==================== design 1
==> design_1/flops_by_reg.png <==
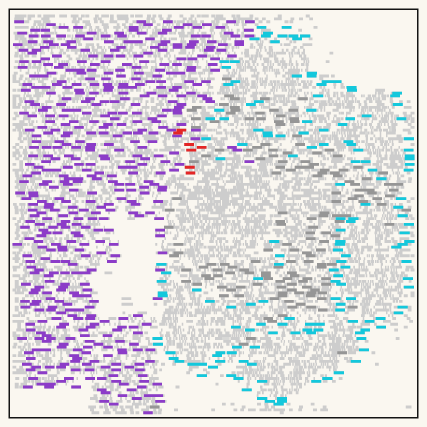
==> design_1/power_grid.png <==
Pins as bars on the die edge. Tap cells in gray.
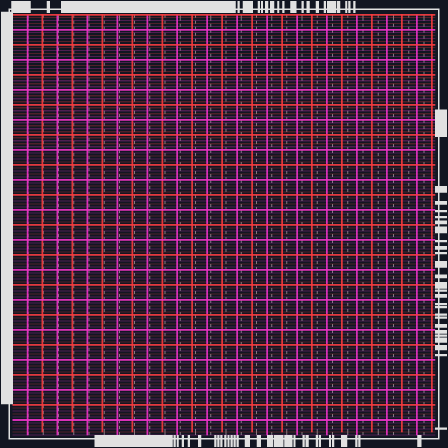
**src/rtl/sha1_pkg.sv**
```systemverilog
// Shared SHA-1 constants, chaining-state struct, FSM states and round helpers.
package sha1_pkg;

  localparam int unsigned WORD_W    = 32;
  localparam int unsigned ROUND_CNT = 80;
  localparam int unsigned CNT_W     = 7;
  localparam int unsigned BLOCK_W   = 512;
  localparam int unsigned DIGEST_W  = 160;
  localparam int unsigned WIN_WORDS = 16;

  typedef struct packed {
    logic [WORD_W-1:0] a;
    logic [WORD_W-1:0] b;
    logic [WORD_W-1:0] c;
    logic [WORD_W-1:0] d;
    logic [WORD_W-1:0] e;
  } sha1_state_t;

  localparam sha1_state_t IV = '{a: 32'h67452301, b: 32'hEFCDAB89, c: 32'h98BADCFE,
                                 d: 32'h10325476, e: 32'hC3D2E1F0};

  localparam logic [WORD_W-1:0] K0 = 32'h5A827999;
  localparam logic [WORD_W-1:0] K1 = 32'h6ED9EBA1;
  localparam logic [WORD_W-1:0] K2 = 32'h8F1BBCDC;
  localparam logic [WORD_W-1:0] K3 = 32'hCA62C1D6;

  typedef enum logic [1:0] {IDLE, RUN, FIN, DONE} state_t;

  function automatic logic [WORD_W-1:0] rotl(input logic [WORD_W-1:0] x, input int unsigned s);
    return (x << s) | (x >> (WORD_W - s));
  endfunction

  // Round function chosen by 20-round phase: Ch, Parity, Maj, Parity.
  function automatic logic [WORD_W-1:0] f_sel(input logic [CNT_W-1:0] t,
                                              input logic [WORD_W-1:0] b,
                                              input logic [WORD_W-1:0] c,
                                              input logic [WORD_W-1:0] d);
    logic [WORD_W-1:0] f;
    f = b ^ c ^ d;
    if (t < CNT_W'(20))      f = (b & c) | (~b & d);
    else if (t < CNT_W'(40)) f = b ^ c ^ d;
    else if (t < CNT_W'(60)) f = (b & c) | (b & d) | (c & d);
    return f;
  endfunction

  function automatic logic [WORD_W-1:0] k_sel(input logic [CNT_W-1:0] t);
    logic [WORD_W-1:0] k;
    k = K3;
    if (t < CNT_W'(20))      k = K0;
    else if (t < CNT_W'(40)) k = K1;
    else if (t < CNT_W'(60)) k = K2;
    return k;
  endfunction

endpackage

```
**src/rtl/sha1_compress_if.sv**
```systemverilog
// Block-in / digest-out handshake bundle for the SHA-1 compression engine.
interface sha1_compress_if;
  import sha1_pkg::*;

  logic                in_valid;
  logic                in_ready;
  logic [BLOCK_W-1:0]  in_block;
  logic                in_init;
  logic                out_valid;
  logic                out_ready;
  logic [DIGEST_W-1:0] out_digest;
  logic                busy;

  modport master (output in_valid, in_block, in_init, out_ready,
                  input  in_ready, out_valid, out_digest, busy);
  modport slave  (input  in_valid, in_block, in_init, out_ready,
                  output in_ready, out_valid, out_digest, busy);
endinterface

```
**src/rtl/sha1_step.sv**
```systemverilog
// One combinational SHA-1 round: {A,B,C,D,E}, W[t], t -> next {A,B,C,D,E}.
module sha1_step
  import sha1_pkg::*;
#(
  parameter int unsigned N = 32
) (
  input  sha1_state_t      st,
  input  logic [N-1:0]     w,
  input  logic [CNT_W-1:0] t,
  output sha1_state_t      st_next
);

  logic [N-1:0] temp;

  assign temp    = rotl(st.a, 5) + f_sel(t, st.b, st.c, st.d) + st.e + k_sel(t) + w;
  assign st_next = '{a: temp, b: st.a, c: rotl(st.b, 30), d: st.c, e: st.d};

endmodule

```
**src/rtl/sha1_compress.sv**
```systemverilog
// Iterative SHA-1 compression: RPC chained rounds per cycle, sliding 16-word schedule.
module sha1_compress
  import sha1_pkg::*;
#(
  parameter int unsigned RPC = 1,
  parameter int unsigned N   = 32
) (
  input logic            clk,
  input logic            rst_n,
  sha1_compress_if.slave bus
);

  typedef logic [0:WIN_WORDS-1][N-1:0] window_t;

  state_t           state, state_next;
  logic             in_ready_q, out_valid_q, busy_q;
  logic [CNT_W-1:0] cnt;
  logic             last_step;
  window_t          win, win_next;
  sha1_state_t      h, abcde, rounds_out;

  // Slide the window by RPC words; new words may depend on ones expanded this cycle.
  function automatic window_t next_window(input window_t cur);
    logic [N-1:0] e [WIN_WORDS+RPC];
    window_t      res;
    for (int i = 0; i < WIN_WORDS; i++) e[i] = cur[i];
    for (int k = 0; k < RPC; k++) e[WIN_WORDS+k] = rotl(e[k+13] ^ e[k+8] ^ e[k+2] ^ e[k], 1);
    for (int i = 0; i < WIN_WORDS; i++) res[i] = e[i+RPC];
    return res;
  endfunction

  assign win_next  = next_window(win);
  assign last_step = (cnt + CNT_W'(RPC)) == CNT_W'(ROUND_CNT);

  for (genvar j = 0; j < RPC; j++) begin : g_round
    sha1_state_t st_in, st_out;
    if (j == 0) begin : g_first
      assign st_in = abcde;
    end else begin : g_next
      assign st_in = g_round[j-1].st_out;
    end
    sha1_step #(.N(N)) u_step (
      .st      (st_in),
      .w       (win[j]),
      .t       (cnt + CNT_W'(j)),
      .st_next (st_out)
    );
  end

  assign rounds_out = g_round[RPC-1].st_out;

  always_comb begin : p_next_state
    state_next = state;
    case (state)
      IDLE:    if (bus.in_valid)  state_next = RUN;
      RUN:     if (last_step)     state_next = FIN;
      FIN:                        state_next = DONE;
      DONE:    if (bus.out_ready) state_next = IDLE;
      default:                    state_next = IDLE;
    endcase
  end

  always_ff @(posedge clk or negedge rst_n) begin : p_state
    if (!rst_n) begin
      state       <= IDLE;
      in_ready_q  <= 1'b1;
      out_valid_q <= 1'b0;
      busy_q      <= 1'b0;
    end else begin
      state       <= state_next;
      in_ready_q  <= (state_next == IDLE);
      out_valid_q <= (state_next == DONE);
      busy_q      <= (state_next == RUN) || (state_next == FIN);
    end
  end

  // Working variables, schedule window, round counter and chaining value.
  always_ff @(posedge clk or negedge rst_n) begin : p_datapath
    if (!rst_n) begin
      h     <= IV;
      abcde <= '0;
      cnt   <= '0;
      win   <= '0;
    end else begin
      case (state)
        IDLE: if (bus.in_valid) begin
          win   <= window_t'(bus.in_block);
          if (bus.in_init) h <= IV;
          abcde <= bus.in_init ? IV : h;
          cnt   <= '0;
        end
        RUN: begin
          abcde <= rounds_out;
          win   <= win_next;
          cnt   <= cnt + CNT_W'(RPC);
        end
        FIN: h <= '{a: h.a + abcde.a, b: h.b + abcde.b, c: h.c + abcde.c,
                    d: h.d + abcde.d, e: h.e + abcde.e};
        default: ;
      endcase
    end
  end

  assign bus.in_ready   = in_ready_q;
  assign bus.out_valid  = out_valid_q;
  assign bus.busy       = busy_q;
  assign bus.out_digest = h;

endmodule

```
**src/flat_wrapper.sv**
```systemverilog
// flat-port wrapper written by rule: the top's interface ports become plain ports
module sha1_compress_flat import sha1_pkg::*;
#(
  parameter int unsigned RPC = 1,
  parameter int unsigned N   = 32
)
  (clk, rst_n, bus_in_valid, bus_in_block, bus_in_init, bus_out_ready, bus_in_ready, bus_out_valid, bus_out_digest, bus_busy);
  sha1_compress_if bus_i ();
  input logic clk;
  input logic rst_n;
  input wire logic [$bits(bus_i.in_valid)-1:0] bus_in_valid;
  input wire logic [$bits(bus_i.in_block)-1:0] bus_in_block;
  input wire logic [$bits(bus_i.in_init)-1:0] bus_in_init;
  input wire logic [$bits(bus_i.out_ready)-1:0] bus_out_ready;
  output wire logic [$bits(bus_i.in_ready)-1:0] bus_in_ready;
  output wire logic [$bits(bus_i.out_valid)-1:0] bus_out_valid;
  output wire logic [$bits(bus_i.out_digest)-1:0] bus_out_digest;
  output wire logic [$bits(bus_i.busy)-1:0] bus_busy;
  assign bus_i.in_valid = bus_in_valid;
  assign bus_i.in_block = bus_in_block;
  assign bus_i.in_init = bus_in_init;
  assign bus_i.out_ready = bus_out_ready;
  assign bus_in_ready = bus_i.in_ready;
  assign bus_out_valid = bus_i.out_valid;
  assign bus_out_digest = bus_i.out_digest;
  assign bus_busy = bus_i.busy;
  sha1_compress #(.RPC(RPC), .N(N)) u_core (.clk(clk), .rst_n(rst_n), .bus(bus_i));
endmodule
```
**config.mk**
```make
export PLATFORM = sky130hd
export DESIGN_NAME = sha1_compress_flat
export DESIGN_NICKNAME = d
export VERILOG_FILES = /design/src/rtl/sha1_pkg.sv /design/src/rtl/sha1_compress_if.sv /design/src/rtl/sha1_step.sv /design/src/rtl/sha1_compress.sv /design/src/flat_wrapper.sv
export SDC_FILE = /design/constraint.sdc
export NUM_CORES = 2
export LEC_CHECK = 0
export ABC_AREA = 1
export CAP_MARGIN = 20
export CORE_MARGIN = 2
export CORE_UTILIZATION = 40
export DETAILED_ROUTE_END_ITERATION = 8
export GPL_ROUTABILITY_DRIVEN = 0
export SLEW_MARGIN = 0
export SYNTH_ARGS = -nofsm -noshare
export SYNTH_HDL_FRONTEND = slang
export SYNTH_HIERARCHICAL = 1
export SYNTH_SLANG_ARGS = --single-unit
```
**constraint.sdc**
```tcl
create_clock -name clk -period 4.3 [get_ports clk]
set_input_delay 0.86 -clock clk [delete_from_list [all_inputs] [get_ports clk]]
set_output_delay 0.86 -clock clk [all_outputs]
set_load 0.01 [all_outputs]
```
==> results.rst <==
Run summary
-----------

.. list-table::
   :header-rows: 1

   * - Metric
     - Value
   * - Result of the run
     - finished clean
   * - Number of synthesized register bits
     - 844
   * - Global route overflow
     - 0
   * - Start point of the critical path
     - u_core/abcde[158]
   * - Distinct cells, synth
     - 49
   * - IO Count
     - 680
   * - Area of the core
     - 145900 sq um
   * - Yosys Instances
     - 8212
   * - Multi-input gate share of total cell area
     - 41.96%
   * - Clock buffers
     - 144
   * - Via count of the first global-routing pass
     - 54740
   * - Wire length on met2
     - 117700 microns
   * - Arrival time reported for the critical path endpoint
     - 4.77 ns
   * - Cell Area, Synth
     - 58950 sq um
   * - Dominant non-sequential cell family after synthesis
     - simple AND/OR/NAND/NOR gates
   * - Reg-to-reg setup timing slack
     - 0.15 ns
   * - Number of endpoints failing setup at the final stage
     - 0
   * - Register containing the most flip-flops in the final layout
     - u_core/win
   * - Initial DRC Count
     - 5780
   * - Clock input transition at the sequential cells of the worst setup and hold paths
     - 0.06 ns
   * - Top fanout value on the critical path
     - 4
   * - Buffer share of cell area
     - 12.36%
   * - Number of buffers and inverters on the critical path
     - 3
   * - Most congested layer reported by global routing
     - met2
   * - Cycle use final
     - 96.48%
   * - Fraction of the yosys area taken by sequential cells
     - 36.00%
   * - Routing usage on met2
     - 53.25%
   * - M1 GR Usage
     - 38.91%
   * - Share of synthesized area spent on multiplexers
     - 0.01698%
   * - Clock tree cell share of total cell area
     - 5.040%
   * - Highest-delay cell along the critical path
     - sky130_fd_sc_hd__dfrtp_1
   * - Highest metal layer with signal wires
     - met5
   * - Buffers, non-clock
     - 885
   * - DRC violation count after routing
     - 0
   * - Placed wire-length estimate after detailed placement
     - 196300 microns
   * - Clock period minus worst slack
     - 4.149 ns
## Picture notes: design_1/flops_by_reg.png
netlist name	color	sequential cells
`u_core/cnt`	red	7
`u_core/win`	purple	512
`u_core/bus.out_digest`	cyan	160
fraction of area in registers: 29.77%
final core utilization: 48.86%

## Picture notes: design_1/power_grid.png
net	color
VSS	magenta
VDD	red
met5 straps	28
signal pins	680
tap cells	1917
rows	140

-- synth_stat cells (all sizes together) --
cell type | count | area [sq um]
a32o | 1 | 10.01
o221a | 6 | 67.56
clkbuf | 209 | 784.5
inv | 1399 | 5251
o31ai | 97 | 728.2
nor4 | 1 | 6.260
fa | 117 | 2342
dfstp | 81 | 2128
a22oi | 5 | 37.54
and2 | 6 | 37.54
xnor2 | 134 | 1174
ha | 201 | 2515
o211ai | 482 | 3618
o221ai | 7 | 61.31
buf | 297 | 1828
a22o | 1 | 8.760
o21ai | 875 | 4379
mux2i | 1 | 10.01
nand4 | 28 | 181.4
xor2 | 36 | 315.3
or2 | 66 | 412.9
nand3b | 9 | 67.56
a221oi | 17 | 249.0
o22ai | 40 | 250.2
a21oi | 227 | 1136
a21o | 9 | 67.56
dfrtp | 763 | 19090
nor2 | 495 | 1907
and3 | 3 | 18.77
o21bai | 18 | 135.1
a31o | 2 | 17.52
a21boi | 3 | 22.52
nand2 | 2261 | 8499
nor3 | 26 | 135.1
nand3 | 289 | 1456

==================== design 2
==> design_2/clk_routes.png <==
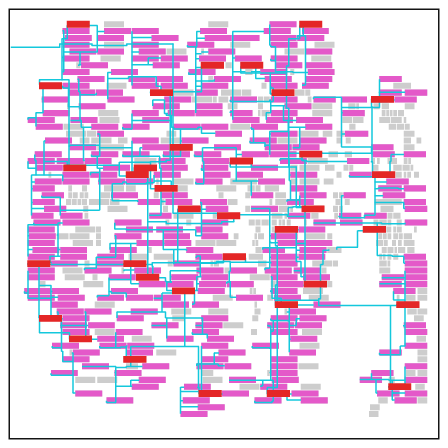
==> design_2/congestion.png <==
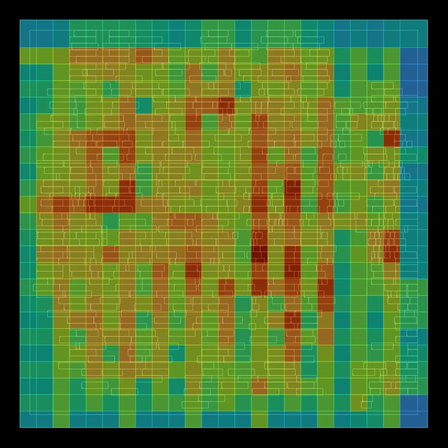
File: src/rtl/sdram_stream_feeder.sv
// rtl/sdram_stream_feeder.sv - write FIFO + read-request arbiter issuing paced wr_en/rd_en pulses to the SDRAM controller
// Optional issue/return counters: define SDRAM_FEEDER_STATS_EN.
module sdram_stream_feeder #(
   parameter int DEPTH      = 16,
   parameter int PEND_W     = 4,
   parameter int GAP_CYCLES = 1,
   parameter int RD_LATENCY = 1
) (
   input  logic                       clk,
   input  logic                       reset_n,
   input  logic                       wr_valid,
   input  logic [15:0]                wr_data,
   output logic                       wr_ready,
   input  logic                       rd_req,
   output logic                       rd_req_ready,
   output logic                       rd_valid,
   output logic [15:0]                rd_data,
   output logic                       mem_wr_en,
   output logic                       mem_rd_en,
   output logic [15:0]                mem_data_in,
   input  logic [15:0]                mem_data_out,
   output logic [$clog2(DEPTH):0]     fifo_level,
   output logic                       busy
`ifdef SDRAM_FEEDER_STATS_EN
   ,
   output logic [15:0]                wr_count,
   output logic [15:0]                rd_count
`endif
);

   localparam int AW = $clog2(DEPTH);
   localparam int GW = $clog2(GAP_CYCLES) + 1;

   typedef enum logic [1:0] {IDLE, ISSUE, GAP} state_t;

   state_t                state;
   logic [15:0]           fifo_mem [DEPTH];
   logic [AW-1:0]         wr_ptr, rd_ptr;
   logic [AW:0]           count, count_next;
   logic                  full, empty;
   logic [PEND_W-1:0]     pend;
   logic                  last_rd;
   logic [GW-1:0]         gap_cnt;
   logic [RD_LATENCY-1:0] rd_pipe;
   logic                  push, pop, rd_acc;

   assign wr_ready     = ~full;
   assign rd_req_ready = ~&pend;
   assign push         = wr_valid & ~full;
   // The write pulse itself is the pop: the head word leaves as it is presented to the controller.
   assign pop          = mem_wr_en;
   assign rd_acc       = rd_req & rd_req_ready;
   assign fifo_level   = count;
   assign busy         = (state != IDLE) | ~empty | (pend != '0);

   always_comb begin
      count_next = count;
      if (push && !pop)
         count_next = count + 1'b1;
      else if (!push && pop)
         count_next = count - 1'b1;
   end

   always_ff @(posedge clk) begin
      if (push)
         fifo_mem[wr_ptr] <= wr_data;
   end

   always_ff @(posedge clk or negedge reset_n) begin
      if (!reset_n) begin
         wr_ptr <= '0;
         rd_ptr <= '0;
         count  <= '0;
         full   <= 1'b0;
         empty  <= 1'b1;
      end else begin
         if (push)
            wr_ptr <= wr_ptr + 1'b1;
         if (pop)
            rd_ptr <= rd_ptr + 1'b1;
         count <= count_next;
         full  <= (count_next == (AW+1)'(DEPTH));
         empty <= (count_next == '0);
      end
   end

   always_ff @(posedge clk or negedge reset_n) begin
      if (!reset_n)
         pend <= '0;
      else if (rd_acc && !mem_rd_en)
         pend <= pend + 1'b1;
      else if (!rd_acc && mem_rd_en)
         pend <= pend - 1'b1;
   end

   always_ff @(posedge clk or negedge reset_n) begin
      if (!reset_n) begin
         state       <= IDLE;
         mem_wr_en   <= 1'b0;
         mem_rd_en   <= 1'b0;
         mem_data_in <= '0;
         last_rd     <= 1'b0;
         gap_cnt     <= '0;
      end else begin
         case (state)
            IDLE: begin
               if (!empty || pend != '0) begin
                  state <= ISSUE;
                  // With both sources ready, take the one not served last time.
                  if (!empty && (pend == '0 || last_rd)) begin
                     mem_wr_en   <= 1'b1;
                     mem_data_in <= fifo_mem[rd_ptr];
                  end else begin
                     mem_rd_en <= 1'b1;
                  end
               end
            end
            ISSUE: begin
               mem_wr_en <= 1'b0;
               mem_rd_en <= 1'b0;
               last_rd   <= mem_rd_en;
               gap_cnt   <= GW'(GAP_CYCLES - 1);
               state     <= GAP;
            end
            GAP: begin
               if (gap_cnt == '0)
                  state <= IDLE;
               else
                  gap_cnt <= gap_cnt - 1'b1;
            end
            default: state <= IDLE;
         endcase
      end
   end

   always_ff @(posedge clk or negedge reset_n) begin
      if (!reset_n) begin
         rd_pipe  <= '0;
         rd_valid <= 1'b0;
         rd_data  <= '0;
      end else begin
         rd_pipe[0] <= mem_rd_en;
         for (int i = 1; i < RD_LATENCY; i++)
            rd_pipe[i] <= rd_pipe[i-1];
         rd_valid <= rd_pipe[RD_LATENCY-1];
         if (rd_pipe[RD_LATENCY-1])
            rd_data <= mem_data_out;
      end
   end

`ifdef SDRAM_FEEDER_STATS_EN
   always_ff @(posedge clk or negedge reset_n) begin
      if (!reset_n) begin
         wr_count <= '0;
         rd_count <= '0;
      end else begin
         if (mem_wr_en)
            wr_count <= wr_count + 1'b1;
         if (rd_pipe[RD_LATENCY-1])
            rd_count <= rd_count + 1'b1;
      end
   end
`endif

endmodule

File: config.mk
export PLATFORM = sky130hd
export DESIGN_NAME = sdram_stream_feeder
export DESIGN_NICKNAME = d
export VERILOG_FILES = /design/src/rtl/sdram_stream_feeder.sv
export SDC_FILE = /design/constraint.sdc
export NUM_CORES = 1
export LEC_CHECK = 0
export CAP_MARGIN = 20
export CORE_MARGIN = 4
export CORE_UTILIZATION = 46
export CTS_CLUSTER_DIAMETER = 50
export DETAILED_ROUTE_END_ITERATION = 16
export DONT_BUFFER_PORTS = 1
export GPL_ROUTABILITY_DRIVEN = 0
export PLACE_DENSITY = 0.59
export SLEW_MARGIN = 20
export SYNTH_ARGS = -nofsm -noshare
export SYNTH_HDL_FRONTEND = slang
export SYNTH_SLANG_ARGS = --single-unit
export TNS_END_PERCENT = 1
File: constraint.sdc
create_clock -name clk -period 7.45 [get_ports clk]
set_input_delay 1.8625 -clock clk [delete_from_list [all_inputs] [get_ports clk]]
set_output_delay 1.8625 -clock clk [all_outputs]
set_load 0.005 [all_outputs]
==> results.rst <==
Run summary
-----------

.. list-table::
   :header-rows: 1

   * - Metric
     - Value
   * - End point of the worst hold path
     - rd_pipe
   * - Floorplan die width
     - 170.2 microns
   * - Result of the run
     - finished clean
   * - Number of buffers and inverters on the critical path
     - 0
   * - Number of setup buffers added after CTS
     - 0
   * - Top Layout Cells
     - sky130_fd_sc_hd__edfxtp_1 (256), sky130_fd_sc_hd__mux4_2 (64), sky130_fd_sc_hd__dfrtp_1 (55)
   * - Antenna violations before repair
     - 0
   * - Distinct cells, synth
     - 39
   * - Number of endpoints with negative hold slack in the final report
     - 0
   * - Share of final-layout standard cells stronger than drive strength 1
     - 27.93%
   * - Vertical die dimension
     - 170.2 microns
   * - Slowest cell delay on critical path
     - 0.82 ns
   * - Reg2Reg Launch Point
     - rd_ptr[2]
   * - Commonest flop
     - sky130_fd_sc_hd__edfxtp_1
   * - Worst-case setup slack after placement
     - 3.456 ns
   * - Top fanout value on the critical path
     - 16
   * - Largest regs
     - fifo_mem: 256 flops, mem_data_in: 16 flops, rd_data: 16 flops
   * - Filler-free cell count of the finished design
     - 976
   * - Max frequency
     - 289.5 MHz
   * - TritonCTS clock tree
     - done
   * - Clock tree cell share of total cell area
     - 8.567%
   * - Number of clock sinks
     - 314
   * - Area after detailed placement
     - 12500 sq um
   * - Highest-delay cell along the critical path
     - sky130_fd_sc_hd__nor2_2
   * - Number of placement rows
     - 59
   * - Count of H-tree levels built during CTS
     - 2
   * - Classification of the worst-slack hold path
     - flip-flop to flip-flop
   * - Routed via count
     - 5621
   * - Logic area
     - 2823 sq um
   * - Layout Area Growth over Synthesis
     - 12.94%
   * - Type of destination of the critical path
     - flip-flop
   * - Full die area
     - 28970 sq um
   * - Number of diodes
     - 0
Notes on design_2/clk_routes.png above:
[clock drivers] red | count: 35
[flip-flops] magenta | count: 314
[clock wires] cyan | length: 3580 microns
routed clock nets	36
flops lie	widely spread
Skew-Pair Late Insertion Delay: 0.51 ns
clock share of power: 30.9%
power in the clock group: 1.71 mW

Notes on design_2/congestion.png above:
met3 layer usage reported by global route: 4.901%
final core utilization: 52.61%

[metal layers]
metal	GRT usage (%)	up-vias	routed length, microns
li1	-	2452	-
met2	27.56	194	12040
met5	0	-	0
met3	4.901	46	1910
met1	21.89	2929	9379
met4	5.660	0	595
[power by group through the flow]
stage                     Clock [mW]  Combinational [mW]  Sequential, mW
after global routing            1.84                1.45            2.56
after global placement             0                1.33            2.53
final                           1.71                1.33            2.51
after floorplan                    0                1.16            2.37
after CTS                       1.76                1.36            2.52
after detailed placement           0                1.35            2.55
[logic make-up after synthesis]
| family | Yosys count | share of synthesized area [%] |
|---|---|---|
| adders and majority gates | 11 | 1.199 |
| AOI/OAI and AO/OA | 64 | 3.122 |
| xor gates and xnor gates | 14 | 1.013 |
| DFF | 314 | 75.51 |
| buffers and inverters | 39 | 1.561 |
| muxes | 99 | 15.16 |
| and+or+nand+nor | 56 | 2.429 |
[worst reg2reg max path, cell delays in order (launching register included)]
cell and delay, ns:
sky130_fd_sc_hd__dfrtp_4 0.77, sky130_fd_sc_hd__buf_4 0.74, sky130_fd_sc_hd__mux4_2 0.68, sky130_fd_sc_hd__mux2_2 0.31, sky130_fd_sc_hd__o22ai_1 0.11, sky130_fd_sc_hd__a21oi_1 0.07

==================== design 3
==> design_3/congestion.png <==
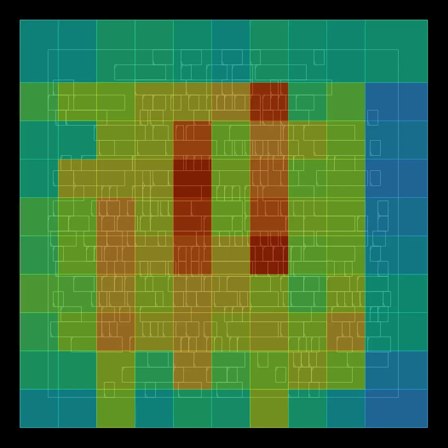
==> design_3/flops_by_reg.png <==
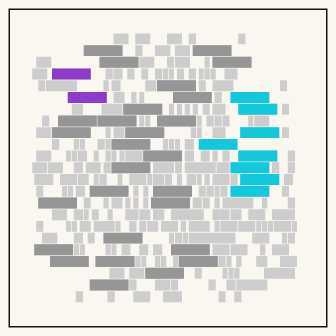
===== src/rtl/uart_sfr_bridge.sv =====
// 8051 SBUF/SCON front-end for the Uart block: TX push, RX capture, flags and serial IRQ.
// Define UART_SFR_TX_QUEUE_EN to hold one TX byte while the FIFO is full.
module uart_sfr_bridge #(
  parameter logic [7:0]  SBUF_ADDR   = 8'h99,
  parameter logic [7:0]  SCON_ADDR   = 8'h98,
  parameter int unsigned DATA_WIDTH  = 8,
  parameter int unsigned SYNC_STAGES = 2
) (
  input  logic                  clk,
  input  logic                  rst_n,
  input  logic [7:0]            sfr_addr_i,
  input  logic                  sfr_wr_en_i,
  input  logic [7:0]            sfr_wr_data_i,
  input  logic                  sfr_rd_en_i,
  output logic [7:0]            sfr_rd_data_o,
  output logic                  fifo_w_en_o,
  output logic [DATA_WIDTH-1:0] fifo_w_data_o,
  input  logic                  fifo_full_i,
  input  logic                  rxd_int_i,
  input  logic [DATA_WIDTH-1:0] rx_data_i,
  output logic                  rx_ack_o,
  output logic                  uart_irq_o
);

  typedef enum logic [0:0] {StIdle, StPend} tx_state_e;

  tx_state_e             state_q, state_d;
  logic                  w_en_q, w_en_d;
  logic [DATA_WIDTH-1:0] w_data_q, w_data_d;
  logic [7:0]            scon_q, scon_d;
  logic [DATA_WIDTH-1:0] rx_buf_q, rx_buf_d;
  logic [SYNC_STAGES-1:0] sync_q;
  logic                  rx_prev_q;
  logic                  rx_ack_q;
  logic [7:0]            rd_data_q, rd_data_d;
`ifdef UART_SFR_TX_QUEUE_EN
  logic [DATA_WIDTH-1:0] hold_q, hold_d;
`endif

  logic wr_sbuf, wr_scon, rx_edge;
  logic ti_set, txov_set, ri_set, rxov_set;
  logic [3:0] flag_clr;

  assign wr_sbuf = sfr_wr_en_i && (sfr_addr_i == SBUF_ADDR);
  assign wr_scon = sfr_wr_en_i && (sfr_addr_i == SCON_ADDR);
  assign rx_edge = sync_q[SYNC_STAGES-1] & ~rx_prev_q;

  // TX push decision uses fifo_full_i from the same cycle; the pulse is registered.
  always_comb begin
    state_d  = state_q;
    w_en_d   = 1'b0;
    w_data_d = w_data_q;
    ti_set   = 1'b0;
    txov_set = 1'b0;
`ifdef UART_SFR_TX_QUEUE_EN
    hold_d   = hold_q;
`endif
    case (state_q)
      StIdle: begin
        if (wr_sbuf) begin
          if (!fifo_full_i) begin
            w_en_d   = 1'b1;
            w_data_d = DATA_WIDTH'(sfr_wr_data_i);
            ti_set   = 1'b1;
          end else begin
`ifdef UART_SFR_TX_QUEUE_EN
            hold_d  = DATA_WIDTH'(sfr_wr_data_i);
            state_d = StPend;
`else
            txov_set = 1'b1;
`endif
          end
        end
      end
      StPend: begin
`ifdef UART_SFR_TX_QUEUE_EN
        if (!fifo_full_i) begin
          w_en_d   = 1'b1;
          w_data_d = hold_q;
          ti_set   = 1'b1;
          state_d  = StIdle;
        end
        if (wr_sbuf) txov_set = 1'b1;
`else
        state_d = StIdle;
`endif
      end
      default: state_d = StIdle;
    endcase
  end

  // Flags are hardware-set only; software writes of 0 clear them, and a set wins a clear.
  always_comb begin
    ri_set   = rx_edge & scon_q[4];
    rxov_set = ri_set & scon_q[0];
    flag_clr = {4{wr_scon}} & ~sfr_wr_data_i[3:0];
    scon_d[0]   = ri_set   | (scon_q[0] & ~flag_clr[0]);
    scon_d[1]   = ti_set   | (scon_q[1] & ~flag_clr[1]);
    scon_d[2]   = rxov_set | (scon_q[2] & ~flag_clr[2]);
    scon_d[3]   = txov_set | (scon_q[3] & ~flag_clr[3]);
    scon_d[7:4] = wr_scon ? sfr_wr_data_i[7:4] : scon_q[7:4];
    rx_buf_d    = ri_set ? rx_data_i : rx_buf_q;
  end

  always_comb begin
    rd_data_d = 8'h00;
    if (sfr_rd_en_i) begin
      if (sfr_addr_i == SBUF_ADDR)      rd_data_d = 8'(rx_buf_q);
      else if (sfr_addr_i == SCON_ADDR) rd_data_d = scon_q;
    end
  end

  always_ff @(posedge clk or negedge rst_n) begin
    if (!rst_n) begin
      state_q   <= StIdle;
      w_en_q    <= 1'b0;
      w_data_q  <= '0;
      scon_q    <= 8'h00;
      rx_buf_q  <= '0;
      sync_q    <= '0;
      rx_prev_q <= 1'b0;
      rx_ack_q  <= 1'b0;
      rd_data_q <= 8'h00;
`ifdef UART_SFR_TX_QUEUE_EN
      hold_q    <= '0;
`endif
    end else begin
      state_q   <= state_d;
      w_en_q    <= w_en_d;
      w_data_q  <= w_data_d;
      scon_q    <= scon_d;
      rx_buf_q  <= rx_buf_d;
      sync_q    <= {sync_q[SYNC_STAGES-2:0], rxd_int_i};
      rx_prev_q <= sync_q[SYNC_STAGES-1];
      // Ack every edge, even with REN=0, so the Uart is always released.
      rx_ack_q  <= rx_edge;
      rd_data_q <= rd_data_d;
`ifdef UART_SFR_TX_QUEUE_EN
      hold_q    <= hold_d;
`endif
    end
  end

  assign sfr_rd_data_o = rd_data_q;
  assign fifo_w_en_o   = w_en_q;
  assign fifo_w_data_o = w_data_q;
  assign rx_ack_o      = rx_ack_q;
  assign uart_irq_o    = scon_q[0] | scon_q[1];

endmodule


===== config.mk =====
export PLATFORM = sky130hd
export DESIGN_NAME = uart_sfr_bridge
export DESIGN_NICKNAME = d
export VERILOG_FILES = /design/src/rtl/uart_sfr_bridge.sv
export SDC_FILE = /design/constraint.sdc
export NUM_CORES = 1
export LEC_CHECK = 0
export ABC_AREA = 1
export CAP_MARGIN = 15
export CORE_MARGIN = 5
export CORE_UTILIZATION = 42
export DETAILED_ROUTE_END_ITERATION = 16
export PLACE_DENSITY = 0.76
export REMOVE_ABC_BUFFERS = 1
export SYNTH_ARGS = -nofsm -noshare
export SYNTH_HDL_FRONTEND = slang
export SYNTH_SLANG_ARGS = --single-unit
export TNS_END_PERCENT = 10

===== constraint.sdc =====
create_clock -name clk -period 0.98 [get_ports clk]
set_clock_uncertainty 0.15 [all_clocks]
set_input_delay 0.294 -clock clk [delete_from_list [all_inputs] [get_ports clk]]
set_output_delay 0.294 -clock clk [all_outputs]
set_load 0.01 [all_outputs]

==> results.rst <==
Run summary
-----------

.. list-table::
   :header-rows: 1

   * - Metric
     - Value
   * - Result of the run
     - finished, violations left
   * - Violated checks
     - setup timing
   * - Type of destination of the critical path
     - primary output
   * - Cells traversed along the worst timing path
     - or2_4, buf_6
   * - Full die area
     - 5379 sq um
   * - PnR worst setup slack
     - -0.4983 ns
   * - Cycle use final
     - 150.8%
   * - Share of power burned in registers
     - 50.3%
   * - Fa+ha+maj area frac
     - 0%
   * - Number of endpoints failing setup at the final stage
     - 50
   * - Buffer share of cell area
     - 24.48%
   * - IO Count
     - 49
   * - Wire length of the first global-routing pass
     - 6272 microns
   * - Power attributed to combinational cells
     - 0.453 mW
   * - Routed via count
     - 1472
Notes on design_3/congestion.png above:
M1 GR Usage: 17.27%
GRT Overall Usage: 15.05%
mean routed wirelength per cell: 12.72 microns

Notes on design_3/flops_by_reg.png above:
netlist name	color	sequential cells
`sfr_rd_data_o`	cyan	8
`sync_q`	purple	2
not colored	27

## metal layers
metal,global-route usage (%),share of wire (%),vias up,wire length [microns]
met1,17.27,41,687,1595
met5,0,0,-,0
met4,4.829,1.3,0,52
li1,-,-,734,-
met3,4.925,6.8,6,268
met2,26.42,51,45,2002
## timing repair
action | CTS | global route
pin swaps | 7 | 14
endpoints found under the hold margin | 37 | 0
hold buffers | 1 | 0
cloned | 0 | 0
setup endpoints to repair | 52 | 52
buffers inserted | 1 | 5
resized | 91 | 43
## state kept, by name (all words and copies together), names as in the netlist
| signal | count |
|---|---|
| sync_q | 2 |
| rx_prev_q | 1 |
| sfr_rd_data_o | 8 |
| rx_buf_q | 8 |
| scon_q | 8 |
| fifo_w_data_o | 8 |
| fifo_w_en_o | 1 |
| rx_ack_o | 1 |
## worst paths after layout
path,startpoint,end,depth (start not counted)
min in group asynchronous,rst_n,sync_q[0],3
worst max-delay path,scon_q[0],uart_irq_o,2
max in group asynchronous,rst_n,fifo_w_data_o[0],3
worst min register to register,sync_q[0],sync_q[1],0
worst min-delay path,fifo_full_i,scon_q[3],3
worst max register to register,scon_q[0],sfr_rd_data_o[0],6

==================== design 4
==> design_4/by_instance.png <==
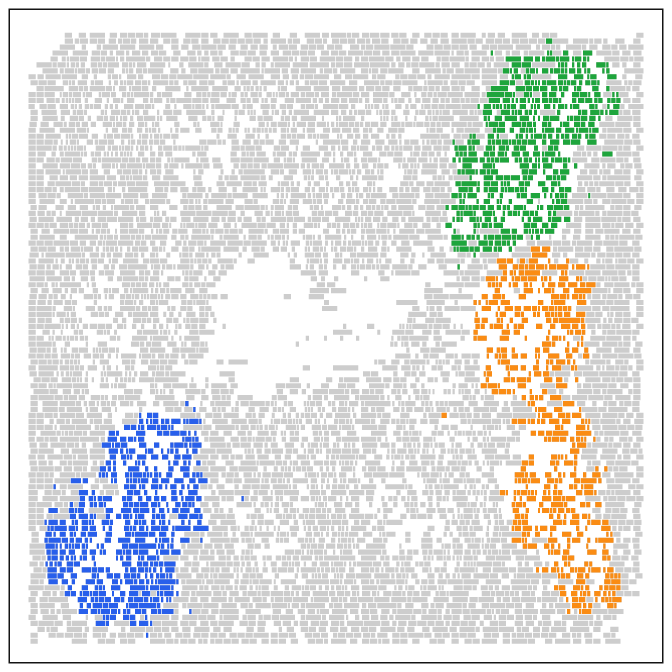
==> design_4/congestion.png <==
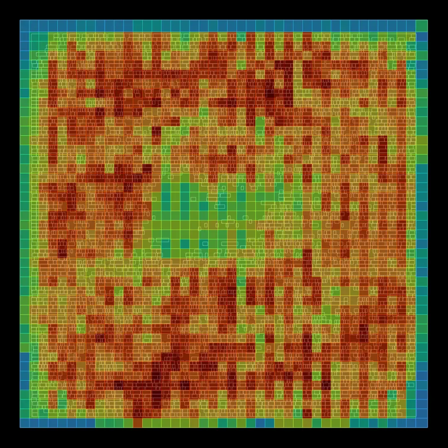
**src/rtl/strassen_pkg.sv**
```systemverilog
// Shared types and constants for the Strassen pre-add stream.
package strassen_pkg;

  // Product index k of the seven Strassen products; only 1..7 are used.
  typedef logic [2:0] prod_idx_t;

  localparam prod_idx_t K1 = 3'd1;
  localparam prod_idx_t K2 = 3'd2;
  localparam prod_idx_t K3 = 3'd3;
  localparam prod_idx_t K4 = 3'd4;
  localparam prod_idx_t K5 = 3'd5;
  localparam prod_idx_t K6 = 3'd6;
  localparam prod_idx_t K7 = 3'd7;

  // Quadrant positions inside a packed input row.
  localparam int Q11 = 0;
  localparam int Q12 = 1;
  localparam int Q21 = 2;
  localparam int Q22 = 3;

  // Stream controller states.
  typedef enum logic {
    IDLE = 1'b0,
    EMIT = 1'b1
  } state_t;

endpackage

```
**src/rtl/strassen_operand_sel.sv**
```systemverilog
// One lane of the Strassen operand pre-adder: selects and combines the
// quadrant elements that form T_k and S_k for product k.
module strassen_operand_sel
  import strassen_pkg::*;
#(
  parameter int W = 8
) (
  input  logic [W-1:0] a11,
  input  logic [W-1:0] a12,
  input  logic [W-1:0] a21,
  input  logic [W-1:0] a22,
  input  logic [W-1:0] b11,
  input  logic [W-1:0] b12,
  input  logic [W-1:0] b21,
  input  logic [W-1:0] b22,
  input  logic [2:0]   idx,
  output logic [W:0]   t,
  output logic [W:0]   s
);

  // One extra bit holds any sum or difference of two W-bit values exactly.
  logic signed [W:0] xa11, xa12, xa21, xa22;
  logic signed [W:0] xb11, xb12, xb21, xb22;

  assign xa11 = {a11[W-1], a11};
  assign xa12 = {a12[W-1], a12};
  assign xa21 = {a21[W-1], a21};
  assign xa22 = {a22[W-1], a22};
  assign xb11 = {b11[W-1], b11};
  assign xb12 = {b12[W-1], b12};
  assign xb21 = {b21[W-1], b21};
  assign xb22 = {b22[W-1], b22};

  // Operand table for the seven products.
  always_comb begin
    // NOTE: every output gets a default before the case so no path leaves
    // it unassigned, which would otherwise infer a latch.
    t = '0;
    s = '0;
    case (prod_idx_t'(idx))
      K1: begin t = xa11 + xa22; s = xb11 + xb22; end
      K2: begin t = xa21 + xa22; s = xb11;        end
      K3: begin t = xa11;        s = xb12 - xb22; end
      K4: begin t = xa22;        s = xb21 - xb11; end
      K5: begin t = xa11 + xa12; s = xb22;        end
      K6: begin t = xa21 - xa11; s = xb11 + xb12; end
      K7: begin t = xa12 - xa22; s = xb21 + xb22; end
      default: begin t = '0; s = '0; end
    endcase
  end

endmodule

```
**src/rtl/strassen_preadd_stream.sv**
```systemverilog
// Accepts one row of A/B quadrants and streams the seven Strassen operand
// pairs (T_k, S_k) for that row, one per accepted output beat.
module strassen_preadd_stream
  import strassen_pkg::*;
#(
  parameter int W     = 8,
  parameter int LANES = 8,
  parameter int ROWS  = 8
) (
  input  logic                       clk,
  input  logic                       rst,
  input  logic                       in_valid,
  output logic                       in_ready,
  input  logic [4*LANES*W-1:0]       in_a,
  input  logic [4*LANES*W-1:0]       in_b,
  output logic                       out_valid,
  input  logic                       out_ready,
  output logic [LANES*(W+1)-1:0]     out_t,
  output logic [LANES*(W+1)-1:0]     out_s,
  output logic [2:0]                 out_idx,
  output logic [$clog2(ROWS)-1:0]    out_row,
  output logic                       out_last
);

  localparam int              RW       = $clog2(ROWS);
  localparam int              QW       = LANES * W;
  localparam logic [RW-1:0]   ROW_LAST = RW'(ROWS - 1);

  state_t                 state, state_next;
  prod_idx_t              idx;
  logic [RW-1:0]          row;
  logic [4*LANES*W-1:0]   buf_a, buf_b;
  logic                   accept, advance, row_done;

  assign accept   = in_valid && in_ready;
  assign advance  = out_valid && out_ready;
  assign row_done = advance && (idx == K7);

  // Next state and handshake outputs. in_ready in EMIT follows out_ready
  // combinationally so a new row can load on the k=7 beat with no bubble.
  always_comb begin
    state_next = state;
    in_ready   = 1'b0;
    out_valid  = 1'b0;
    if (!rst) begin
      case (state)
        IDLE: begin
          in_ready = 1'b1;
          if (in_valid) state_next = EMIT;
        end
        EMIT: begin
          out_valid = 1'b1;
          in_ready  = (idx == K7) && out_ready;
          if ((idx == K7) && out_ready && !in_valid) state_next = IDLE;
        end
        default: state_next = IDLE;
      endcase
    end
  end

  // State register, row buffer, product and row counters.
  always_ff @(posedge clk) begin
    // NOTE: sequential state uses non-blocking assignments so every register
    // samples pre-edge values regardless of statement order.
    if (rst) begin
      state <= IDLE;
      idx   <= K1;
      row   <= '0;
      // NOTE: the row buffer is reset even though its contents are never
      // consumed before a load; this pins out_t/out_s to zero in reset.
      buf_a <= '0;
      buf_b <= '0;
    end else begin
      state <= state_next;
      if (accept) begin
        buf_a <= in_a;
        buf_b <= in_b;
        idx   <= K1;
      end else if (advance && (idx != K7)) begin
        idx <= idx + 3'd1;
      end
      if (row_done) row <= (row == ROW_LAST) ? '0 : row + 1'b1;
    end
  end

  assign out_idx  = idx;
  assign out_row  = row;
  assign out_last = out_valid && (idx == K7) && (row == ROW_LAST);

  // Lane datapath works only from the held row, never the live inputs.
  for (genvar i = 0; i < LANES; i++) begin : g_lane
    strassen_operand_sel #(.W(W)) u_sel (
      .a11 (buf_a[Q11*QW + i*W +: W]),
      .a12 (buf_a[Q12*QW + i*W +: W]),
      .a21 (buf_a[Q21*QW + i*W +: W]),
      .a22 (buf_a[Q22*QW + i*W +: W]),
      .b11 (buf_b[Q11*QW + i*W +: W]),
      .b12 (buf_b[Q12*QW + i*W +: W]),
      .b21 (buf_b[Q21*QW + i*W +: W]),
      .b22 (buf_b[Q22*QW + i*W +: W]),
      .idx (idx),
      .t   (out_t[i*(W+1) +: W+1]),
      .s   (out_s[i*(W+1) +: W+1])
    );
  end

endmodule

```
**config.mk**
```make
export PLATFORM = sky130hd
export DESIGN_NAME = strassen_preadd_stream
export DESIGN_NICKNAME = d
export VERILOG_FILES = /design/src/rtl/strassen_pkg.sv /design/src/rtl/strassen_operand_sel.sv /design/src/rtl/strassen_preadd_stream.sv
export SDC_FILE = /design/constraint.sdc
export NUM_CORES = 2
export LEC_CHECK = 0
export ABC_CLOCK_PERIOD_IN_PS = 5000
export CORE_MARGIN = 8
export CORE_UTILIZATION = 57
export CTS_CLUSTER_DIAMETER = 200
export DETAILED_ROUTE_END_ITERATION = 16
export GPL_TIMING_DRIVEN = 0
export PLACE_DENSITY = 0.92
export SLEW_MARGIN = 20
export SYNTH_ARGS = -nofsm -noshare
export SYNTH_HDL_FRONTEND = slang
export SYNTH_HIERARCHICAL = 1
export SYNTH_SLANG_ARGS = --single-unit
```
**constraint.sdc**
```tcl
create_clock -name clk -period 5 [get_ports clk]
set_clock_uncertainty 0.2 [all_clocks]
set_input_delay 0.5 -clock clk [delete_from_list [all_inputs] [get_ports clk]]
set_output_delay 0.5 -clock clk [all_outputs]
set_load 0.005 [all_outputs]
```
==> results.rst <==
Run summary
-----------

.. list-table::
   :header-rows: 1

   * - Metric
     - Value
   * - Iteration count of the initial detailed-routing pass
     - 10
   * - Type of destination of the critical path
     - primary output
   * - Layout Area Growth over Synthesis
     - 25.68%
   * - Result of the run
     - finished clean
   * - Antenna violations before repair
     - 45
   * - Initial DRC Count
     - 4713
   * - Number of synthesized register bits
     - 519
   * - Cell Area, Synth
     - 45490 sq um
   * - Power attributed to combinational cells
     - 6.42 mW
   * - Net load switching power
     - 5.653 mW
   * - Final design area excluding fillers
     - 57170 sq um
   * - Fillcell total
     - 5961
   * - Power in the clock group
     - 4.70 mW
   * - GPL Wtd Cong
     - 1.052
   * - Synthesis Warnings
     - 6
   * - Root Buffer
     - sky130_fd_sc_hd__clkbuf_16
   * - Hold buffer count at CTS
     - 0
   * - Crit path top cell by count
     - sky130_fd_sc_hd__o21ai_2
   * - Setup_tns
     - 0 ns
   * - CP top delay family
     - AND-OR/OR-AND gates
   * - Area of the synthesized netlist per yosys stat
     - 45490 sq um
   * - Distinct cells, synth
     - 100
   * - Classification of the worst-slack hold path
     - input port to flip-flop
   * - Type of origin of the critical path
     - flip-flop
   * - Number of enable flip-flop cells
     - 0
   * - Post-cts resize count
     - 259
   * - Area of the core
     - 79000 sq um
   * - Number of setup buffers added after CTS
     - 31
   * - Relative slew slack
     - 34.99%
   * - Vertical die dimension
     - 298.5 microns
   * - Number of placement rows
     - 103
   * - Least-Margin Pin Slew
     - 0.9751 ns
   * - Post-DR vias/cell
     - 6.245
   * - Wire length of the first global-routing pass
     - 263500 microns
   * - Routed via count
     - 45190
   * - Async set or reset register ratio after synthesis
     - 0%
   * - Required time of the critical path
     - 4.30 ns
   * - Total power per unit cell area
     - 279.8 nW/um^2
   * - Clock share of power
     - 29.4%
   * - DRC violation count after routing
     - 0
   * - Cell depth of the worst flop-to-flop path
     - 9
   * - Internal power
     - 10.35 mW
   * - Compound-cell area share of the yosys netlist
     - 17.54%
   * - Cells traversed along the worst timing path
     - buf_12, clkbuf_4, buf_6, nand3_4, clkbuf_8, o21ai_2, ha_1, a21o_1, a21oi_2, o211ai_1, o31ai_2, xnor2_1, a221oi_2, o21ai_2, clkdlybuf4s50_1
   * - Cells taking the most area after synthesis
     - sky130_fd_sc_hd__dfxtp_1 (23%), sky130_fd_sc_hd__mux2_2 (13%), sky130_fd_sc_hd__ha_1 (11%), sky130_fd_sc_hd__nor2b_1 (8.6%), sky130_fd_sc_hd__xnor2_1 (4.4%)
   * - Dominant non-sequential cell family after synthesis
     - simple AND/OR/NAND/NOR gates
   * - GRT Overall Usage
     - 37.30%
   * - Arrival time reported for the critical path endpoint
     - 4.26 ns
   * - Fa+ha+maj area frac
     - 13.44%
   * - Fp_density
     - 57.58%
   * - Worst Hold Margin
     - 0.2559 ns
   * - Skew-Pair Late Insertion Delay
     - 0.63 ns
   * - Combinational fraction of design power
     - 40.1%
   * - Max-cap viol count
     - 0
   * - Top Layout Cells
     - sky130_fd_sc_hd__clkdlybuf4s50_1 (627), sky130_fd_sc_hd__nor2b_1 (617), sky130_fd_sc_hd__mux2_2 (517)
   * - Number of buffers and inverters on the critical path
     - 5
   * - Number of clock buffers inserted by TritonCTS
     - 60
   * - Top cells by count
     - sky130_fd_sc_hd__nor2b_1 (623), sky130_fd_sc_hd__dfxtp_1 (519), sky130_fd_sc_hd__mux2_2 (517)
   * - Placed wire-length estimate after detailed placement
     - 138700 microns
   * - Reg2Reg Launch Point
     - out_idx[1]
## Picture notes: design_4/by_instance.png
instance	color	cells
`g_lane[3].u_sel`	green	464
`g_lane[4].u_sel`	orange	472
`g_lane[7].u_sel`	blue	465
not colored	4759
final core utilization: 72.37%
full die area: 89100 sq um
filler-free cell count of the finished design: 7236

## Picture notes: design_4/congestion.png
most congested layer reported by global routing: met2
met3 layer usage reported by global route: 8.473%
mean routed wirelength per cell: 24.67 microns
routing usage on met2: 60.76%

layer usage:
metal	wire [microns]	GRT usage, %	vias up
li1	-	-	20570
met1	67610	45.50	21260
met2	80450	60.76	2676
met3	18800	8.473	646
met4	11430	20.30	34
met5	226	0	-
final cells by class:
cell class	count	area, sq um	area share (%)
multi-input combinational	4357	33830	59.17
inverter	240	900.9	1.576
timing repair buffer	719	7264	12.71
clock inverter	33	405.4	0.7091
tap	1050	1314	2.298
antenna	26	65.06	0.1138
clock buffer	75	1659	2.902
buffer	217	1331	2.329
sequential	519	10400	18.20
how the worst max path moves through the flow:
stage / start / to / slack (ns) / cells past startpoint
2_1_floorplan: out_idx[2] / out_s[62] / 0.71 / 15
3_3_place_gp: out_idx[0] / out_s[41] / -2.09 / 13
3_5_place_dp: out_idx[0] / out_s[41] / -1.08 / 14
4_1_cts: out_idx[1] / out_s[61] / -0.02 / 15
5_1_grt: out_idx[1] / out_s[61] / -0.14 / 15
6_report: out_idx[1] / out_s[61] / 0.04 / 15
flip-flops by register name, summed over array words and instances (netlist names):
signal / count
buf_a: 256
buf_b: 256
out_idx: 3
out_row: 3
state: 1

==================== design 5
### src/rtl/cfg_tgate_mux.sv
// rtl/cfg_tgate_mux.sv - configurable transmission-gate routing mux with serial config chain
//
// Purpose:
//   NUM_IN-input routing multiplexer for connection/switch blocks. A config word
//   {enable, select} is shifted in on the programming chain (ccff_head -> ccff_tail),
//   then committed atomically into a shadow register that drives the datapath.
//   A disabled mux, or one with an out-of-range select, drives a defined 0.
//
// Optional build macro:
//   CFG_MUX_OUTREG_EN - when defined, out/out_en/sel_err are registered on prog_clk
//                       (1-cycle latency, async reset to 0). Undefined: combinational.
//
// Ports:
//   prog_clk      in   programming clock (single domain)
//   prog_reset_n  in   asynchronous active-low reset
//   ccff_head     in   serial config data in
//   cfg_shift_en  in   shift enable for the config shift register
//   cfg_commit    in   copy shift register into shadow (honoured only when cfg_ready)
//   ccff_tail     out  serial config data out (shift register MSB)
//   cfg_ready     out  a full config word has been shifted since last commit/reset
//   in            in   NUM_IN data inputs
//   out           out  mux output
//   out_en        out  committed enable bit
//   sel_err       out  committed select is out of range

module cfg_tgate_mux #(
  parameter int NUM_IN  = 4,
  parameter bit OUT_INV = 1'b0
) (
  input  logic              prog_clk,
  input  logic              prog_reset_n,
  input  logic              ccff_head,
  input  logic              cfg_shift_en,
  input  logic              cfg_commit,
  output logic              ccff_tail,
  output logic              cfg_ready,
  input  logic [NUM_IN-1:0] in,
  output logic              out,
  output logic              out_en,
  output logic              sel_err
);

  localparam int SEL_W   = $clog2(NUM_IN);
  localparam int CFG_W   = SEL_W + 1;
  localparam int CNT_W   = $clog2(CFG_W + 1);
  localparam int PAD_W   = 2 ** SEL_W;

  localparam logic [CNT_W-1:0] CNT_FULL   = CNT_W'(CFG_W);
  localparam logic [SEL_W:0]   NUM_IN_CMP = (SEL_W + 1)'(NUM_IN);

  logic [CFG_W-1:0] shreg_q, shreg_d;
  logic [CFG_W-1:0] shadow_q, shadow_d;
  logic [CNT_W-1:0] cnt_q, cnt_d;
  logic             commit_ok;

  // Fill state is encoded directly in cnt_q: 0 = EMPTY, 1..CFG_W-1 = PARTIAL,
  // CFG_W = FULL (saturating, extra shifts still move data down the chain).
  assign cfg_ready = (cnt_q == CNT_FULL);
  assign commit_ok = cfg_commit & cfg_ready;
  assign ccff_tail = shreg_q[CFG_W-1];

  always_comb begin
    shreg_d  = shreg_q;
    shadow_d = shadow_q;
    cnt_d    = cnt_q;
    if (cfg_shift_en) begin
      shreg_d = {shreg_q[CFG_W-2:0], ccff_head};
      if (cnt_q != CNT_FULL) begin
        cnt_d = cnt_q + CNT_W'(1);
      end
    end
    // Commit captures the pre-edge word; a shift in the same cycle starts the next word.
    if (commit_ok) begin
      shadow_d = shreg_q;
      cnt_d    = cfg_shift_en ? CNT_W'(1) : '0;
    end
  end

  always_ff @(posedge prog_clk or negedge prog_reset_n) begin
    if (!prog_reset_n) begin
      shreg_q  <= '0;
      shadow_q <= '0;
      cnt_q    <= '0;
    end else begin
      shreg_q  <= shreg_d;
      shadow_q <= shadow_d;
      cnt_q    <= cnt_d;
    end
  end

  // Datapath
  logic             en;
  logic [SEL_W-1:0] sel;
  logic [PAD_W-1:0] in_pad;
  logic             err_c;
  logic             out_c;

  assign en  = shadow_q[CFG_W-1];
  assign sel = shadow_q[SEL_W-1:0];

  // Zero-extend inputs to a full power-of-two table so every select value indexes a defined bit.
  always_comb begin
    in_pad               = '0;
    in_pad[NUM_IN-1:0]   = in;
  end

  assign err_c = en & ({1'b0, sel} >= NUM_IN_CMP);
  assign out_c = (en & ~err_c) ? (in_pad[sel] ^ OUT_INV) : 1'b0;

`ifdef CFG_MUX_OUTREG_EN
  logic out_q, out_en_q, sel_err_q;

  always_ff @(posedge prog_clk or negedge prog_reset_n) begin
    if (!prog_reset_n) begin
      out_q     <= 1'b0;
      out_en_q  <= 1'b0;
      sel_err_q <= 1'b0;
    end else begin
      out_q     <= out_c;
      out_en_q  <= en;
      sel_err_q <= err_c;
    end
  end

  assign out     = out_q;
  assign out_en  = out_en_q;
  assign sel_err = sel_err_q;
`else
  assign out     = out_c;
  assign out_en  = en;
  assign sel_err = err_c;
`endif

endmodule

### config.mk
export PLATFORM = sky130hd
export DESIGN_NAME = cfg_tgate_mux
export DESIGN_NICKNAME = d
export VERILOG_FILES = /design/src/rtl/cfg_tgate_mux.sv
export SDC_FILE = /design/constraint.sdc
export NUM_CORES = 1
export LEC_CHECK = 0
export ABC_AREA = 1
export ABC_CLOCK_PERIOD_IN_PS = 2350
export CAP_MARGIN = 20
export CORE_AREA = 4 4 41 43
export CTS_CLUSTER_SIZE = 14
export DETAILED_ROUTE_END_ITERATION = 16
export DIE_AREA = 0 0 45 47
export HOLD_SLACK_MARGIN = 0.03
export MAX_ROUTING_LAYER = met4
export PLACE_DENSITY_LB_ADDON = 0.08
export REMOVE_ABC_BUFFERS = 1
export SKIP_LAST_GASP = 1
export SLEW_MARGIN = 5
export SYNTH_ARGS = -nofsm -noshare
export SYNTH_HDL_FRONTEND = slang
export SYNTH_SLANG_ARGS = --single-unit
### constraint.sdc
create_clock -name prog_clk -period 2.35 [get_ports prog_clk]
set_clock_uncertainty 0.2 [all_clocks]
set_input_delay 0.47 -clock prog_clk [delete_from_list [all_inputs] [get_ports prog_clk]]
set_output_delay 0.47 -clock prog_clk [all_outputs]
set_load 0.05 [all_outputs]
==> results.rst <==
Run summary
-----------

.. list-table::
   :header-rows: 1

   * - Metric
     - Value
   * - Result of the run
     - finished clean
   * - Via count of the first global-routing pass
     - 285
   * - Type of origin of the critical path
     - input port
   * - Worst Hold Margin
     - 0.2837 ns
   * - Initial DRC Count
     - 0
   * - Met3 layer usage reported by global route
     - 3.448%
   * - Reg-to-reg setup timing slack
     - 1.04 ns
   * - Internal power
     - 0.3613 mW
   * - Number of multi-input combinational cells
     - 30
   * - RSZ-0062 raised after global routing
     - false
   * - Max Buffers Root-to-Sink
     - 2
   * - Most used standard cell by instance count after synthesis
     - sky130_fd_sc_hd__nand2_1
   * - Synthesis Warnings
     - 0
   * - Max frequency
     - 459.9 MHz
   * - Number of synthesized register bits
     - 8
   * - Post-cts resize count
     - 0
   * - Number of diodes
     - 0
   * - Wire length on met2
     - 331 microns
   * - Clock share of power
     - 16.7%
   * - Setup_tns
     - 0 ns
   * - Arrival time reported for the critical path endpoint
     - 1.50 ns
   * - Fp_density
     - 30.67%
   * - NumNets Final
     - 76
   * - Number of placed cells counting well taps
     - 76
   * - Clock buffers
     - 3
   * - Hold buffer count at CTS
     - 0
   * - Multi-input gate share of total cell area
     - 26.79%
   * - Vertical die dimension
     - 47 microns
   * - Fa+ha+maj area frac
     - 3.135%
   * - Type of destination of the critical path
     - primary output
   * - Total length of routed wires
     - 756 microns
   * - Amount of wire on met3 after detailed routing
     - 53 microns
   * - Share of synthesized area spent on multiplexers
     - 0%
   * - Share of total power consumed by net switching
     - 42.17%
   * - Share of power burned in registers
     - 35.4%
   * - Number of endpoints failing setup at the final stage
     - 0
   * - Cell count after synthesis
     - 50
   * - Total power per unit cell area
     - 1115 nW/um^2
   * - Post-DR vias/cell
     - 4.405
   * - Power in the clock group
     - 0.105 mW
   * - Cycle use final
     - 92.53%
   * - Antenna violations before repair
     - 0
   * - Layout Area Growth over Synthesis
     - 40.44%
   * - Fraction of the yosys area taken by sequential cells
     - 50.16%
   * - Clock tree cell share of total cell area
     - 4.018%
   * - Required time of the critical path
     - 1.68 ns
   * - Clock input transition at the sequential cells of the worst setup and hold paths
     - 0.05 ns
   * - Xor-xnor portion of the synthesized cell area
     - 0%
   * - Yosys Instances
     - 50
   * - Largest regs
     - shadow_q: 3 flops, shreg_q: 3 flops, cnt_q: 2 flops
   * - Peak supply drop
     - 0.4027 mV
   * - Remaining number of nets flagged by the antenna check after routing
     - 0
   * - Number of setup buffers added after CTS
     - 0
   * - Filler-free cell count of the finished design
     - 79
   * - Biggest area consumer among cell classes
     - sequential cells
   * - Classification of the worst-slack hold path
     - flip-flop to flip-flop
   * - PnR worst setup slack
     - 0.1756 ns
   * - Final design area excluding fillers
     - 560.5 sq um
   * - IO Count
     - 14
   * - Cell type contributing the most total cell area after synthesis
     - sky130_fd_sc_hd__dfrtp_1
   * - Wire length of the first global-routing pass
     - 1207 microns
   * - Largest Pwr Group
     - combinational logic
   * - Floorplan die width
     - 45 microns
path summary, 6_finish.rpt:
kind                              startpoint         end  cells past startpoint
max in group asynchronous       prog_reset_n    cnt_q[1]                      1
worst max register to register      cnt_q[0]    cnt_q[1]                      5
worst min-delay path              shreg_q[1]  shreg_q[2]                      2
min in group asynchronous       prog_reset_n  shreg_q[1]                      1
worst min register to register    shreg_q[1]  shreg_q[2]                      2
worst max-delay path                   in[1]         out                      6
layout by cell type, fill, tap and decap left out, types with 2 or more instances in the layout:
cell type and count:
sky130_fd_sc_hd__inv_1 11, sky130_fd_sc_hd__clkdlybuf4s50_1 10, sky130_fd_sc_hd__nand2_1 13, sky130_fd_sc_hd__o21ai_0 6, sky130_fd_sc_hd__clkbuf_4 3, sky130_fd_sc_hd__nand2_2 2
sky130_fd_sc_hd__nand3_1 5, sky130_fd_sc_hd__dfrtp_1 8
worst max-delay path, cell delays in order:
cell and delay [ns]:
sky130_fd_sc_hd__clkdlybuf4s50_1 0.45, sky130_fd_sc_hd__inv_1 0.03, sky130_fd_sc_hd__nand2_1 0.05, sky130_fd_sc_hd__nand3_1 0.07, sky130_fd_sc_hd__a21oi_1 0.25, sky130_fd_sc_hd__buf_12 0.17
==> design_5/clk_routes.png <==
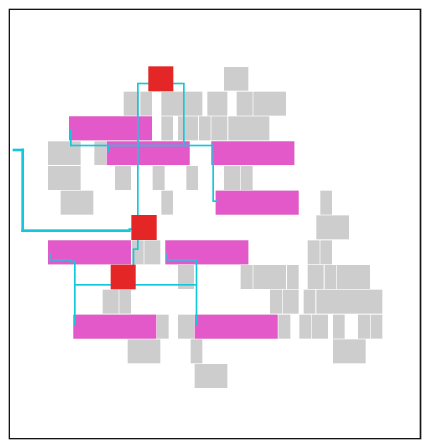
[clock wires] cyan | length: 117 microns
[flip-flops] magenta | count: 8
[clock drivers] red | count: 3
routed clock nets	4

==> design_5/congestion.png <==
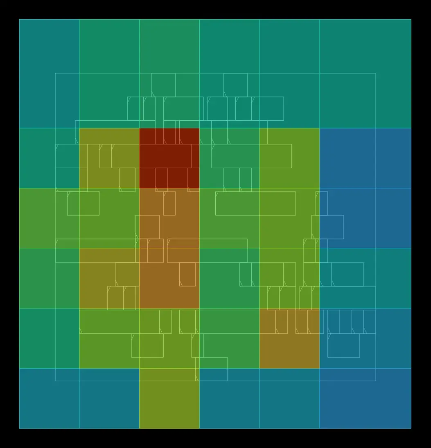
M1 GR Usage: 10.98%
final core utilization: 43.08%
mean routed wirelength per cell: 9.570 microns
routing usage on met2: 10.73%
most congested layer reported by global routing: met1


==================== design 6
==> design_6/power_grid.png <==
Pins as bars on the die edge. Tap cells in gray.
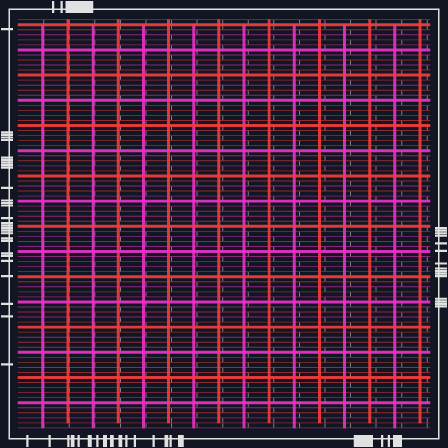
--- config.mk ---
export PLATFORM = sky130hd
export DESIGN_NAME = parametrik_bolme_birimi_flat
export DESIGN_NICKNAME = d
export VERILOG_FILES = /design/src/rtl/parametrik_bolme_birimi_if.sv /design/src/rtl/parametrik_bolme_birimi.sv /design/src/flat_wrapper.sv
export SDC_FILE = /design/constraint.sdc
export NUM_CORES = 1
export LEC_CHECK = 0
export ABC_CLOCK_PERIOD_IN_PS = 9770
export CORE_MARGIN = 4
export CORE_UTILIZATION = 35
export CTS_CLUSTER_DIAMETER = 50
export DETAILED_ROUTE_END_ITERATION = 6
export GPL_TIMING_DRIVEN = 0
export PLACE_DENSITY_LB_ADDON = 0.1
export SLEW_MARGIN = 20
export SYNTH_ARGS = -nofsm -noshare
export SYNTH_HDL_FRONTEND = slang
export SYNTH_SLANG_ARGS = --single-unit
--- constraint.sdc ---
create_clock -name clk_i -period 9.77 [get_ports clk_i]
set_input_delay 1.954 -clock clk_i [delete_from_list [all_inputs] [get_ports clk_i]]
set_output_delay 1.954 -clock clk_i [all_outputs]
set_load 0.01 [all_outputs]
--- src/rtl/parametrik_bolme_birimi_if.sv ---
// Execute-stage divider handshake bundle.
//   master : pipeline side, drives stall/start/opcode/operands, reads result.
//   slave  : divider side.
//   durdur_i  stall from the stall controller, holds a finished result
//   basla_i   divide op present in the execute stage
//   islem_i   00 DIV, 01 DIVU, 10 REM, 11 REMU
//   bolunen_i dividend, bolen_i divisor
//   sonuc_o   quotient/remainder, bitti_o result valid / ready, mesgul_o iterating
interface parametrik_bolme_birimi_if #(
  parameter int unsigned VERI_BIT = 32
);
  logic                durdur_i;
  logic                basla_i;
  logic [1:0]          islem_i;
  logic [VERI_BIT-1:0] bolunen_i;
  logic [VERI_BIT-1:0] bolen_i;
  logic [VERI_BIT-1:0] sonuc_o;
  logic                bitti_o;
  logic                mesgul_o;

  modport master (
    output durdur_i, basla_i, islem_i, bolunen_i, bolen_i,
    input  sonuc_o, bitti_o, mesgul_o
  );

  modport slave (
    input  durdur_i, basla_i, islem_i, bolunen_i, bolen_i,
    output sonuc_o, bitti_o, mesgul_o
  );
endinterface

--- src/rtl/parametrik_bolme_birimi.sv ---
// Parametrised multi-cycle restoring integer divider with last-result cache.
//   clk_i  clock
//   rst_i  synchronous active-high reset
//   bolme  divider handshake bundle (slave side), see parametrik_bolme_birimi_if
// VERI_BIT must be a multiple of ADIM_BIT (1, 2 or 4). ONBELLEK=0 drops the cache.
module parametrik_bolme_birimi #(
  parameter int unsigned VERI_BIT = 32,
  parameter int unsigned ADIM_BIT = 1,
  parameter int unsigned ONBELLEK = 1
) (
  input logic                       clk_i,
  input logic                       rst_i,
  parametrik_bolme_birimi_if.slave  bolme
);

  localparam int unsigned N       = VERI_BIT / ADIM_BIT;
  localparam int unsigned SAYAC_W = (N > 1) ? $clog2(N) : 1;
  localparam logic [SAYAC_W-1:0]  SAYAC_SON = SAYAC_W'(N - 1);
  localparam logic [VERI_BIT-1:0] EN_KUCUK  = {1'b1, {(VERI_BIT-1){1'b0}}};

  typedef enum logic [1:0] {BOSTA, HESAPLA, DUZELT, BITTI} durum_t;

  durum_t durum_q, durum_d;

  // Working registers of the iteration
  logic [VERI_BIT-1:0] bolum_q, kalan_q, bolen_q;
  logic                bolum_neg_q, kalan_neg_q;
  logic [SAYAC_W-1:0]  sayac_q;
  // Operands of the op in flight, committed to the cache tag only on completion
  logic [VERI_BIT-1:0] bek_bolunen_q, bek_bolen_q;
  logic                bek_isaretsiz_q;
  // Result registers double as cache data
  logic [VERI_BIT-1:0] sonuc_bolum_q, sonuc_kalan_q;
  logic [VERI_BIT-1:0] on_bolunen_q, on_bolen_q;
  logic                on_isaretsiz_q, on_gecerli_q;

  logic                isaretli, bolunen_neg, bolen_neg;
  logic [VERI_BIT-1:0] bolunen_mut, bolen_mut;
  logic                sifir_bolen, tasma, isabet;
  logic [VERI_BIT-1:0] adim_bolum, adim_kalan;
  logic [VERI_BIT:0]   deneme;
  logic [VERI_BIT-1:0] secili_sonuc;
  logic [VERI_BIT-1:0] sonuc;
  logic                bitti, mesgul;

  always_comb begin
    isaretli    = ~bolme.islem_i[0];
    bolunen_neg = isaretli & bolme.bolunen_i[VERI_BIT-1];
    bolen_neg   = isaretli & bolme.bolen_i[VERI_BIT-1];
    bolunen_mut = bolunen_neg ? (~bolme.bolunen_i + 1'b1) : bolme.bolunen_i;
    bolen_mut   = bolen_neg ? (~bolme.bolen_i + 1'b1) : bolme.bolen_i;
    sifir_bolen = (bolme.bolen_i == '0);
    tasma       = isaretli && (bolme.bolunen_i == EN_KUCUK) && (bolme.bolen_i == '1);
    isabet      = (ONBELLEK != 0) && on_gecerli_q &&
                  (bolme.bolunen_i == on_bolunen_q) && (bolme.bolen_i == on_bolen_q) &&
                  (bolme.islem_i[0] == on_isaretsiz_q);
    secili_sonuc = bolme.islem_i[1] ? sonuc_kalan_q : sonuc_bolum_q;
  end

  // ADIM_BIT restoring steps chained in one cycle; the dividend shifts out of
  // bolum's MSB while quotient bits shift into its LSB.
  always_comb begin
    adim_bolum = bolum_q;
    adim_kalan = kalan_q;
    deneme     = '0;
    for (int unsigned i = 0; i < ADIM_BIT; i++) begin
      deneme     = {adim_kalan, adim_bolum[VERI_BIT-1]};
      adim_bolum = {adim_bolum[VERI_BIT-2:0], 1'b0};
      if (deneme >= {1'b0, bolen_q}) begin
        deneme        = deneme - {1'b0, bolen_q};
        adim_bolum[0] = 1'b1;
      end
      adim_kalan = deneme[VERI_BIT-1:0];
    end
  end

  always_ff @(posedge clk_i) begin
    if (rst_i) durum_q <= BOSTA;
    else       durum_q <= durum_d;
  end

  always_comb begin
    durum_d = durum_q;
    bitti   = ~bolme.basla_i;
    sonuc   = '0;
    mesgul  = 1'b0;
    case (durum_q)
      BOSTA: begin
        if (bolme.basla_i) begin
          if (isabet) begin
            bitti = 1'b1;
            sonuc = secili_sonuc;
          end else if (sifir_bolen || tasma) begin
            durum_d = BITTI;
          end else begin
            durum_d = HESAPLA;
          end
        end
      end
      HESAPLA: begin
        mesgul = 1'b1;
        if (!bolme.basla_i)          durum_d = BOSTA;
        else if (sayac_q == SAYAC_SON) durum_d = DUZELT;
      end
      DUZELT: begin
        mesgul  = 1'b1;
        durum_d = bolme.basla_i ? BITTI : BOSTA;
      end
      BITTI: begin
        bitti = 1'b1;
        sonuc = secili_sonuc;
        if (!bolme.durdur_i) durum_d = BOSTA;
      end
      default: durum_d = BOSTA;
    endcase
  end

  always_ff @(posedge clk_i) begin
    if (rst_i) begin
      on_gecerli_q <= 1'b0;
      sayac_q      <= '0;
    end else begin
      if (durum_q == BOSTA && bolme.basla_i && !isabet) begin
        bek_bolunen_q   <= bolme.bolunen_i;
        bek_bolen_q     <= bolme.bolen_i;
        bek_isaretsiz_q <= bolme.islem_i[0];
        if (sifir_bolen || tasma) begin
          sonuc_bolum_q  <= sifir_bolen ? '1 : EN_KUCUK;
          sonuc_kalan_q  <= sifir_bolen ? bolme.bolunen_i : '0;
          on_bolunen_q   <= bolme.bolunen_i;
          on_bolen_q     <= bolme.bolen_i;
          on_isaretsiz_q <= bolme.islem_i[0];
          on_gecerli_q   <= (ONBELLEK != 0);
        end else begin
          bolum_q     <= bolunen_mut;
          kalan_q     <= '0;
          bolen_q     <= bolen_mut;
          bolum_neg_q <= bolunen_neg ^ bolen_neg;
          kalan_neg_q <= bolunen_neg;
          sayac_q     <= '0;
        end
      end
      if (durum_q == HESAPLA && bolme.basla_i) begin
        bolum_q <= adim_bolum;
        kalan_q <= adim_kalan;
        sayac_q <= sayac_q + 1'b1;
      end
      if (durum_q == DUZELT && bolme.basla_i) begin
        sonuc_bolum_q  <= bolum_neg_q ? (~bolum_q + 1'b1) : bolum_q;
        sonuc_kalan_q  <= kalan_neg_q ? (~kalan_q + 1'b1) : kalan_q;
        on_bolunen_q   <= bek_bolunen_q;
        on_bolen_q     <= bek_bolen_q;
        on_isaretsiz_q <= bek_isaretsiz_q;
        on_gecerli_q   <= (ONBELLEK != 0);
      end
    end
  end

  assign bolme.sonuc_o  = sonuc;
  assign bolme.bitti_o  = bitti;
  assign bolme.mesgul_o = mesgul;

endmodule

--- src/flat_wrapper.sv ---
// flat-port wrapper written by rule: the top's interface ports become plain ports
module parametrik_bolme_birimi_flat 
#(
  parameter int unsigned VERI_BIT = 32,
  parameter int unsigned ADIM_BIT = 1,
  parameter int unsigned ONBELLEK = 1
)
  (clk_i, rst_i, bolme_durdur_i, bolme_basla_i, bolme_islem_i, bolme_bolunen_i, bolme_bolen_i, bolme_sonuc_o, bolme_bitti_o, bolme_mesgul_o);
  parametrik_bolme_birimi_if #(.VERI_BIT(VERI_BIT)) bolme_i ();
  input logic clk_i;
  input logic rst_i;
  input wire logic [$bits(bolme_i.durdur_i)-1:0] bolme_durdur_i;
  input wire logic [$bits(bolme_i.basla_i)-1:0] bolme_basla_i;
  input wire logic [$bits(bolme_i.islem_i)-1:0] bolme_islem_i;
  input wire logic [$bits(bolme_i.bolunen_i)-1:0] bolme_bolunen_i;
  input wire logic [$bits(bolme_i.bolen_i)-1:0] bolme_bolen_i;
  output wire logic [$bits(bolme_i.sonuc_o)-1:0] bolme_sonuc_o;
  output wire logic [$bits(bolme_i.bitti_o)-1:0] bolme_bitti_o;
  output wire logic [$bits(bolme_i.mesgul_o)-1:0] bolme_mesgul_o;
  assign bolme_i.durdur_i = bolme_durdur_i;
  assign bolme_i.basla_i = bolme_basla_i;
  assign bolme_i.islem_i = bolme_islem_i;
  assign bolme_i.bolunen_i = bolme_bolunen_i;
  assign bolme_i.bolen_i = bolme_bolen_i;
  assign bolme_sonuc_o = bolme_i.sonuc_o;
  assign bolme_bitti_o = bolme_i.bitti_o;
  assign bolme_mesgul_o = bolme_i.mesgul_o;
  parametrik_bolme_birimi #(.VERI_BIT(VERI_BIT), .ADIM_BIT(ADIM_BIT), .ONBELLEK(ONBELLEK)) u_core (.clk_i(clk_i), .rst_i(rst_i), .bolme(bolme_i));
endmodule
==> results.rst <==
Run summary
-----------

.. list-table::
   :header-rows: 1

   * - Metric
     - Value
   * - PnR worst setup slack
     - 1.652 ns
   * - Internal power
     - 2.968 mW
   * - Result of the run
     - finished clean
   * - Clock buffers
     - 47
   * - IO Count
     - 104
   * - Via count of the first global-routing pass
     - 13210
   * - Flip-flops
     - 300
   * - Cycle use final
     - 83.09%
   * - NumNets Final
     - 2035
   * - Biggest area consumer among cell classes
     - sequential cells
   * - Cell count after synthesis
     - 1766
   * - Mean routed wirelength per cell
     - 21.41 microns
   * - Clock input transition at the sequential cells of the worst setup and hold paths
     - 0.06 ns
   * - Reg-to-reg setup timing slack
     - 5.77 ns
   * - Post-synthesis net count
     - 1880
   * - Hold buffer count at CTS
     - 0
   * - Number of setup buffers added after CTS
     - 0
About design_6/power_grid.png:
net	color
VSS	magenta
VDD	red
met5 straps	16
tap cells	664
rows	81
met4 straps	16
signal pins	104
vertical die dimension: 231.0 microns
Peak supply drop: 0.1615 mV

==> metal layers <==
metal	vias to the layer above	global-route usage, %	part of all wire [%]
li1	6629	-	-
met5	-	0	0
met4	0	5.807	2.4
met1	6542	29.65	47
met2	414	32.93	46
met3	69	2.591	5.0
==> worst max-delay path, cell delays in order <==
cell and delay [ns]:
sky130_fd_sc_hd__clkdlybuf4s50_1 0.47, sky130_fd_sc_hd__clkbuf_1 0.43, sky130_fd_sc_hd__xnor2_1 0.21, sky130_fd_sc_hd__o221ai_1 0.14, sky130_fd_sc_hd__nor4_1 0.51, sky130_fd_sc_hd__nand4_1 0.24, sky130_fd_sc_hd__nor3_2 0.45, sky130_fd_sc_hd__a31oi_1 0.13
sky130_fd_sc_hd__or2_1 0.30, sky130_fd_sc_hd__clkbuf_1 0.24, sky130_fd_sc_hd__clkbuf_1 0.28, sky130_fd_sc_hd__nor2_1 0.23, sky130_fd_sc_hd__clkdlybuf4s50_1 0.57
==> final timing paths <==
path | endpoint | depth (start not counted)
min reg2reg | u_core.on_bolen_q[16] | 2
min | u_core.on_bolen_q[16] | 2
max | bolme_sonuc_o[15] | 13
max reg2reg | u_core.kalan_q[26] | 9

==================== design 7
==> design_7/clk_routes.png <==
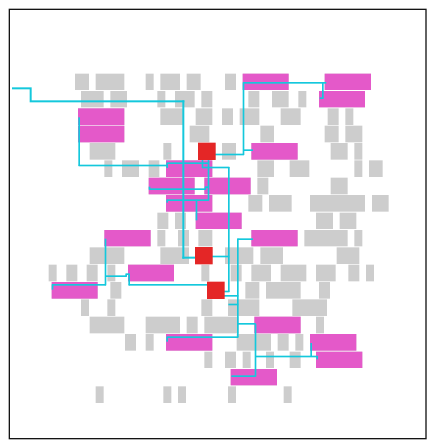
==> design_7/placement_by_type.png <==
The bar under the picture is 20 microns long.
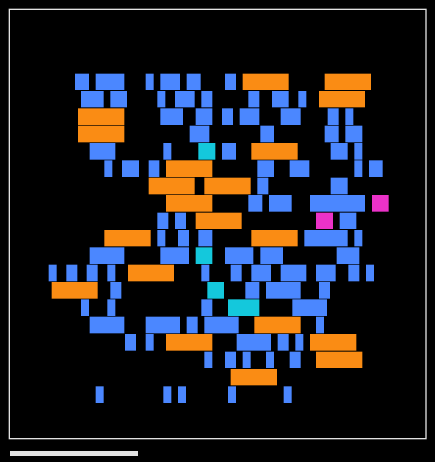
===== config.mk =====
export PLATFORM = sky130hd
export DESIGN_NAME = jkff_stim_driver_flat
export DESIGN_NICKNAME = d
export VERILOG_FILES = /design/src/rtl/jkff_stim_if.sv /design/src/rtl/jkff_stim_driver.sv /design/src/flat_wrapper.sv
export SDC_FILE = /design/constraint.sdc
export NUM_CORES = 1
export LEC_CHECK = 0
export CAP_MARGIN = 20
export CELL_PAD_IN_SITES_DETAIL_PLACEMENT = 1
export CELL_PAD_IN_SITES_GLOBAL_PLACEMENT = 2
export CORE_AREA = 5 5 60 62
export DETAILED_ROUTE_END_ITERATION = 10
export DIE_AREA = 0 0 65 67
export DONT_BUFFER_PORTS = 1
export PLACE_DENSITY_LB_ADDON = 0.3
export REMOVE_ABC_BUFFERS = 1
export SLEW_MARGIN = 20
export SYNTH_ARGS = -nofsm -noshare
export SYNTH_HDL_FRONTEND = slang
export SYNTH_SLANG_ARGS = --single-unit

===== constraint.sdc =====
create_clock -name clk -period 2.4 [get_ports clk]
set_input_delay 0.36 -clock clk [delete_from_list [all_inputs] [get_ports clk]]
set_output_delay 0.36 -clock clk [all_outputs]
set_load 0.02 [all_outputs]

===== src/rtl/jkff_stim_if.sv =====
// J/K stimulus bundle between the stimulus driver and its environment.
// The master side is the driver. It issues J/K and reports its model and status.
// The slave side is the environment. It supplies start, pattern and the fed-back Q.
interface jkff_stim_if #(
  parameter int WIDTH = 8
);
  localparam int CW = $clog2(WIDTH + 2);

  logic             start;
  logic [WIDTH-1:0] pattern;
  logic             q_obs;
  logic             J;
  logic             K;
  logic             q_model;
  logic             busy;
  logic             done;
  logic             mismatch;
  logic [CW-1:0]    err_count;

  modport master (
    input  start, pattern, q_obs,
    output J, K, q_model, busy, done, mismatch, err_count
  );

  modport slave (
    output start, pattern, q_obs,
    input  J, K, q_model, busy, done, mismatch, err_count
  );
endinterface


===== src/rtl/jkff_stim_driver.sv =====
// Drives a downstream JK flop so that its Q follows a WIDTH-bit target pattern,
// one bit per clock with the LSB first. Each cycle, the fed-back Q is checked
// against an internal model of what the flop should hold.
module jkff_stim_driver #(
  parameter int WIDTH      = 8,
  parameter bit USE_TOGGLE = 1'b0
) (
  input  logic           clk,
  input  logic           reset,
  jkff_stim_if.master    bus
);

  localparam int CW = $clog2(WIDTH + 2);
  localparam int IW = $clog2(WIDTH);

  typedef enum logic [2:0] {
    S_IDLE,
    S_PRIME,
    S_DRIVE,
    S_CHECK,
    S_DONE
  } state_t;

  state_t           state;
  state_t           state_nxt;
  logic [WIDTH-1:0] shreg;
  logic [IW-1:0]    idx;
  logic             q_model_r;
  logic             mismatch_r;
  logic [CW-1:0]    err_r;
  logic             cmp_fail;

  // Compare the flop's Q against the model in every DRIVE cycle and in CHECK.
  assign cmp_fail = ((state == S_DRIVE) || (state == S_CHECK)) &&
                    (bus.q_obs != q_model_r);

  // State register.
  // NOTE: sequential state uses non-blocking (<=) so every flop samples pre-edge values.
  always_ff @(posedge clk) begin
    if (reset) state <= S_IDLE;
    else       state <= state_nxt;
  end

  // Next-state logic: PRIME, then WIDTH DRIVE cycles, then CHECK and DONE.
  always_comb begin
    // NOTE: a default on entry keeps every path assigned, so no latch is inferred.
    state_nxt = state;
    unique case (state)
      S_IDLE:  if (bus.start) state_nxt = S_PRIME;
      S_PRIME: state_nxt = S_DRIVE;
      S_DRIVE: if (idx == IW'(WIDTH - 1)) state_nxt = S_CHECK;
      S_CHECK: state_nxt = S_DONE;
      S_DONE:  state_nxt = S_IDLE;
      default: state_nxt = S_IDLE;
    endcase
  end

  // Datapath: pattern shift register, bit index, flop model and error tracking.
  always_ff @(posedge clk) begin
    if (reset) begin
      // NOTE: the shift register is plain flops, not a memory array, so it is reset along with the rest.
      shreg      <= '0;
      idx        <= '0;
      q_model_r  <= 1'b0;
      mismatch_r <= 1'b0;
      err_r      <= '0;
    end else begin
      unique case (state)
        S_IDLE: begin
          if (bus.start) begin
            shreg      <= bus.pattern;
            idx        <= '0;
            mismatch_r <= 1'b0;
            err_r      <= '0;
          end
        end
        S_PRIME: q_model_r <= 1'b0;
        S_DRIVE: begin
          q_model_r <= shreg[0];
          shreg     <= {1'b0, shreg[WIDTH-1:1]};
          idx       <= idx + IW'(1);
        end
        default: ;
      endcase

      if (cmp_fail) begin
        mismatch_r <= 1'b1;
        if (err_r != '1) err_r <= err_r + CW'(1);
      end
    end
  end

  // Output decode: J/K and status come only from registered state.
  always_comb begin
    bus.J    = 1'b0;
    bus.K    = 1'b0;
    bus.busy = 1'b0;
    bus.done = 1'b0;
    unique case (state)
      S_PRIME: begin
        bus.K    = 1'b1;
        bus.busy = 1'b1;
      end
      S_DRIVE: begin
        bus.busy = 1'b1;
        if (shreg[0] != q_model_r) begin
          if (USE_TOGGLE) begin
            bus.J = 1'b1;
            bus.K = 1'b1;
          end else begin
            bus.J = shreg[0];
            bus.K = ~shreg[0];
          end
        end
      end
      S_CHECK: bus.busy = 1'b1;
      S_DONE:  bus.done = 1'b1;
      default: ;
    endcase
  end

  assign bus.q_model   = q_model_r;
  assign bus.mismatch  = mismatch_r;
  assign bus.err_count = err_r;

endmodule


===== src/flat_wrapper.sv =====
// flat-port wrapper written by rule: the top's interface ports become plain ports
module jkff_stim_driver_flat 
#(
  parameter int WIDTH      = 8,
  parameter bit USE_TOGGLE = 1'b0
)
  (clk, reset, bus_start, bus_pattern, bus_q_obs, bus_J, bus_K, bus_q_model, bus_busy, bus_done, bus_mismatch, bus_err_count);
  jkff_stim_if #(.WIDTH(WIDTH)) bus_i ();
  input  logic clk;
  input  logic reset;
  input wire logic [$bits(bus_i.start)-1:0] bus_start;
  input wire logic [$bits(bus_i.pattern)-1:0] bus_pattern;
  input wire logic [$bits(bus_i.q_obs)-1:0] bus_q_obs;
  output wire logic [$bits(bus_i.J)-1:0] bus_J;
  output wire logic [$bits(bus_i.K)-1:0] bus_K;
  output wire logic [$bits(bus_i.q_model)-1:0] bus_q_model;
  output wire logic [$bits(bus_i.busy)-1:0] bus_busy;
  output wire logic [$bits(bus_i.done)-1:0] bus_done;
  output wire logic [$bits(bus_i.mismatch)-1:0] bus_mismatch;
  output wire logic [$bits(bus_i.err_count)-1:0] bus_err_count;
  assign bus_i.start = bus_start;
  assign bus_i.pattern = bus_pattern;
  assign bus_i.q_obs = bus_q_obs;
  assign bus_J = bus_i.J;
  assign bus_K = bus_i.K;
  assign bus_q_model = bus_i.q_model;
  assign bus_busy = bus_i.busy;
  assign bus_done = bus_i.done;
  assign bus_mismatch = bus_i.mismatch;
  assign bus_err_count = bus_i.err_count;
  jkff_stim_driver #(.WIDTH(WIDTH), .USE_TOGGLE(USE_TOGGLE)) u_core (.clk(clk), .reset(reset), .bus(bus_i));
endmodule

==> results.rst <==
Run summary
-----------

.. list-table::
   :header-rows: 1

   * - Metric
     - Value
   * - Initial DRC Count
     - 51
   * - Hold buffer count at CTS
     - 0
   * - Skew-Pair Late Insertion Delay
     - 0.30 ns
   * - Hold_sp
     - reset
   * - Wire length of the first global-routing pass
     - 4250 microns
   * - Highest metal layer with signal wires
     - met4
   * - Required time of the critical path
     - 2.04 ns
   * - Total sequential power
     - 0.390 mW
   * - Total length of routed wires
     - 2477 microns
   * - Fin Clk Skew
     - 0.007919 ns
   * - Result of the run
     - finished clean
   * - Iteration count of the initial detailed-routing pass
     - 4
   * - Cycle use final
     - 88.74%
   * - Number of placement rows
     - 20
   * - Clock share of power
     - 27.0%
   * - Number of enable flip-flop cells
     - 0
   * - Wire length on met2
     - 1192 microns
   * - Via count of the first global-routing pass
     - 898
   * - Fp_density
     - 37.56%
   * - Worst-case setup slack after placement
     - 0.5876 ns
   * - NumNets Final
     - 136
   * - Cell count after synthesis
     - 122
   * - TritonCTS clock tree
     - done
   * - Cell depth of the worst flop-to-flop path
     - 3
   * - Number of diodes
     - 0
   * - Type of origin of the critical path
     - flip-flop
   * - Synthesis Warnings
     - 0
   * - Critical setup path kind
     - flip-flop to primary output
   * - Post-DR vias/cell
     - 5.699
   * - Top Layout Cells
     - sky130_fd_sc_hd__nand2_1 (20), sky130_fd_sc_hd__dfxtp_1 (20), sky130_fd_sc_hd__nor3_1 (8)
   * - Reg2Reg Launch Point
     - u_core.state[1]
   * - RSZ-0062 raised after global routing
     - false
   * - Routed via count
     - 872
   * - Peak supply drop
     - 0.2267 mV
   * - Power in the clock group
     - 0.197 mW
   * - Tool warning count
     - 25
   * - Max-cap viol count
     - 0
About design_7/clk_routes.png:
[flip-flops] magenta | count: 20
[clock drivers] red | count: 3
[clock wires] cyan | length: 272 microns
routed clock nets	4

About design_7/placement_by_type.png:
class	color	cells
remaining buffers and delay cells	magenta	2
combinational and other logic	blue	94
sequential cells	orange	20
clock drivers and dummy loads	cyan	4

==> metrics by stage <==
step | instance area, sq um | total power, mW | std cells
after floorplan | 1064 | 0.5061 | 114
after detailed placement | 1120 | 0.5425 | 149
after CTS | 1156 | 0.7367 | 153
after global routing | 1156 | 0.7688 | 153
final | 1156 | 0.7283 | 153
after global placement | 1120 | 0.5331 | 149
==> critical path: cells and delay by family (launching register included) <==
family        cells  cell delay (ns)
buf+inv           1             0.18
flops             1             0.66
simple gates      2             0.64
==> cell families (layout without fill, tap and decap cells) <==
logic type,Yosys count,in the layout,share of synthesized area [%]
AND/OR/NAND/NOR,61,61,31.77
AND-OR/OR-AND,21,21,17.56
flip-flops,20,20,35.79
buffers and inverters,10,8,5.592
XOR/XNOR,4,4,3.133
adder cells (fa/ha/maj),3,3,3.356
multiplexers,3,3,2.796
==> layout make-up <==
cell class,instances,area [sq um]
clock buffers,4,36.28
inverters,2,7.507
flip-flops and latches,20,400.4
well taps,33,41.29
fillers,358,1822
multi-input cells,92,655.6
repair buffers,2,15.01

==================== design 8
==> design_8/placement_by_type.png <==
The bar under the picture is 20 microns long.
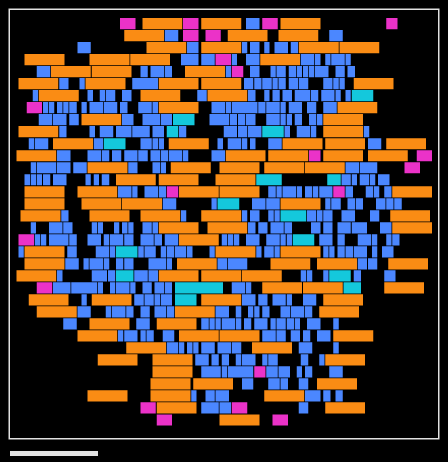
==> design_8/congestion.png <==
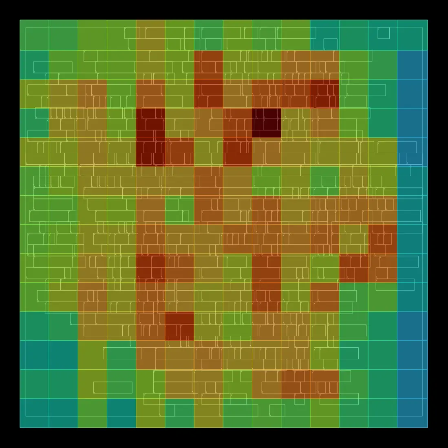
**src/rtl/button_conditioner.sv**
```systemverilog
// button_conditioner: synchronise, debounce and optionally auto-repeat the
// clock-set push-buttons before they reach the clock core.
// Channel map: [0] hour, [1] min, [2] sec, [3] alarm, [4] alarm on/off toggle.
// Build option: define BTN_AUTOREPEAT_EN to add the per-channel hold/repeat FSM
// (REPEAT_MASK selects which channels repeat). Without it, every channel gives
// exactly one btn_pulse per debounced press and no repeat counters exist.
module button_conditioner #(
    parameter int               N_BTN               = 5,
    parameter int               DEBOUNCE_CYCLES     = 250000,
    parameter int               REPEAT_DELAY_CYCLES = 12500000,
    parameter int               REPEAT_RATE_CYCLES  = 2500000,
    parameter logic [N_BTN-1:0] REPEAT_MASK         = 5'b01111
) (
    input  logic             clk,
    input  logic             reset_n,
    input  logic [N_BTN-1:0] btn_raw,
    output logic [N_BTN-1:0] btn_level,
    output logic [N_BTN-1:0] btn_pulse
);

    localparam int DB_W = $clog2(DEBOUNCE_CYCLES + 1);

`ifdef BTN_AUTOREPEAT_EN
    localparam int RPT_MAX = (REPEAT_DELAY_CYCLES > REPEAT_RATE_CYCLES) ?
                             REPEAT_DELAY_CYCLES : REPEAT_RATE_CYCLES;
    localparam int RC_W    = $clog2(RPT_MAX + 1);

    typedef enum logic [1:0] {
        ST_IDLE   = 2'd0,
        ST_HELD   = 2'd1,
        ST_REPEAT = 2'd2
    } rpt_state_t;
`endif

    logic [N_BTN-1:0] sync1_reg;
    logic [N_BTN-1:0] sync2_reg;

    // Two-stage synchroniser; the second stage feeds the debouncer directly.
    always_ff @(posedge clk or negedge reset_n) begin
        if (!reset_n) begin
            sync1_reg <= '0;
            sync2_reg <= '0;
        end else begin
            sync1_reg <= btn_raw;
            sync2_reg <= sync1_reg;
        end
    end

    genvar gi;
    generate
        for (gi = 0; gi < N_BTN; gi++) begin : g_chan
            logic            level_reg;
            logic            level_next;
            logic [DB_W-1:0] db_cnt_reg;
            logic [DB_W-1:0] db_cnt_next;
            logic            flip;
            logic            rise;
            logic            fall;
            logic            pulse_reg;
            logic            pulse_next;

            // Debounce: count consecutive cycles that disagree with the accepted
            // level; any agreeing cycle restarts the count.
            always_comb begin
                flip        = 1'b0;
                db_cnt_next = db_cnt_reg;
                if (sync2_reg[gi] == level_reg) begin
                    db_cnt_next = '0;
                end else if (db_cnt_reg == DB_W'(DEBOUNCE_CYCLES - 1)) begin
                    flip        = 1'b1;
                    db_cnt_next = '0;
                end else begin
                    db_cnt_next = db_cnt_reg + 1'b1;
                end
                level_next = level_reg ^ flip;
            end

            assign rise = flip & ~level_reg;
            assign fall = flip &  level_reg;

            // Accepted level, debounce counter and the registered pulse output.
            always_ff @(posedge clk or negedge reset_n) begin
                if (!reset_n) begin
                    level_reg  <= 1'b0;
                    db_cnt_reg <= '0;
                    pulse_reg  <= 1'b0;
                end else begin
                    level_reg  <= level_next;
                    db_cnt_reg <= db_cnt_next;
                    pulse_reg  <= pulse_next;
                end
            end

`ifdef BTN_AUTOREPEAT_EN
            rpt_state_t      state_reg;
            rpt_state_t      state_next;
            logic [RC_W-1:0] rcnt_reg;
            logic [RC_W-1:0] rcnt_next;

            // Hold/repeat FSM: press pulse on the debounced rise, first repeat
            // after the delay, then at the repeat rate; release wins over a due
            // repeat so no pulse is emitted on the release cycle.
            always_comb begin
                state_next = state_reg;
                rcnt_next  = rcnt_reg;
                pulse_next = 1'b0;
                case (state_reg)
                    ST_IDLE: begin
                        if (rise) begin
                            state_next = ST_HELD;
                            rcnt_next  = '0;
                            pulse_next = 1'b1;
                        end
                    end
                    ST_HELD: begin
                        if (fall) begin
                            state_next = ST_IDLE;
                            rcnt_next  = '0;
                        end else if (REPEAT_MASK[gi]) begin
                            if (rcnt_reg == RC_W'(REPEAT_DELAY_CYCLES - 1)) begin
                                state_next = ST_REPEAT;
                                rcnt_next  = '0;
                                pulse_next = 1'b1;
                            end else begin
                                rcnt_next = rcnt_reg + 1'b1;
                            end
                        end
                    end
                    ST_REPEAT: begin
                        if (fall) begin
                            state_next = ST_IDLE;
                            rcnt_next  = '0;
                        end else if (rcnt_reg == RC_W'(REPEAT_RATE_CYCLES - 1)) begin
                            rcnt_next  = '0;
                            pulse_next = 1'b1;
                        end else begin
                            rcnt_next = rcnt_reg + 1'b1;
                        end
                    end
                    default: begin
                        state_next = ST_IDLE;
                        rcnt_next  = '0;
                    end
                endcase
            end

            // Repeat FSM state and hold-time counter.
            always_ff @(posedge clk or negedge reset_n) begin
                if (!reset_n) begin
                    state_reg <= ST_IDLE;
                    rcnt_reg  <= '0;
                end else begin
                    state_reg <= state_next;
                    rcnt_reg  <= rcnt_next;
                end
            end
`else
            // Without auto-repeat a press yields exactly one pulse.
            always_comb begin
                pulse_next = rise;
            end
`endif

            assign btn_level[gi] = level_reg;
            assign btn_pulse[gi] = pulse_reg;
        end
    endgenerate

endmodule
```
**config.mk**
```make
export PLATFORM = sky130hd
export DESIGN_NAME = button_conditioner
export DESIGN_NICKNAME = d
export VERILOG_FILES = /design/src/rtl/button_conditioner.sv
export SDC_FILE = /design/constraint.sdc
export NUM_CORES = 1
export LEC_CHECK = 0
export ABC_AREA = 0
export CAP_MARGIN = 30
export CORE_UTILIZATION = 58
export DETAILED_ROUTE_END_ITERATION = 6
export PLACE_DENSITY = 0.87
export SLEW_MARGIN = 20
export SYNTH_ARGS = -nofsm -noshare
export SYNTH_HDL_FRONTEND = slang
export SYNTH_SLANG_ARGS = --single-unit
```
**constraint.sdc**
```tcl
create_clock -name clk -period 4.2 [get_ports clk]
set_input_delay 0.84 -clock clk [delete_from_list [all_inputs] [get_ports clk]]
set_output_delay 0.84 -clock clk [all_outputs]
set_load 0.05 [all_outputs]
```
==> results.rst <==
Run summary
-----------

.. list-table::
   :header-rows: 1

   * - Metric
     - Value
   * - Hold buffer count at CTS
     - 0
   * - PnR worst setup slack
     - 1.740 ns
   * - Number of endpoints with negative hold slack in the final report
     - 0
   * - Routed via count
     - 3787
   * - Number of pins with negative max-slew slack in the final report
     - 0
   * - Fin Clk Skew
     - 0.008187 ns
   * - Via count of the first global-routing pass
     - 3802
   * - Number of placed cells counting well taps
     - 619
   * - Length of routed wiring on met1
     - 4176 microns
   * - Last element of the critical path
     - btn_level[1]
   * - Area after detailed placement
     - 5430 sq um
   * - Fa+ha+maj area frac
     - 1.197%
   * - Async set or reset register ratio after synthesis
     - 100.0%
   * - Type of destination of the critical path
     - primary output
   * - Required time of the critical path
     - 3.36 ns
   * - Top fanout value on the critical path
     - 4
   * - Arrival time reported for the critical path endpoint
     - 1.62 ns
   * - Result of the run
     - finished clean
   * - End point of the worst hold path
     - sync2_reg[1]
   * - Iteration count of the initial detailed-routing pass
     - 4
   * - Reg2Reg Launch Point
     - g_chan[3].db_cnt_reg[10]
   * - Max frequency
     - 406.6 MHz
   * - Relative slew slack
     - 43.80%
   * - Wire length on met2
     - 4711 microns
About design_8/placement_by_type.png:
class	color	cells
remaining buffers and delay cells	magenta	21
clock drivers and dummy loads	cyan	16
sequential cells	orange	110
combinational and other logic	blue	380
final core utilization: 64.85%
number of placement rows: 34
final design area excluding fillers: 5655 sq um
fraction of area in registers: 48.67%
area of the core: 8721 sq um

About design_8/congestion.png:
mean routed wirelength per cell: 14.79 microns
M1 GR Usage: 29.34%
routing usage on met2: 35.81%
met3 layer usage reported by global route: 4.841%

==> synthesized netlist by cell type, types with 10 or more instances <==
| library cell | number | area (sq um) |
|---|---|---|
| sky130_fd_sc_hd__nor2_1 | 93 | 349.1 |
| sky130_fd_sc_hd__or4_1 | 10 | 75.07 |
| sky130_fd_sc_hd__xnor2_1 | 51 | 446.7 |
| sky130_fd_sc_hd__xor2_1 | 24 | 210.2 |
| sky130_fd_sc_hd__nand3_1 | 36 | 180.2 |
| sky130_fd_sc_hd__inv_1 | 13 | 48.80 |
| sky130_fd_sc_hd__nor3_1 | 14 | 70.07 |
| sky130_fd_sc_hd__nand4_1 | 26 | 162.7 |
| sky130_fd_sc_hd__nand2_1 | 22 | 82.58 |
| sky130_fd_sc_hd__a21oi_1 | 10 | 50.05 |
| sky130_fd_sc_hd__nor4_1 | 19 | 118.9 |
| sky130_fd_sc_hd__buf_4 | 10 | 75.07 |
| sky130_fd_sc_hd__dfrtp_1 | 110 | 2753 |
==> cells by family after synthesis <==
logic type / count (synthesis)
simple gates: 257
flops: 110
xor+xnor: 75
buf+inv: 32
compound gates: 25
mux: 5
fa+ha+maj: 5

==================== design 9
==> design_9/power_grid.png <==
Pins as bars on the die edge. Tap cells in gray.
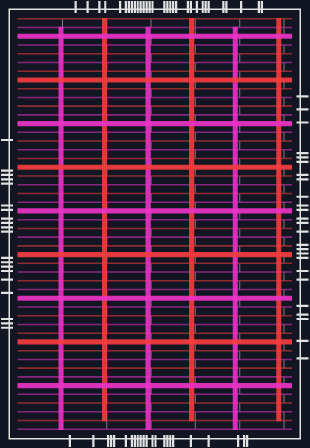
==> design_9/flops_by_reg.png <==
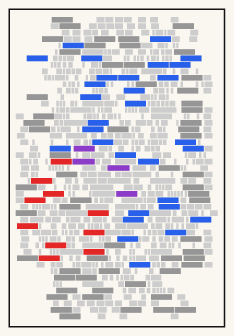
`src/rtl/vpu_controller.sv`:
```
// vpu_controller
//   Sequencing controller for the VPU datapath. Pops one decoded instruction
//   from the decoder request FIFO, latches its operand descriptor and, for
//   every vector beat, issues SRAM operand reads, waits out the SRAM read
//   latency, starts the execution unit, waits for completion and issues the
//   SRAM write-back.
//
// Ports
//   clk, rst_n      : clock, asynchronous active-low reset
//   req_valid_i     : decoder FIFO non-empty (head fields valid while high)
//   req_rvalid_i    : per-port source-operand used flags
//   req_raddr_i     : per-port source base addresses, port i at [i*AW +: AW]
//   req_vlen_i      : beat count minus one
//   req_waddr_i     : destination base address
//   rden_o          : FIFO pop strobe (combinational)
//   sram_ren_o      : per-port SRAM read enable
//   sram_raddr_o    : per-port SRAM read address (0 when port disabled)
//   exec_start_o    : one-cycle execution start pulse
//   exec_done_i     : execution unit result valid
//   sram_wen_o      : write-back enable
//   sram_waddr_o    : write-back address
//   busy_o          : controller not idle
//   done_o          : pulse with the final write of an instruction
module vpu_controller #(
  parameter int SRAM_R_PORT_CNT    = 3,
  parameter int OPERAND_ADDR_WIDTH = 10,
  parameter int VEC_LEN_LG2        = 4,
  parameter int SRAM_RD_LATENCY    = 1
) (
  input  logic                                          clk,
  input  logic                                          rst_n,
  input  logic                                          req_valid_i,
  input  logic [SRAM_R_PORT_CNT-1:0]                    req_rvalid_i,
  input  logic [SRAM_R_PORT_CNT*OPERAND_ADDR_WIDTH-1:0] req_raddr_i,
  input  logic [VEC_LEN_LG2-1:0]                        req_vlen_i,
  input  logic [OPERAND_ADDR_WIDTH-1:0]                 req_waddr_i,
  output logic                                          rden_o,
  output logic [SRAM_R_PORT_CNT-1:0]                    sram_ren_o,
  output logic [SRAM_R_PORT_CNT*OPERAND_ADDR_WIDTH-1:0] sram_raddr_o,
  output logic                                          exec_start_o,
  input  logic                                          exec_done_i,
  output logic                                          sram_wen_o,
  output logic [OPERAND_ADDR_WIDTH-1:0]                 sram_waddr_o,
  output logic                                          busy_o,
  output logic                                          done_o
);

  localparam int unsigned RP  = SRAM_R_PORT_CNT;
  localparam int unsigned AW  = OPERAND_ADDR_WIDTH;
  localparam int unsigned VL  = VEC_LEN_LG2;
  // Holds SRAM_RD_LATENCY-2, at most 6 for the legal latency range.
  localparam int unsigned WCW = 3;

  typedef enum logic [2:0] {
    S_IDLE,
    S_READ,
    S_RWAIT,
    S_EXEC,
    S_WRITE
  } state_t;

  state_t              state_q, state_d;
  logic [RP-1:0]       rvalid_q, rvalid_d;
  logic [RP*AW-1:0]    raddr_q, raddr_d;
  logic [VL-1:0]       vlen_q, vlen_d;
  logic [AW-1:0]       waddr_q, waddr_d;
  logic [VL-1:0]       beat_q, beat_d;
  logic [WCW-1:0]      wcnt_q, wcnt_d;

  logic [RP-1:0]       ren_d;
  logic [RP*AW-1:0]    rd_addr_d;
  logic                start_d;
  logic                wen_d;
  logic [AW-1:0]       wr_addr_d;
  logic                busy_d;
  logic                done_d;

  // Pop strobe; gated by rst_n so every output is quiet while in reset.
  assign rden_o = (state_q == S_IDLE) && req_valid_i && rst_n;

  // Next-state and next-register logic.
  always_comb begin
    state_d  = state_q;
    rvalid_d = rvalid_q;
    raddr_d  = raddr_q;
    vlen_d   = vlen_q;
    waddr_d  = waddr_q;
    beat_d   = beat_q;
    wcnt_d   = wcnt_q;
    unique case (state_q)
      S_IDLE: begin
        if (req_valid_i) begin
          rvalid_d = req_rvalid_i;
          raddr_d  = req_raddr_i;
          vlen_d   = req_vlen_i;
          waddr_d  = req_waddr_i;
          beat_d   = '0;
          state_d  = S_READ;
        end
      end
      S_READ: begin
        if (SRAM_RD_LATENCY <= 1) begin
          state_d = S_EXEC;
        end else begin
          wcnt_d  = WCW'(SRAM_RD_LATENCY - 2);
          state_d = S_RWAIT;
        end
      end
      S_RWAIT: begin
        if (wcnt_q == '0) begin
          state_d = S_EXEC;
        end else begin
          wcnt_d = wcnt_q - 1'b1;
        end
      end
      S_EXEC: begin
        if (exec_done_i) begin
          state_d = S_WRITE;
        end
      end
      S_WRITE: begin
        if (beat_q == vlen_q) begin
          state_d = S_IDLE;
        end else begin
          beat_d  = beat_q + 1'b1;
          state_d = S_READ;
        end
      end
      default: state_d = S_IDLE;
    endcase
  end

  // Outputs are computed from the next state/registers so that, once
  // registered, they line up with the cycle spent in the matching state.
  always_comb begin
    ren_d     = '0;
    rd_addr_d = '0;
    if (state_d == S_READ) begin
      ren_d = rvalid_d;
    end
    for (int unsigned i = 0; i < RP; i++) begin
      if (ren_d[i]) begin
        rd_addr_d[i*AW +: AW] = raddr_d[i*AW +: AW] + AW'(beat_d);
      end
    end
    start_d   = (state_d == S_EXEC) && (state_q != S_EXEC);
    wen_d     = (state_d == S_WRITE);
    wr_addr_d = wen_d ? (waddr_d + AW'(beat_d)) : '0;
    busy_d    = (state_d != S_IDLE);
    done_d    = (state_d == S_WRITE) && (beat_d == vlen_d);
  end

  always_ff @(posedge clk or negedge rst_n) begin
    if (!rst_n) begin
      state_q      <= S_IDLE;
      rvalid_q     <= '0;
      raddr_q      <= '0;
      vlen_q       <= '0;
      waddr_q      <= '0;
      beat_q       <= '0;
      wcnt_q       <= '0;
      sram_ren_o   <= '0;
      sram_raddr_o <= '0;
      exec_start_o <= 1'b0;
      sram_wen_o   <= 1'b0;
      sram_waddr_o <= '0;
      busy_o       <= 1'b0;
      done_o       <= 1'b0;
    end else begin
      state_q      <= state_d;
      rvalid_q     <= rvalid_d;
      raddr_q      <= raddr_d;
      vlen_q       <= vlen_d;
      waddr_q      <= waddr_d;
      beat_q       <= beat_d;
      wcnt_q       <= wcnt_d;
      sram_ren_o   <= ren_d;
      sram_raddr_o <= rd_addr_d;
      exec_start_o <= start_d;
      sram_wen_o   <= wen_d;
      sram_waddr_o <= wr_addr_d;
      busy_o       <= busy_d;
      done_o       <= done_d;
    end
  end

endmodule

```
`config.mk`:
```
export PLATFORM = sky130hd
export DESIGN_NAME = vpu_controller
export DESIGN_NICKNAME = d
export VERILOG_FILES = /design/src/rtl/vpu_controller.sv
export SDC_FILE = /design/constraint.sdc
export NUM_CORES = 1
export LEC_CHECK = 0
export CAP_MARGIN = 0
export CORE_ASPECT_RATIO = 1.5
export CORE_MARGIN = 2
export CORE_UTILIZATION = 47
export CTS_BUF_LIST = sky130_fd_sc_hd__clkbuf_16
export DETAILED_ROUTE_END_ITERATION = 6
export GPL_TIMING_DRIVEN = 0
export MAX_ROUTING_LAYER = met4
export PLACE_DENSITY = 0.76
export SYNTH_ARGS = -nofsm -noshare
export SYNTH_HDL_FRONTEND = slang
export SYNTH_SLANG_ARGS = --single-unit
```
`constraint.sdc`:
```
create_clock -name clk -period 3.4 [get_ports clk]
set_input_delay 0.51 -clock clk [delete_from_list [all_inputs] [get_ports clk]]
set_output_delay 0.51 -clock clk [all_outputs]
set_load 0.01 [all_outputs]
```
==> results.rst <==
Run summary
-----------

.. list-table::
   :header-rows: 1

   * - Metric
     - Value
   * - Number of buffers and inverters on the critical path
     - 4
   * - Global route overflow
     - 0
   * - Cell count after synthesis
     - 538
   * - Number of placed cells counting well taps
     - 784
   * - Internal power
     - 3.212 mW
   * - Yosys top cell area share
     - 49.68%
   * - Yosys Instances
     - 538
   * - Crit path top cell by count
     - sky130_fd_sc_hd__buf_6
   * - Clock input transition at the sequential cells of the worst setup and hold paths
     - 0.07 ns
   * - Count of H-tree levels built during CTS
     - 3
   * - Number of endpoints with negative hold slack in the final report
     - 0
   * - Post-synthesis net count
     - 608
   * - Clock tree cell share of total cell area
     - 4.224%
   * - Worst Hold Margin
     - 0.1750 ns
   * - Floorplan die width
     - 90.20 microns
   * - Reg2Reg Launch Point
     - beat_q[1]
   * - Number of tapcells
     - 147
   * - Cycle use final
     - 99.05%
   * - Final core utilization
     - 65.27%
   * - Remaining number of nets flagged by the antenna check after routing
     - 0
   * - Total power per unit cell area
     - 730.9 nW/um^2
   * - Net load switching power
     - 2.006 mW
   * - Largest regs
     - raddr_q: 30 flops, sram_raddr_o: 30 flops
   * - Commonest flop
     - sky130_fd_sc_hd__dfrtp_1
   * - Fraction of the yosys area taken by sequential cells
     - 49.68%
   * - NumNets Final
     - 732
   * - Result of the run
     - finished clean
## Picture notes: design_9/power_grid.png
net	color
VDD	red
VSS	magenta
met5 straps	9
met1 rails	48

## Picture notes: design_9/flops_by_reg.png
netlist name	color	sequential cells
`raddr_q`	blue	30
`waddr_q`	red	10
`beat_q`	purple	4
combined flip-flop and latch cell area: 2605 sq um
fraction of area in registers: 36.49%
total sequential power: 1.76 mW

## kinds of logic after synthesis
logic type                 after synthesis  share of synthesized area (%)
AOI/OAI and AO/OA                       75                          11.06
xor gates and xnor gates                26                          4.490
adders and majority gates               19                          4.538
buffers and inverters                   44                          4.156
DFF                                    104                          49.68
muxes                                   23                          4.538
and+or+nand+nor                        247                          21.54
## power by group through the flow
stage | sequential (mW) | clock (mW) | combinational [mW]
2_1_floorplan | 1.77 | 0 | 1.41
3_3_place_gp | 1.75 | 0 | 2.03
3_5_place_dp | 1.77 | 0 | 2.10
4_1_cts | 1.75 | 1.08 | 2.26
5_1_grt | 1.79 | 1.14 | 2.61
6_report | 1.76 | 1.08 | 2.38
## layer usage
layer  part of all wire, %  vias up  GRT usage, %
met5                     0        -             -
met4                   3.6        0         11.97
met3                   4.4       39         3.394
met2                    54      141         42.31
met1                    38     2158         26.00
li1                      -     2090             -
## timing repair
action,CTS,global route
setup endpoints to repair,37,11
resized,39,19
cloned,1,0
pin swaps,6,12
buffers inserted,7,11

==================== design 10
==> config.mk <==
export PLATFORM = sky130hd
export DESIGN_NAME = uart_rx_ctrl_flat
export DESIGN_NICKNAME = d
export VERILOG_FILES = /design/src/rtl/uart_rx_ctrl_if.sv /design/src/rtl/uart_rx_ctrl.sv /design/src/flat_wrapper.sv
export SDC_FILE = /design/constraint.sdc
export NUM_CORES = 1
export LEC_CHECK = 0
export ABC_AREA = 1
export CAP_MARGIN = 20
export CORE_UTILIZATION = 55
export DETAILED_ROUTE_END_ITERATION = 10
export HOLD_SLACK_MARGIN = 0.08
export PLACE_DENSITY = 0.83
export SKIP_LAST_GASP = 1
export SLEW_MARGIN = 20
export SYNTH_ARGS = -nofsm -noshare
export SYNTH_HDL_FRONTEND = slang
export SYNTH_SLANG_ARGS = --single-unit
==> constraint.sdc <==
create_clock -name clk -period 2.6 [get_ports clk]
set_input_delay 0.26 -clock clk [delete_from_list [all_inputs] [get_ports clk]]
set_output_delay 0.26 -clock clk [all_outputs]
set_load 0.05 [all_outputs]
==> src/rtl/uart_rx_ctrl_if.sv <==
// Receiver-side and consumer-side signals of the UART receive controller.
// The controller connects through the slave modport. The surrounding logic connects through master.
interface uart_rx_ctrl_if #(
  parameter int DATA_BITS = 8
);
  logic                 rx_done;
  logic                 rx_busy;
  logic                 rx_error;
  logic [DATA_BITS-1:0] rx_data;
  logic                 rx_en;
  logic                 rx_rst;
  logic                 rd_valid;
  logic                 rd_ready;
  logic [DATA_BITS-1:0] rd_data;

  modport slave (
    input  rx_done, rx_busy, rx_error, rx_data, rd_ready,
    output rx_en, rx_rst, rd_valid, rd_data
  );

  modport master (
    output rx_done, rx_busy, rx_error, rx_data, rd_ready,
    input  rx_en, rx_rst, rd_valid, rd_data
  );
endinterface

==> src/rtl/uart_rx_ctrl.sv <==
// UART receive controller: sequences receiver enable/reset and buffers received
// characters in a show-ahead FIFO with overrun, framing-error and idle-timeout status.
module uart_rx_ctrl #(
  parameter int DATA_BITS    = 8,
  parameter int FIFO_DEPTH   = 8,
  parameter int RST_CYCLES   = 4,
  parameter int TIMEOUT_CLKS = 416640
) (
  input  logic                          clk,
  input  logic                          arst_n,
  input  logic                          ctrl_en,
  input  logic                          ctrl_flush,
  input  logic                          err_clr,
  uart_rx_ctrl_if.slave                 bus,
  output logic [$clog2(FIFO_DEPTH):0]   fifo_count,
  output logic                          overrun_flag,
  output logic                          frame_err_flag,
  output logic                          timeout_irq
);
  localparam int PW = $clog2(FIFO_DEPTH);
  localparam int CW = PW + 1;
  localparam int RW = $clog2(RST_CYCLES + 1);
  localparam int TW = $clog2(TIMEOUT_CLKS);

  typedef enum logic [1:0] {S_OFF, S_RST, S_RUN, S_STOP} state_t;

  state_t               state_q, state_d;
  logic [RW-1:0]        rst_cnt_q;
  logic [PW-1:0]        wr_ptr_q, rd_ptr_q;
  logic [TW-1:0]        to_cnt_q;
  logic [DATA_BITS-1:0] mem [FIFO_DEPTH];

  logic capture, full, do_pop, do_push, ovr_set, ferr_set;

  // ---------------- control FSM ----------------
  // NOTE: every always_comb output gets a default first so no path can infer a latch.
  always_comb begin
    state_d = state_q;
    unique case (state_q)
      S_OFF:  if (ctrl_en) state_d = S_RST;
      S_RST:  if (rst_cnt_q == RW'(RST_CYCLES - 1)) state_d = ctrl_en ? S_RUN : S_OFF;
      S_RUN:  if (!ctrl_en) state_d = S_STOP;
      S_STOP: if (!bus.rx_busy) state_d = S_OFF;
      default: state_d = S_OFF;
    endcase
    // Flush overrides every other transition, including from RST back into RST.
    if (ctrl_flush) state_d = ctrl_en ? S_RST : S_OFF;
  end

  // NOTE: sequential state uses non-blocking assignments so all registers update together.
  always_ff @(posedge clk or negedge arst_n) begin
    if (!arst_n) begin
      state_q   <= S_OFF;
      rst_cnt_q <= '0;
    end else begin
      state_q   <= state_d;
      rst_cnt_q <= (state_q == S_RST && state_d == S_RST && !ctrl_flush)
                   ? rst_cnt_q + RW'(1) : '0;
    end
  end

  assign bus.rx_en  = (state_q == S_RUN);
  assign bus.rx_rst = (state_q == S_RST);

  // ---------------- receive FIFO ----------------
  assign capture  = bus.rx_done && (state_q == S_RUN || state_q == S_STOP);
  assign full     = (fifo_count == CW'(FIFO_DEPTH));
  assign do_pop   = bus.rd_valid && bus.rd_ready;
  assign do_push  = capture && !bus.rx_error && !ctrl_flush && (!full || do_pop);
  assign ovr_set  = capture && !bus.rx_error && !ctrl_flush && full && !do_pop;
  assign ferr_set = capture && bus.rx_error;

  // NOTE: storage has no reset; emptiness is tracked by the pointers and count alone.
  always_ff @(posedge clk) begin
    if (do_push) mem[wr_ptr_q] <= bus.rx_data;
  end

  always_ff @(posedge clk or negedge arst_n) begin
    if (!arst_n) begin
      wr_ptr_q   <= '0;
      rd_ptr_q   <= '0;
      fifo_count <= '0;
    end else if (ctrl_flush) begin
      wr_ptr_q   <= '0;
      rd_ptr_q   <= '0;
      fifo_count <= '0;
    end else begin
      if (do_push) wr_ptr_q <= wr_ptr_q + PW'(1);
      if (do_pop)  rd_ptr_q <= rd_ptr_q + PW'(1);
      if (do_push && !do_pop)      fifo_count <= fifo_count + CW'(1);
      else if (do_pop && !do_push) fifo_count <= fifo_count - CW'(1);
    end
  end

  assign bus.rd_valid = (fifo_count != '0);
  // Empty reads as zero so the output is defined without resetting the storage.
  assign bus.rd_data  = bus.rd_valid ? mem[rd_ptr_q] : '0;

  // ---------------- idle timeout and status ----------------
  always_ff @(posedge clk or negedge arst_n) begin
    if (!arst_n) begin
      to_cnt_q    <= '0;
      timeout_irq <= 1'b0;
    end else begin
      if (ctrl_flush || do_push || do_pop || fifo_count == '0)
        to_cnt_q <= '0;
      else if (!bus.rx_busy && to_cnt_q != TW'(TIMEOUT_CLKS - 1))
        to_cnt_q <= to_cnt_q + TW'(1);

      if (ctrl_flush || do_push || do_pop)       timeout_irq <= 1'b0;
      else if (to_cnt_q == TW'(TIMEOUT_CLKS - 1)) timeout_irq <= 1'b1;
    end
  end

  // Sticky error flags: a set event beats a same-cycle clear; flush leaves them alone.
  always_ff @(posedge clk or negedge arst_n) begin
    if (!arst_n) begin
      overrun_flag   <= 1'b0;
      frame_err_flag <= 1'b0;
    end else begin
      if (ovr_set)      overrun_flag <= 1'b1;
      else if (err_clr) overrun_flag <= 1'b0;
      if (ferr_set)     frame_err_flag <= 1'b1;
      else if (err_clr) frame_err_flag <= 1'b0;
    end
  end
endmodule

==> src/flat_wrapper.sv <==
// flat-port wrapper written by rule: the top's interface ports become plain ports
module uart_rx_ctrl_flat 
#(
  parameter int DATA_BITS    = 8,
  parameter int FIFO_DEPTH   = 8,
  parameter int RST_CYCLES   = 4,
  parameter int TIMEOUT_CLKS = 416640
)
  (clk, arst_n, ctrl_en, ctrl_flush, err_clr, fifo_count, overrun_flag, frame_err_flag, timeout_irq, bus_rx_done, bus_rx_busy, bus_rx_error, bus_rx_data, bus_rd_ready, bus_rx_en, bus_rx_rst, bus_rd_valid, bus_rd_data);
  uart_rx_ctrl_if #(.DATA_BITS(DATA_BITS)) bus_i ();
  input  logic clk;
  input  logic arst_n;
  input  logic ctrl_en;
  input  logic ctrl_flush;
  input  logic err_clr;
  output logic [$clog2(FIFO_DEPTH):0] fifo_count;
  output logic overrun_flag;
  output logic frame_err_flag;
  output logic timeout_irq;
  input wire logic [$bits(bus_i.rx_done)-1:0] bus_rx_done;
  input wire logic [$bits(bus_i.rx_busy)-1:0] bus_rx_busy;
  input wire logic [$bits(bus_i.rx_error)-1:0] bus_rx_error;
  input wire logic [$bits(bus_i.rx_data)-1:0] bus_rx_data;
  input wire logic [$bits(bus_i.rd_ready)-1:0] bus_rd_ready;
  output wire logic [$bits(bus_i.rx_en)-1:0] bus_rx_en;
  output wire logic [$bits(bus_i.rx_rst)-1:0] bus_rx_rst;
  output wire logic [$bits(bus_i.rd_valid)-1:0] bus_rd_valid;
  output wire logic [$bits(bus_i.rd_data)-1:0] bus_rd_data;
  assign bus_i.rx_done = bus_rx_done;
  assign bus_i.rx_busy = bus_rx_busy;
  assign bus_i.rx_error = bus_rx_error;
  assign bus_i.rx_data = bus_rx_data;
  assign bus_i.rd_ready = bus_rd_ready;
  assign bus_rx_en = bus_i.rx_en;
  assign bus_rx_rst = bus_i.rx_rst;
  assign bus_rd_valid = bus_i.rd_valid;
  assign bus_rd_data = bus_i.rd_data;
  uart_rx_ctrl #(.DATA_BITS(DATA_BITS), .FIFO_DEPTH(FIFO_DEPTH), .RST_CYCLES(RST_CYCLES), .TIMEOUT_CLKS(TIMEOUT_CLKS)) u_core (.clk(clk), .arst_n(arst_n), .ctrl_en(ctrl_en), .ctrl_flush(ctrl_flush), .err_clr(err_clr), .bus(bus_i), .fifo_count(fifo_count), .overrun_flag(overrun_flag), .frame_err_flag(frame_err_flag), .timeout_irq(timeout_irq));
endmodule
==> design_10/clk_routes.png <==
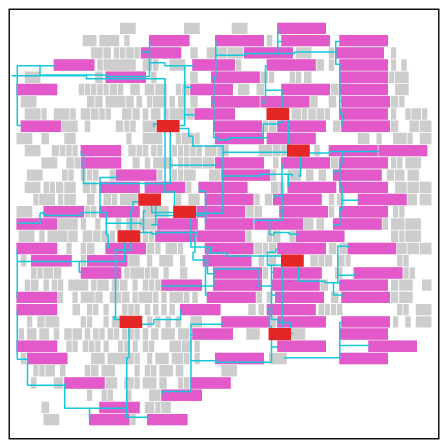
[clock wires] cyan | length: 1060 microns
[flip-flops] magenta | count: 101
[clock drivers] red | count: 9
routed clock nets	10
Skew-Pair Late Insertion Delay: 0.37 ns
clock share of power: 22.0%
power in the clock group: 0.997 mW

==> results.rst <==
Run summary
-----------

.. list-table::
   :header-rows: 1

   * - Metric
     - Value
   * - Top fanout value on the critical path
     - 32
   * - Wire length of the first global-routing pass
     - 16200 microns
   * - Total sequential power
     - 1.89 mW
   * - Number of endpoints failing setup at the final stage
     - 0
   * - Internal power
     - 2.672 mW
   * - Worst-case setup slack after placement
     - 0.1708 ns
   * - Register containing the most flip-flops in the final layout
     - u_core.mem
   * - Relative slew slack
     - 45.12%
   * - Area of the synthesized netlist per yosys stat
     - 4778 sq um
   * - Antenna violations before repair
     - 0
   * - Number of placed cells counting well taps
     - 634
   * - Result of the run
     - finished clean
   * - Slowest cell delay on critical path
     - 0.51 ns
   * - PnR worst setup slack
     - 0.2006 ns
   * - Reg2Reg Launch Point
     - u_core.fifo_count[1]
   * - Required time of the critical path
     - 2.34 ns
   * - Combinational fraction of design power
     - 36.4%
   * - Highest-delay cell along the critical path
     - sky130_fd_sc_hd__dfrtp_2
   * - Hold_sp
     - u_core.rst_cnt_q[0]
   * - Least-Margin Pin Slew
     - 0.8232 ns
   * - Max Buffers Root-to-Sink
     - 2
## area by class of cell
| class | instances | area [sq um] |
|---|---|---|
| Inverter | 29 | 112.6 |
| Fill cell | 640 | 2833 |
| Clock buffer | 9 | 123.9 |
| Sequential cell | 101 | 2850 |
| Timing Repair Buffer | 49 | 430.4 |
| Clock inverter | 7 | 81.33 |
| Multi-Input combinational cell | 351 | 1737 |
| Tap cell | 105 | 131.4 |
## cell families (layout without fill, tap and decap cells)
| group | after synthesis | after routing | share of synthesized area, % |
|---|---|---|---|
| and+or+nand+nor | 260 | 260 | 22.99 |
| DFF | 101 | 101 | 59.60 |
| AOI/OAI and AO/OA | 70 | 70 | 8.301 |
| buffers and inverters | 45 | 94 | 4.477 |
| xor gates and xnor gates | 13 | 13 | 2.383 |
| adders and majority gates | 8 | 8 | 2.252 |
## per-layer routing
metal  track usage [%]  wire length, microns  vias to the layer above
li1                  -                     -                     1759
met1             30.50                  4135                     1748
met2             39.76                  4893                      107
met3             4.705                   465                       16
met4             7.576                   119                        0
met5                 0                     0                        -

==================== design 11
**config.mk**
```make
export PLATFORM = sky130hd
export DESIGN_NAME = instruction_fetch_unit_flat
export DESIGN_NICKNAME = d
export VERILOG_FILES = /design/src/rtl/instruction_fetch_unit_pkg.sv /design/src/rtl/instruction_fetch_unit_if.sv /design/src/rtl/instruction_fetch_unit_prefetch_buf.sv /design/src/rtl/instruction_fetch_unit.sv /design/src/flat_wrapper.sv
export SDC_FILE = /design/constraint.sdc
export NUM_CORES = 1
export LEC_CHECK = 0
export CORE_MARGIN = 10
export CORE_UTILIZATION = 35
export DETAILED_ROUTE_END_ITERATION = 7
export MAX_ROUTING_LAYER = met4
export PLACE_DENSITY = 0.6
export SLEW_MARGIN = 15
export SYNTH_ARGS = -nofsm -noshare
export SYNTH_HDL_FRONTEND = slang
export SYNTH_SLANG_ARGS = --single-unit
```
**constraint.sdc**
```tcl
create_clock -name clock -period 4.83 [get_ports clock]
set_input_delay 0.966 -clock clock [delete_from_list [all_inputs] [get_ports clock]]
set_output_delay 0.966 -clock clock [all_outputs]
set_load 0.005 [all_outputs]
```
**src/rtl/instruction_fetch_unit_pkg.sv**
```systemverilog
// Shared definitions for the instruction fetch unit: opcode macros,
// source-mode encodings, fetch-state enum and the fetched-word record.

`ifndef IFU_OPCODES_SVH
`define IFU_OPCODES_SVH
`define NOP   5'b00000
`define ADD   5'b00001
`define SUB   5'b00010
`define LOAD  5'b01100
`define STORE 5'b01101
`define JUMP  5'b10000
`endif

package instruction_fetch_unit_pkg;

   localparam logic [1:0] SRC_REG = 2'b00;
   localparam logic [1:0] SRC_MEM = 2'b01;
   localparam logic [1:0] SRC_IMM = 2'b10;

   typedef enum logic [1:0] {
      F_HI   = 2'd0,
      F_LO   = 2'd1,
      F_OPND = 2'd2,
      F_HOLD = 2'd3
   } fetch_state_t;

   typedef struct packed {
      logic [15:0] instr;
      logic [7:0]  opnd;
      logic        has_opnd;
   } fetch_word_t;

   // The high byte carries both the opcode [15:11] and source mode [10:9],
   // so the operand decision is known before the low byte arrives.
   function automatic logic needs_operand(input logic [7:0] hi_byte);
      return (hi_byte[2:1] != SRC_REG) || (hi_byte[7:3] == `JUMP);
   endfunction

endpackage

```
**src/rtl/instruction_fetch_unit_if.sv**
```systemverilog
// Bus bundle between the fetch unit, program memory and the control state
// machine. master = fetch unit, slave = memory/consumer environment.

interface instruction_fetch_unit_if #(
   parameter int ADDR_WIDTH = 8
);
   logic [ADDR_WIDTH-1:0] mem_addr;
   logic                  mem_rd;
   logic [7:0]            mem_rdata;
   logic                  mem_ready;
   logic [15:0]           instruction;
   logic [7:0]            operand;
   logic                  has_operand;
   logic                  instr_valid;
   logic                  instr_ack;
   logic [ADDR_WIDTH-1:0] pc;
   logic                  pc_load;
   logic [ADDR_WIDTH-1:0] pc_load_addr;
   logic                  halt;

   modport master (
      output mem_addr, mem_rd,
      input  mem_rdata, mem_ready,
      output instruction, operand, has_operand, instr_valid,
      input  instr_ack,
      output pc,
      input  pc_load, pc_load_addr, halt
   );

   modport slave (
      input  mem_addr, mem_rd,
      output mem_rdata, mem_ready,
      input  instruction, operand, has_operand, instr_valid,
      output instr_ack,
      input  pc,
      output pc_load, pc_load_addr, halt
   );
endinterface

```
**src/rtl/instruction_fetch_unit_prefetch_buf.sv**
```systemverilog
// One holding register for a fetched instruction plus its full flag.
// Used as the output stage, and as the prefetch buffer when enabled.

module instruction_fetch_unit_prefetch_buf
   import instruction_fetch_unit_pkg::*;
(
   input  logic        clk_i,
   input  logic        rst_n_i,
   input  logic        flush_i,
   input  logic        load_i,
   input  fetch_word_t data_i,
   input  logic        clear_i,
   output fetch_word_t data_o,
   output logic        full_o
);

   fetch_word_t data_q;
   logic        full_q;

   // Load wins over clear so a same-edge consume-and-refill keeps the slot full.
   always_ff @(posedge clk_i) begin
      if (!rst_n_i || flush_i) begin
         data_q <= '0;
         full_q <= 1'b0;
      end else if (load_i) begin
         data_q <= data_i;
         full_q <= 1'b1;
      end else if (clear_i) begin
         full_q <= 1'b0;
      end
   end

   assign data_o = data_q;
   assign full_o = full_q;

endmodule

```
**src/rtl/instruction_fetch_unit.sv**
```systemverilog
// Instruction fetch unit: owns the PC, reads 16-bit instructions (high byte
// first) plus an optional operand byte from byte-wide program memory, and
// hands them to the control state machine over a valid/ack handshake.
// Build option IFU_PREFETCH_EN adds a one-entry prefetch buffer so fetch of
// the next instruction overlaps with the consumer holding the current one.
//
// state  | meaning
// F_HI   | request high byte (suppressed by halt unless already issued)
// F_LO   | request low byte, decide whether an operand follows
// F_OPND | request operand byte
// F_HOLD | no free slot; wait for the consumer to ack

module instruction_fetch_unit
   import instruction_fetch_unit_pkg::*;
#(
   parameter int                    ADDR_WIDTH = 8,
   parameter logic [ADDR_WIDTH-1:0] RESET_PC   = '0
)(
   input  logic                     clock,
   input  logic                     reset,
   instruction_fetch_unit_if.master bus
);

   localparam logic [ADDR_WIDTH-1:0] PC_ONE = ADDR_WIDTH'(1);

   fetch_state_t          state_q;
   logic [ADDR_WIDTH-1:0] pc_q;
   logic [15:0]           stage_q;
   logic                  hi_req_q;

   logic        rd_req;
   logic        beat;
   logic        done;
   logic        ack_take;
   logic        slot_full_d;
   fetch_word_t word_d;
   fetch_word_t out_word;
   logic        out_full;

   // A high-byte request, once raised, is held until accepted even if halt rises.
   assign rd_req = reset && ((state_q == F_HI) ? (!bus.halt || hi_req_q)
                                               : (state_q == F_LO || state_q == F_OPND));
   assign beat     = rd_req && bus.mem_ready && !bus.pc_load;
   assign ack_take = bus.instr_ack && out_full && !bus.pc_load;

   // Assemble the completed instruction on its final byte.
   always_comb begin
      word_d = '0;
      done   = 1'b0;
      if (beat && state_q == F_LO && !needs_operand(stage_q[15:8])) begin
         done         = 1'b1;
         word_d.instr = {stage_q[15:8], bus.mem_rdata};
      end else if (beat && state_q == F_OPND) begin
         done            = 1'b1;
         word_d.instr    = stage_q;
         word_d.opnd     = bus.mem_rdata;
         word_d.has_opnd = 1'b1;
      end
   end

`ifdef IFU_PREFETCH_EN
   fetch_word_t buf_word;
   fetch_word_t out_in;
   logic        buf_full;
   logic        buf_load;
   logic        buf_clear;
   logic        out_load;

   assign buf_clear   = ack_take && buf_full;
   assign buf_load    = done && out_full && !ack_take;
   assign out_load    = buf_clear || (done && (!out_full || ack_take));
   assign out_in      = buf_clear ? buf_word : word_d;
   assign slot_full_d = buf_load || (buf_full && !buf_clear);

   instruction_fetch_unit_prefetch_buf u_out_stage (
      .clk_i   (clock),
      .rst_n_i (reset),
      .flush_i (bus.pc_load),
      .load_i  (out_load),
      .data_i  (out_in),
      .clear_i (ack_take),
      .data_o  (out_word),
      .full_o  (out_full)
   );

   instruction_fetch_unit_prefetch_buf u_buf_stage (
      .clk_i   (clock),
      .rst_n_i (reset),
      .flush_i (bus.pc_load),
      .load_i  (buf_load),
      .data_i  (word_d),
      .clear_i (buf_clear),
      .data_o  (buf_word),
      .full_o  (buf_full)
   );
`else
   assign slot_full_d = done || (out_full && !ack_take);

   instruction_fetch_unit_prefetch_buf u_out_stage (
      .clk_i   (clock),
      .rst_n_i (reset),
      .flush_i (bus.pc_load),
      .load_i  (done),
      .data_i  (word_d),
      .clear_i (ack_take),
      .data_o  (out_word),
      .full_o  (out_full)
   );
`endif

   // Fetch sequencing and PC; a redirect abandons any byte returned alongside it.
   always_ff @(posedge clock) begin
      if (!reset) begin
         state_q  <= F_HI;
         pc_q     <= RESET_PC;
         stage_q  <= '0;
         hi_req_q <= 1'b0;
      end else if (bus.pc_load) begin
         state_q  <= F_HI;
         pc_q     <= bus.pc_load_addr;
         hi_req_q <= 1'b0;
      end else begin
         case (state_q)
            F_HI: begin
               if (beat) begin
                  stage_q[15:8] <= bus.mem_rdata;
                  pc_q          <= pc_q + PC_ONE;
                  hi_req_q      <= 1'b0;
                  state_q       <= F_LO;
               end else begin
                  hi_req_q <= rd_req;
               end
            end
            F_LO: begin
               if (beat) begin
                  stage_q[7:0] <= bus.mem_rdata;
                  pc_q         <= pc_q + PC_ONE;
                  if (needs_operand(stage_q[15:8])) begin
                     state_q <= F_OPND;
                  end else begin
                     state_q <= slot_full_d ? F_HOLD : F_HI;
                  end
               end
            end
            F_OPND: begin
               if (beat) begin
                  pc_q    <= pc_q + PC_ONE;
                  state_q <= slot_full_d ? F_HOLD : F_HI;
               end
            end
            F_HOLD: begin
               if (!slot_full_d) begin
                  state_q <= F_HI;
               end
            end
            default: state_q <= F_HI;
         endcase
      end
   end

   assign bus.mem_rd      = rd_req;
   assign bus.mem_addr    = pc_q;
   assign bus.pc          = pc_q;
   assign bus.instruction = out_word.instr;
   assign bus.operand     = out_word.opnd;
   assign bus.has_operand = out_word.has_opnd;
   assign bus.instr_valid = out_full;

endmodule

```
**src/flat_wrapper.sv**
```systemverilog
// flat-port wrapper written by rule: the top's interface ports become plain ports
module instruction_fetch_unit_flat import instruction_fetch_unit_pkg::*;
#(
   parameter int                    ADDR_WIDTH = 8,
   parameter logic [ADDR_WIDTH-1:0] RESET_PC   = '0
)
  (clock, reset, bus_mem_addr, bus_mem_rd, bus_mem_rdata, bus_mem_ready, bus_instruction, bus_operand, bus_has_operand, bus_instr_valid, bus_instr_ack, bus_pc, bus_pc_load, bus_pc_load_addr, bus_halt);
  instruction_fetch_unit_if #(.ADDR_WIDTH(ADDR_WIDTH)) bus_i ();
  input  logic clock;
  input  logic reset;
  output wire logic [$bits(bus_i.mem_addr)-1:0] bus_mem_addr;
  output wire logic [$bits(bus_i.mem_rd)-1:0] bus_mem_rd;
  input wire logic [$bits(bus_i.mem_rdata)-1:0] bus_mem_rdata;
  input wire logic [$bits(bus_i.mem_ready)-1:0] bus_mem_ready;
  output wire logic [$bits(bus_i.instruction)-1:0] bus_instruction;
  output wire logic [$bits(bus_i.operand)-1:0] bus_operand;
  output wire logic [$bits(bus_i.has_operand)-1:0] bus_has_operand;
  output wire logic [$bits(bus_i.instr_valid)-1:0] bus_instr_valid;
  input wire logic [$bits(bus_i.instr_ack)-1:0] bus_instr_ack;
  output wire logic [$bits(bus_i.pc)-1:0] bus_pc;
  input wire logic [$bits(bus_i.pc_load)-1:0] bus_pc_load;
  input wire logic [$bits(bus_i.pc_load_addr)-1:0] bus_pc_load_addr;
  input wire logic [$bits(bus_i.halt)-1:0] bus_halt;
  assign bus_mem_addr = bus_i.mem_addr;
  assign bus_mem_rd = bus_i.mem_rd;
  assign bus_i.mem_rdata = bus_mem_rdata;
  assign bus_i.mem_ready = bus_mem_ready;
  assign bus_instruction = bus_i.instruction;
  assign bus_operand = bus_i.operand;
  assign bus_has_operand = bus_i.has_operand;
  assign bus_instr_valid = bus_i.instr_valid;
  assign bus_i.instr_ack = bus_instr_ack;
  assign bus_pc = bus_i.pc;
  assign bus_i.pc_load = bus_pc_load;
  assign bus_i.pc_load_addr = bus_pc_load_addr;
  assign bus_i.halt = bus_halt;
  instruction_fetch_unit #(.ADDR_WIDTH(ADDR_WIDTH), .RESET_PC(RESET_PC)) u_core (.clock(clock), .reset(reset), .bus(bus_i));
endmodule
```
==> results.rst <==
Run summary
-----------

.. list-table::
   :header-rows: 1

   * - Metric
     - Value
   * - Cell Area, Synth
     - 2402 sq um
   * - Full die area
     - 10580 sq um
   * - PnR worst setup slack
     - 1.388 ns
   * - Routed via count
     - 1949
   * - Root Buffer
     - sky130_fd_sc_hd__clkbuf_8
   * - Setup_tns
     - 0 ns
   * - Number of buffer cells added on primary ports
     - 64
   * - Buffers, non-clock
     - 67
   * - Cells traversed along the worst timing path
     - clkdlybuf4s50_1, buf_4, o21ai_0, nor2_1, clkdlybuf4s50_1
   * - Routing usage on met2
     - 18.79%
   * - Flip-flops
     - 53
   * - Combinational fraction of design power
     - 10.3%
   * - Worst Hold Margin
     - 0.4541 ns
   * - Top fanout value on the critical path
     - 26
   * - Worst reg2reg path endpoint
     - u_core.state_q[1]
   * - RSZ-0062 raised after global routing
     - false
   * - Most congested layer reported by global routing
     - met2
   * - Slowest cell delay on critical path
     - 0.52 ns
   * - Number of clock buffers inserted by TritonCTS
     - 5
   * - Count of cell instances traversed by the critical path
     - 5
   * - Post-synthesis net count
     - 288
   * - Global route overflow
     - 0
   * - Biggest area consumer among cell classes
     - multi-input combinational cells
   * - Largest Pwr Group
     - sequential cells
   * - Leakage power
     - 1.066 nW
   * - Hold Path Depth
     - 2
   * - Number of endpoints with negative hold slack in the final report
     - 0
   * - Max frequency
     - 290.5 MHz
   * - Initial DRC Count
     - 72
   * - Final core utilization
     - 46.01%
   * - Length of routed wiring on met1
     - 2904 microns
   * - Clock tree cell share of total cell area
     - 2.792%
   * - NumNets Final
     - 338
   * - Highest-delay cell along the critical path
     - sky130_fd_sc_hd__clkdlybuf4s50_1
   * - Net load switching power
     - 0.1959 mW
   * - Reg2Reg Launch Point
     - u_core.state_q[0]
   * - Distinct cells, synth
     - 41
   * - Number of diodes
     - 0
   * - Amount of wire on met3 after detailed routing
     - 267 microns
   * - Relative slew slack
     - 45.05%
   * - CP top delay family
     - buffers and inverters
   * - Area after detailed placement
     - 3005 sq um
   * - Required time of the critical path
     - 3.86 ns
   * - Hold_sp
     - u_core.u_out_stage.data_o[10]
   * - Reg-to-reg setup timing slack
     - 2.08 ns
   * - Layout Area Growth over Synthesis
     - 28.70%
   * - Number of synthesized register bits
     - 53
   * - TritonCTS clock tree
     - done
   * - Result of the run
     - finished clean
   * - Clock input transition at the sequential cells of the worst setup and hold paths
     - 0.10 ns
   * - Clock buffers
     - 6
   * - Clock period minus worst slack
     - 3.442 ns
   * - Cycle use final
     - 71.26%
   * - Wire length on met2
     - 2818 microns
   * - Wire length of the first global-routing pass
     - 9528 microns
   * - GPL Wtd Cong
     - 0.7471
   * - Iteration count of the initial detailed-routing pass
     - 4
## kinds of logic (layout without fill, tap and decap cells)
group / after synthesis / in the layout / synth area share [%]
buf+inv: 28 / 79 / 7.292
mux: 15 / 15 / 6.250
xor+xnor: 7 / 7 / 2.552
fa+ha+maj: 6 / 6 / 3.125
simple gates: 86 / 86 / 17.66
flops: 53 / 53 / 44.17
compound gates: 65 / 65 / 18.96
## registers in the layout, summed over array words and instances (netlist names)
| signal | flops |
|---|---|
| u_core.u_out_stage.data_o | 25 |
| u_core.hi_req_q | 1 |
| u_core.state_q | 2 |
| u_core.stage_q | 16 |
| u_core.bus.mem_addr | 8 |
| u_core.u_out_stage.full_o | 1 |
## synthesized netlist by cell type (all sizes together)
cell,n
ha,6
a211oi,1
nand3,4
xnor2,2
and2,4
or2,2
nor3,3
a21oi,18
clkbuf,7
mux2i,15
nor4b,1
a211o,1
and3,3
nand2b,3
o311a,1
nor2b,8
xor2,5
a22oi,18
nand4,3
dfxtp,53
o311ai,2
and3b,1
inv,4
o21ai,9
or3,3
nand2,29
o31ai,1
nor2,21
buf,17
or3b,1
o21bai,2
o2bb2ai,1
a21boi,9
o211ai,2
==> design_11/placement_by_type.png <==
The bar under the picture is 20 microns long.
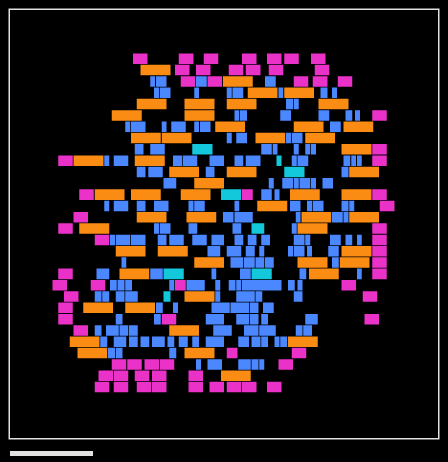
class	color	cells
combinational and other logic	blue	183
remaining buffers and delay cells	magenta	67
sequential cells	orange	53
clock drivers and dummy loads	cyan	8
fraction of area in registers: 34.32%
number of placement rows: 30

==> design_11/clk_routes.png <==
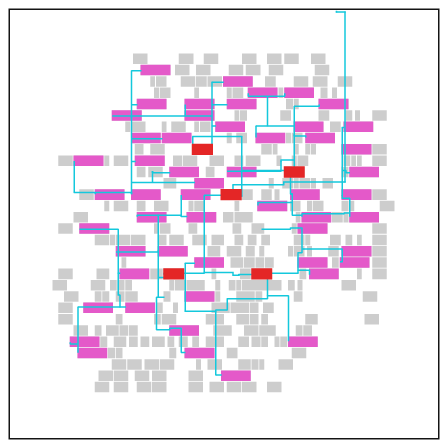
[clock wires] cyan | length: 689 microns
[flip-flops] magenta | count: 53
[clock drivers] red | count: 5
routed clock nets	6
power in the clock group: 0.256 mW
Skew-Pair Late Insertion Delay: 0.31 ns
clock share of power: 32.4%
Fin Clk Skew: 0.005635 ns


==================== design 12
**config.mk**
```make
export PLATFORM = sky130hd
export DESIGN_NAME = ifetch_ctrl
export DESIGN_NICKNAME = d
export VERILOG_FILES = /design/src/rtl/ifetch_ctrl.sv
export SDC_FILE = /design/constraint.sdc
export NUM_CORES = 1
export LEC_CHECK = 0
export ABC_CLOCK_PERIOD_IN_PS = 6500
export CAP_MARGIN = 15
export CORE_AREA = 4 4 138 140
export CTS_CLUSTER_DIAMETER = 100
export DETAILED_ROUTE_END_ITERATION = 10
export DIE_AREA = 0 0 142 144
export REMOVE_ABC_BUFFERS = 1
export SLEW_MARGIN = 20
export SYNTH_ARGS = -nofsm -noshare
export SYNTH_HDL_FRONTEND = slang
export SYNTH_SLANG_ARGS = --single-unit
```
**constraint.sdc**
```tcl
create_clock -name clk -period 6.5 [get_ports clk]
set_input_delay 1.95 -clock clk [delete_from_list [all_inputs] [get_ports clk]]
set_output_delay 1.95 -clock clk [all_outputs]
set_load 0.05 [all_outputs]
```
**src/rtl/ifetch_ctrl.sv**
```systemverilog
// ifetch_ctrl: dual-issue instruction-fetch sequencer for a 64-word
// instruction memory. An optional loader writes the program through a
// valid/ready word stream. The sequencer then issues paired reads (pc, pc+1)
// and hands instruction pairs to decode with valid/ready backpressure and
// branch redirects.
// Optional feature macro: IFETCH_LOADER_EN (LOAD state and program-load port).
module ifetch_ctrl #(
  parameter int unsigned MEM_SIZE = 64,
  parameter logic [31:0] RESET_PC = 32'd0
) (
  input  logic        clk,
  input  logic        reset,
  input  logic        load_valid,
  input  logic [31:0] load_data,
  output logic        load_ready,
  input  logic        load_done,
  input  logic        redirect_valid,
  input  logic [31:0] redirect_pc,
  output logic        mem_enable,
  output logic [31:0] mem_read_address1,
  output logic [31:0] mem_read_address2,
  input  logic [31:0] mem_instruction1,
  input  logic [31:0] mem_instruction2,
  output logic        mem_write_enable,
  output logic [31:0] mem_write_address,
  output logic [31:0] mem_write_data,
  output logic        out_valid,
  input  logic        out_ready,
  output logic [31:0] out_pc,
  output logic [31:0] out_instr1,
  output logic [31:0] out_instr2,
  output logic        out_valid2
);

  typedef enum logic [1:0] {S_LOAD, S_FETCH, S_END} state_t;

  localparam logic [31:0] W_MEM_SIZE = 32'(MEM_SIZE);
  // A reset PC outside the memory has nothing to fetch.
  localparam state_t S_RUN = (RESET_PC < W_MEM_SIZE) ? S_FETCH : S_END;
`ifdef IFETCH_LOADER_EN
  localparam state_t S_BOOT = S_LOAD;
`else
  localparam state_t S_BOOT = S_RUN;
`endif

  state_t      r_state;
  state_t      w_state_nxt;
  logic [31:0] r_pc;
  logic [31:0] r_rsp_pc;
  logic        r_rsp_valid;

  logic        w_running;
  logic        w_redirect;
  logic        w_stall;
  logic        w_issue;
  logic [31:0] w_pc_adv;
  logic [31:0] w_pc_next;

  assign w_running  = (r_state == S_FETCH) || (r_state == S_END);
  assign w_redirect = w_running && redirect_valid;
  // The presented pair is refused by decode: freeze pc, response and memory.
  assign w_stall    = w_running && r_rsp_valid && !out_ready;
  assign w_issue    = (r_state == S_FETCH) && (r_pc < W_MEM_SIZE) &&
                      !redirect_valid && !w_stall;
  assign w_pc_adv   = r_pc + 32'd2;
  assign w_pc_next  = r_pc + 32'd1;

`ifdef IFETCH_LOADER_EN
  localparam int unsigned CW = $clog2(MEM_SIZE + 1);
  localparam logic [CW-1:0] W_LOAD_MAX = CW'(MEM_SIZE);

  logic [CW-1:0] r_load_cnt;
  logic          w_load_room;
  logic          w_load_acc;

  assign w_load_room = (r_state == S_LOAD) && (r_load_cnt < W_LOAD_MAX);
  assign w_load_acc  = w_load_room && load_valid;

  // Count accepted program words; reset restarts the load at word 0.
  always_ff @(posedge clk) begin
    if (reset) begin
      r_load_cnt <= '0;
    end else if (w_load_acc) begin
      r_load_cnt <= r_load_cnt + CW'(1);
    end
  end
`else
  logic w_unused_load;
  assign w_unused_load = &{1'b0, load_valid, load_done, load_data};
`endif

  // State register.
  always_ff @(posedge clk) begin
    if (reset) begin
      r_state <= S_BOOT;
    end else begin
      r_state <= w_state_nxt;
    end
  end

  // Next-state logic: load completion, redirects, and running off the end.
  always_comb begin
    w_state_nxt = r_state;
    case (r_state)
      S_LOAD: begin
`ifdef IFETCH_LOADER_EN
        if (load_done) begin
          w_state_nxt = S_RUN;
        end
`else
        w_state_nxt = S_RUN;
`endif
      end
      S_FETCH, S_END: begin
        if (redirect_valid) begin
          w_state_nxt = (redirect_pc < W_MEM_SIZE) ? S_FETCH : S_END;
        end else if (w_issue && (w_pc_adv >= W_MEM_SIZE)) begin
          w_state_nxt = S_END;
        end
      end
      default: w_state_nxt = S_BOOT;
    endcase
  end

  // Fetch pointer and response tracking; redirect outranks stall and issue.
  always_ff @(posedge clk) begin
    if (reset) begin
      r_pc        <= RESET_PC;
      r_rsp_pc    <= '0;
      r_rsp_valid <= 1'b0;
    end else if (w_redirect) begin
      r_pc        <= redirect_pc;
      r_rsp_valid <= 1'b0;
    end else if (!w_stall) begin
      if (w_issue) begin
        r_rsp_pc    <= r_pc;
        r_rsp_valid <= 1'b1;
        r_pc        <= w_pc_adv;
      end else begin
        r_rsp_valid <= 1'b0;
      end
    end
  end

  // Output decode: all outputs forced low while reset is held.
  always_comb begin
    load_ready        = 1'b0;
    mem_write_enable  = 1'b0;
    mem_write_address = '0;
    mem_write_data    = '0;
    mem_enable        = 1'b0;
    mem_read_address1 = '0;
    mem_read_address2 = '0;
    out_valid         = 1'b0;
    out_pc            = '0;
    out_instr1        = '0;
    out_instr2        = '0;
    out_valid2        = 1'b0;
    if (!reset) begin
`ifdef IFETCH_LOADER_EN
      load_ready       = w_load_room;
      mem_write_enable = w_load_acc;
      if (w_load_acc) begin
        mem_write_address = 32'(r_load_cnt);
        mem_write_data    = load_data;
      end
`endif
      mem_enable = w_issue;
      if (w_issue) begin
        mem_read_address1 = r_pc;
        mem_read_address2 = w_pc_next;
      end
      out_valid  = w_running && r_rsp_valid;
      out_pc     = r_rsp_pc;
      out_instr1 = mem_instruction1;
      out_instr2 = mem_instruction2;
      out_valid2 = (r_rsp_pc + 32'd1) < W_MEM_SIZE;
    end
  end

endmodule
```
==> design_12/flops_by_reg.png <==
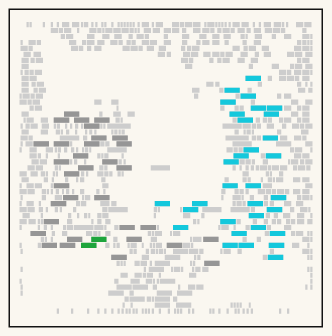
netlist name	color	sequential cells
`r_rsp_pc`	cyan	32
`r_state`	green	2
total sequential power: 0.459 mW
combined flip-flop and latch cell area: 1341 sq um
fraction of area in registers: 20.04%
final core utilization: 37.52%

==> results.rst <==
Run summary
-----------

.. list-table::
   :header-rows: 1

   * - Metric
     - Value
   * - Highest metal layer with signal wires
     - met4
   * - Amount of wire on met3 after detailed routing
     - 1166 microns
   * - Worst reg2reg path endpoint
     - r_rsp_pc[9]
   * - RSZ-0062 raised after global routing
     - false
   * - PnR worst setup slack
     - 0.5036 ns
   * - Hold Path Depth
     - 2
   * - Reg2Reg Launch Point
     - r_state[1]
   * - Final design area excluding fillers
     - 6694 sq um
   * - Area of the synthesized netlist per yosys stat
     - 4320 sq um
   * - Compound-cell area share of the yosys netlist
     - 7.443%
   * - Fraction of the yosys area taken by sequential cells
     - 31.05%
   * - Result of the run
     - finished clean
   * - Largest Pwr Group
     - clock
   * - Power in the clock group
     - 0.514 mW
   * - Cycle use final
     - 92.25%
   * - Placed wire-length estimate after detailed placement
     - 10300 microns
   * - Top cells by count
     - sky130_fd_sc_hd__buf_4 (117), sky130_fd_sc_hd__nor2b_1 (94), sky130_fd_sc_hd__dfxtp_1 (67)
   * - Required time of the critical path
     - 4.55 ns
   * - Count of H-tree levels built during CTS
     - 3
   * - Number of endpoints with negative hold slack in the final report
     - 0
   * - Number of placed cells counting well taps
     - 980
   * - Total power per unit cell area
     - 216.0 nW/um^2
   * - Syn Area/Cell
     - 7.674 sq um
   * - Number of clock buffers inserted by TritonCTS
     - 9
   * - Fp_density
     - 24.22%
   * - Antenna violations before repair
     - 0
   * - Type of destination of the critical path
     - primary output
   * - Relative slew slack
     - 52.30%
   * - Wire length on met2
     - 6079 microns
   * - Routed via count
     - 3912
[registers in the layout, summed over array words and instances, names as in the netlist]
| register | cells |
|---|---|
| r_rsp_valid | 1 |
| r_state | 2 |
| r_rsp_pc | 32 |
| r_pc | 32 |
[critical path: cells and delay by family]
kind	cells	cell delay (ns)
and+or+nand+nor	5	1.27
buffers and inverters	3	0.81
[final cells by class]
cell class / count / area share (%)
multi-input combinational: 461 / 36.13
timing repair buffer: 217 / 34.47
sequential: 67 / 20.04
tap: 229 / 4.280
clock buffer: 9 / 3.364
clock inverter: 7 / 1.383
inverter: 6 / 0.3364
[logic make-up (layout without fill, tap and decap cells)]
group | after synthesis | count (layout)
other cells | 1 | 117
buf+inv | 151 | 239
mux | 5 | 5
xor+xnor | 6 | 6
compound gates | 54 | 54
fa+ha+maj | 3 | 3
flops | 67 | 67
simple gates | 276 | 276
[worst max path at each step]
stage	startpoint	end	slack, ns
finish	out_ready	mem_read_address1[3]	0.50
global route	out_ready	mem_read_address1[2]	0.34
detailed placement	out_ready	mem_read_address1[1]	0.48
global placement	out_ready	mem_read_address1[0]	0.47
CTS	redirect_valid	mem_read_address1[1]	0.46
floorplan	redirect_valid	mem_read_address1[0]	0.75

==================== design 13
==> design_13/power_grid.png <==
Pins as bars on the die edge. Tap cells in gray.
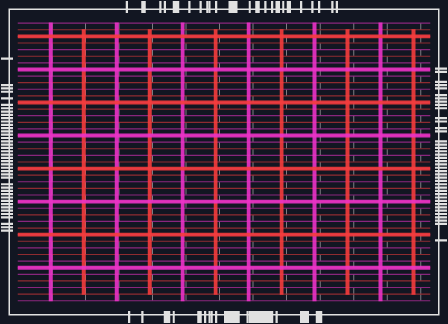
<file path="src/rtl/xgmii_tx_arbiter.sv">
// Round-robin frame arbiter for one 64-bit XGMII TX port.
// One grant per frame, programmable idle gap, link gating and grant watchdog.
module xgmii_tx_arbiter #(
  parameter int NREQ     = 4,
  parameter int IFG_W    = 8,
  parameter int CNT_W    = 32,
  parameter int WDOG_MAX = 1024
) (
  input  logic                  sys_clk,
  input  logic                  sys_rst,
  input  logic                  enable,
  input  logic                  link_up,
  input  logic [IFG_W-1:0]      ifg_cycles,
  input  logic [NREQ-1:0]       req,
  input  logic [NREQ-1:0]       frame_done,
  output logic [NREQ-1:0]       grant,
  output logic                  busy,
  output logic                  wdog_tmo,
  output logic [NREQ*CNT_W-1:0] grant_cnt
);

  localparam int PW     = $clog2(NREQ);
  localparam int WDOG_W = $clog2(WDOG_MAX);

  typedef enum logic [1:0] {
    IDLE  = 2'd0,
    GRANT = 2'd1,
    GAP   = 2'd2
  } state_t;

  state_t state;
  state_t state_nxt;

  logic [PW-1:0]     ptr;
  logic [PW-1:0]     ptr_nxt;
  logic [PW-1:0]     sel;
  logic [NREQ-1:0]   sel_oh;
  logic              found;
  logic              start;
  logic              fin;
  logic              expire;
  logic [IFG_W-1:0]  gap_cnt;
  logic [WDOG_W-1:0] wdog;

  // Rotating priority search starting at ptr.
  always_comb begin
    found   = 1'b0;
    sel     = '0;
    ptr_nxt = '0;
    for (int k = 0; k < NREQ; k++) begin
      if (!found && req[(int'(ptr) + k) % NREQ]) begin
        found   = 1'b1;
        sel     = PW'((int'(ptr) + k) % NREQ);
        ptr_nxt = PW'((int'(ptr) + k + 1) % NREQ);
      end
    end
  end

  assign sel_oh = NREQ'(1) << sel;
  assign start  = enable & link_up & found;
  // A dropped request of the granted source is an abort and ends the frame.
  assign fin    = (|(frame_done & grant)) | ~(|(req & grant));
  assign expire = (wdog == WDOG_W'(WDOG_MAX - 1));

  always_ff @(posedge sys_clk) begin
    if (sys_rst) state <= IDLE;
    else         state <= state_nxt;
  end

  always_comb begin
    state_nxt = state;
    case (state)
      IDLE: begin
        if (start) state_nxt = GRANT;
      end
      GRANT: begin
        if (fin || expire)
          state_nxt = (ifg_cycles == '0) ? IDLE : GAP;
      end
      GAP: begin
        if (gap_cnt <= IFG_W'(1)) state_nxt = IDLE;
      end
      default: state_nxt = IDLE;
    endcase
  end

  always_comb begin
    busy = (state != IDLE);
  end

  always_ff @(posedge sys_clk) begin
    if (sys_rst) begin
      grant     <= '0;
      ptr       <= '0;
      gap_cnt   <= '0;
      wdog      <= '0;
      wdog_tmo  <= 1'b0;
      grant_cnt <= '0;
    end else begin
      wdog_tmo <= 1'b0;
      case (state)
        IDLE: begin
          if (start) begin
            grant <= sel_oh;
            ptr   <= ptr_nxt;
            wdog  <= '0;
            grant_cnt[sel*CNT_W +: CNT_W] <=
              grant_cnt[sel*CNT_W +: CNT_W] + CNT_W'(1);
          end
        end
        GRANT: begin
          if (fin || expire) begin
            grant    <= '0;
            gap_cnt  <= ifg_cycles;
            // A real frame end on the expiry cycle is not a timeout.
            wdog_tmo <= ~fin;
          end else begin
            wdog <= wdog + WDOG_W'(1);
          end
        end
        GAP: begin
          gap_cnt <= gap_cnt - IFG_W'(1);
        end
        default: grant <= '0;
      endcase
    end
  end

endmodule
</file>
<file path="config.mk">
export PLATFORM = sky130hd
export DESIGN_NAME = xgmii_tx_arbiter
export DESIGN_NICKNAME = d
export VERILOG_FILES = /design/src/rtl/xgmii_tx_arbiter.sv
export SDC_FILE = /design/constraint.sdc
export NUM_CORES = 1
export LEC_CHECK = 0
export ABC_AREA = 1
export CORE_ASPECT_RATIO = 0.7
export CORE_MARGIN = 3
export CORE_UTILIZATION = 45
export CTS_CLUSTER_DIAMETER = 200
export CTS_CLUSTER_SIZE = 30
export DETAILED_ROUTE_END_ITERATION = 8
export PLACE_DENSITY = 0.8
export RECOVER_POWER = 50
export SLEW_MARGIN = 5
export SYNTH_ARGS = -nofsm -noshare
export SYNTH_HDL_FRONTEND = slang
export SYNTH_SLANG_ARGS = --single-unit
</file>
<file path="constraint.sdc">
create_clock -name sys_clk -period 4.3 [get_ports sys_clk]
set_input_delay 0.86 -clock sys_clk [delete_from_list [all_inputs] [get_ports sys_clk]]
set_output_delay 0.86 -clock sys_clk [all_outputs]
set_load 0.02 [all_outputs]
</file>
==> results.rst <==
Run summary
-----------

.. list-table::
   :header-rows: 1

   * - Metric
     - Value
   * - Worst Hold Margin
     - 0.4777 ns
   * - Root Buffer
     - sky130_fd_sc_hd__clkbuf_16
   * - Final design area excluding fillers
     - 11490 sq um
   * - Most congested layer reported by global routing
     - met2
   * - DRC violation count after routing
     - 0
   * - Count of cell instances traversed by the critical path
     - 19
   * - Wire length on met2
     - 12600 microns
   * - Cells taking the most area after synthesis
     - sky130_fd_sc_hd__dfxtp_1 (34%), sky130_fd_sc_hd__nand2_1 (18%), sky130_fd_sc_hd__nand3_1 (8.5%), sky130_fd_sc_hd__a21oi_1 (8.0%), sky130_fd_sc_hd__inv_1 (6.2%)
   * - Result of the run
     - finished clean
   * - Top fanout value on the critical path
     - 27
   * - Reg-to-reg setup timing slack
     - 0.64 ns
   * - Yosys top cell area share
     - 34.02%
   * - Post-synthesis net count
     - 1423
   * - Buffer share of cell area
     - 15.46%
   * - Last element of the critical path
     - grant_cnt[110]
   * - Hold_sp
     - grant_cnt[29]
   * - Iteration count of the initial detailed-routing pass
     - 6
   * - Routed via count
     - 9933
Notes on design_13/power_grid.png above:
net	color
VSS	magenta
VDD	red
signal pins	154
met1 rails	43
met4 straps	12
met5 straps	8

[layout by cell type (no fill, tap or decap), types with 17 or more instances in the layout]
master / n
sky130_fd_sc_hd__a21oi_1: 146
sky130_fd_sc_hd__buf_4: 18
sky130_fd_sc_hd__clkbuf_16: 17
sky130_fd_sc_hd__clkdlybuf4s50_1: 17
sky130_fd_sc_hd__dfxtp_1: 155
sky130_fd_sc_hd__dlygate4sd3_1: 135
sky130_fd_sc_hd__inv_1: 150
sky130_fd_sc_hd__nand2_1: 428
sky130_fd_sc_hd__nand3_1: 154
sky130_fd_sc_hd__nand3b_1: 32
sky130_fd_sc_hd__nand4_1: 49
sky130_fd_sc_hd__nor2_1: 58
[cells by family (layout without fill, tap and decap cells)]
kind of cell / count (synthesis) / in the layout / share of synthesized area, %
adder cells (fa/ha/maj): 11 / 11 / 1.509
flip-flops: 155 / 155 / 34.02
XOR/XNOR: 16 / 16 / 2.113
buffers and inverters: 242 / 368 / 11.10
AND/OR/NAND/NOR: 788 / 788 / 40.69
AND-OR/OR-AND: 180 / 180 / 10.56
[power by group]
group	switching, mW	internal, mW
clock	0.629	1.06
sequential	0.0324	1.47
combinational	1.53	0.606

==================== design 14
==> design_14/layer_met2.png <==
The bar under the picture is 20 microns long. Cells faint in the background.
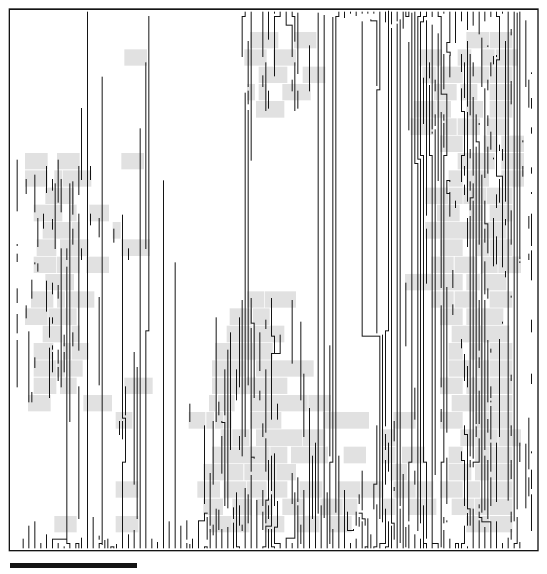
==> design_14/placement_by_type.png <==
The bar under the picture is 20 microns long.
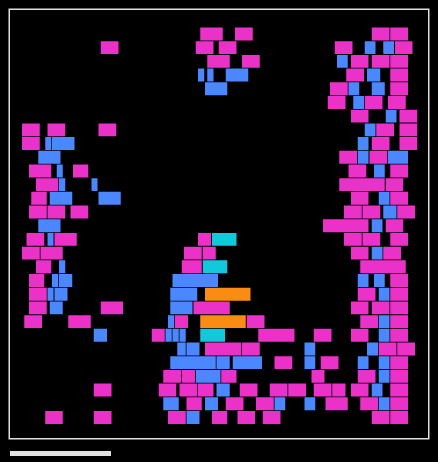
==> src/rtl/ram_arb_pkg.sv <==
// Shared types for the IF/LS RAM port arbiter: issue-FSM states and the
// identity of the requester that won the port in a given cycle.
package ram_arb_pkg;

    typedef enum logic [1:0] {
        IDLE,
        RD_IF,
        RD_LS,
        WR_LS
    } issue_state_e;

    typedef enum logic [1:0] {
        REQ_NONE,
        REQ_IF,
        REQ_LS
    } requester_e;

    // What the port is doing in the cycle after this grant lands at the RAM.
    function automatic issue_state_e next_issue(requester_e who, logic ls_we);
        issue_state_e st;
        st = IDLE;
        unique case (who)
            REQ_IF:  st = RD_IF;
            REQ_LS:  st = ls_we ? WR_LS : RD_LS;
            default: st = IDLE;
        endcase
        return st;
    endfunction

endpackage

==> src/rtl/ram_arb_starve_cnt.sv <==
// Counts consecutive cycles in which IF requests but is denied. promote_o
// asserts once the count reaches StarveMax.
module ram_arb_starve_cnt #(
    parameter int unsigned StarveMax = 4
) (
    input  logic clk_i,
    input  logic rst_ni,
    input  logic if_req_i,
    input  logic if_gnt_i,
    output logic promote_o
);

    localparam int unsigned CntW = (StarveMax < 1) ? 1 : $clog2(StarveMax + 1);
    localparam logic [CntW-1:0] MaxCnt = CntW'(StarveMax);

    logic [CntW-1:0] cnt_q, cnt_d;

    always_comb begin
        cnt_d = cnt_q;
        if (!if_req_i || if_gnt_i) begin
            cnt_d = '0;
        end else if (cnt_q != MaxCnt) begin
            cnt_d = cnt_q + 1'b1;
        end
    end

    always_ff @(posedge clk_i or negedge rst_ni) begin
        if (!rst_ni) begin
            cnt_q <= '0;
        end else begin
            cnt_q <= cnt_d;
        end
    end

    assign promote_o = (cnt_q == MaxCnt);

endmodule

==> src/rtl/ram_port_arbiter.sv <==
// Shares one single-port synchronous RAM between IF and LS, LS first by default.
// Defining RAM_ARB_STARVE_GUARD_EN lets a starved IF win after STARVE_MAX denials.
module ram_port_arbiter
    import ram_arb_pkg::*;
#(
    parameter int unsigned ADDR_W     = 10,
    parameter int unsigned DATA_W     = 32,
    parameter int unsigned STARVE_MAX = 4
) (
    input  logic                clock,
    input  logic                reset_n,

    input  logic                if_req,
    input  logic [ADDR_W-1:0]   if_addr,
    output logic                if_gnt,
    output logic                if_rvalid,
    output logic [DATA_W-1:0]   if_rdata,

    input  logic                ls_req,
    input  logic                ls_we,
    input  logic [DATA_W/8-1:0] ls_be,
    input  logic [ADDR_W-1:0]   ls_addr,
    input  logic [DATA_W-1:0]   ls_wdata,
    output logic                ls_gnt,
    output logic                ls_rvalid,
    output logic [DATA_W-1:0]   ls_rdata,

    output logic [ADDR_W-1:0]   ram_address,
    output logic [DATA_W/8-1:0] ram_byteena,
    output logic [DATA_W-1:0]   ram_data,
    output logic                ram_wren,
    input  logic [DATA_W-1:0]   ram_q
);

    logic         promote;
    requester_e   winner;
    issue_state_e state_q;
    logic         if_rvalid_q, ls_rvalid_q;

`ifdef RAM_ARB_STARVE_GUARD_EN
    ram_arb_starve_cnt #(
        .StarveMax (STARVE_MAX)
    ) u_starve_cnt (
        .clk_i     (clock),
        .rst_ni    (reset_n),
        .if_req_i  (if_req),
        .if_gnt_i  (if_gnt),
        .promote_o (promote)
    );
`else
    logic unused_starve_max;
    assign unused_starve_max = ^STARVE_MAX;
    assign promote           = 1'b0;
`endif

    // Reset gates the grant so nothing reaches the RAM while reset_n is low.
    always_comb begin
        winner = REQ_NONE;
        if (reset_n) begin
            if (ls_req && !(promote && if_req)) begin
                winner = REQ_LS;
            end else if (if_req) begin
                winner = REQ_IF;
            end
        end
    end

    assign if_gnt = (winner == REQ_IF);
    assign ls_gnt = (winner == REQ_LS);

    always_comb begin
        ram_address = '0;
        ram_byteena = '0;
        ram_data    = '0;
        ram_wren    = 1'b0;
        unique case (winner)
            REQ_IF: begin
                ram_address = if_addr;
                ram_byteena = '1;
            end
            REQ_LS: begin
                ram_address = ls_addr;
                if (ls_we) begin
                    ram_wren    = 1'b1;
                    ram_byteena = ls_be;
                    ram_data    = ls_wdata;
                end else begin
                    ram_byteena = '1;
                end
            end
            default: ;
        endcase
    end

    // Records last cycle's issue; rvalid lines up with the RAM's one-cycle read latency.
    always_ff @(posedge clock or negedge reset_n) begin
        if (!reset_n) begin
            state_q     <= IDLE;
            if_rvalid_q <= 1'b0;
            ls_rvalid_q <= 1'b0;
        end else begin
            state_q     <= next_issue(winner, ls_we);
            if_rvalid_q <= (next_issue(winner, ls_we) == RD_IF);
            ls_rvalid_q <= (next_issue(winner, ls_we) == RD_LS);
        end
    end

    logic unused_state;
    assign unused_state = ^state_q;

    assign if_rvalid = if_rvalid_q;
    assign ls_rvalid = ls_rvalid_q;
    assign if_rdata  = ram_q;
    assign ls_rdata  = ram_q;

endmodule

==> config.mk <==
export PLATFORM = sky130hd
export DESIGN_NAME = ram_port_arbiter
export DESIGN_NICKNAME = d
export VERILOG_FILES = /design/src/rtl/ram_arb_pkg.sv /design/src/rtl/ram_arb_starve_cnt.sv /design/src/rtl/ram_port_arbiter.sv
export SDC_FILE = /design/constraint.sdc
export NUM_CORES = 1
export LEC_CHECK = 0
export CAP_MARGIN = 20
export CORE_AREA = 2 2 81 83
export CTS_CLUSTER_DIAMETER = 150
export DETAILED_ROUTE_END_ITERATION = 8
export DIE_AREA = 0 0 83 85
export PLACE_DENSITY = 0.7
export REMOVE_ABC_BUFFERS = 1
export SETUP_SLACK_MARGIN = 0.05
export SLEW_MARGIN = 20
export SYNTH_ARGS = -nofsm -noshare
export SYNTH_HDL_FRONTEND = slang
export SYNTH_SLANG_ARGS = --single-unit
==> constraint.sdc <==
create_clock -name clock -period 2.4 [get_ports clock]
set_input_delay 0.24 -clock clock [delete_from_list [all_inputs] [get_ports clock]]
set_output_delay 0.24 -clock clock [all_outputs]
set_load 0.005 [all_outputs]
==> results.rst <==
Run summary
-----------

.. list-table::
   :header-rows: 1

   * - Metric
     - Value
   * - Result of the run
     - finished clean
   * - Root Buffer
     - sky130_fd_sc_hd__clkbuf_8
   * - Clock share of power
     - 30.3%
   * - Cells taking the most area after synthesis
     - sky130_fd_sc_hd__buf_4 (46%), sky130_fd_sc_hd__and3_1 (17%), sky130_fd_sc_hd__a22oi_2 (8.0%), sky130_fd_sc_hd__dfrtp_1 (4.6%), sky130_fd_sc_hd__ha_1 (4.6%)
   * - Number of synthesized register bits
     - 2
   * - Wire length of the first global-routing pass
     - 9804 microns
   * - Simple-gate portion of the synthesized area
     - 24.91%
   * - Critical setup path kind
     - input port to primary output
   * - Number of clock sinks
     - 2
   * - Least-Margin Pin Slew
     - 0.1925 ns
   * - Fraction of the yosys area taken by sequential cells
     - 4.571%
   * - Syn Area/Cell
     - 7.499 sq um
   * - Cell count after synthesis
     - 146
   * - Tool warning count
     - 28
   * - Fillcell total
     - 644
   * - Share of final-layout standard cells stronger than drive strength 1
     - 17.91%
   * - Cell type contributing the most total cell area after synthesis
     - sky130_fd_sc_hd__buf_4
   * - Count of H-tree levels built during CTS
     - 1
   * - Total power of the final layout
     - 0.4292 mW
   * - Number of buffers and inverters on the critical path
     - 3
   * - Type of origin of the critical path
     - input port
   * - Async set or reset register ratio after synthesis
     - 100.0%
   * - Total sequential power
     - 0.0360 mW
   * - Area of the synthesized netlist per yosys stat
     - 1095 sq um
   * - CP top delay family
     - buffers and inverters
   * - Number of buffer cells added on primary ports
     - 111
   * - Power attributed to combinational cells
     - 0.263 mW
   * - Setup_tns
     - 0 ns
   * - Synthesis Warnings
     - 0
   * - DRC violation count after routing
     - 0
   * - Number of multi-input combinational cells
     - 69
   * - Highest metal layer with signal wires
     - met5
   * - Commonest flop
     - sky130_fd_sc_hd__dfrtp_1
   * - Number of pins with negative max-slew slack in the final report
     - 0
   * - Max-cap viol count
     - 0
   * - Combinational fraction of design power
     - 61.3%
   * - Number of clock buffers inserted by TritonCTS
     - 3
   * - Most congested layer reported by global routing
     - met2
   * - Multi-input gate share of total cell area
     - 25.96%
   * - Last element of the critical path
     - ram_data[11]
   * - Peak supply drop
     - 0.1008 mV
   * - Number of endpoints failing setup at the final stage
     - 0
   * - Inverters
     - 1
   * - Xor-xnor portion of the synthesized cell area
     - 0%
   * - Max Buffers Root-to-Sink
     - 2
   * - Buffers, non-clock
     - 126
   * - Mean routed wirelength per cell
     - 29.06 microns
   * - Hold buffer count at CTS
     - 0
   * - Iteration count of the initial detailed-routing pass
     - 6
   * - Final design area excluding fillers
     - 2058 sq um
   * - Vertical die dimension
     - 85 microns
   * - Biggest area consumer among cell classes
     - buffers
   * - Compound-cell area share of the yosys netlist
     - 14.86%
   * - Post-DR vias/cell
     - 4.701
   * - Yosys top cell area share
     - 45.94%
   * - Power in the clock group
     - 0.130 mW
   * - Logic area
     - 534.3 sq um
   * - Highest-delay cell along the critical path
     - sky130_fd_sc_hd__clkdlybuf4s50_1
   * - Met3 layer usage reported by global route
     - 17.22%
   * - Leakage power
     - 1.034 nW
   * - Antenna violations before repair
     - 0
   * - M1 GR Usage
     - 12.74%
   * - IO Count
     - 208
   * - Type of destination of the critical path
     - primary output
   * - RSZ-0062 raised after global routing
     - false
   * - Length of routed wiring on met1
     - 1986 microns
   * - Hold Path Depth
     - 0
   * - TritonCTS clock tree
     - done
## Picture notes: design_14/layer_met2.png
wire length on this layer	4390 microns
longest straight run	84.3 microns
main direction	vertical

## Picture notes: design_14/placement_by_type.png
class	color	cells
remaining buffers and delay cells	magenta	126
combinational and other logic	blue	70
clock drivers	cyan	3
sequential cells	orange	2
fraction of area in registers: 2.432%
area of the core: 6205 sq um
number of placement rows: 29

## layout by cell type (no fill, tap or decap), types with 2 or more instances in the layout
| master | count |
|---|---|
| sky130_fd_sc_hd__clkdlybuf4s50_1 | 94 |
| sky130_fd_sc_hd__and3_1 | 28 |
| sky130_fd_sc_hd__nor2_1 | 11 |
| sky130_fd_sc_hd__dlymetal6s2s_1 | 9 |
| sky130_fd_sc_hd__dlygate4sd2_1 | 8 |
| sky130_fd_sc_hd__a22oi_2 | 7 |
| sky130_fd_sc_hd__buf_4 | 7 |
| sky130_fd_sc_hd__o21a_1 | 5 |
| sky130_fd_sc_hd__and3_2 | 3 |
| sky130_fd_sc_hd__a22oi_1 | 3 |
| sky130_fd_sc_hd__clkbuf_8 | 3 |
| sky130_fd_sc_hd__clkbuf_16 | 3 |
| sky130_fd_sc_hd__buf_12 | 3 |
| sky130_fd_sc_hd__nand2_1 | 2 |
| sky130_fd_sc_hd__ha_4 | 2 |
| sky130_fd_sc_hd__dfrtp_1 | 2 |
## cell families after synthesis
kind of cell / Yosys count
compound gates: 17
flops: 2
simple gates: 48
fa+ha+maj: 4
buf+inv: 75
## registers in the layout (all words and copies together), names as in the netlist
name,cells
if_rvalid,1
ls_rvalid,1

==================== design 15
==> design_15/clk_routes.png <==
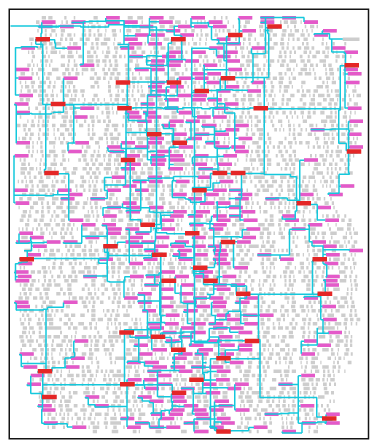
==> design_15/congestion.png <==
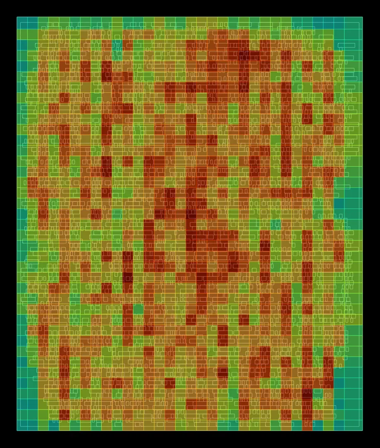
===== config.mk =====
export PLATFORM = sky130hd
export DESIGN_NAME = multi_rate_enable_gen
export DESIGN_NICKNAME = d
export VERILOG_FILES = /design/src/rtl/multi_rate_enable_pkg.sv /design/src/rtl/multi_rate_enable_gen_channel.sv /design/src/rtl/multi_rate_enable_gen.sv
export SDC_FILE = /design/constraint.sdc
export NUM_CORES = 1
export LEC_CHECK = 0
export CELL_PAD_IN_SITES_DETAIL_PLACEMENT = 1
export CELL_PAD_IN_SITES_GLOBAL_PLACEMENT = 1
export CORE_ASPECT_RATIO = 1.2
export CORE_MARGIN = 2
export CORE_UTILIZATION = 50
export DETAILED_ROUTE_END_ITERATION = 10
export DONT_BUFFER_PORTS = 1
export PLACE_DENSITY_LB_ADDON = 0.1
export SYNTH_ARGS = -nofsm -noshare
export SYNTH_HDL_FRONTEND = slang
export SYNTH_SLANG_ARGS = --single-unit

===== constraint.sdc =====
create_clock -name clk -period 4.7 [get_ports clk]
set_input_delay 0.94 -clock clk [delete_from_list [all_inputs] [get_ports clk]]
set_output_delay 0.94 -clock clk [all_outputs]
set_load 0.05 [all_outputs]

===== src/rtl/multi_rate_enable_pkg.sv =====
// Shared types and helpers for the multi-rate clock-enable generator.
package multi_rate_enable_pkg;

    typedef enum logic {
        MODE_INT  = 1'b0,
        MODE_FRAC = 1'b1
    } mode_e;

    localparam int              DEF_ACC_W = 32;
    localparam longint unsigned DEF_DIV   = 64'd31250;

    // Channel-select width; a single-channel bank still needs a 1-bit select.
    function automatic int ch_width(input int n);
        return (n <= 1) ? 1 : $clog2(n);
    endfunction

    // Layout at the default width; channels re-declare it at their own ACC_W.
    typedef struct packed {
        mode_e                mode;
        logic [DEF_ACC_W-1:0] val;
    } ch_cfg_t;

endpackage


===== src/rtl/multi_rate_enable_gen_channel.sv =====
// One enable channel: integer divider or NCO accumulator with a shadow
// config register that is swapped in only at a period boundary.
module enable_channel
    import multi_rate_enable_pkg::*;
#(
    parameter int              ACC_W       = DEF_ACC_W,
    parameter longint unsigned DEFAULT_DIV = DEF_DIV
) (
    input  logic             clk,
    input  logic             rst_n,
    input  logic             wr,
    input  mode_e            wr_mode,
    input  logic [ACC_W-1:0] wr_val,
    input  logic             sync,
    output logic             en,
    output logic             pend
);

    typedef struct packed {
        mode_e            mode;
        logic [ACC_W-1:0] val;
    } cfg_t;

    localparam logic [ACC_W-1:0] RESET_VAL = ACC_W'(DEFAULT_DIV);

    cfg_t             active;
    cfg_t             shadow;
    cfg_t             new_cfg;
    logic [ACC_W-1:0] cnt;
    logic [ACC_W:0]   sum;
    logic             disabled;
    logic             wrap;
    logic             apply;

    always_comb begin
        new_cfg.mode = wr_mode;
        new_cfg.val  = wr_val;
        sum          = {1'b0, cnt} + {1'b0, active.val};
        disabled     = (active.val == '0);
        if (active.mode == MODE_FRAC) begin
            wrap = sum[ACC_W];
        end else begin
            wrap = !disabled && (cnt == active.val - ACC_W'(1));
        end
        // pend is the registered value, so a write landing on a wrap waits a period
        apply = pend && (wrap || disabled);
    end

    always_ff @(posedge clk or negedge rst_n) begin
        if (!rst_n) begin
            active.mode <= MODE_INT;
            active.val  <= RESET_VAL;
            shadow.mode <= MODE_INT;
            shadow.val  <= RESET_VAL;
            cnt         <= '0;
            pend        <= 1'b0;
            en          <= 1'b0;
        end else if (sync) begin
            en   <= 1'b0;
            cnt  <= '0;
            pend <= 1'b0;
            if (wr) begin
                active <= new_cfg;
                shadow <= new_cfg;
            end else if (pend) begin
                active <= shadow;
            end
        end else begin
            en <= wrap;
            if (apply) begin
                active <= shadow;
                cnt    <= '0;
                pend   <= 1'b0;
            end else if (active.mode == MODE_FRAC) begin
                cnt <= sum[ACC_W-1:0];
            end else if (wrap || disabled) begin
                cnt <= '0;
            end else begin
                cnt <= cnt + ACC_W'(1);
            end
            if (wr) begin
                shadow <= new_cfg;
                pend   <= 1'b1;
            end
        end
    end

endmodule


===== src/rtl/multi_rate_enable_gen.sv =====
// Bank of independent clock-enable channels with a shared valid/ready
// config port and a global phase-align request.
module multi_rate_enable_gen
    import multi_rate_enable_pkg::*;
#(
    parameter int              NUM_CH      = 4,
    parameter int              ACC_W       = DEF_ACC_W,
    parameter longint unsigned DEFAULT_DIV = DEF_DIV,
    localparam int             CH_W        = ch_width(NUM_CH)
) (
    input  logic              clk,
    input  logic              rst_n,
    input  logic              cfg_valid,
    output logic              cfg_ready,
    input  logic [CH_W-1:0]   cfg_ch,
    input  logic              cfg_mode,
    input  logic [ACC_W-1:0]  cfg_val,
    input  logic              sync_req,
    output logic [NUM_CH-1:0] ch_en,
    output logic [NUM_CH-1:0] ch_pend
);

    logic [NUM_CH-1:0] sel;
    logic              pend_sel;
    logic              in_range;
    logic              accept;

    always_comb begin
        sel      = '0;
        pend_sel = 1'b0;
        in_range = 1'b0;
        for (int i = 0; i < NUM_CH; i++) begin
            if (cfg_ch == CH_W'(i)) begin
                sel[i]   = 1'b1;
                pend_sel = ch_pend[i];
                in_range = 1'b1;
            end
        end
    end

    // Out-of-range writes are acknowledged and dropped so a bad address cannot stall the master.
    assign cfg_ready = rst_n & (in_range ? ~pend_sel : 1'b1);
    assign accept    = cfg_valid & cfg_ready;

    for (genvar g = 0; g < NUM_CH; g++) begin : g_ch
        enable_channel #(
            .ACC_W       (ACC_W),
            .DEFAULT_DIV (DEFAULT_DIV)
        ) u_ch (
            .clk     (clk),
            .rst_n   (rst_n),
            .wr      (accept & sel[g]),
            .wr_mode (mode_e'(cfg_mode)),
            .wr_val  (cfg_val),
            .sync    (sync_req),
            .en      (ch_en[g]),
            .pend    (ch_pend[g])
        );
    end

endmodule

==> results.rst <==
Run summary
-----------

.. list-table::
   :header-rows: 1

   * - Metric
     - Value
   * - Result of the run
     - finished clean
   * - Length of routed wiring on met1
     - 41590 microns
   * - Max frequency
     - 224.5 MHz
   * - Max Buffers Root-to-Sink
     - 3
   * - Remaining number of nets flagged by the antenna check after routing
     - 0
   * - Wire length of the first global-routing pass
     - 153900 microns
   * - Power in the clock group
     - 3.73 mW
   * - Total sequential power
     - 6.67 mW
   * - Top fanout value on the critical path
     - 33
   * - Biggest area consumer among cell classes
     - multi-input combinational cells
   * - Fillcell total
     - 6798
   * - Clock period minus worst slack
     - 4.455 ns
   * - Synthesis Warnings
     - 0
   * - Power attributed to combinational cells
     - 9.89 mW
   * - Full die area
     - 60990 sq um
   * - Cells taking the most area after synthesis
     - sky130_fd_sc_hd__dfrtp_1 (29%), sky130_fd_sc_hd__xnor2_1 (6.9%), sky130_fd_sc_hd__ha_1 (5.9%), sky130_fd_sc_hd__dfstp_2 (5.0%), sky130_fd_sc_hd__nor2_1 (4.6%)
   * - Buffers, non-clock
     - 59
   * - Share of final-layout standard cells stronger than drive strength 1
     - 10.31%
   * - Cell depth of the worst flop-to-flop path
     - 16
   * - Commonest flop
     - sky130_fd_sc_hd__dfrtp_1
   * - Cells traversed along the worst timing path
     - ha_1, fa_1, a21o_1, a21o_1, a2111oi_1, buf_4, o21ai_0, a31oi_1, buf_4, o21ai_0, a21oi_2, o22ai_1, nor3_2, nand2b_1, buf_12, o211ai_1
   * - Cell count after synthesis
     - 3357
   * - Post-DR vias/cell
     - 6.293
   * - Post-cts resize count
     - 0
   * - Mean routed wirelength per cell
     - 23.26 microns
   * - Layout Area Growth over Synthesis
     - 7.835%
   * - Hold buffer count at CTS
     - 0
   * - Worst reg2reg path endpoint
     - g_ch[0].u_ch.active[25]
   * - Number of diodes
     - 1
   * - Simple-gate portion of the synthesized area
     - 19.01%
   * - Area of the synthesized netlist per yosys stat
     - 29510 sq um
   * - Relative slew slack
     - 10.58%
   * - Routing usage on met2
     - 53.37%
   * - Peak supply drop
     - 0.3608 mV
   * - Clock tree cell share of total cell area
     - 4.738%
   * - Fa+ha+maj area frac
     - 6.207%
   * - NumNets Final
     - 3475
   * - Share of total power consumed by net switching
     - 44.97%
   * - TritonCTS clock tree
     - done
   * - Buffer share of cell area
     - 1.639%
   * - Least-Margin Pin Slew
     - 1.341 ns
   * - Number of pins with negative max-slew slack in the final report
     - 0
   * - Fin Clk Skew
     - 0.01437 ns
   * - Fraction of area in registers
     - 31.67%
   * - GPL Wtd Cong
     - 0.9225
   * - Number of endpoints with negative hold slack in the final report
     - 0
   * - Via count of the first global-routing pass
     - 27800
   * - Compound-cell area share of the yosys netlist
     - 18.31%
   * - Highest metal layer with signal wires
     - met4
   * - Root Buffer
     - sky130_fd_sc_hd__clkbuf_16
   * - Global route overflow
     - 0
   * - Reg2Reg Launch Point
     - g_ch[0].u_ch.cnt[0]
   * - Clock buffers
     - 61
   * - Max-cap viol count
     - 0
About design_15/clk_routes.png:
[clock drivers] red | count: 45
[flip-flops] magenta | count: 400
[clock wires] cyan | length: 6140 microns
routed clock nets	46
flops lie	widely spread

About design_15/congestion.png:
GRT Overall Usage: 31.52%
M1 GR Usage: 40.62%
met3 layer usage reported by global route: 3.764%
most congested layer reported by global routing: met2

==> metrics by stage <==
step                hold slack [ns]  worst slack, ns  instance area (sq um)  std cells  total power, mW
floorplan                    0.4735           0.7276                  29510       3357            13.57
global placement             0.4881           0.2606                  30290       4037            15.79
detailed placement           0.5021           0.1679                  30290       4037            16.35
CTS                         0.03583          0.08993                  31800       4118            20.23
global route                0.03022          0.01239                  31820       4118            21.73
finish                      0.05465           0.2448                  31820       4119            20.29
==> how the worst max path moves through the flow <==
stage                         endpoint  slack [ns]  cells after the start
2_1_floorplan  g_ch[0].u_ch.active[10]        0.73                     15
3_3_place_gp    g_ch[0].u_ch.active[8]        0.26                     16
3_5_place_dp   g_ch[0].u_ch.active[26]        0.17                     16
4_1_cts        g_ch[0].u_ch.active[22]        0.09                     16
5_1_grt           g_ch[3].u_ch.cnt[13]        0.01                     12
6_report       g_ch[0].u_ch.active[25]        0.24                     16
==> registers in the layout, summed over array words and instances (netlist names) <==
name and count:
g_ch.u_ch.pend 4, g_ch.u_ch.shadow 132, g_ch.u_ch.cnt 128, g_ch.u_ch.active 132, g_ch.u_ch.en 4

==================== design 16
==> design_16/clk_routes.png <==
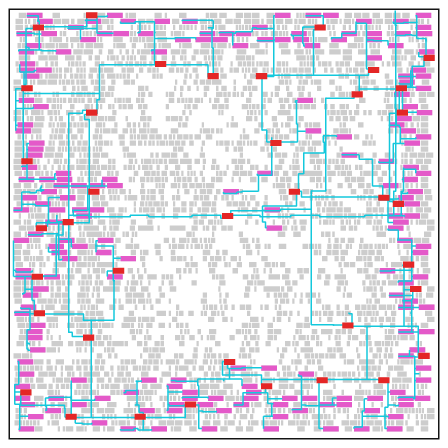
==> design_16/placement_by_type.png <==
The bar under the picture is 50 microns long.
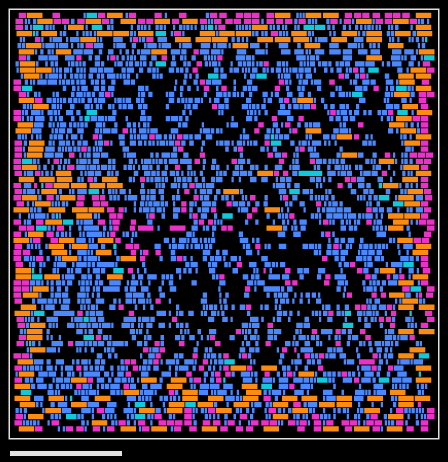
$ cat src/rtl/pipelined_alu_cc.sv
// ============================================================================
//  Module   : pipelined_alu_cc
//  Purpose  : Two-stage Y86 execute ALU (add/sub/and/xor) with valid/ready
//             handshakes and an architectural ZF/SF/OF condition-code register.
//  Revision : 1.0 - initial release
// ============================================================================
`default_nettype none

module pipelined_alu_cc #(
   parameter int         WIDTH    = 64,
   parameter logic [2:0] CC_RESET = 3'b100
) (
   input  logic             clk,
   input  logic             rst_n,
   input  logic             in_valid,
   output logic             in_ready,
   input  logic [WIDTH-1:0] num1,
   input  logic [WIDTH-1:0] num2,
   input  logic [1:0]       operation,
   input  logic             set_cc,
   output logic             out_valid,
   input  logic             out_ready,
   output logic [WIDTH-1:0] result,
   output logic             overflow_flag,
   output logic             zero_flag,
   output logic             sign_flag,
   output logic             cc_zf,
   output logic             cc_sf,
   output logic             cc_of
);

   localparam logic [1:0] c_op_add = 2'b00;
   localparam logic [1:0] c_op_sub = 2'b01;
   localparam logic [1:0] c_op_and = 2'b10;
   localparam logic [1:0] c_op_xor = 2'b11;

   logic             r_s1_valid;
   logic [WIDTH-1:0] r_s1_a;
   logic [WIDTH-1:0] r_s1_b;
   logic [1:0]       r_s1_op;
   logic             r_s1_set_cc;
   logic             r_s2_set_cc;

   logic             w_s2_adv;
   logic             w_s1_adv;
   logic [WIDTH-1:0] w_res;
   logic             w_of;
   logic             w_zf;
   logic             w_sf;
   logic             w_a_sign;
   logic             w_b_sign;

   // Each stage moves when its downstream slot is empty or draining this cycle.
   assign w_s2_adv = !out_valid || out_ready;
   assign w_s1_adv = !r_s1_valid || w_s2_adv;
   assign in_ready = w_s1_adv;

   always_ff @(posedge clk) begin
      if (!rst_n) begin
         r_s1_valid  <= 1'b0;
         r_s1_a      <= '0;
         r_s1_b      <= '0;
         r_s1_op     <= c_op_add;
         r_s1_set_cc <= 1'b0;
      end else if (w_s1_adv) begin
         r_s1_valid <= in_valid;
         if (in_valid) begin
            r_s1_a      <= num1;
            r_s1_b      <= num2;
            r_s1_op     <= operation;
            r_s1_set_cc <= set_cc;
         end
      end
   end

   assign w_a_sign = r_s1_a[WIDTH-1];
   assign w_b_sign = r_s1_b[WIDTH-1];

   always_comb begin
      w_res = '0;
      w_of  = 1'b0;
      case (r_s1_op)
         c_op_add: begin
            w_res = r_s1_a + r_s1_b;
            w_of  = (w_a_sign == w_b_sign) && (w_res[WIDTH-1] != w_a_sign);
         end
         c_op_sub: begin
            w_res = r_s1_a - r_s1_b;
            w_of  = (w_a_sign != w_b_sign) && (w_res[WIDTH-1] != w_a_sign);
         end
         c_op_and: w_res = r_s1_a & r_s1_b;
         c_op_xor: w_res = r_s1_a ^ r_s1_b;
         default:  w_res = '0;
      endcase
   end

   assign w_zf = (w_res == '0);
   assign w_sf = w_res[WIDTH-1];

   // Output registers only load on advance, so a stalled beat holds steady.
   always_ff @(posedge clk) begin
      if (!rst_n) begin
         out_valid     <= 1'b0;
         result        <= '0;
         overflow_flag <= 1'b0;
         zero_flag     <= 1'b0;
         sign_flag     <= 1'b0;
         r_s2_set_cc   <= 1'b0;
      end else if (w_s2_adv) begin
         out_valid <= r_s1_valid;
         if (r_s1_valid) begin
            result        <= w_res;
            overflow_flag <= w_of;
            zero_flag     <= w_zf;
            sign_flag     <= w_sf;
            r_s2_set_cc   <= r_s1_set_cc;
         end
      end
   end

   always_ff @(posedge clk) begin
      if (!rst_n) begin
         {cc_zf, cc_sf, cc_of} <= CC_RESET;
      end else if (out_valid && out_ready && r_s2_set_cc) begin
         {cc_zf, cc_sf, cc_of} <= {zero_flag, sign_flag, overflow_flag};
      end
   end

endmodule

`default_nettype wire

$ cat config.mk
export PLATFORM = sky130hd
export DESIGN_NAME = pipelined_alu_cc
export DESIGN_NICKNAME = d
export VERILOG_FILES = /design/src/rtl/pipelined_alu_cc.sv
export SDC_FILE = /design/constraint.sdc
export NUM_CORES = 1
export LEC_CHECK = 0
export CORE_UTILIZATION = 50
export CTS_BUF_LIST = sky130_fd_sc_hd__clkbuf_8
export CTS_CLUSTER_SIZE = 30
export DETAILED_ROUTE_END_ITERATION = 6
export PLACE_DENSITY = 0.78
export RECOVER_POWER = 100
export SYNTH_ARGS = -nofsm -noshare
export SYNTH_HDL_FRONTEND = slang
export SYNTH_SLANG_ARGS = --single-unit
$ cat constraint.sdc
create_clock -name clk -period 4.4 [get_ports clk]
set_input_delay 1.1 -clock clk [delete_from_list [all_inputs] [get_ports clk]]
set_output_delay 1.1 -clock clk [all_outputs]
set_load 0.02 [all_outputs]
==> results.rst <==
Run summary
-----------

.. list-table::
   :header-rows: 1

   * - Metric
     - Value
   * - Result of the run
     - finished, violations left
   * - Violated checks
     - DRC
   * - Share of synthesized area spent on multiplexers
     - 3.536%
   * - Synthesis Warnings
     - 0
   * - Cell depth of the worst flop-to-flop path
     - 16
   * - Cells traversed along the worst timing path
     - inv_1, ha_1, fa_1, nand2b_4, a21o_1, or3_1, a21oi_1, or3_4, mux2i_1, a221oi_2, nor4b_2, and4b_1, nand4_1, nor4_2, nand4_1, o21ai_1
   * - Compound-cell area share of the yosys netlist
     - 28.42%
   * - Setup_tns
     - 0 ns
   * - Routed via count
     - 21190
   * - Least-Margin Pin Slew
     - 1.297 ns
   * - Most used standard cell by instance count after synthesis
     - sky130_fd_sc_hd__nand2_1
   * - Top Layout Cells
     - sky130_fd_sc_hd__nand2_1 (482), sky130_fd_sc_hd__a21oi_1 (344), sky130_fd_sc_hd__nor2_1 (241)
   * - DRC violation count after routing
     - 9
   * - Cycle use final
     - 98.43%
   * - Number of diodes
     - 0
   * - Cells taking the most area after synthesis
     - sky130_fd_sc_hd__dfxtp_1 (23%), sky130_fd_sc_hd__nand2_1 (10%), sky130_fd_sc_hd__a21oi_1 (9.6%), sky130_fd_sc_hd__ha_1 (8.9%), sky130_fd_sc_hd__nor2_1 (5.1%)
   * - Number of buffer cells added on primary ports
     - 206
   * - Met3 layer usage reported by global route
     - 8.812%
   * - Internal power
     - 3.894 mW
   * - Full die area
     - 36640 sq um
   * - Fin Clk Skew
     - 0.04858 ns
   * - Area after detailed placement
     - 21280 sq um
   * - Clock buffers
     - 42
   * - Buffer share of cell area
     - 16.08%
   * - Type of origin of the critical path
     - flip-flop
   * - Cell count after synthesis
     - 2625
   * - TritonCTS clock tree
     - done
   * - Share of power burned in registers
     - 31.4%
   * - Number of endpoints with negative hold slack in the final report
     - 0
   * - Max-cap viol count
     - 0
   * - Number of pins with negative max-slew slack in the final report
     - 0
   * - Cell Area, Synth
     - 17940 sq um
   * - Final design area excluding fillers
     - 22040 sq um
   * - Arrival time reported for the critical path endpoint
     - 4.91 ns
   * - Crit path top cell by count
     - sky130_fd_sc_hd__nand4_1
   * - Number of buffers and inverters on the critical path
     - 1
   * - M1 GR Usage
     - 55.65%
   * - Amount of wire on met3 after detailed routing
     - 7951 microns
   * - Count of H-tree levels built during CTS
     - 2
   * - Number of clock buffers inserted by TritonCTS
     - 38
   * - Multi-input gate share of total cell area
     - 57.24%
   * - Last element of the critical path
     - zero_flag
Notes on design_16/clk_routes.png above:
[flip-flops] magenta | count: 203
[clock wires] cyan | length: 3390 microns
[clock drivers] red | count: 38
flops lie	widely spread
routed clock nets	39

Notes on design_16/placement_by_type.png above:
class	color	cells
combinational and other logic	blue	2247
sequential cells	orange	203
remaining buffers and delay cells	magenta	401
clock drivers and dummy loads	cyan	60
number of placement rows: 69
area of the core: 35400 sq um
final core utilization: 62.28%
fraction of area in registers: 18.45%

## worst min-delay path by stage
stage	startpoint	end	slack [ns]	cells past startpoint
2_1_floorplan	r_s1_set_cc	r_s2_set_cc	0.43	2
3_3_place_gp	r_s1_set_cc	r_s2_set_cc	0.44	2
3_5_place_dp	result[44]	result[44]	0.45	2
4_1_cts	result[6]	result[6]	0.46	2
5_1_grt	result[6]	result[6]	0.47	2
6_report	r_s1_set_cc	r_s2_set_cc	0.46	2
## metrics by stage
step | worst slack (ns) | total power [mW] | util [%] | cells
2_1_floorplan | 0.8682 | 3.582 | - | 2625
3_3_place_gp | 0.1074 | 4.595 | 60.12 | 3311
3_5_place_dp | 0.07762 | 4.617 | 60.12 | 3311
4_1_cts | 0.05261 | 6.412 | 62.07 | 3371
5_1_grt | 0.007195 | 6.764 | 62.28 | 3372
6_report | 0.06890 | 6.486 | 62.28 | 3372
## what timing repair did
action	in CTS	in global routing
resized	0	32
buffers inserted	0	1
endpoints found under the setup margin	0	3

==================== design 17
==> design_17/power_grid.png <==
Pins as bars on the die edge. Tap cells in gray.
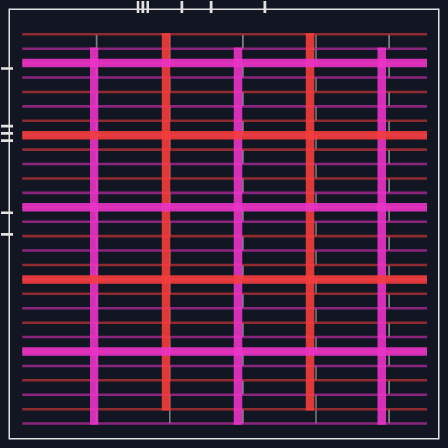
==> design_17/clk_routes.png <==
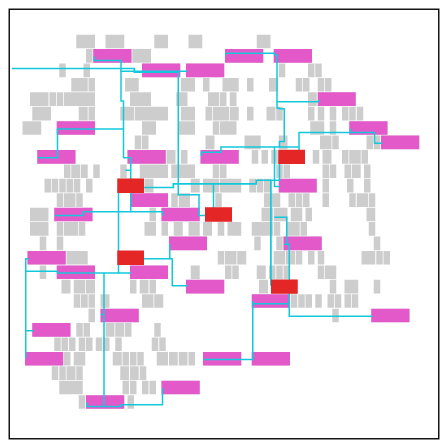
==> design_17/placement_by_type.png <==
The bar under the picture is 20 microns long.
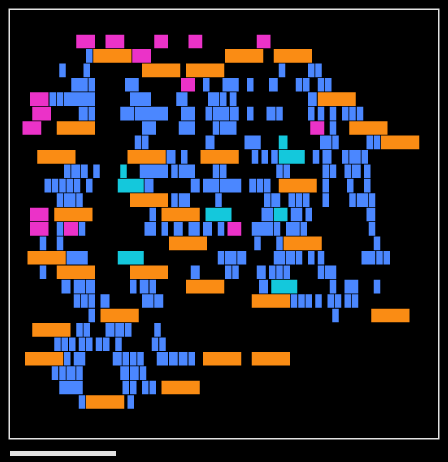
$ cat config.mk
export PLATFORM = sky130hd
export DESIGN_NAME = door_command_ctrl
export DESIGN_NICKNAME = d
export VERILOG_FILES = /design/src/rtl/door_pkg.sv /design/src/rtl/button_debouncer.sv /design/src/rtl/door_command_ctrl.sv
export SDC_FILE = /design/constraint.sdc
export NUM_CORES = 1
export LEC_CHECK = 0
export ABC_AREA = 1
export ABC_CLOCK_PERIOD_IN_PS = 1900
export CAP_MARGIN = 20
export CORE_MARGIN = 2
export CORE_UTILIZATION = 29
export CTS_CLUSTER_DIAMETER = 40
export DETAILED_ROUTE_END_ITERATION = 8
export PLACE_DENSITY = 0.46
export SYNTH_ARGS = -nofsm -noshare
export SYNTH_HDL_FRONTEND = slang
export SYNTH_HIERARCHICAL = 1
export SYNTH_SLANG_ARGS = --single-unit
$ cat constraint.sdc
create_clock -name clock -period 1.9 [get_ports clock]
set_input_delay 0.285 -clock clock [delete_from_list [all_inputs] [get_ports clock]]
set_output_delay 0.285 -clock clock [all_outputs]
set_load 0.1 [all_outputs]
$ cat src/rtl/door_pkg.sv
// Shared constants and the press-direction decode for the garage door command stage.
package door_pkg;

    localparam int DEF_DEBOUNCE_CYCLES  = 4;
    localparam int DEF_AUTOCLOSE_CYCLES = 200;

    localparam logic [1:0] CMD_NONE  = 2'd0;
    localparam logic [1:0] CMD_OPEN  = 2'd1;
    localparam logic [1:0] CMD_CLOSE = 2'd2;

    // Moving up or fully open reverses to close; moving down or fully closed opens;
    // a door stopped mid-travel closes.
    function automatic logic [1:0] decode_press(
        input logic power_up,
        input logic door_up,
        input logic power_down,
        input logic door_down
    );
        logic [1:0] cmd;
        if (power_up || door_up) begin
            cmd = CMD_CLOSE;
        end else if (power_down || door_down) begin
            cmd = CMD_OPEN;
        end else begin
            cmd = CMD_CLOSE;
        end
        return cmd;
    endfunction

endpackage

$ cat src/rtl/button_debouncer.sv
// Two-flop synchroniser plus stability counter; emits a registered pulse on each
// debounced rising edge.
module button_debouncer
    import door_pkg::*;
#(
    parameter int DEBOUNCE_CYCLES = DEF_DEBOUNCE_CYCLES
) (
    input  logic clock,
    input  logic reset,
    input  logic raw_in,
    output logic level,
    output logic rise_pulse
);

    logic       sync1_r;
    logic       btn_s;
    logic [7:0] cnt_r;
    logic       deb_r;
    logic       rise_r;

    // Synchronise, then accept the new level only after DEBOUNCE_CYCLES stable samples.
    always_ff @(posedge clock) begin
        if (reset) begin
            sync1_r <= 1'b0;
            btn_s   <= 1'b0;
            cnt_r   <= 8'd0;
            deb_r   <= 1'b0;
            rise_r  <= 1'b0;
        end else begin
            sync1_r <= raw_in;
            btn_s   <= sync1_r;
            rise_r  <= 1'b0;
            if (btn_s != deb_r) begin
                if (cnt_r == 8'(DEBOUNCE_CYCLES - 1)) begin
                    deb_r  <= btn_s;
                    cnt_r  <= 8'd0;
                    rise_r <= btn_s;
                end else begin
                    cnt_r <= cnt_r + 8'd1;
                end
            end else begin
                cnt_r <= 8'd0;
            end
        end
    end

    assign level      = deb_r;
    assign rise_pulse = rise_r;

endmodule

$ cat src/rtl/door_command_ctrl.sv
// Turns a debounced button, obstruction sensor and auto-close timer into one-cycle
// open/close command pulses for the garage door controller.
module door_command_ctrl
    import door_pkg::*;
#(
    parameter int DEBOUNCE_CYCLES  = DEF_DEBOUNCE_CYCLES,
    parameter int AUTOCLOSE_CYCLES = DEF_AUTOCLOSE_CYCLES
) (
    input  logic clock,
    input  logic reset,
    input  logic button,
    input  logic obstruction,
    input  logic autoclose_en,
    input  logic door_up,
    input  logic door_down,
    input  logic power_up,
    input  logic power_down,
    output logic open,
    output logic close,
    output logic autoclose_pending
);

    logic        level_s;
    logic        rise_s;
    logic        press_s;
    logic [1:0]  press_cmd_s;
    logic [1:0]  cmd_s;
    logic        ac_run_s;
    logic        ac_fire_s;
    logic [15:0] ac_cnt_r;
    logic [15:0] ac_cnt_next_s;
    logic        open_r;
    logic        close_r;
    logic        pending_r;

    button_debouncer #(
        .DEBOUNCE_CYCLES(DEBOUNCE_CYCLES)
    ) u_debouncer (
        .clock      (clock),
        .reset      (reset),
        .raw_in     (button),
        .level      (level_s),
        .rise_pulse (rise_s)
    );

    assign press_s     = rise_s & level_s;
    assign press_cmd_s = decode_press(power_up, door_up, power_down, door_down);
    assign ac_run_s    = autoclose_en & door_up & ~power_down & ~obstruction;
    assign ac_fire_s   = ac_run_s && (ac_cnt_r == 16'(AUTOCLOSE_CYCLES - 1));

    // Command arbitration: obstruction reopen beats a press, which beats auto-close.
    always_comb begin
        cmd_s = CMD_NONE;
        if (obstruction && power_down) begin
            cmd_s = CMD_OPEN;
        end else if (press_s) begin
            cmd_s = (obstruction && (press_cmd_s == CMD_CLOSE)) ? CMD_NONE : press_cmd_s;
        end else if (ac_fire_s) begin
            cmd_s = CMD_CLOSE;
        end else begin
            cmd_s = CMD_NONE;
        end
    end

    // Auto-close counter restarts on any press, on firing, or when the door leaves the open rest state.
    always_comb begin
        ac_cnt_next_s = 16'd0;
        if (press_s || !ac_run_s || ac_fire_s) begin
            ac_cnt_next_s = 16'd0;
        end else begin
            ac_cnt_next_s = ac_cnt_r + 16'd1;
        end
    end

    // Registered command pulses and auto-close state.
    always_ff @(posedge clock) begin
        if (reset) begin
            open_r    <= 1'b0;
            close_r   <= 1'b0;
            pending_r <= 1'b0;
            ac_cnt_r  <= 16'd0;
        end else begin
            open_r    <= (cmd_s == CMD_OPEN);
            close_r   <= (cmd_s == CMD_CLOSE);
            pending_r <= (ac_cnt_next_s != 16'd0);
            ac_cnt_r  <= ac_cnt_next_s;
        end
    end

    assign open              = open_r;
    assign close             = close_r;
    assign autoclose_pending = pending_r;

endmodule
==> results.rst <==
Run summary
-----------

.. list-table::
   :header-rows: 1

   * - Metric
     - Value
   * - Synthesis Warnings
     - 6
   * - Xor-xnor portion of the synthesized cell area
     - 1.538%
   * - GPL Wtd Cong
     - 0.8194
   * - Syn Area/Cell
     - 6.620 sq um
   * - Number of clock buffers inserted by TritonCTS
     - 5
   * - Setup_tns
     - 0 ns
   * - Total power per unit cell area
     - 617.4 nW/um^2
   * - Share of final-layout standard cells stronger than drive strength 1
     - 12.95%
   * - Number of pins with negative max-slew slack in the final report
     - 0
   * - Full die area
     - 6519 sq um
   * - Async set or reset register ratio after synthesis
     - 0%
   * - Combined flip-flop and latch cell area
     - 620.6 sq um
   * - Net load switching power
     - 0.2991 mW
   * - Cell type contributing the most total cell area after synthesis
     - sky130_fd_sc_hd__dfxtp_1
   * - Number of placement rows
     - 27
   * - Via count of the first global-routing pass
     - 1421
   * - Remaining number of nets flagged by the antenna check after routing
     - 0
   * - Fin Clk Skew
     - 0.007806 ns
   * - Skew-Pair Late Insertion Delay
     - 0.28 ns
   * - Clock period minus worst slack
     - 1.680 ns
   * - Commonest flop
     - sky130_fd_sc_hd__dfxtp_1
   * - Number of enable flip-flop cells
     - 0
   * - Number of endpoints with negative hold slack in the final report
     - 0
   * - Number of diodes
     - 0
   * - Number of endpoints failing setup at the final stage
     - 0
   * - Share of synthesized area spent on multiplexers
     - 0%
   * - DRC violation count after routing
     - 0
   * - Fillcell total
     - 660
   * - Arrival time reported for the critical path endpoint
     - 1.85 ns
   * - Area of the synthesized netlist per yosys stat
     - 1708 sq um
   * - Layout Area Growth over Synthesis
     - 17.07%
   * - Final design area excluding fillers
     - 1999 sq um
   * - Antenna violations before repair
     - 0
   * - Share of total power consumed by net switching
     - 24.23%
   * - Critical setup path kind
     - flip-flop to flip-flop
   * - Result of the run
     - finished clean
   * - Fp_density
     - 30.46%
   * - Highest-delay cell along the critical path
     - sky130_fd_sc_hd__dfxtp_1
   * - Logic area
     - 928.4 sq um
   * - Post-DR vias/cell
     - 4.551
   * - Crit path top cell by count
     - sky130_fd_sc_hd__nand2_1
   * - Compound-cell area share of the yosys netlist
     - 6.520%
   * - Start point of the critical path
     - ac_cnt_r[0]
   * - GRT Overall Usage
     - 13.39%
   * - Relative slew slack
     - 73.93%
   * - Top cells by count
     - sky130_fd_sc_hd__nand2_1 (71), sky130_fd_sc_hd__nor2_1 (43), sky130_fd_sc_hd__inv_1 (34)
   * - Clock input transition at the sequential cells of the worst setup and hold paths
     - 0.07 ns
   * - Max frequency
     - 595.1 MHz
   * - Power in the clock group
     - 0.516 mW
   * - Least-Margin Pin Slew
     - 0.3896 ns
   * - Power attributed to combinational cells
     - 0.0626 mW
   * - Final core utilization
     - 35.65%
   * - Most frequently placed logic cell in the final layout
     - sky130_fd_sc_hd__nand2_1
   * - Yosys top cell area share
     - 36.34%
   * - Count of cell instances traversed by the critical path
     - 11
## Picture notes: design_17/power_grid.png
net	color
VDD	red
VSS	magenta
met1 rails	28
tap cells	72
signal pins	12
rows	27
floorplan die width: 80.74 microns
Peak supply drop: 0.4215 mV
area of the core: 5608 sq um

## Picture notes: design_17/clk_routes.png
[clock drivers] red | count: 5
[clock wires] cyan | length: 499 microns
[flip-flops] magenta | count: 31
routed clock nets	6

## Picture notes: design_17/placement_by_type.png
class	color	cells
remaining buffers and delay cells	magenta	15
sequential cells	orange	31
clock drivers and dummy loads	cyan	8
combinational and other logic	blue	224

flip-flops by register name (all words and copies together) (netlist names):
register and cells:
close 1, ac_cnt_r 16, open 1, u_debouncer/rise_pulse 1, u_debouncer/cnt_r 8, u_debouncer/level 1, autoclose_pending 1, u_debouncer/sync1_r 1
u_debouncer/btn_s 1
area by class of cell:
| class | instances | share of cell area (%) |
|---|---|---|
| clock buffer | 6 | 3.630 |
| clock inverter | 2 | 0.6258 |
| inverter | 37 | 7.134 |
| multi-input combinational | 187 | 46.43 |
| sequential | 31 | 31.04 |
| tap | 72 | 4.506 |
| timing repair buffer | 15 | 6.633 |
metal layers:
metal / vias up / routed length, microns / GRT usage [%]
li1: 854 / - / -
met1: 721 / 1937 / 17.71
met2: 14 / 1813 / 21.33
met3: 4 / 119 / 3.333
met4: 0 / 42 / 4.576
met5: - / 0 / 0
stage by stage:
step	setup WS, ns	hold slack (ns)	std cells
after global placement	0.1102	0.3971	342
after global routing	0.01660	0.4316	350
after floorplan	0.3240	0.3562	258
final	0.2197	0.4076	350
after detailed placement	0.06657	0.3987	342
after CTS	0.1960	0.4124	350
timing repair:
action	CTS	global route
setup endpoints to repair	0	1
gates resized	0	1
hold endpoints to repair	0	0

==================== design 18
==> design_18/placement_by_type.png <==
The bar under the picture is 20 microns long.
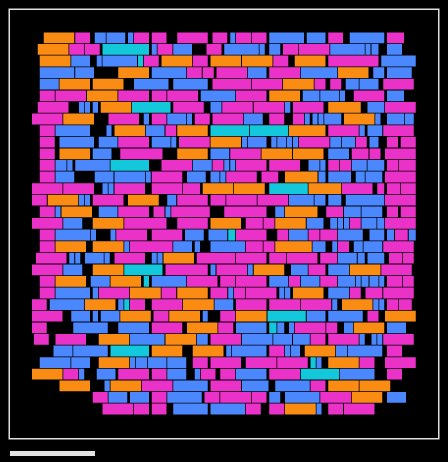
==> design_18/clk_routes.png <==
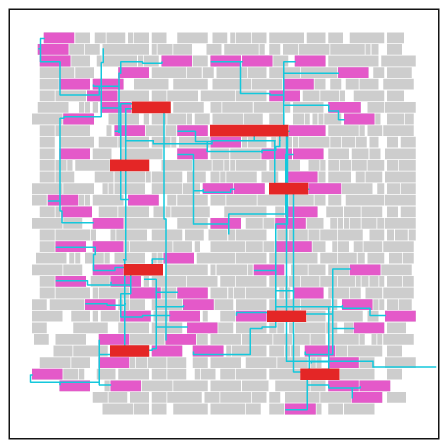
==> design_18/power_grid.png <==
Pins as bars on the die edge. Tap cells in gray.
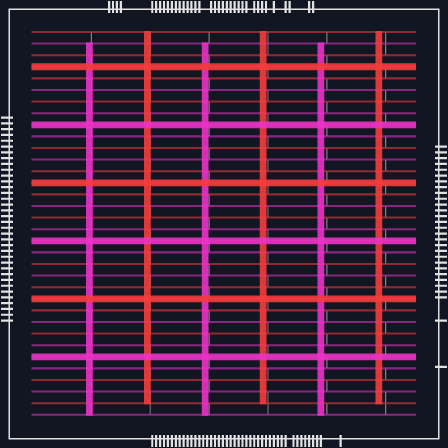
$ cat config.mk
export PLATFORM = sky130hd
export DESIGN_NAME = alu_shift_seq
export DESIGN_NICKNAME = d
export VERILOG_FILES = /design/src/rtl/alu_shift_seq.sv
export SDC_FILE = /design/constraint.sdc
export NUM_CORES = 1
export LEC_CHECK = 0
export ABC_AREA = 0
export CAP_MARGIN = 25
export CORE_MARGIN = 5
export CORE_UTILIZATION = 36
export CTS_BUF_LIST = sky130_fd_sc_hd__clkbuf_16
export CTS_CLUSTER_SIZE = 16
export DETAILED_ROUTE_END_ITERATION = 10
export PLACE_DENSITY = 0.75
export SLEW_MARGIN = 20
export SYNTH_ARGS = -nofsm -noshare
export SYNTH_HDL_FRONTEND = slang
export SYNTH_SLANG_ARGS = --single-unit
$ cat constraint.sdc
create_clock -name clk -period 1.5 [get_ports clk]
set_clock_uncertainty 0.1 [all_clocks]
set_input_delay 0.3 -clock clk [delete_from_list [all_inputs] [get_ports clk]]
set_output_delay 0.3 -clock clk [all_outputs]
set_load 0.05 [all_outputs]
$ cat src/rtl/alu_shift_seq.sv
// alu_shift_seq: multi-cycle sequencer that breaks 5-bit logical shifts
// into repeated passes through the ALU's 3-bit-shamt shifter. It stalls
// the EX stage while busy and returns the composed result on rsp_data.
module alu_shift_seq #(
   parameter int STEP_MAX = 7
) (
   input  logic        clk,
   input  logic        rst,
   input  logic        req_valid,
   output logic        req_ready,
   input  logic        req_dir,
   input  logic [31:0] req_val,
   input  logic [4:0]  req_shamt,
   output logic        busy,
   output logic        alu_req,
   output logic        alu_dir,
   output logic [31:0] alu_val,
   output logic [2:0]  alu_shamt,
   input  logic [31:0] alu_rslt,
   output logic        rsp_valid,
   output logic [31:0] rsp_data
);

   typedef enum logic [1:0] {IDLE, ISSUE, WAIT, DONE} state_t;

   localparam logic [4:0] STEP_REM = 5'(STEP_MAX);
   localparam logic [2:0] STEP_AMT = 3'(STEP_MAX);

   state_t      state;
   state_t      next_state;
   logic [31:0] acc;
   logic [4:0]  rem;
   logic        dir;
   logic [31:0] rsp_reg;
   logic [2:0]  step;

   // Each pass shifts by the remaining amount, capped at what one ALU pass can do.
   // Because step never exceeds rem, the remaining count cannot underflow.
   assign step = (rem > STEP_REM) ? STEP_AMT : rem[2:0];

   // State register; reset abandons any in-flight shift without responding.
   always_ff @(posedge clk) begin
      if (rst) begin
         state <= IDLE;
      end else begin
         state <= next_state;
      end
   end

   // Next-state selection: a zero-amount shift skips the ALU entirely.
   always_comb begin
      next_state = state;
      case (state)
         IDLE: begin
            if (req_valid) begin
               next_state = (req_shamt == 5'd0) ? DONE : ISSUE;
            end
         end
         ISSUE: next_state = WAIT;
         WAIT:  next_state = (rem == 5'd0) ? DONE : ISSUE;
         DONE:  next_state = IDLE;
         default: next_state = IDLE;
      endcase
   end

   // Datapath: latch the request, count down the remaining shift, capture each
   // ALU result, and freeze the final value into the response register.
   always_ff @(posedge clk) begin
      if (rst) begin
         acc     <= 32'd0;
         rem     <= 5'd0;
         dir     <= 1'b0;
         rsp_reg <= 32'd0;
      end else begin
         case (state)
            IDLE: begin
               if (req_valid) begin
                  acc <= req_val;
                  dir <= req_dir;
                  rem <= req_shamt;
                  if (req_shamt == 5'd0) begin
                     rsp_reg <= req_val;
                  end
               end
            end
            ISSUE: begin
               rem <= rem - {2'b00, step};
            end
            WAIT: begin
               acc <= alu_rslt;
               if (rem == 5'd0) begin
                  rsp_reg <= alu_rslt;
               end
            end
            default: begin
            end
         endcase
      end
   end

   // Outputs decoded from the state; ALU operands idle at acc/dir/0 to avoid X.
   always_comb begin
      req_ready = (state == IDLE);
      busy      = (state != IDLE);
      alu_req   = (state == ISSUE);
      alu_dir   = dir;
      alu_val   = acc;
      alu_shamt = (state == ISSUE) ? step : 3'd0;
      rsp_valid = (state == DONE);
      rsp_data  = rsp_reg;
   end

endmodule

==> results.rst <==
Run summary
-----------

.. list-table::
   :header-rows: 1

   * - Metric
     - Value
   * - Cells traversed along the worst timing path
     - dlygate4sd2_1, nor4_2, nand3_2, a211o_4, buf_6, buf_16, o22ai_4
   * - Area after detailed placement
     - 5470 sq um
   * - Number of clock sinks
     - 72
   * - Tool warning count
     - 29
   * - Routed via count
     - 3757
   * - Number of multi-input combinational cells
     - 220
   * - IO Count
     - 145
   * - Violated checks
     - setup timing
   * - Fraction of area in registers
     - 20.01%
   * - Max frequency
     - 526.2 MHz
   * - Max-cap viol count
     - 0
   * - Logic area
     - 2318 sq um
   * - PnR worst setup slack
     - -0.4004 ns
   * - Share of total power consumed by net switching
     - 34.35%
   * - Clock period minus worst slack
     - 1.900 ns
   * - DRC violation count after routing
     - 0
   * - Number of enable flip-flop cells
     - 0
   * - Iteration count of the initial detailed-routing pass
     - 4
   * - Cell Area, Synth
     - 2939 sq um
   * - Share of final-layout standard cells stronger than drive strength 1
     - 54.11%
   * - Xor-xnor portion of the synthesized cell area
     - 0%
   * - Result of the run
     - finished, violations left
   * - Classification of the worst-slack hold path
     - input port to flip-flop
   * - Biggest area consumer among cell classes
     - buffers
   * - Power attributed to combinational cells
     - 2.89 mW
   * - Yosys Instances
     - 324
   * - Skew-Pair Late Insertion Delay
     - 0.33 ns
   * - Syn Area/Cell
     - 9.071 sq um
   * - Peak supply drop
     - 0.7399 mV
   * - Number of tapcells
     - 105
   * - Share of synthesized area spent on multiplexers
     - 11.58%
   * - Internal power
     - 4.753 mW
   * - Fillcell total
     - 294
   * - Placed wire-length estimate after detailed placement
     - 7744 microns
   * - Leakage power
     - 2.669 nW
   * - CP top delay family
     - AND-OR/OR-AND gates
   * - Distinct cells, synth
     - 33
   * - Number of buffer cells added on primary ports
     - 144
   * - Least-Margin Pin Slew
     - 0.3651 ns
   * - Floorplan die width
     - 100.4 microns
   * - Worst Hold Margin
     - 0.3488 ns
   * - Flip-flops
     - 72
   * - Via count of the first global-routing pass
     - 3841
   * - Number of clock buffers inserted by TritonCTS
     - 9
   * - Combined flip-flop and latch cell area
     - 1454 sq um
   * - GPL Wtd Cong
     - 0.8889
   * - Buffer share of cell area
     - 41.92%
   * - Worst-case setup slack after placement
     - -0.6761 ns
   * - Post-synthesis net count
     - 398
   * - Filler-free cell count of the finished design
     - 629
   * - Share of power burned in registers
     - 31.0%
   * - Largest Pwr Group
     - combinational logic
   * - Combinational fraction of design power
     - 40.0%
   * - Most congested layer reported by global routing
     - met2
   * - Buffers, non-clock
     - 209
   * - Number of setup buffers added after CTS
     - 17
   * - Relative slew slack
     - 75.57%
   * - Full die area
     - 10070 sq um
   * - Number of diodes
     - 1
   * - Top fanout value on the critical path
     - 8
   * - Arrival time reported for the critical path endpoint
     - 2.05 ns
   * - Number of placed cells counting well taps
     - 577
   * - Number of endpoints failing setup at the final stage
     - 75
   * - Post-cts resize count
     - 136
   * - Commonest flop
     - sky130_fd_sc_hd__dfxtp_1
   * - Inverters
     - 6
   * - Root Buffer
     - sky130_fd_sc_hd__clkbuf_16
   * - Max Buffers Root-to-Sink
     - 2
Notes on design_18/placement_by_type.png above:
class	color	cells
remaining buffers and delay cells	magenta	209
combinational and other logic	blue	226
sequential cells	orange	72
clock drivers and dummy loads	cyan	16
area of the core: 8093 sq um
final design area excluding fillers: 7267 sq um
number of placement rows: 33
final core utilization: 89.80%

Notes on design_18/clk_routes.png above:
[clock drivers] red | count: 9
[clock wires] cyan | length: 1080 microns
[flip-flops] magenta | count: 72
flops lie	widely spread
routed clock nets	10
clock share of power: 29.1%
power in the clock group: 2.10 mW

Notes on design_18/power_grid.png above:
net	color
VDD	red
VSS	magenta
rows	33
tap cells	105
met5 straps	6

## path summary, 6_finish.rpt
kind           startpoint     endpoint  slack [ns]  depth (start not counted)
min          req_shamt[1]       rem[1]        0.35                          3
max reg2reg        rem[2]  rsp_data[8]       -0.36                          6
max          req_shamt[4]  rsp_data[8]       -0.40                          7
min reg2reg       alu_dir      alu_dir        0.43                          2
## Yosys cell counts, types with 3 or more instances
cell type                  count  area (sq um)
sky130_fd_sc_hd__buf_2         9         45.04
sky130_fd_sc_hd__a211oi_1     32         240.2
sky130_fd_sc_hd__buf_4         3         22.52
sky130_fd_sc_hd__clkbuf_1     14         52.55
sky130_fd_sc_hd__a21oi_1       6         30.03
sky130_fd_sc_hd__mux2i_1      34         340.3
sky130_fd_sc_hd__nand3_1       5         25.02
sky130_fd_sc_hd__nor2_1       47         176.4
sky130_fd_sc_hd__nor3_1        3         15.01
sky130_fd_sc_hd__inv_1         5         18.77
sky130_fd_sc_hd__nand2b_1      3         18.77
sky130_fd_sc_hd__o22ai_1      32         200.2
sky130_fd_sc_hd__dfxtp_1      72          1441
sky130_fd_sc_hd__nand2_1      39         146.4

==================== design 19
==> design_19/placement_by_type.png <==
The bar under the picture is 20 microns long.
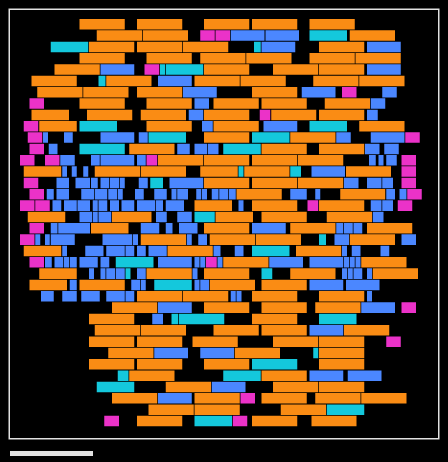
File: src/rtl/uart_pkg.sv
// Shared UART constants: character width, default RX FIFO depth and the
// bit layout of the peripheral status register.
package uart_pkg;

    localparam int UART_DATA_W            = 8;
    localparam int UART_RX_FIFO_DEPTH_DEF = 16;

    localparam int STAT_EMPTY_BIT   = 0;
    localparam int STAT_FULL_BIT    = 1;
    localparam int STAT_OVERRUN_BIT = 2;
    localparam int STAT_COUNT_LSB   = 8;

    typedef struct packed {
        logic       overrun;
        logic       full;
        logic       empty;
    } rx_flags_t;

    // Packs FIFO status into the 32-bit word the bus side reads back.
    function automatic logic [31:0] rx_status_word(input rx_flags_t flags,
                                                   input logic [8:0] count);
        logic [31:0] word_v;
        word_v                   = 32'h0000_0000;
        word_v[STAT_EMPTY_BIT]   = flags.empty;
        word_v[STAT_FULL_BIT]    = flags.full;
        word_v[STAT_OVERRUN_BIT] = flags.overrun;
        word_v[STAT_COUNT_LSB +: 9] = count;
        return word_v;
    endfunction

endpackage

File: src/rtl/uart_rx_fifo_if.sv
// Receive FIFO handshake bundle: master drives receiver/bus strobes, slave is the FIFO.
// irq is present only when UART_RX_FIFO_IRQ_EN is defined.
interface uart_rx_fifo_if
    import uart_pkg::*;
#(
    parameter int DEPTH  = UART_RX_FIFO_DEPTH_DEF,
    parameter int DATA_W = UART_DATA_W
);
    localparam int CNT_W = $clog2(DEPTH) + 1;

    logic              in_valid;
    logic [DATA_W-1:0] in_data;
    logic              pop;
    logic              flush;
    logic              clr_overrun;
    logic [DATA_W-1:0] out_data;
    logic              empty;
    logic              full;
    logic [CNT_W-1:0]  count;
    logic              overrun;
`ifdef UART_RX_FIFO_IRQ_EN
    logic              irq;

    modport master (output in_valid, in_data, pop, flush, clr_overrun,
                    input  out_data, empty, full, count, overrun, irq);
    modport slave  (input  in_valid, in_data, pop, flush, clr_overrun,
                    output out_data, empty, full, count, overrun, irq);
`else
    modport master (output in_valid, in_data, pop, flush, clr_overrun,
                    input  out_data, empty, full, count, overrun);
    modport slave  (input  in_valid, in_data, pop, flush, clr_overrun,
                    output out_data, empty, full, count, overrun);
`endif

endinterface

File: src/rtl/uart_edge_detect.sv
// Registers a ready level and emits a one-cycle pulse on its rising edge;
// shared by the RX capture path and tx_ready handling.
module uart_edge_detect
    import uart_pkg::*;
(
    input  logic clk,
    input  logic rst,
    input  logic din,
    output logic rise
);

    logic din_r;

    // Previous-cycle copy of the level, cleared on reset.
    always_ff @(posedge clk or posedge rst) begin
        if (rst) begin
            din_r <= 1'b0;
        end else begin
            din_r <= din;
        end
    end

    assign rise = din & ~din_r;

endmodule

File: src/rtl/uart_rx_fifo.sv
// Receive byte FIFO with first-word fall-through head, occupancy flags and sticky overrun.
// Optional threshold interrupt enabled by defining UART_RX_FIFO_IRQ_EN.
module uart_rx_fifo
    import uart_pkg::*;
#(
    parameter int DEPTH  = UART_RX_FIFO_DEPTH_DEF,
    parameter int DATA_W = UART_DATA_W
`ifdef UART_RX_FIFO_IRQ_EN
    ,
    parameter int IRQ_THRESH = DEPTH / 2
`endif
)
(
    input  logic            clk,
    input  logic            rst,
    uart_rx_fifo_if.slave   bus
);

    localparam int AW = $clog2(DEPTH);
    localparam int PW = AW + 1;
    localparam logic [PW-1:0] PTR_ONE  = {{(PW-1){1'b0}}, 1'b1};
    localparam logic [PW-1:0] PTR_ZERO = {PW{1'b0}};

    logic [PW-1:0]     wr_ptr_r;
    logic [PW-1:0]     rd_ptr_r;
    logic [PW-1:0]     wr_ptr_next_s;
    logic [PW-1:0]     rd_ptr_next_s;
    logic [DATA_W-1:0] mem_r [DEPTH];
    logic              overrun_r;
    logic              overrun_next_s;
    logic              rise_s;
    logic              empty_s;
    logic              full_s;
    logic              pop_ok_s;
    logic              push_ok_s;
    logic              drop_s;
    logic              wr_en_s;
    logic [DATA_W-1:0] out_data_s;

    uart_edge_detect u_valid_edge (
        .clk  (clk),
        .rst  (rst),
        .din  (bus.in_valid),
        .rise (rise_s)
    );

    // Occupancy flags, push/pop qualification and next pointer/overrun state.
    always_comb begin
        empty_s   = (wr_ptr_r == rd_ptr_r);
        full_s    = (wr_ptr_r[AW] != rd_ptr_r[AW]) &&
                    (wr_ptr_r[AW-1:0] == rd_ptr_r[AW-1:0]);
        pop_ok_s  = bus.pop && !empty_s;
        // A pop in the same cycle frees the slot a full FIFO needs for the push.
        push_ok_s = rise_s && (!full_s || pop_ok_s);
        drop_s    = rise_s && full_s && !pop_ok_s && !bus.flush;
        wr_en_s   = push_ok_s && !bus.flush;

        wr_ptr_next_s = wr_ptr_r;
        rd_ptr_next_s = rd_ptr_r;
        if (bus.flush) begin
            wr_ptr_next_s = PTR_ZERO;
            rd_ptr_next_s = PTR_ZERO;
        end else begin
            if (push_ok_s) begin
                wr_ptr_next_s = wr_ptr_r + PTR_ONE;
            end else begin
                wr_ptr_next_s = wr_ptr_r;
            end
            if (pop_ok_s) begin
                rd_ptr_next_s = rd_ptr_r + PTR_ONE;
            end else begin
                rd_ptr_next_s = rd_ptr_r;
            end
        end

        if (drop_s) begin
            overrun_next_s = 1'b1;
        end else if (bus.clr_overrun) begin
            overrun_next_s = 1'b0;
        end else begin
            overrun_next_s = overrun_r;
        end
    end

    // Pointer and sticky overrun state.
    always_ff @(posedge clk or posedge rst) begin
        if (rst) begin
            wr_ptr_r  <= PTR_ZERO;
            rd_ptr_r  <= PTR_ZERO;
            overrun_r <= 1'b0;
        end else begin
            wr_ptr_r  <= wr_ptr_next_s;
            rd_ptr_r  <= rd_ptr_next_s;
            overrun_r <= overrun_next_s;
        end
    end

    // Byte storage; contents are left uninitialised by reset.
    always_ff @(posedge clk) begin
        if (wr_en_s) begin
            mem_r[wr_ptr_r[AW-1:0]] <= bus.in_data;
        end
    end

    // Fall-through head, forced to zero when nothing is stored.
    always_comb begin
        out_data_s = {DATA_W{1'b0}};
        if (!empty_s) begin
            out_data_s = mem_r[rd_ptr_r[AW-1:0]];
        end else begin
            out_data_s = {DATA_W{1'b0}};
        end
    end

    assign bus.out_data = out_data_s;
    assign bus.empty    = empty_s;
    assign bus.full     = full_s;
    assign bus.count    = wr_ptr_r - rd_ptr_r;
    assign bus.overrun  = overrun_r;

`ifdef UART_RX_FIFO_IRQ_EN
    localparam logic [PW-1:0] IRQ_THRESH_C = IRQ_THRESH[PW-1:0];

    logic [PW-1:0] count_next_s;
    logic          irq_next_s;
    logic          irq_r;

    // Interrupt tracks next-cycle occupancy so it rises with the threshold push.
    always_comb begin
        count_next_s = wr_ptr_next_s - rd_ptr_next_s;
        if (bus.flush) begin
            irq_next_s = overrun_next_s;
        end else begin
            irq_next_s = (count_next_s >= IRQ_THRESH_C) || overrun_next_s;
        end
    end

    // Registered interrupt output.
    always_ff @(posedge clk or posedge rst) begin
        if (rst) begin
            irq_r <= 1'b0;
        end else begin
            irq_r <= irq_next_s;
        end
    end

    assign bus.irq = irq_r;
`endif

endmodule

File: src/flat_wrapper.sv
// flat-port wrapper written by rule: the top's interface ports become plain ports
module uart_rx_fifo_flat import uart_pkg::*;
#(
    parameter int DEPTH  = UART_RX_FIFO_DEPTH_DEF,
    parameter int DATA_W = UART_DATA_W

)
  (clk, rst, bus_in_valid, bus_in_data, bus_pop, bus_flush, bus_clr_overrun, bus_out_data, bus_empty, bus_full, bus_count, bus_overrun);
  uart_rx_fifo_if #(.DEPTH(DEPTH), .DATA_W(DATA_W)) bus_i ();
  input  logic clk;
  input  logic rst;
  input wire logic [$bits(bus_i.in_valid)-1:0] bus_in_valid;
  input wire logic [$bits(bus_i.in_data)-1:0] bus_in_data;
  input wire logic [$bits(bus_i.pop)-1:0] bus_pop;
  input wire logic [$bits(bus_i.flush)-1:0] bus_flush;
  input wire logic [$bits(bus_i.clr_overrun)-1:0] bus_clr_overrun;
  output wire logic [$bits(bus_i.out_data)-1:0] bus_out_data;
  output wire logic [$bits(bus_i.empty)-1:0] bus_empty;
  output wire logic [$bits(bus_i.full)-1:0] bus_full;
  output wire logic [$bits(bus_i.count)-1:0] bus_count;
  output wire logic [$bits(bus_i.overrun)-1:0] bus_overrun;
  assign bus_i.in_valid = bus_in_valid;
  assign bus_i.in_data = bus_in_data;
  assign bus_i.pop = bus_pop;
  assign bus_i.flush = bus_flush;
  assign bus_i.clr_overrun = bus_clr_overrun;
  assign bus_out_data = bus_i.out_data;
  assign bus_empty = bus_i.empty;
  assign bus_full = bus_i.full;
  assign bus_count = bus_i.count;
  assign bus_overrun = bus_i.overrun;
  uart_rx_fifo #(.DEPTH(DEPTH), .DATA_W(DATA_W)) u_core (.clk(clk), .rst(rst), .bus(bus_i));
endmodule
File: config.mk
export PLATFORM = sky130hd
export DESIGN_NAME = uart_rx_fifo_flat
export DESIGN_NICKNAME = d
export VERILOG_FILES = /design/src/rtl/uart_pkg.sv /design/src/rtl/uart_rx_fifo_if.sv /design/src/rtl/uart_edge_detect.sv /design/src/rtl/uart_rx_fifo.sv /design/src/flat_wrapper.sv
export SDC_FILE = /design/constraint.sdc
export NUM_CORES = 1
export LEC_CHECK = 0
export CORE_MARGIN = 2
export CORE_UTILIZATION = 60
export DETAILED_ROUTE_END_ITERATION = 6
export GPL_ROUTABILITY_DRIVEN = 0
export HOLD_SLACK_MARGIN = 0.1
export PLACE_DENSITY = 0.81
export SLEW_MARGIN = 25
export SYNTH_ARGS = -nofsm -noshare
export SYNTH_HDL_FRONTEND = slang
export SYNTH_SLANG_ARGS = --single-unit
File: constraint.sdc
create_clock -name clk -period 5.2 [get_ports clk]
set_input_delay 1.04 -clock clk [delete_from_list [all_inputs] [get_ports clk]]
set_output_delay 1.04 -clock clk [all_outputs]
set_load 0.05 [all_outputs]
==> results.rst <==
Run summary
-----------

.. list-table::
   :header-rows: 1

   * - Metric
     - Value
   * - Floorplan die width
     - 102.7 microns
   * - DRC violation count after routing
     - 0
   * - Count of H-tree levels built during CTS
     - 4
   * - Most frequently placed logic cell in the final layout
     - sky130_fd_sc_hd__edfxtp_1
   * - Number of clock sinks
     - 140
   * - Simple-gate portion of the synthesized area
     - 6.016%
   * - Multi-input gate share of total cell area
     - 23.28%
   * - Yosys top cell area share
     - 65.77%
   * - Top fanout value on the critical path
     - 19
   * - Routed via count
     - 3144
   * - Post-DR vias/cell
     - 6.238
   * - NumNets Final
     - 382
   * - Full die area
     - 10550 sq um
   * - Result of the run
     - finished clean
   * - Number of placed cells counting well taps
     - 472
   * - Most used standard cell by instance count after synthesis
     - sky130_fd_sc_hd__edfxtp_1
   * - Placed wire-length estimate after detailed placement
     - 7414 microns
   * - Total power of the final layout
     - 2.817 mW
   * - Worst-case setup slack after placement
     - 0.8207 ns
   * - Met3 layer usage reported by global route
     - 6.576%
   * - Clock tree cell share of total cell area
     - 8.364%
   * - Number of pins with negative max-slew slack in the final report
     - 0
   * - Fillcell total
     - 579
## Picture notes: design_19/placement_by_type.png
class	color	cells
sequential cells	orange	140
combinational and other logic	blue	167
remaining buffers and delay cells	magenta	32
clock drivers and dummy loads	cyan	32
number of placement rows: 36
final core utilization: 71.10%
final design area excluding fillers: 6822 sq um
fraction of area in registers: 60.77%

flip-flops by register name, indices dropped and copies added, names as in the netlist:
register,count
u_core.rd_ptr_r,5
u_core.mem_r,128
u_core.u_valid_edge.din_r,1
u_core.wr_ptr_r,5
u_core.bus.overrun,1
power by group:
group	internal, mW	switching (mW)	total [mW]
sequential	1.24	0.0173	1.25
combinational	0.161	0.245	0.407
clock	0.721	0.436	1.16
final timing paths:
kind | cells past startpoint | to | slack [ns] | start
setup / recovery | 6 | bus_out_data[4] | 0.24 | u_core.rd_ptr_r[3]
hold / removal | 2 | u_core.bus.overrun | 0.61 | u_core.bus.overrun
setup reg to reg | 6 | u_core.mem_r[4][4] | 1.91 | u_core.rd_ptr_r[3]
hold reg to reg | 2 | u_core.bus.overrun | 0.61 | u_core.bus.overrun
max in group asynchronous | 2 | u_core.rd_ptr_r[0] | 4.02 | rst
min in group asynchronous | 2 | u_core.u_valid_edge.din_r | 0.83 | rst

==================== design 20
==> design_20/power_grid.png <==
Pins as bars on the die edge. Tap cells in gray.
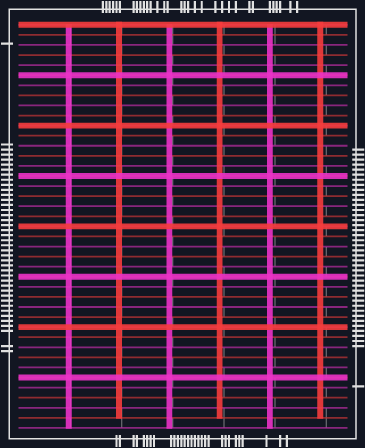
==> design_20/placement_by_type.png <==
The bar under the picture is 20 microns long.
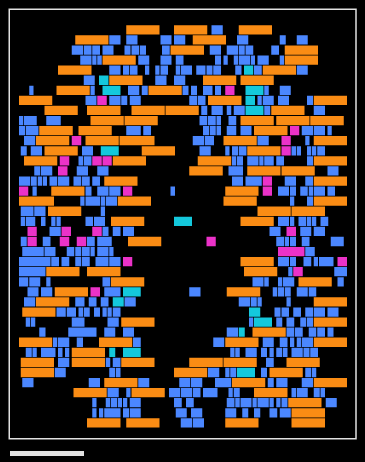
==> design_20/clk_routes.png <==
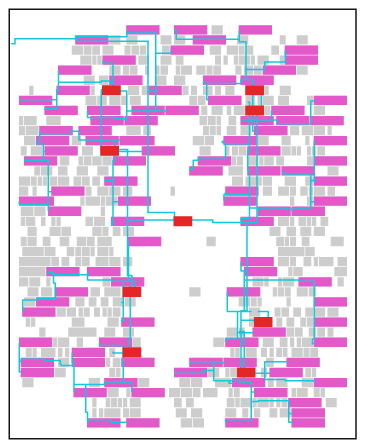
$ cat src/rtl/pipe_ctrl_if.sv
// Pipeline-control bus: hazard inputs from the Y86-64 stages and the
// stall/bubble/status outputs returned to them.
interface pipe_ctrl_if #(
    parameter int CNT_W = 32
);
    logic [3:0]       D_icode;
    logic [3:0]       E_icode;
    logic [3:0]       M_icode;
    logic [3:0]       d_srcA;
    logic [3:0]       d_srcB;
    logic [3:0]       E_dstM;
    logic             e_Cnd;
    logic [3:0]       m_stat;
    logic [3:0]       W_stat;
    logic             F_stall;
    logic             D_stall;
    logic             D_bubble;
    logic             E_bubble;
    logic             M_bubble;
    logic             W_stall;
    logic             set_cc;
    logic             halted;
    logic [3:0]       halt_stat;
    logic [CNT_W-1:0] cyc_cnt;
    logic [CNT_W-1:0] stall_cnt;
    logic [CNT_W-1:0] mispred_cnt;

    // The pipeline datapath drives the hazard inputs and consumes the controls.
    modport master (
        output D_icode, E_icode, M_icode, d_srcA, d_srcB, E_dstM, e_Cnd,
               m_stat, W_stat,
        input  F_stall, D_stall, D_bubble, E_bubble, M_bubble, W_stall,
               set_cc, halted, halt_stat, cyc_cnt, stall_cnt, mispred_cnt
    );

    modport slave (
        input  D_icode, E_icode, M_icode, d_srcA, d_srcB, E_dstM, e_Cnd,
               m_stat, W_stat,
        output F_stall, D_stall, D_bubble, E_bubble, M_bubble, W_stall,
               set_cc, halted, halt_stat, cyc_cnt, stall_cnt, mispred_cnt
    );
endinterface

$ cat src/rtl/pipe_ctrl.sv
// Y86-64 pipeline control: hazard detection, stall/bubble generation,
// halt latching and saturating performance counters.
module pipe_ctrl #(
    parameter int         CNT_W = 32,
    parameter logic [3:0] RNONE = 4'hF
) (
    input logic        clk,
    input logic        rst_n,
    pipe_ctrl_if.slave bus
);
    localparam logic [3:0] I_MRMOVQ = 4'h5;
    localparam logic [3:0] I_OPQ    = 4'h6;
    localparam logic [3:0] I_JXX    = 4'h7;
    localparam logic [3:0] I_RET    = 4'h9;
    localparam logic [3:0] I_POPQ   = 4'hB;
    localparam logic [3:0] S_AOK    = 4'h1;
    localparam logic [3:0] S_HLT    = 4'h2;
    localparam logic [3:0] S_ADR    = 4'h3;
    localparam logic [3:0] S_INS    = 4'h4;
    localparam logic [CNT_W-1:0] CNT_MAX = '1;

    typedef enum logic {RUN, HALTED} state_t;

    state_t           state, next_state;
    logic [3:0]       halt_stat_q;
    logic [CNT_W-1:0] cyc_q, stall_q, mispred_q;
    logic             lu, rt, mp, exc_m, exc_w;

    assign lu = ((bus.E_icode == I_MRMOVQ) || (bus.E_icode == I_POPQ)) &&
                (bus.E_dstM != RNONE) &&
                ((bus.E_dstM == bus.d_srcA) || (bus.E_dstM == bus.d_srcB));
    assign rt = (bus.D_icode == I_RET) || (bus.E_icode == I_RET) ||
                (bus.M_icode == I_RET);
    assign mp = (bus.E_icode == I_JXX) && !bus.e_Cnd;
    assign exc_m = (bus.m_stat == S_HLT) || (bus.m_stat == S_ADR) ||
                   (bus.m_stat == S_INS);
    assign exc_w = (bus.W_stat == S_HLT) || (bus.W_stat == S_ADR) ||
                   (bus.W_stat == S_INS);

    always_ff @(posedge clk or negedge rst_n) begin
        if (!rst_n) state <= RUN;
        else        state <= next_state;
    end

    // Once halted, everything upstream is frozen and the W register holds
    // the faulting instruction so its status stays observable.
    always_comb begin
        next_state   = state;
        bus.F_stall  = 1'b0;
        bus.D_stall  = 1'b0;
        bus.D_bubble = 1'b0;
        bus.E_bubble = 1'b0;
        bus.M_bubble = 1'b0;
        bus.W_stall  = 1'b0;
        bus.set_cc   = 1'b0;
        case (state)
            RUN: begin
                bus.F_stall  = lu | rt;
                bus.D_stall  = lu;
                bus.D_bubble = mp | (rt & ~lu);
                bus.E_bubble = mp | lu;
                bus.M_bubble = exc_m | exc_w;
                bus.W_stall  = exc_w;
                bus.set_cc   = (bus.E_icode == I_OPQ) & ~exc_m & ~exc_w;
                if (exc_w) next_state = HALTED;
            end
            HALTED: begin
                bus.F_stall  = 1'b1;
                bus.D_stall  = 1'b1;
                bus.M_bubble = 1'b1;
                bus.W_stall  = 1'b1;
            end
            default: next_state = RUN;
        endcase
    end

    always_ff @(posedge clk or negedge rst_n) begin
        if (!rst_n)                   halt_stat_q <= S_AOK;
        else if (state == RUN && exc_w) halt_stat_q <= bus.W_stat;
    end

    // Counters only advance while running and stick at all-ones.
    always_ff @(posedge clk or negedge rst_n) begin
        if (!rst_n) begin
            cyc_q     <= '0;
            stall_q   <= '0;
            mispred_q <= '0;
        end else if (state == RUN) begin
            if (cyc_q != CNT_MAX)                 cyc_q     <= cyc_q + CNT_W'(1);
            if ((lu | rt) && stall_q != CNT_MAX)  stall_q   <= stall_q + CNT_W'(1);
            if (mp && mispred_q != CNT_MAX)       mispred_q <= mispred_q + CNT_W'(1);
        end
    end

    assign bus.halted      = (state == HALTED);
    assign bus.halt_stat   = halt_stat_q;
    assign bus.cyc_cnt     = cyc_q;
    assign bus.stall_cnt   = stall_q;
    assign bus.mispred_cnt = mispred_q;
endmodule

$ cat src/flat_wrapper.sv
// flat-port wrapper written by rule: the top's interface ports become plain ports
module pipe_ctrl_flat 
#(
    parameter int         CNT_W = 32,
    parameter logic [3:0] RNONE = 4'hF
)
  (clk, rst_n, bus_D_icode, bus_E_icode, bus_M_icode, bus_d_srcA, bus_d_srcB, bus_E_dstM, bus_e_Cnd, bus_m_stat, bus_W_stat, bus_F_stall, bus_D_stall, bus_D_bubble, bus_E_bubble, bus_M_bubble, bus_W_stall, bus_set_cc, bus_halted, bus_halt_stat, bus_cyc_cnt, bus_stall_cnt, bus_mispred_cnt);
  pipe_ctrl_if #(.CNT_W(CNT_W)) bus_i ();
  input logic clk;
  input logic rst_n;
  input wire logic [$bits(bus_i.D_icode)-1:0] bus_D_icode;
  input wire logic [$bits(bus_i.E_icode)-1:0] bus_E_icode;
  input wire logic [$bits(bus_i.M_icode)-1:0] bus_M_icode;
  input wire logic [$bits(bus_i.d_srcA)-1:0] bus_d_srcA;
  input wire logic [$bits(bus_i.d_srcB)-1:0] bus_d_srcB;
  input wire logic [$bits(bus_i.E_dstM)-1:0] bus_E_dstM;
  input wire logic [$bits(bus_i.e_Cnd)-1:0] bus_e_Cnd;
  input wire logic [$bits(bus_i.m_stat)-1:0] bus_m_stat;
  input wire logic [$bits(bus_i.W_stat)-1:0] bus_W_stat;
  output wire logic [$bits(bus_i.F_stall)-1:0] bus_F_stall;
  output wire logic [$bits(bus_i.D_stall)-1:0] bus_D_stall;
  output wire logic [$bits(bus_i.D_bubble)-1:0] bus_D_bubble;
  output wire logic [$bits(bus_i.E_bubble)-1:0] bus_E_bubble;
  output wire logic [$bits(bus_i.M_bubble)-1:0] bus_M_bubble;
  output wire logic [$bits(bus_i.W_stall)-1:0] bus_W_stall;
  output wire logic [$bits(bus_i.set_cc)-1:0] bus_set_cc;
  output wire logic [$bits(bus_i.halted)-1:0] bus_halted;
  output wire logic [$bits(bus_i.halt_stat)-1:0] bus_halt_stat;
  output wire logic [$bits(bus_i.cyc_cnt)-1:0] bus_cyc_cnt;
  output wire logic [$bits(bus_i.stall_cnt)-1:0] bus_stall_cnt;
  output wire logic [$bits(bus_i.mispred_cnt)-1:0] bus_mispred_cnt;
  assign bus_i.D_icode = bus_D_icode;
  assign bus_i.E_icode = bus_E_icode;
  assign bus_i.M_icode = bus_M_icode;
  assign bus_i.d_srcA = bus_d_srcA;
  assign bus_i.d_srcB = bus_d_srcB;
  assign bus_i.E_dstM = bus_E_dstM;
  assign bus_i.e_Cnd = bus_e_Cnd;
  assign bus_i.m_stat = bus_m_stat;
  assign bus_i.W_stat = bus_W_stat;
  assign bus_F_stall = bus_i.F_stall;
  assign bus_D_stall = bus_i.D_stall;
  assign bus_D_bubble = bus_i.D_bubble;
  assign bus_E_bubble = bus_i.E_bubble;
  assign bus_M_bubble = bus_i.M_bubble;
  assign bus_W_stall = bus_i.W_stall;
  assign bus_set_cc = bus_i.set_cc;
  assign bus_halted = bus_i.halted;
  assign bus_halt_stat = bus_i.halt_stat;
  assign bus_cyc_cnt = bus_i.cyc_cnt;
  assign bus_stall_cnt = bus_i.stall_cnt;
  assign bus_mispred_cnt = bus_i.mispred_cnt;
  pipe_ctrl #(.CNT_W(CNT_W), .RNONE(RNONE)) u_core (.clk(clk), .rst_n(rst_n), .bus(bus_i));
endmodule
$ cat config.mk
export PLATFORM = sky130hd
export DESIGN_NAME = pipe_ctrl_flat
export DESIGN_NICKNAME = d
export VERILOG_FILES = /design/src/rtl/pipe_ctrl_if.sv /design/src/rtl/pipe_ctrl.sv /design/src/flat_wrapper.sv
export SDC_FILE = /design/constraint.sdc
export NUM_CORES = 1
export LEC_CHECK = 0
export CAP_MARGIN = 20
export CORE_ASPECT_RATIO = 1.25
export CORE_MARGIN = 2
export CORE_UTILIZATION = 50
export CTS_BUF_LIST = sky130_fd_sc_hd__clkbuf_4 sky130_fd_sc_hd__clkbuf_8
export DETAILED_ROUTE_END_ITERATION = 6
export DONT_BUFFER_PORTS = 1
export MAX_ROUTING_LAYER = met4
export PLACE_DENSITY = 0.73
export REMOVE_ABC_BUFFERS = 1
export SLEW_MARGIN = 20
export SYNTH_ARGS = -nofsm -noshare
export SYNTH_HDL_FRONTEND = slang
export SYNTH_SLANG_ARGS = --single-unit
$ cat constraint.sdc
create_clock -name clk -period 2.4 [get_ports clk]
set_input_delay 0.6 -clock clk [delete_from_list [all_inputs] [get_ports clk]]
set_output_delay 0.6 -clock clk [all_outputs]
set_load 0.01 [all_outputs]
==> results.rst <==
Run summary
-----------

.. list-table::
   :header-rows: 1

   * - Metric
     - Value
   * - Violated checks
     - hold timing
   * - Compound-cell area share of the yosys netlist
     - 2.540%
   * - Clock input transition at the sequential cells of the worst setup and hold paths
     - 0.09 ns
   * - Async set or reset register ratio after synthesis
     - 100.0%
   * - Fin Clk Skew
     - 0.01238 ns
   * - Number of clock sinks
     - 101
   * - Post-cts resize count
     - 1
   * - Fp_density
     - 51.50%
   * - Xor-xnor portion of the synthesized cell area
     - 17.25%
   * - Full die area
     - 10770 sq um
   * - Max-cap viol count
     - 0
   * - Combined flip-flop and latch cell area
     - 2530 sq um
   * - Logic area
     - 2391 sq um
   * - Share of total power consumed by net switching
     - 21.48%
   * - Remaining number of nets flagged by the antenna check after routing
     - 0
   * - Layout Area Growth over Synthesis
     - 10.59%
   * - Type of origin of the critical path
     - input port
   * - Start point of the critical path
     - bus_E_icode[1]
   * - Top cells by count
     - sky130_fd_sc_hd__dfrtp_1 (100), sky130_fd_sc_hd__xor2_1 (50), sky130_fd_sc_hd__xnor2_1 (48)
   * - Met3 layer usage reported by global route
     - 6.242%
   * - Dominant non-sequential cell family after synthesis
     - simple AND/OR/NAND/NOR gates
   * - Number of endpoints with negative hold slack in the final report
     - 100
   * - Distinct cells, synth
     - 49
   * - Worst Hold Margin
     - -0.08077 ns
   * - Synthesis Warnings
     - 0
   * - Type of destination of the critical path
     - primary output
   * - RSZ-0062 raised after global routing
     - false
   * - Combinational fraction of design power
     - 1.2%
   * - Worst-case setup slack after placement
     - 0.01217 ns
   * - Cell Area, Synth
     - 4975 sq um
   * - Worst reg2reg path endpoint
     - u_core.bus.cyc_cnt[30]
   * - Number of placed cells counting well taps
     - 618
   * - Result of the run
     - finished, violations left
   * - Number of diodes
     - 0
About design_20/power_grid.png:
net	color
VSS	magenta
VDD	red
met5 straps	8
signal pins	143
met4 straps	6
rows	40
area of the core: 9659 sq um
vertical die dimension: 115.5 microns
Peak supply drop: 0.2888 mV

About design_20/placement_by_type.png:
class	color	cells
clock drivers and dummy loads	cyan	16
sequential cells	orange	101
remaining buffers and delay cells	magenta	27
combinational and other logic	blue	364
number of placement rows: 40
final design area excluding fillers: 5502 sq um
final core utilization: 56.96%
fraction of area in registers: 45.99%

About design_20/clk_routes.png:
[clock wires] cyan | length: 1160 microns
[flip-flops] magenta | count: 101
[clock drivers] red | count: 9
flops lie	widely spread
routed clock nets	10

==> cell type report <==
| cell class | count | share of cell area, % |
|---|---|---|
| inverter | 9 | 0.6141 |
| tap | 126 | 2.866 |
| clock inverter | 4 | 0.5003 |
| clock buffer | 12 | 2.661 |
| timing repair buffer | 27 | 3.912 |
| sequential | 101 | 45.99 |
| multi-input combinational | 355 | 43.46 |
==> through the flow <==
stage / area, sq um / hold WS [ns]
5_1_grt: 5502 / -0.1079
2_1_floorplan: 4936 / 0.3044
3_3_place_gp: 5313 / 0.3064
4_1_cts: 5487 / -0.09974
6_report: 5502 / -0.08077
3_5_place_dp: 5313 / 0.3064
==> worst max-delay path: stages <==
cell,delay (ns)
sky130_fd_sc_hd__and3b_1,0.16
sky130_fd_sc_hd__o211ai_1,0.30
sky130_fd_sc_hd__a21oi_2,0.12
sky130_fd_sc_hd__or2_2,0.32
sky130_fd_sc_hd__o21bai_2,0.20
==> state kept, by name, indices dropped and copies added, names as in the netlist <==
register / cells
u_core.bus.cyc_cnt: 32
u_core.bus.halt_stat: 4
u_core.bus.halted: 1
u_core.bus.mispred_cnt: 32
u_core.bus.stall_cnt: 32

==================== design 21
### src/rtl/clk_div_sel.sv
// clk_div_sel: button-stepped 4-entry divider producing a 1-cycle tick and a divided clock.
module clk_div_sel #(
  parameter int CNT_W = 24,
  parameter int DIV0  = 10,
  parameter int DIV1  = 100,
  parameter int DIV2  = 1000,
  parameter int DIV3  = 10000
) (
  input  logic       clk,
  input  logic       reset,
  input  logic       btn_d,
  input  logic       run,
  output logic       tick_o,
  output logic       clk_o,
  output logic [1:0] mode_o
);
  logic [CNT_W-1:0] cnt;
  logic [CNT_W-1:0] last;
  logic             btn_prev;
  logic             press;
  assign press = btn_d & ~btn_prev;
  always_comb
    last = mode_o == 2'd0 ? CNT_W'(DIV0 - 1) :
           mode_o == 2'd1 ? CNT_W'(DIV1 - 1) :
           mode_o == 2'd2 ? CNT_W'(DIV2 - 1) : CNT_W'(DIV3 - 1);
  // press wins over terminal count, so a collision never ticks
  always_ff @(posedge clk) begin
    if (!reset) begin
      mode_o   <= 2'd0;
      tick_o   <= 1'b0;
      clk_o    <= 1'b0;
      cnt      <= '0;
      btn_prev <= 1'b0;
    end else begin
      btn_prev <= btn_d;
      if (press) begin
        mode_o <= mode_o + 2'd1;
        cnt    <= '0;
        tick_o <= 1'b0;
      end else if (run && cnt == last) begin
        cnt    <= '0;
        tick_o <= 1'b1;
        clk_o  <= ~clk_o;
      end else if (run) begin
        cnt    <= cnt + CNT_W'(1);
        tick_o <= 1'b0;
      end else begin
        tick_o <= 1'b0;
      end
    end
  end
endmodule

### config.mk
export PLATFORM = sky130hd
export DESIGN_NAME = clk_div_sel
export DESIGN_NICKNAME = d
export VERILOG_FILES = /design/src/rtl/clk_div_sel.sv
export SDC_FILE = /design/constraint.sdc
export NUM_CORES = 1
export LEC_CHECK = 0
export CAP_MARGIN = 20
export CORE_MARGIN = 2
export CORE_UTILIZATION = 40
export DETAILED_ROUTE_END_ITERATION = 8
export GPL_TIMING_DRIVEN = 0
export PLACE_DENSITY = 0.6
export SLEW_MARGIN = 20
export SYNTH_ARGS = -nofsm -noshare
export SYNTH_HDL_FRONTEND = slang
export SYNTH_SLANG_ARGS = --single-unit
export TNS_END_PERCENT = 100
### constraint.sdc
create_clock -name clk -period 2.7 [get_ports clk]
set_clock_uncertainty 0.2 [all_clocks]
set_input_delay 0.675 -clock clk [delete_from_list [all_inputs] [get_ports clk]]
set_output_delay 0.675 -clock clk [all_outputs]
set_load 0.05 [all_outputs]
==> design_21/clk_routes.png <==
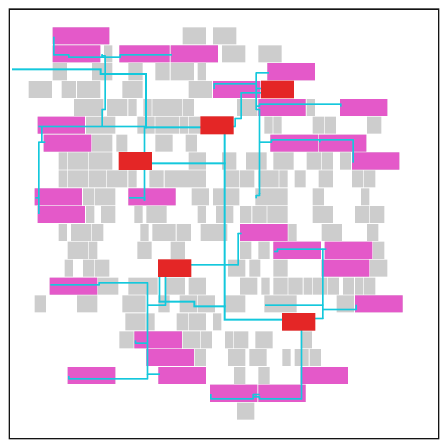
[clock drivers] red | count: 5
[flip-flops] magenta | count: 29
[clock wires] cyan | length: 398 microns
routed clock nets	6
flops lie	widely spread
clock share of power: 43.6%
Skew-Pair Late Insertion Delay: 0.28 ns
power in the clock group: 0.396 mW

==> results.rst <==
Run summary
-----------

.. list-table::
   :header-rows: 1

   * - Metric
     - Value
   * - Cells taking the most area after synthesis
     - sky130_fd_sc_hd__dfxtp_1 (39%), sky130_fd_sc_hd__xor2_1 (7.0%), sky130_fd_sc_hd__nand4_1 (4.2%), sky130_fd_sc_hd__a21oi_1 (4.0%), sky130_fd_sc_hd__ha_1 (3.3%)
   * - Wire length of the first global-routing pass
     - 5630 microns
   * - Number of endpoints failing setup at the final stage
     - 0
   * - Cells traversed along the worst timing path
     - inv_1, ha_1, or4b_1, a222oi_1, a31o_4, buf_6, a21oi_1
   * - Worst-case setup slack after placement
     - 0.1031 ns
   * - Critical setup path kind
     - flip-flop to flip-flop
   * - Number of multi-input combinational cells
     - 127
   * - Flip-flops
     - 29
   * - Async set or reset register ratio after synthesis
     - 0%
   * - Combined flip-flop and latch cell area
     - 585.6 sq um
   * - Syn Area/Cell
     - 8.847 sq um
   * - Floorplan die width
     - 65.14 microns
   * - Share of final-layout standard cells stronger than drive strength 1
     - 12.50%
   * - Number of buffers and inverters on the critical path
     - 2
   * - Fraction of area in registers
     - 33.86%
   * - CP top delay family
     - AND-OR/OR-AND gates
   * - Area after detailed placement
     - 1618 sq um
   * - Fillcell total
     - 369
   * - Area of the core
     - 3633 sq um
   * - Hold_sp
     - clk_o
   * - Antenna violations before repair
     - 0
   * - Number of diodes
     - 0
   * - Worst reg2reg path endpoint
     - cnt[13]
   * - Area of the synthesized netlist per yosys stat
     - 1495 sq um
   * - Number of placement rows
     - 22
   * - Synthesis Warnings
     - 0
   * - Buffers, non-clock
     - 15
   * - Max Buffers Root-to-Sink
     - 2
   * - Full die area
     - 4243 sq um
   * - Number of endpoints with negative hold slack in the final report
     - 0
   * - RSZ-0062 raised after global routing
     - false
   * - Arrival time reported for the critical path endpoint
     - 2.56 ns
   * - Via count of the first global-routing pass
     - 1193
   * - NumNets Final
     - 191
   * - Initial DRC Count
     - 122
   * - Hold Path Depth
     - 2
   * - Relative slew slack
     - 67.31%
   * - Total power of the final layout
     - 0.9088 mW
   * - Least-Margin Pin Slew
     - 0.4888 ns
   * - Most frequently placed logic cell in the final layout
     - sky130_fd_sc_hd__dfxtp_1
   * - Leakage power
     - 0.6043 nW
   * - Cell type contributing the most total cell area after synthesis
     - sky130_fd_sc_hd__dfxtp_1
   * - Maximum number of pins on one net before global-route repair
     - 11
   * - Number of setup buffers added after CTS
     - 0
   * - Count of cell instances traversed by the critical path
     - 7
   * - Filler-free cell count of the finished design
     - 232
   * - Required time of the critical path
     - 2.66 ns
   * - Highest-delay cell along the critical path
     - sky130_fd_sc_hd__or4b_1
   * - Number of enable flip-flop cells
     - 0
   * - Tool warning count
     - 28
   * - Post-cts resize count
     - 0
   * - Logic area
     - 847.1 sq um
   * - Result of the run
     - finished clean
   * - Number of clock sinks
     - 29
   * - Clock tree cell share of total cell area
     - 5.861%
   * - Routed via count
     - 1260
   * - Number of tapcells
     - 48
   * - Top cells by count
     - sky130_fd_sc_hd__dfxtp_1 (29), sky130_fd_sc_hd__a21oi_1 (12), sky130_fd_sc_hd__xor2_1 (12)
   * - Fp_density
     - 41.15%
   * - Cycle use final
     - 96.28%
   * - Max frequency
     - 384.7 MHz
   * - Inverters
     - 5
   * - Setup_tns
     - 0 ns
   * - Count of H-tree levels built during CTS
     - 2
   * - Placed wire-length estimate after detailed placement
     - 2384 microns
per-layer routing:
metal | vias to the layer above | GRT usage [%] | share of wire, %
met4 | 0 | 5.469 | 1.1
li1 | 646 | - | -
met3 | 5 | 5.137 | 3.5
met1 | 596 | 22.34 | 49
met5 | - | 0 | 0
met2 | 13 | 27.32 | 46
logic make-up (layout without fill, tap and decap cells):
group                    count (synthesis)  count (layout)  share of synthesized area, %
adder cells (fa/ha/maj)                  4               4                         3.347
AND-OR/OR-AND                           28              28                         11.88
buffers and inverters                   13              28                         4.519
XOR/XNOR                                15              15                         8.787
flip-flops                              29              29                         38.83
AND/OR/NAND/NOR                         77              77                         30.63
multiplexers                             3               3                         2.008
power breakdown:
group	switching, mW	internal [mW]
combinational	0.0399	0.0325
clock	0.166	0.230
sequential	0.00697	0.433
registers in the layout (all words and copies together), names as in the netlist:
name and flops:
clk_o 1, mode_o 2, cnt 24, tick_o 1
btn_prev 1

==================== design 22
==> design_22/flops_by_reg.png <==
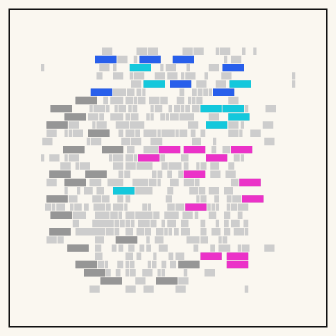
==> design_22/power_grid.png <==
Pins as bars on the die edge. Tap cells in gray.
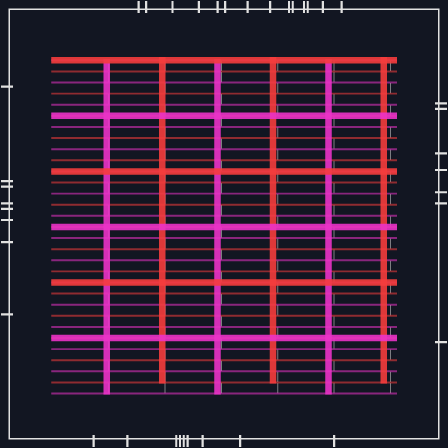
===== src/rtl/adv_init_sequencer.sv =====
// adv_init_sequencer: walks a fixed ADV7513 register table through an I2C master, with retry and status reporting
module adv_init_sequencer #(
    parameter logic [6:0] DEV_ADDR     = 7'h39,
    parameter int          STARTUP_WAIT = 2048,
    parameter int          RETRY_LIMIT  = 3,
    parameter int          RETRY_GAP    = 64
) (
    input  logic       Clock,
    input  logic       Reset_n,
    input  logic       Go,
    input  logic       HPD,
    output logic       Req,
    output logic [6:0] DevAddr,
    output logic [7:0] RegAddr,
    output logic [7:0] RegData,
    input  logic       Busy,
    input  logic       Done,
    input  logic       Nack,
    output logic       Active,
    output logic       Configured,
    output logic       Error,
    output logic [3:0] ErrIndex
);
    localparam int CNT_MAX = (STARTUP_WAIT > RETRY_GAP) ? STARTUP_WAIT : RETRY_GAP;
    localparam int CNT_W   = $clog2(CNT_MAX + 1);
    localparam int RTY_W   = $clog2(RETRY_LIMIT + 2);
    localparam logic [15:0] TABLE [12] = '{
        16'h4110, 16'h9803, 16'h9AE0, 16'h9C30, 16'h9D61, 16'hA2A4,
        16'hA3A4, 16'hE0D0, 16'hF900, 16'h1500, 16'h1630, 16'h1846
    };

    typedef enum logic [2:0] {S_IDLE, S_WAIT, S_ISSUE, S_XFER, S_GAP, S_DONE, S_FAIL} state_t;

    state_t             state;
    logic               go_q;
    logic               hpd_q;
    logic [3:0]         idx;
    logic [RTY_W-1:0]   retry;
    logic [CNT_W-1:0]   cnt;
    logic               trigger;
    logic               hpd_fall;
    logic               can_start;

    assign DevAddr   = DEV_ADDR;
    assign trigger   = (Go & ~go_q) | (HPD & ~hpd_q);
    assign hpd_fall  = hpd_q & ~HPD;
    assign can_start = (state == S_IDLE) || (state == S_DONE) || (state == S_FAIL);

    // Sequencer FSM; an HPD fall outranks everything, a trigger only starts a run from a resting state
    always_ff @(posedge Clock) begin
        if (!Reset_n) begin
            state      <= S_IDLE;
            go_q       <= 1'b0;
            hpd_q      <= 1'b0;
            idx        <= '0;
            retry      <= '0;
            cnt        <= '0;
            Req        <= 1'b0;
            Active     <= 1'b0;
            Configured <= 1'b0;
            Error      <= 1'b0;
            ErrIndex   <= '0;
            RegAddr    <= TABLE[0][15:8];
            RegData    <= TABLE[0][7:0];
        end else begin
            go_q  <= Go;
            hpd_q <= HPD;
            Req   <= 1'b0;
            if (hpd_fall) begin
                state      <= S_IDLE;
                Active     <= 1'b0;
                Configured <= 1'b0;
            end else if (trigger && can_start) begin
                state              <= S_WAIT;
                idx                <= '0;
                {RegAddr, RegData} <= TABLE[0];
                retry              <= '0;
                // the trigger cycle is the first settle cycle, so the first Req lands STARTUP_WAIT+1 cycles after the trigger
                cnt                <= CNT_W'(1);
                Configured         <= 1'b0;
                Error              <= 1'b0;
                Active             <= 1'b1;
            end else begin
                case (state)
                    S_WAIT: begin
                        if (cnt >= CNT_W'(STARTUP_WAIT - 1)) state <= S_ISSUE;
                        else cnt <= cnt + CNT_W'(1);
                    end
                    S_ISSUE: begin
                        if (!Busy) begin
                            Req   <= 1'b1;
                            state <= S_XFER;
                        end
                    end
                    S_XFER: begin
                        if (Done) begin
                            if (!Nack) begin
                                retry <= '0;
                                if (idx == 4'd11) begin
                                    state      <= S_DONE;
                                    Configured <= 1'b1;
                                    Active     <= 1'b0;
                                end else begin
                                    idx                <= idx + 4'd1;
                                    {RegAddr, RegData} <= TABLE[idx + 4'd1];
                                    state              <= S_ISSUE;
                                end
                            end else if (retry < RTY_W'(RETRY_LIMIT)) begin
                                retry <= retry + RTY_W'(1);
                                cnt   <= '0;
                                state <= S_GAP;
                            end else begin
                                ErrIndex <= idx;
                                Error    <= 1'b1;
                                Active   <= 1'b0;
                                state    <= S_FAIL;
                            end
                        end
                    end
                    S_GAP: begin
                        if (cnt >= CNT_W'(RETRY_GAP - 1)) state <= S_ISSUE;
                        else cnt <= cnt + CNT_W'(1);
                    end
                    default: ;
                endcase
            end
        end
    end
endmodule


===== config.mk =====
export PLATFORM = sky130hd
export DESIGN_NAME = adv_init_sequencer
export DESIGN_NICKNAME = d
export VERILOG_FILES = /design/src/rtl/adv_init_sequencer.sv
export SDC_FILE = /design/constraint.sdc
export NUM_CORES = 1
export LEC_CHECK = 0
export CAP_MARGIN = 0
export CORE_MARGIN = 10
export CORE_UTILIZATION = 40
export CTS_CLUSTER_DIAMETER = 80
export DETAILED_ROUTE_END_ITERATION = 16
export PLACE_DENSITY = 0.66
export REMOVE_ABC_BUFFERS = 1
export SYNTH_ARGS = -nofsm -noshare
export SYNTH_HDL_FRONTEND = slang
export SYNTH_SLANG_ARGS = --single-unit

===== constraint.sdc =====
create_clock -name Clock -period 3.6 [get_ports Clock]
set_clock_uncertainty 0.1 [all_clocks]
set_input_delay 0.72 -clock Clock [delete_from_list [all_inputs] [get_ports Clock]]
set_output_delay 0.72 -clock Clock [all_outputs]
set_load 0.01 [all_outputs]

==> results.rst <==
Run summary
-----------

.. list-table::
   :header-rows: 1

   * - Metric
     - Value
   * - Result of the run
     - finished clean
   * - Highest-delay cell along the critical path
     - sky130_fd_sc_hd__o221ai_2
   * - Count of cell instances traversed by the critical path
     - 7
   * - Total length of routed wires
     - 6674 microns
   * - Maximum number of pins on one net before global-route repair
     - 42
   * - Fa+ha+maj area frac
     - 3.480%
   * - Max frequency
     - 389.5 MHz
   * - Combinational fraction of design power
     - 26.1%
   * - Number of buffer cells added on primary ports
     - 29
   * - Post-DR vias/cell
     - 5.571
   * - Hold_sp
     - RegData[0]
   * - GRT Overall Usage
     - 12.06%
   * - Most congested layer reported by global routing
     - met2
   * - Fraction of the yosys area taken by sequential cells
     - 32.71%
   * - Syn Area/Cell
     - 8.664 sq um
   * - Wire length of the first global-routing pass
     - 11420 microns
   * - Max-cap viol count
     - 0
   * - Total power per unit cell area
     - 377.1 nW/um^2
   * - Relative slew slack
     - 43.53%
   * - Area of the synthesized netlist per yosys stat
     - 2877 sq um
   * - Antenna violations before repair
     - 0
   * - Area of the core
     - 6907 sq um
   * - Async set or reset register ratio after synthesis
     - 0%
   * - Count of H-tree levels built during CTS
     - 2
   * - Type of origin of the critical path
     - input port
   * - Total power of the final layout
     - 1.225 mW
   * - Clock input transition at the sequential cells of the worst setup and hold paths
     - 0.09 ns
   * - Number of diodes
     - 0
   * - Hold Path Depth
     - 2
   * - Share of power burned in registers
     - 47.2%
   * - End point of the worst hold path
     - RegData[0]
   * - Skew-Pair Late Insertion Delay
     - 0.31 ns
   * - Number of pins with negative max-slew slack in the final report
     - 0
   * - Number of placement rows
     - 30
   * - Critical setup path kind
     - input port to flip-flop
   * - Most used standard cell by instance count after synthesis
     - sky130_fd_sc_hd__dfxtp_1
   * - Tool warning count
     - 29
   * - PnR worst setup slack
     - 1.032 ns
   * - Clock period minus worst slack
     - 2.568 ns
   * - Max Buffers Root-to-Sink
     - 2
   * - Distinct cells, synth
     - 68
   * - Final design area excluding fillers
     - 3249 sq um
   * - Number of endpoints with negative hold slack in the final report
     - 0
   * - Number of endpoints failing setup at the final stage
     - 0
   * - Area after detailed placement
     - 3162 sq um
   * - Hold buffer count at CTS
     - 0
   * - Routed via count
     - 2496
   * - Worst reg2reg path endpoint
     - RegAddr[0]
Notes on design_22/flops_by_reg.png above:
netlist name	color	sequential cells
`RegData`	blue	7
`RegAddr`	cyan	8
`cnt`	magenta	12
total sequential power: 0.579 mW
fraction of area in registers: 28.96%
combined flip-flop and latch cell area: 940.9 sq um
final core utilization: 47.05%

Notes on design_22/power_grid.png above:
net	color
VDD	red
VSS	magenta
met1 rails	31
met5 straps	6
signal pins	38
met4 straps	6
tap cells	96

## kinds of logic (layout without fill, tap and decap cells)
family	Yosys count	after routing
xor gates and xnor gates	4	4
DFF	47	47
AOI/OAI and AO/OA	81	81
and+or+nand+nor	127	127
other	2	8
muxes	27	27
adders and majority gates	8	8
buffers and inverters	36	50
## final cells by class
cell class	count	area, sq um
clock buffers	5	68.82
clock inverters	3	18.77
fillers	710	3657
inverters	9	33.78
multi-input cells	255	1747
flip-flops and latches	47	940.9
well taps	96	120.1
repair buffers	33	320.3
## power groups by stage
| stage | registers [mW] | clock network [mW] | logic (mW) |
|---|---|---|---|
| global route | 0.584 | 0.359 | 0.351 |
| finish | 0.579 | 0.327 | 0.319 |
| detailed placement | 0.591 | 0 | 0.320 |
| CTS | 0.579 | 0.339 | 0.321 |
| global placement | 0.590 | 0 | 0.319 |
| floorplan | 0.593 | 0 | 0.209 |
## sequential cells by signal, indices dropped and copies added, names as in the netlist
register,cells
cnt,12
RegAddr,8
RegData,7
ErrIndex,4
idx,4
retry,3
state,3
Active,1
Configured,1
Error,1
Req,1
go_q,1
hpd_q,1


==> notes/layouts.md <==
Pictures saved along the way, in no particular order.

Placed cells, one color a class.
Plate I
The bar under the picture is 20 microns long.
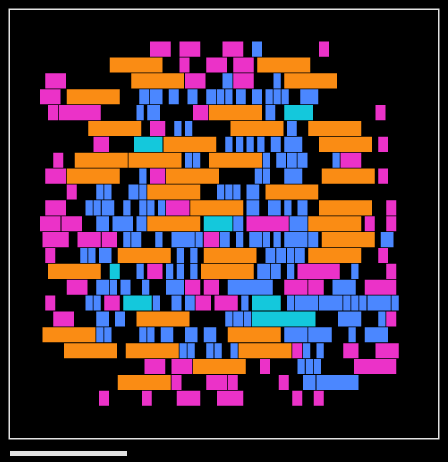
Plate II
The bar under the picture is 10 microns long.
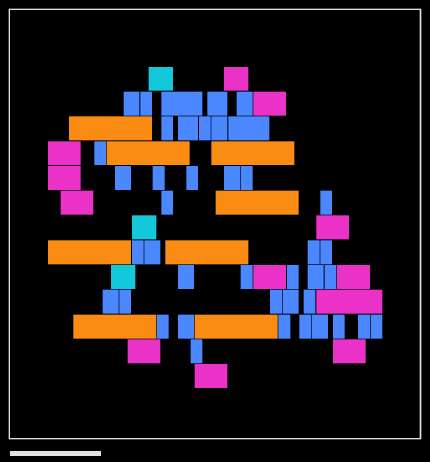
Plate III
The bar under the picture is 50 microns long.
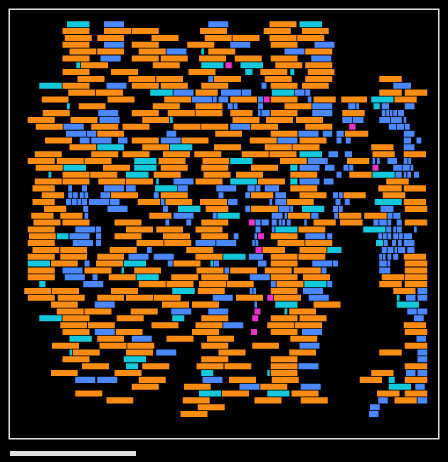
Plate IV
The bar under the picture is 20 microns long.
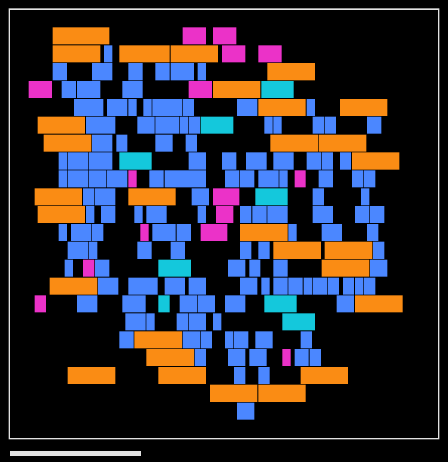
Plate V
The bar under the picture is 50 microns long.
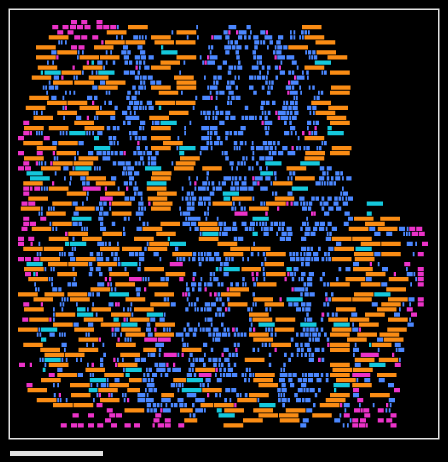
Plate VI
The bar under the picture is 20 microns long.
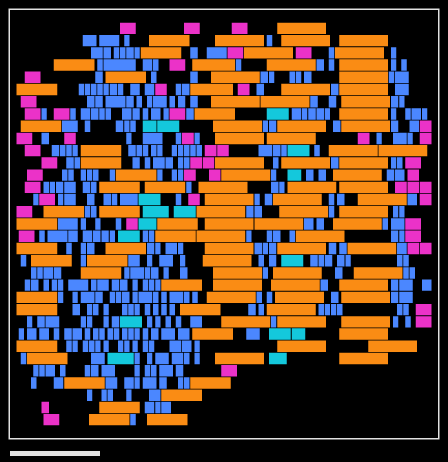
design 10: Plate VI
design 5: Plate II
design 6: Plate V
design 21: Plate IV
design 2: Plate III
design 3: Plate I

Key to Plate II:
class	color	cells
remaining buffers and delay cells	magenta	12
combinational and other logic	blue	41
sequential cells	orange	8
clock drivers	cyan	3


==> layout pictures side by side <==
Clock network drawn from the DEF.
(a)
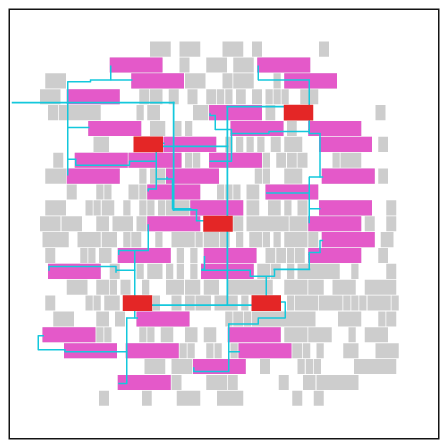
(b)
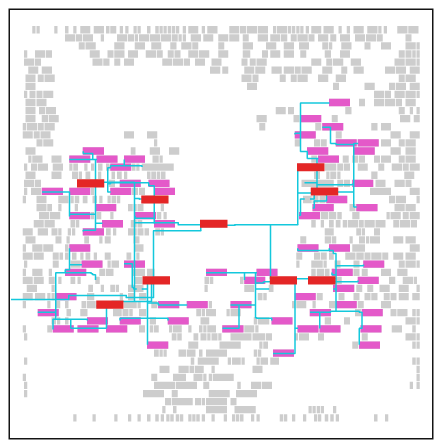
(c)
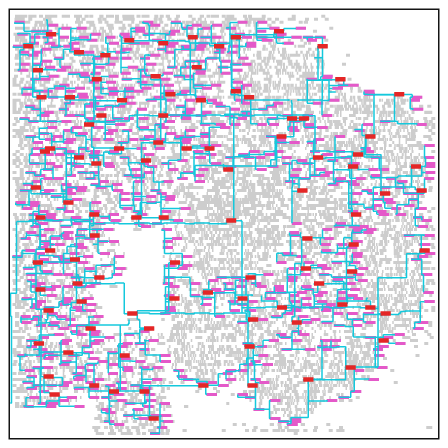
(d)
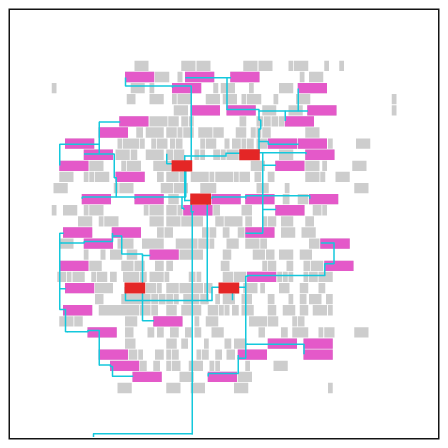
(e)
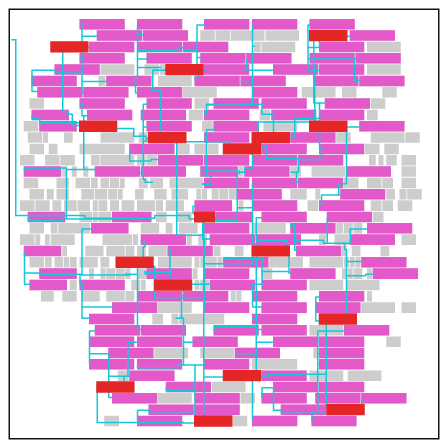
(f)
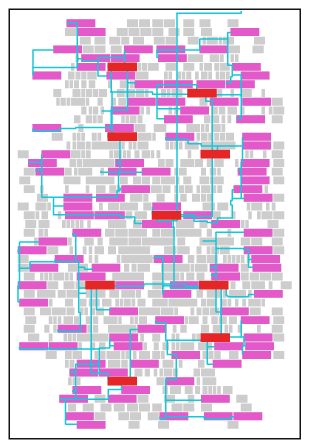
The one with the fewest sequential cells is (a).
The one with the most sequential cells is (c).
Design 19 is (e).
Design 12 is (b).
Design 22 is (d).
Design 9 is (f).
Design 1 is (c).
Design 3 is (a).

Power figures rest on the tool's default switching activity, not on a simulated workload.
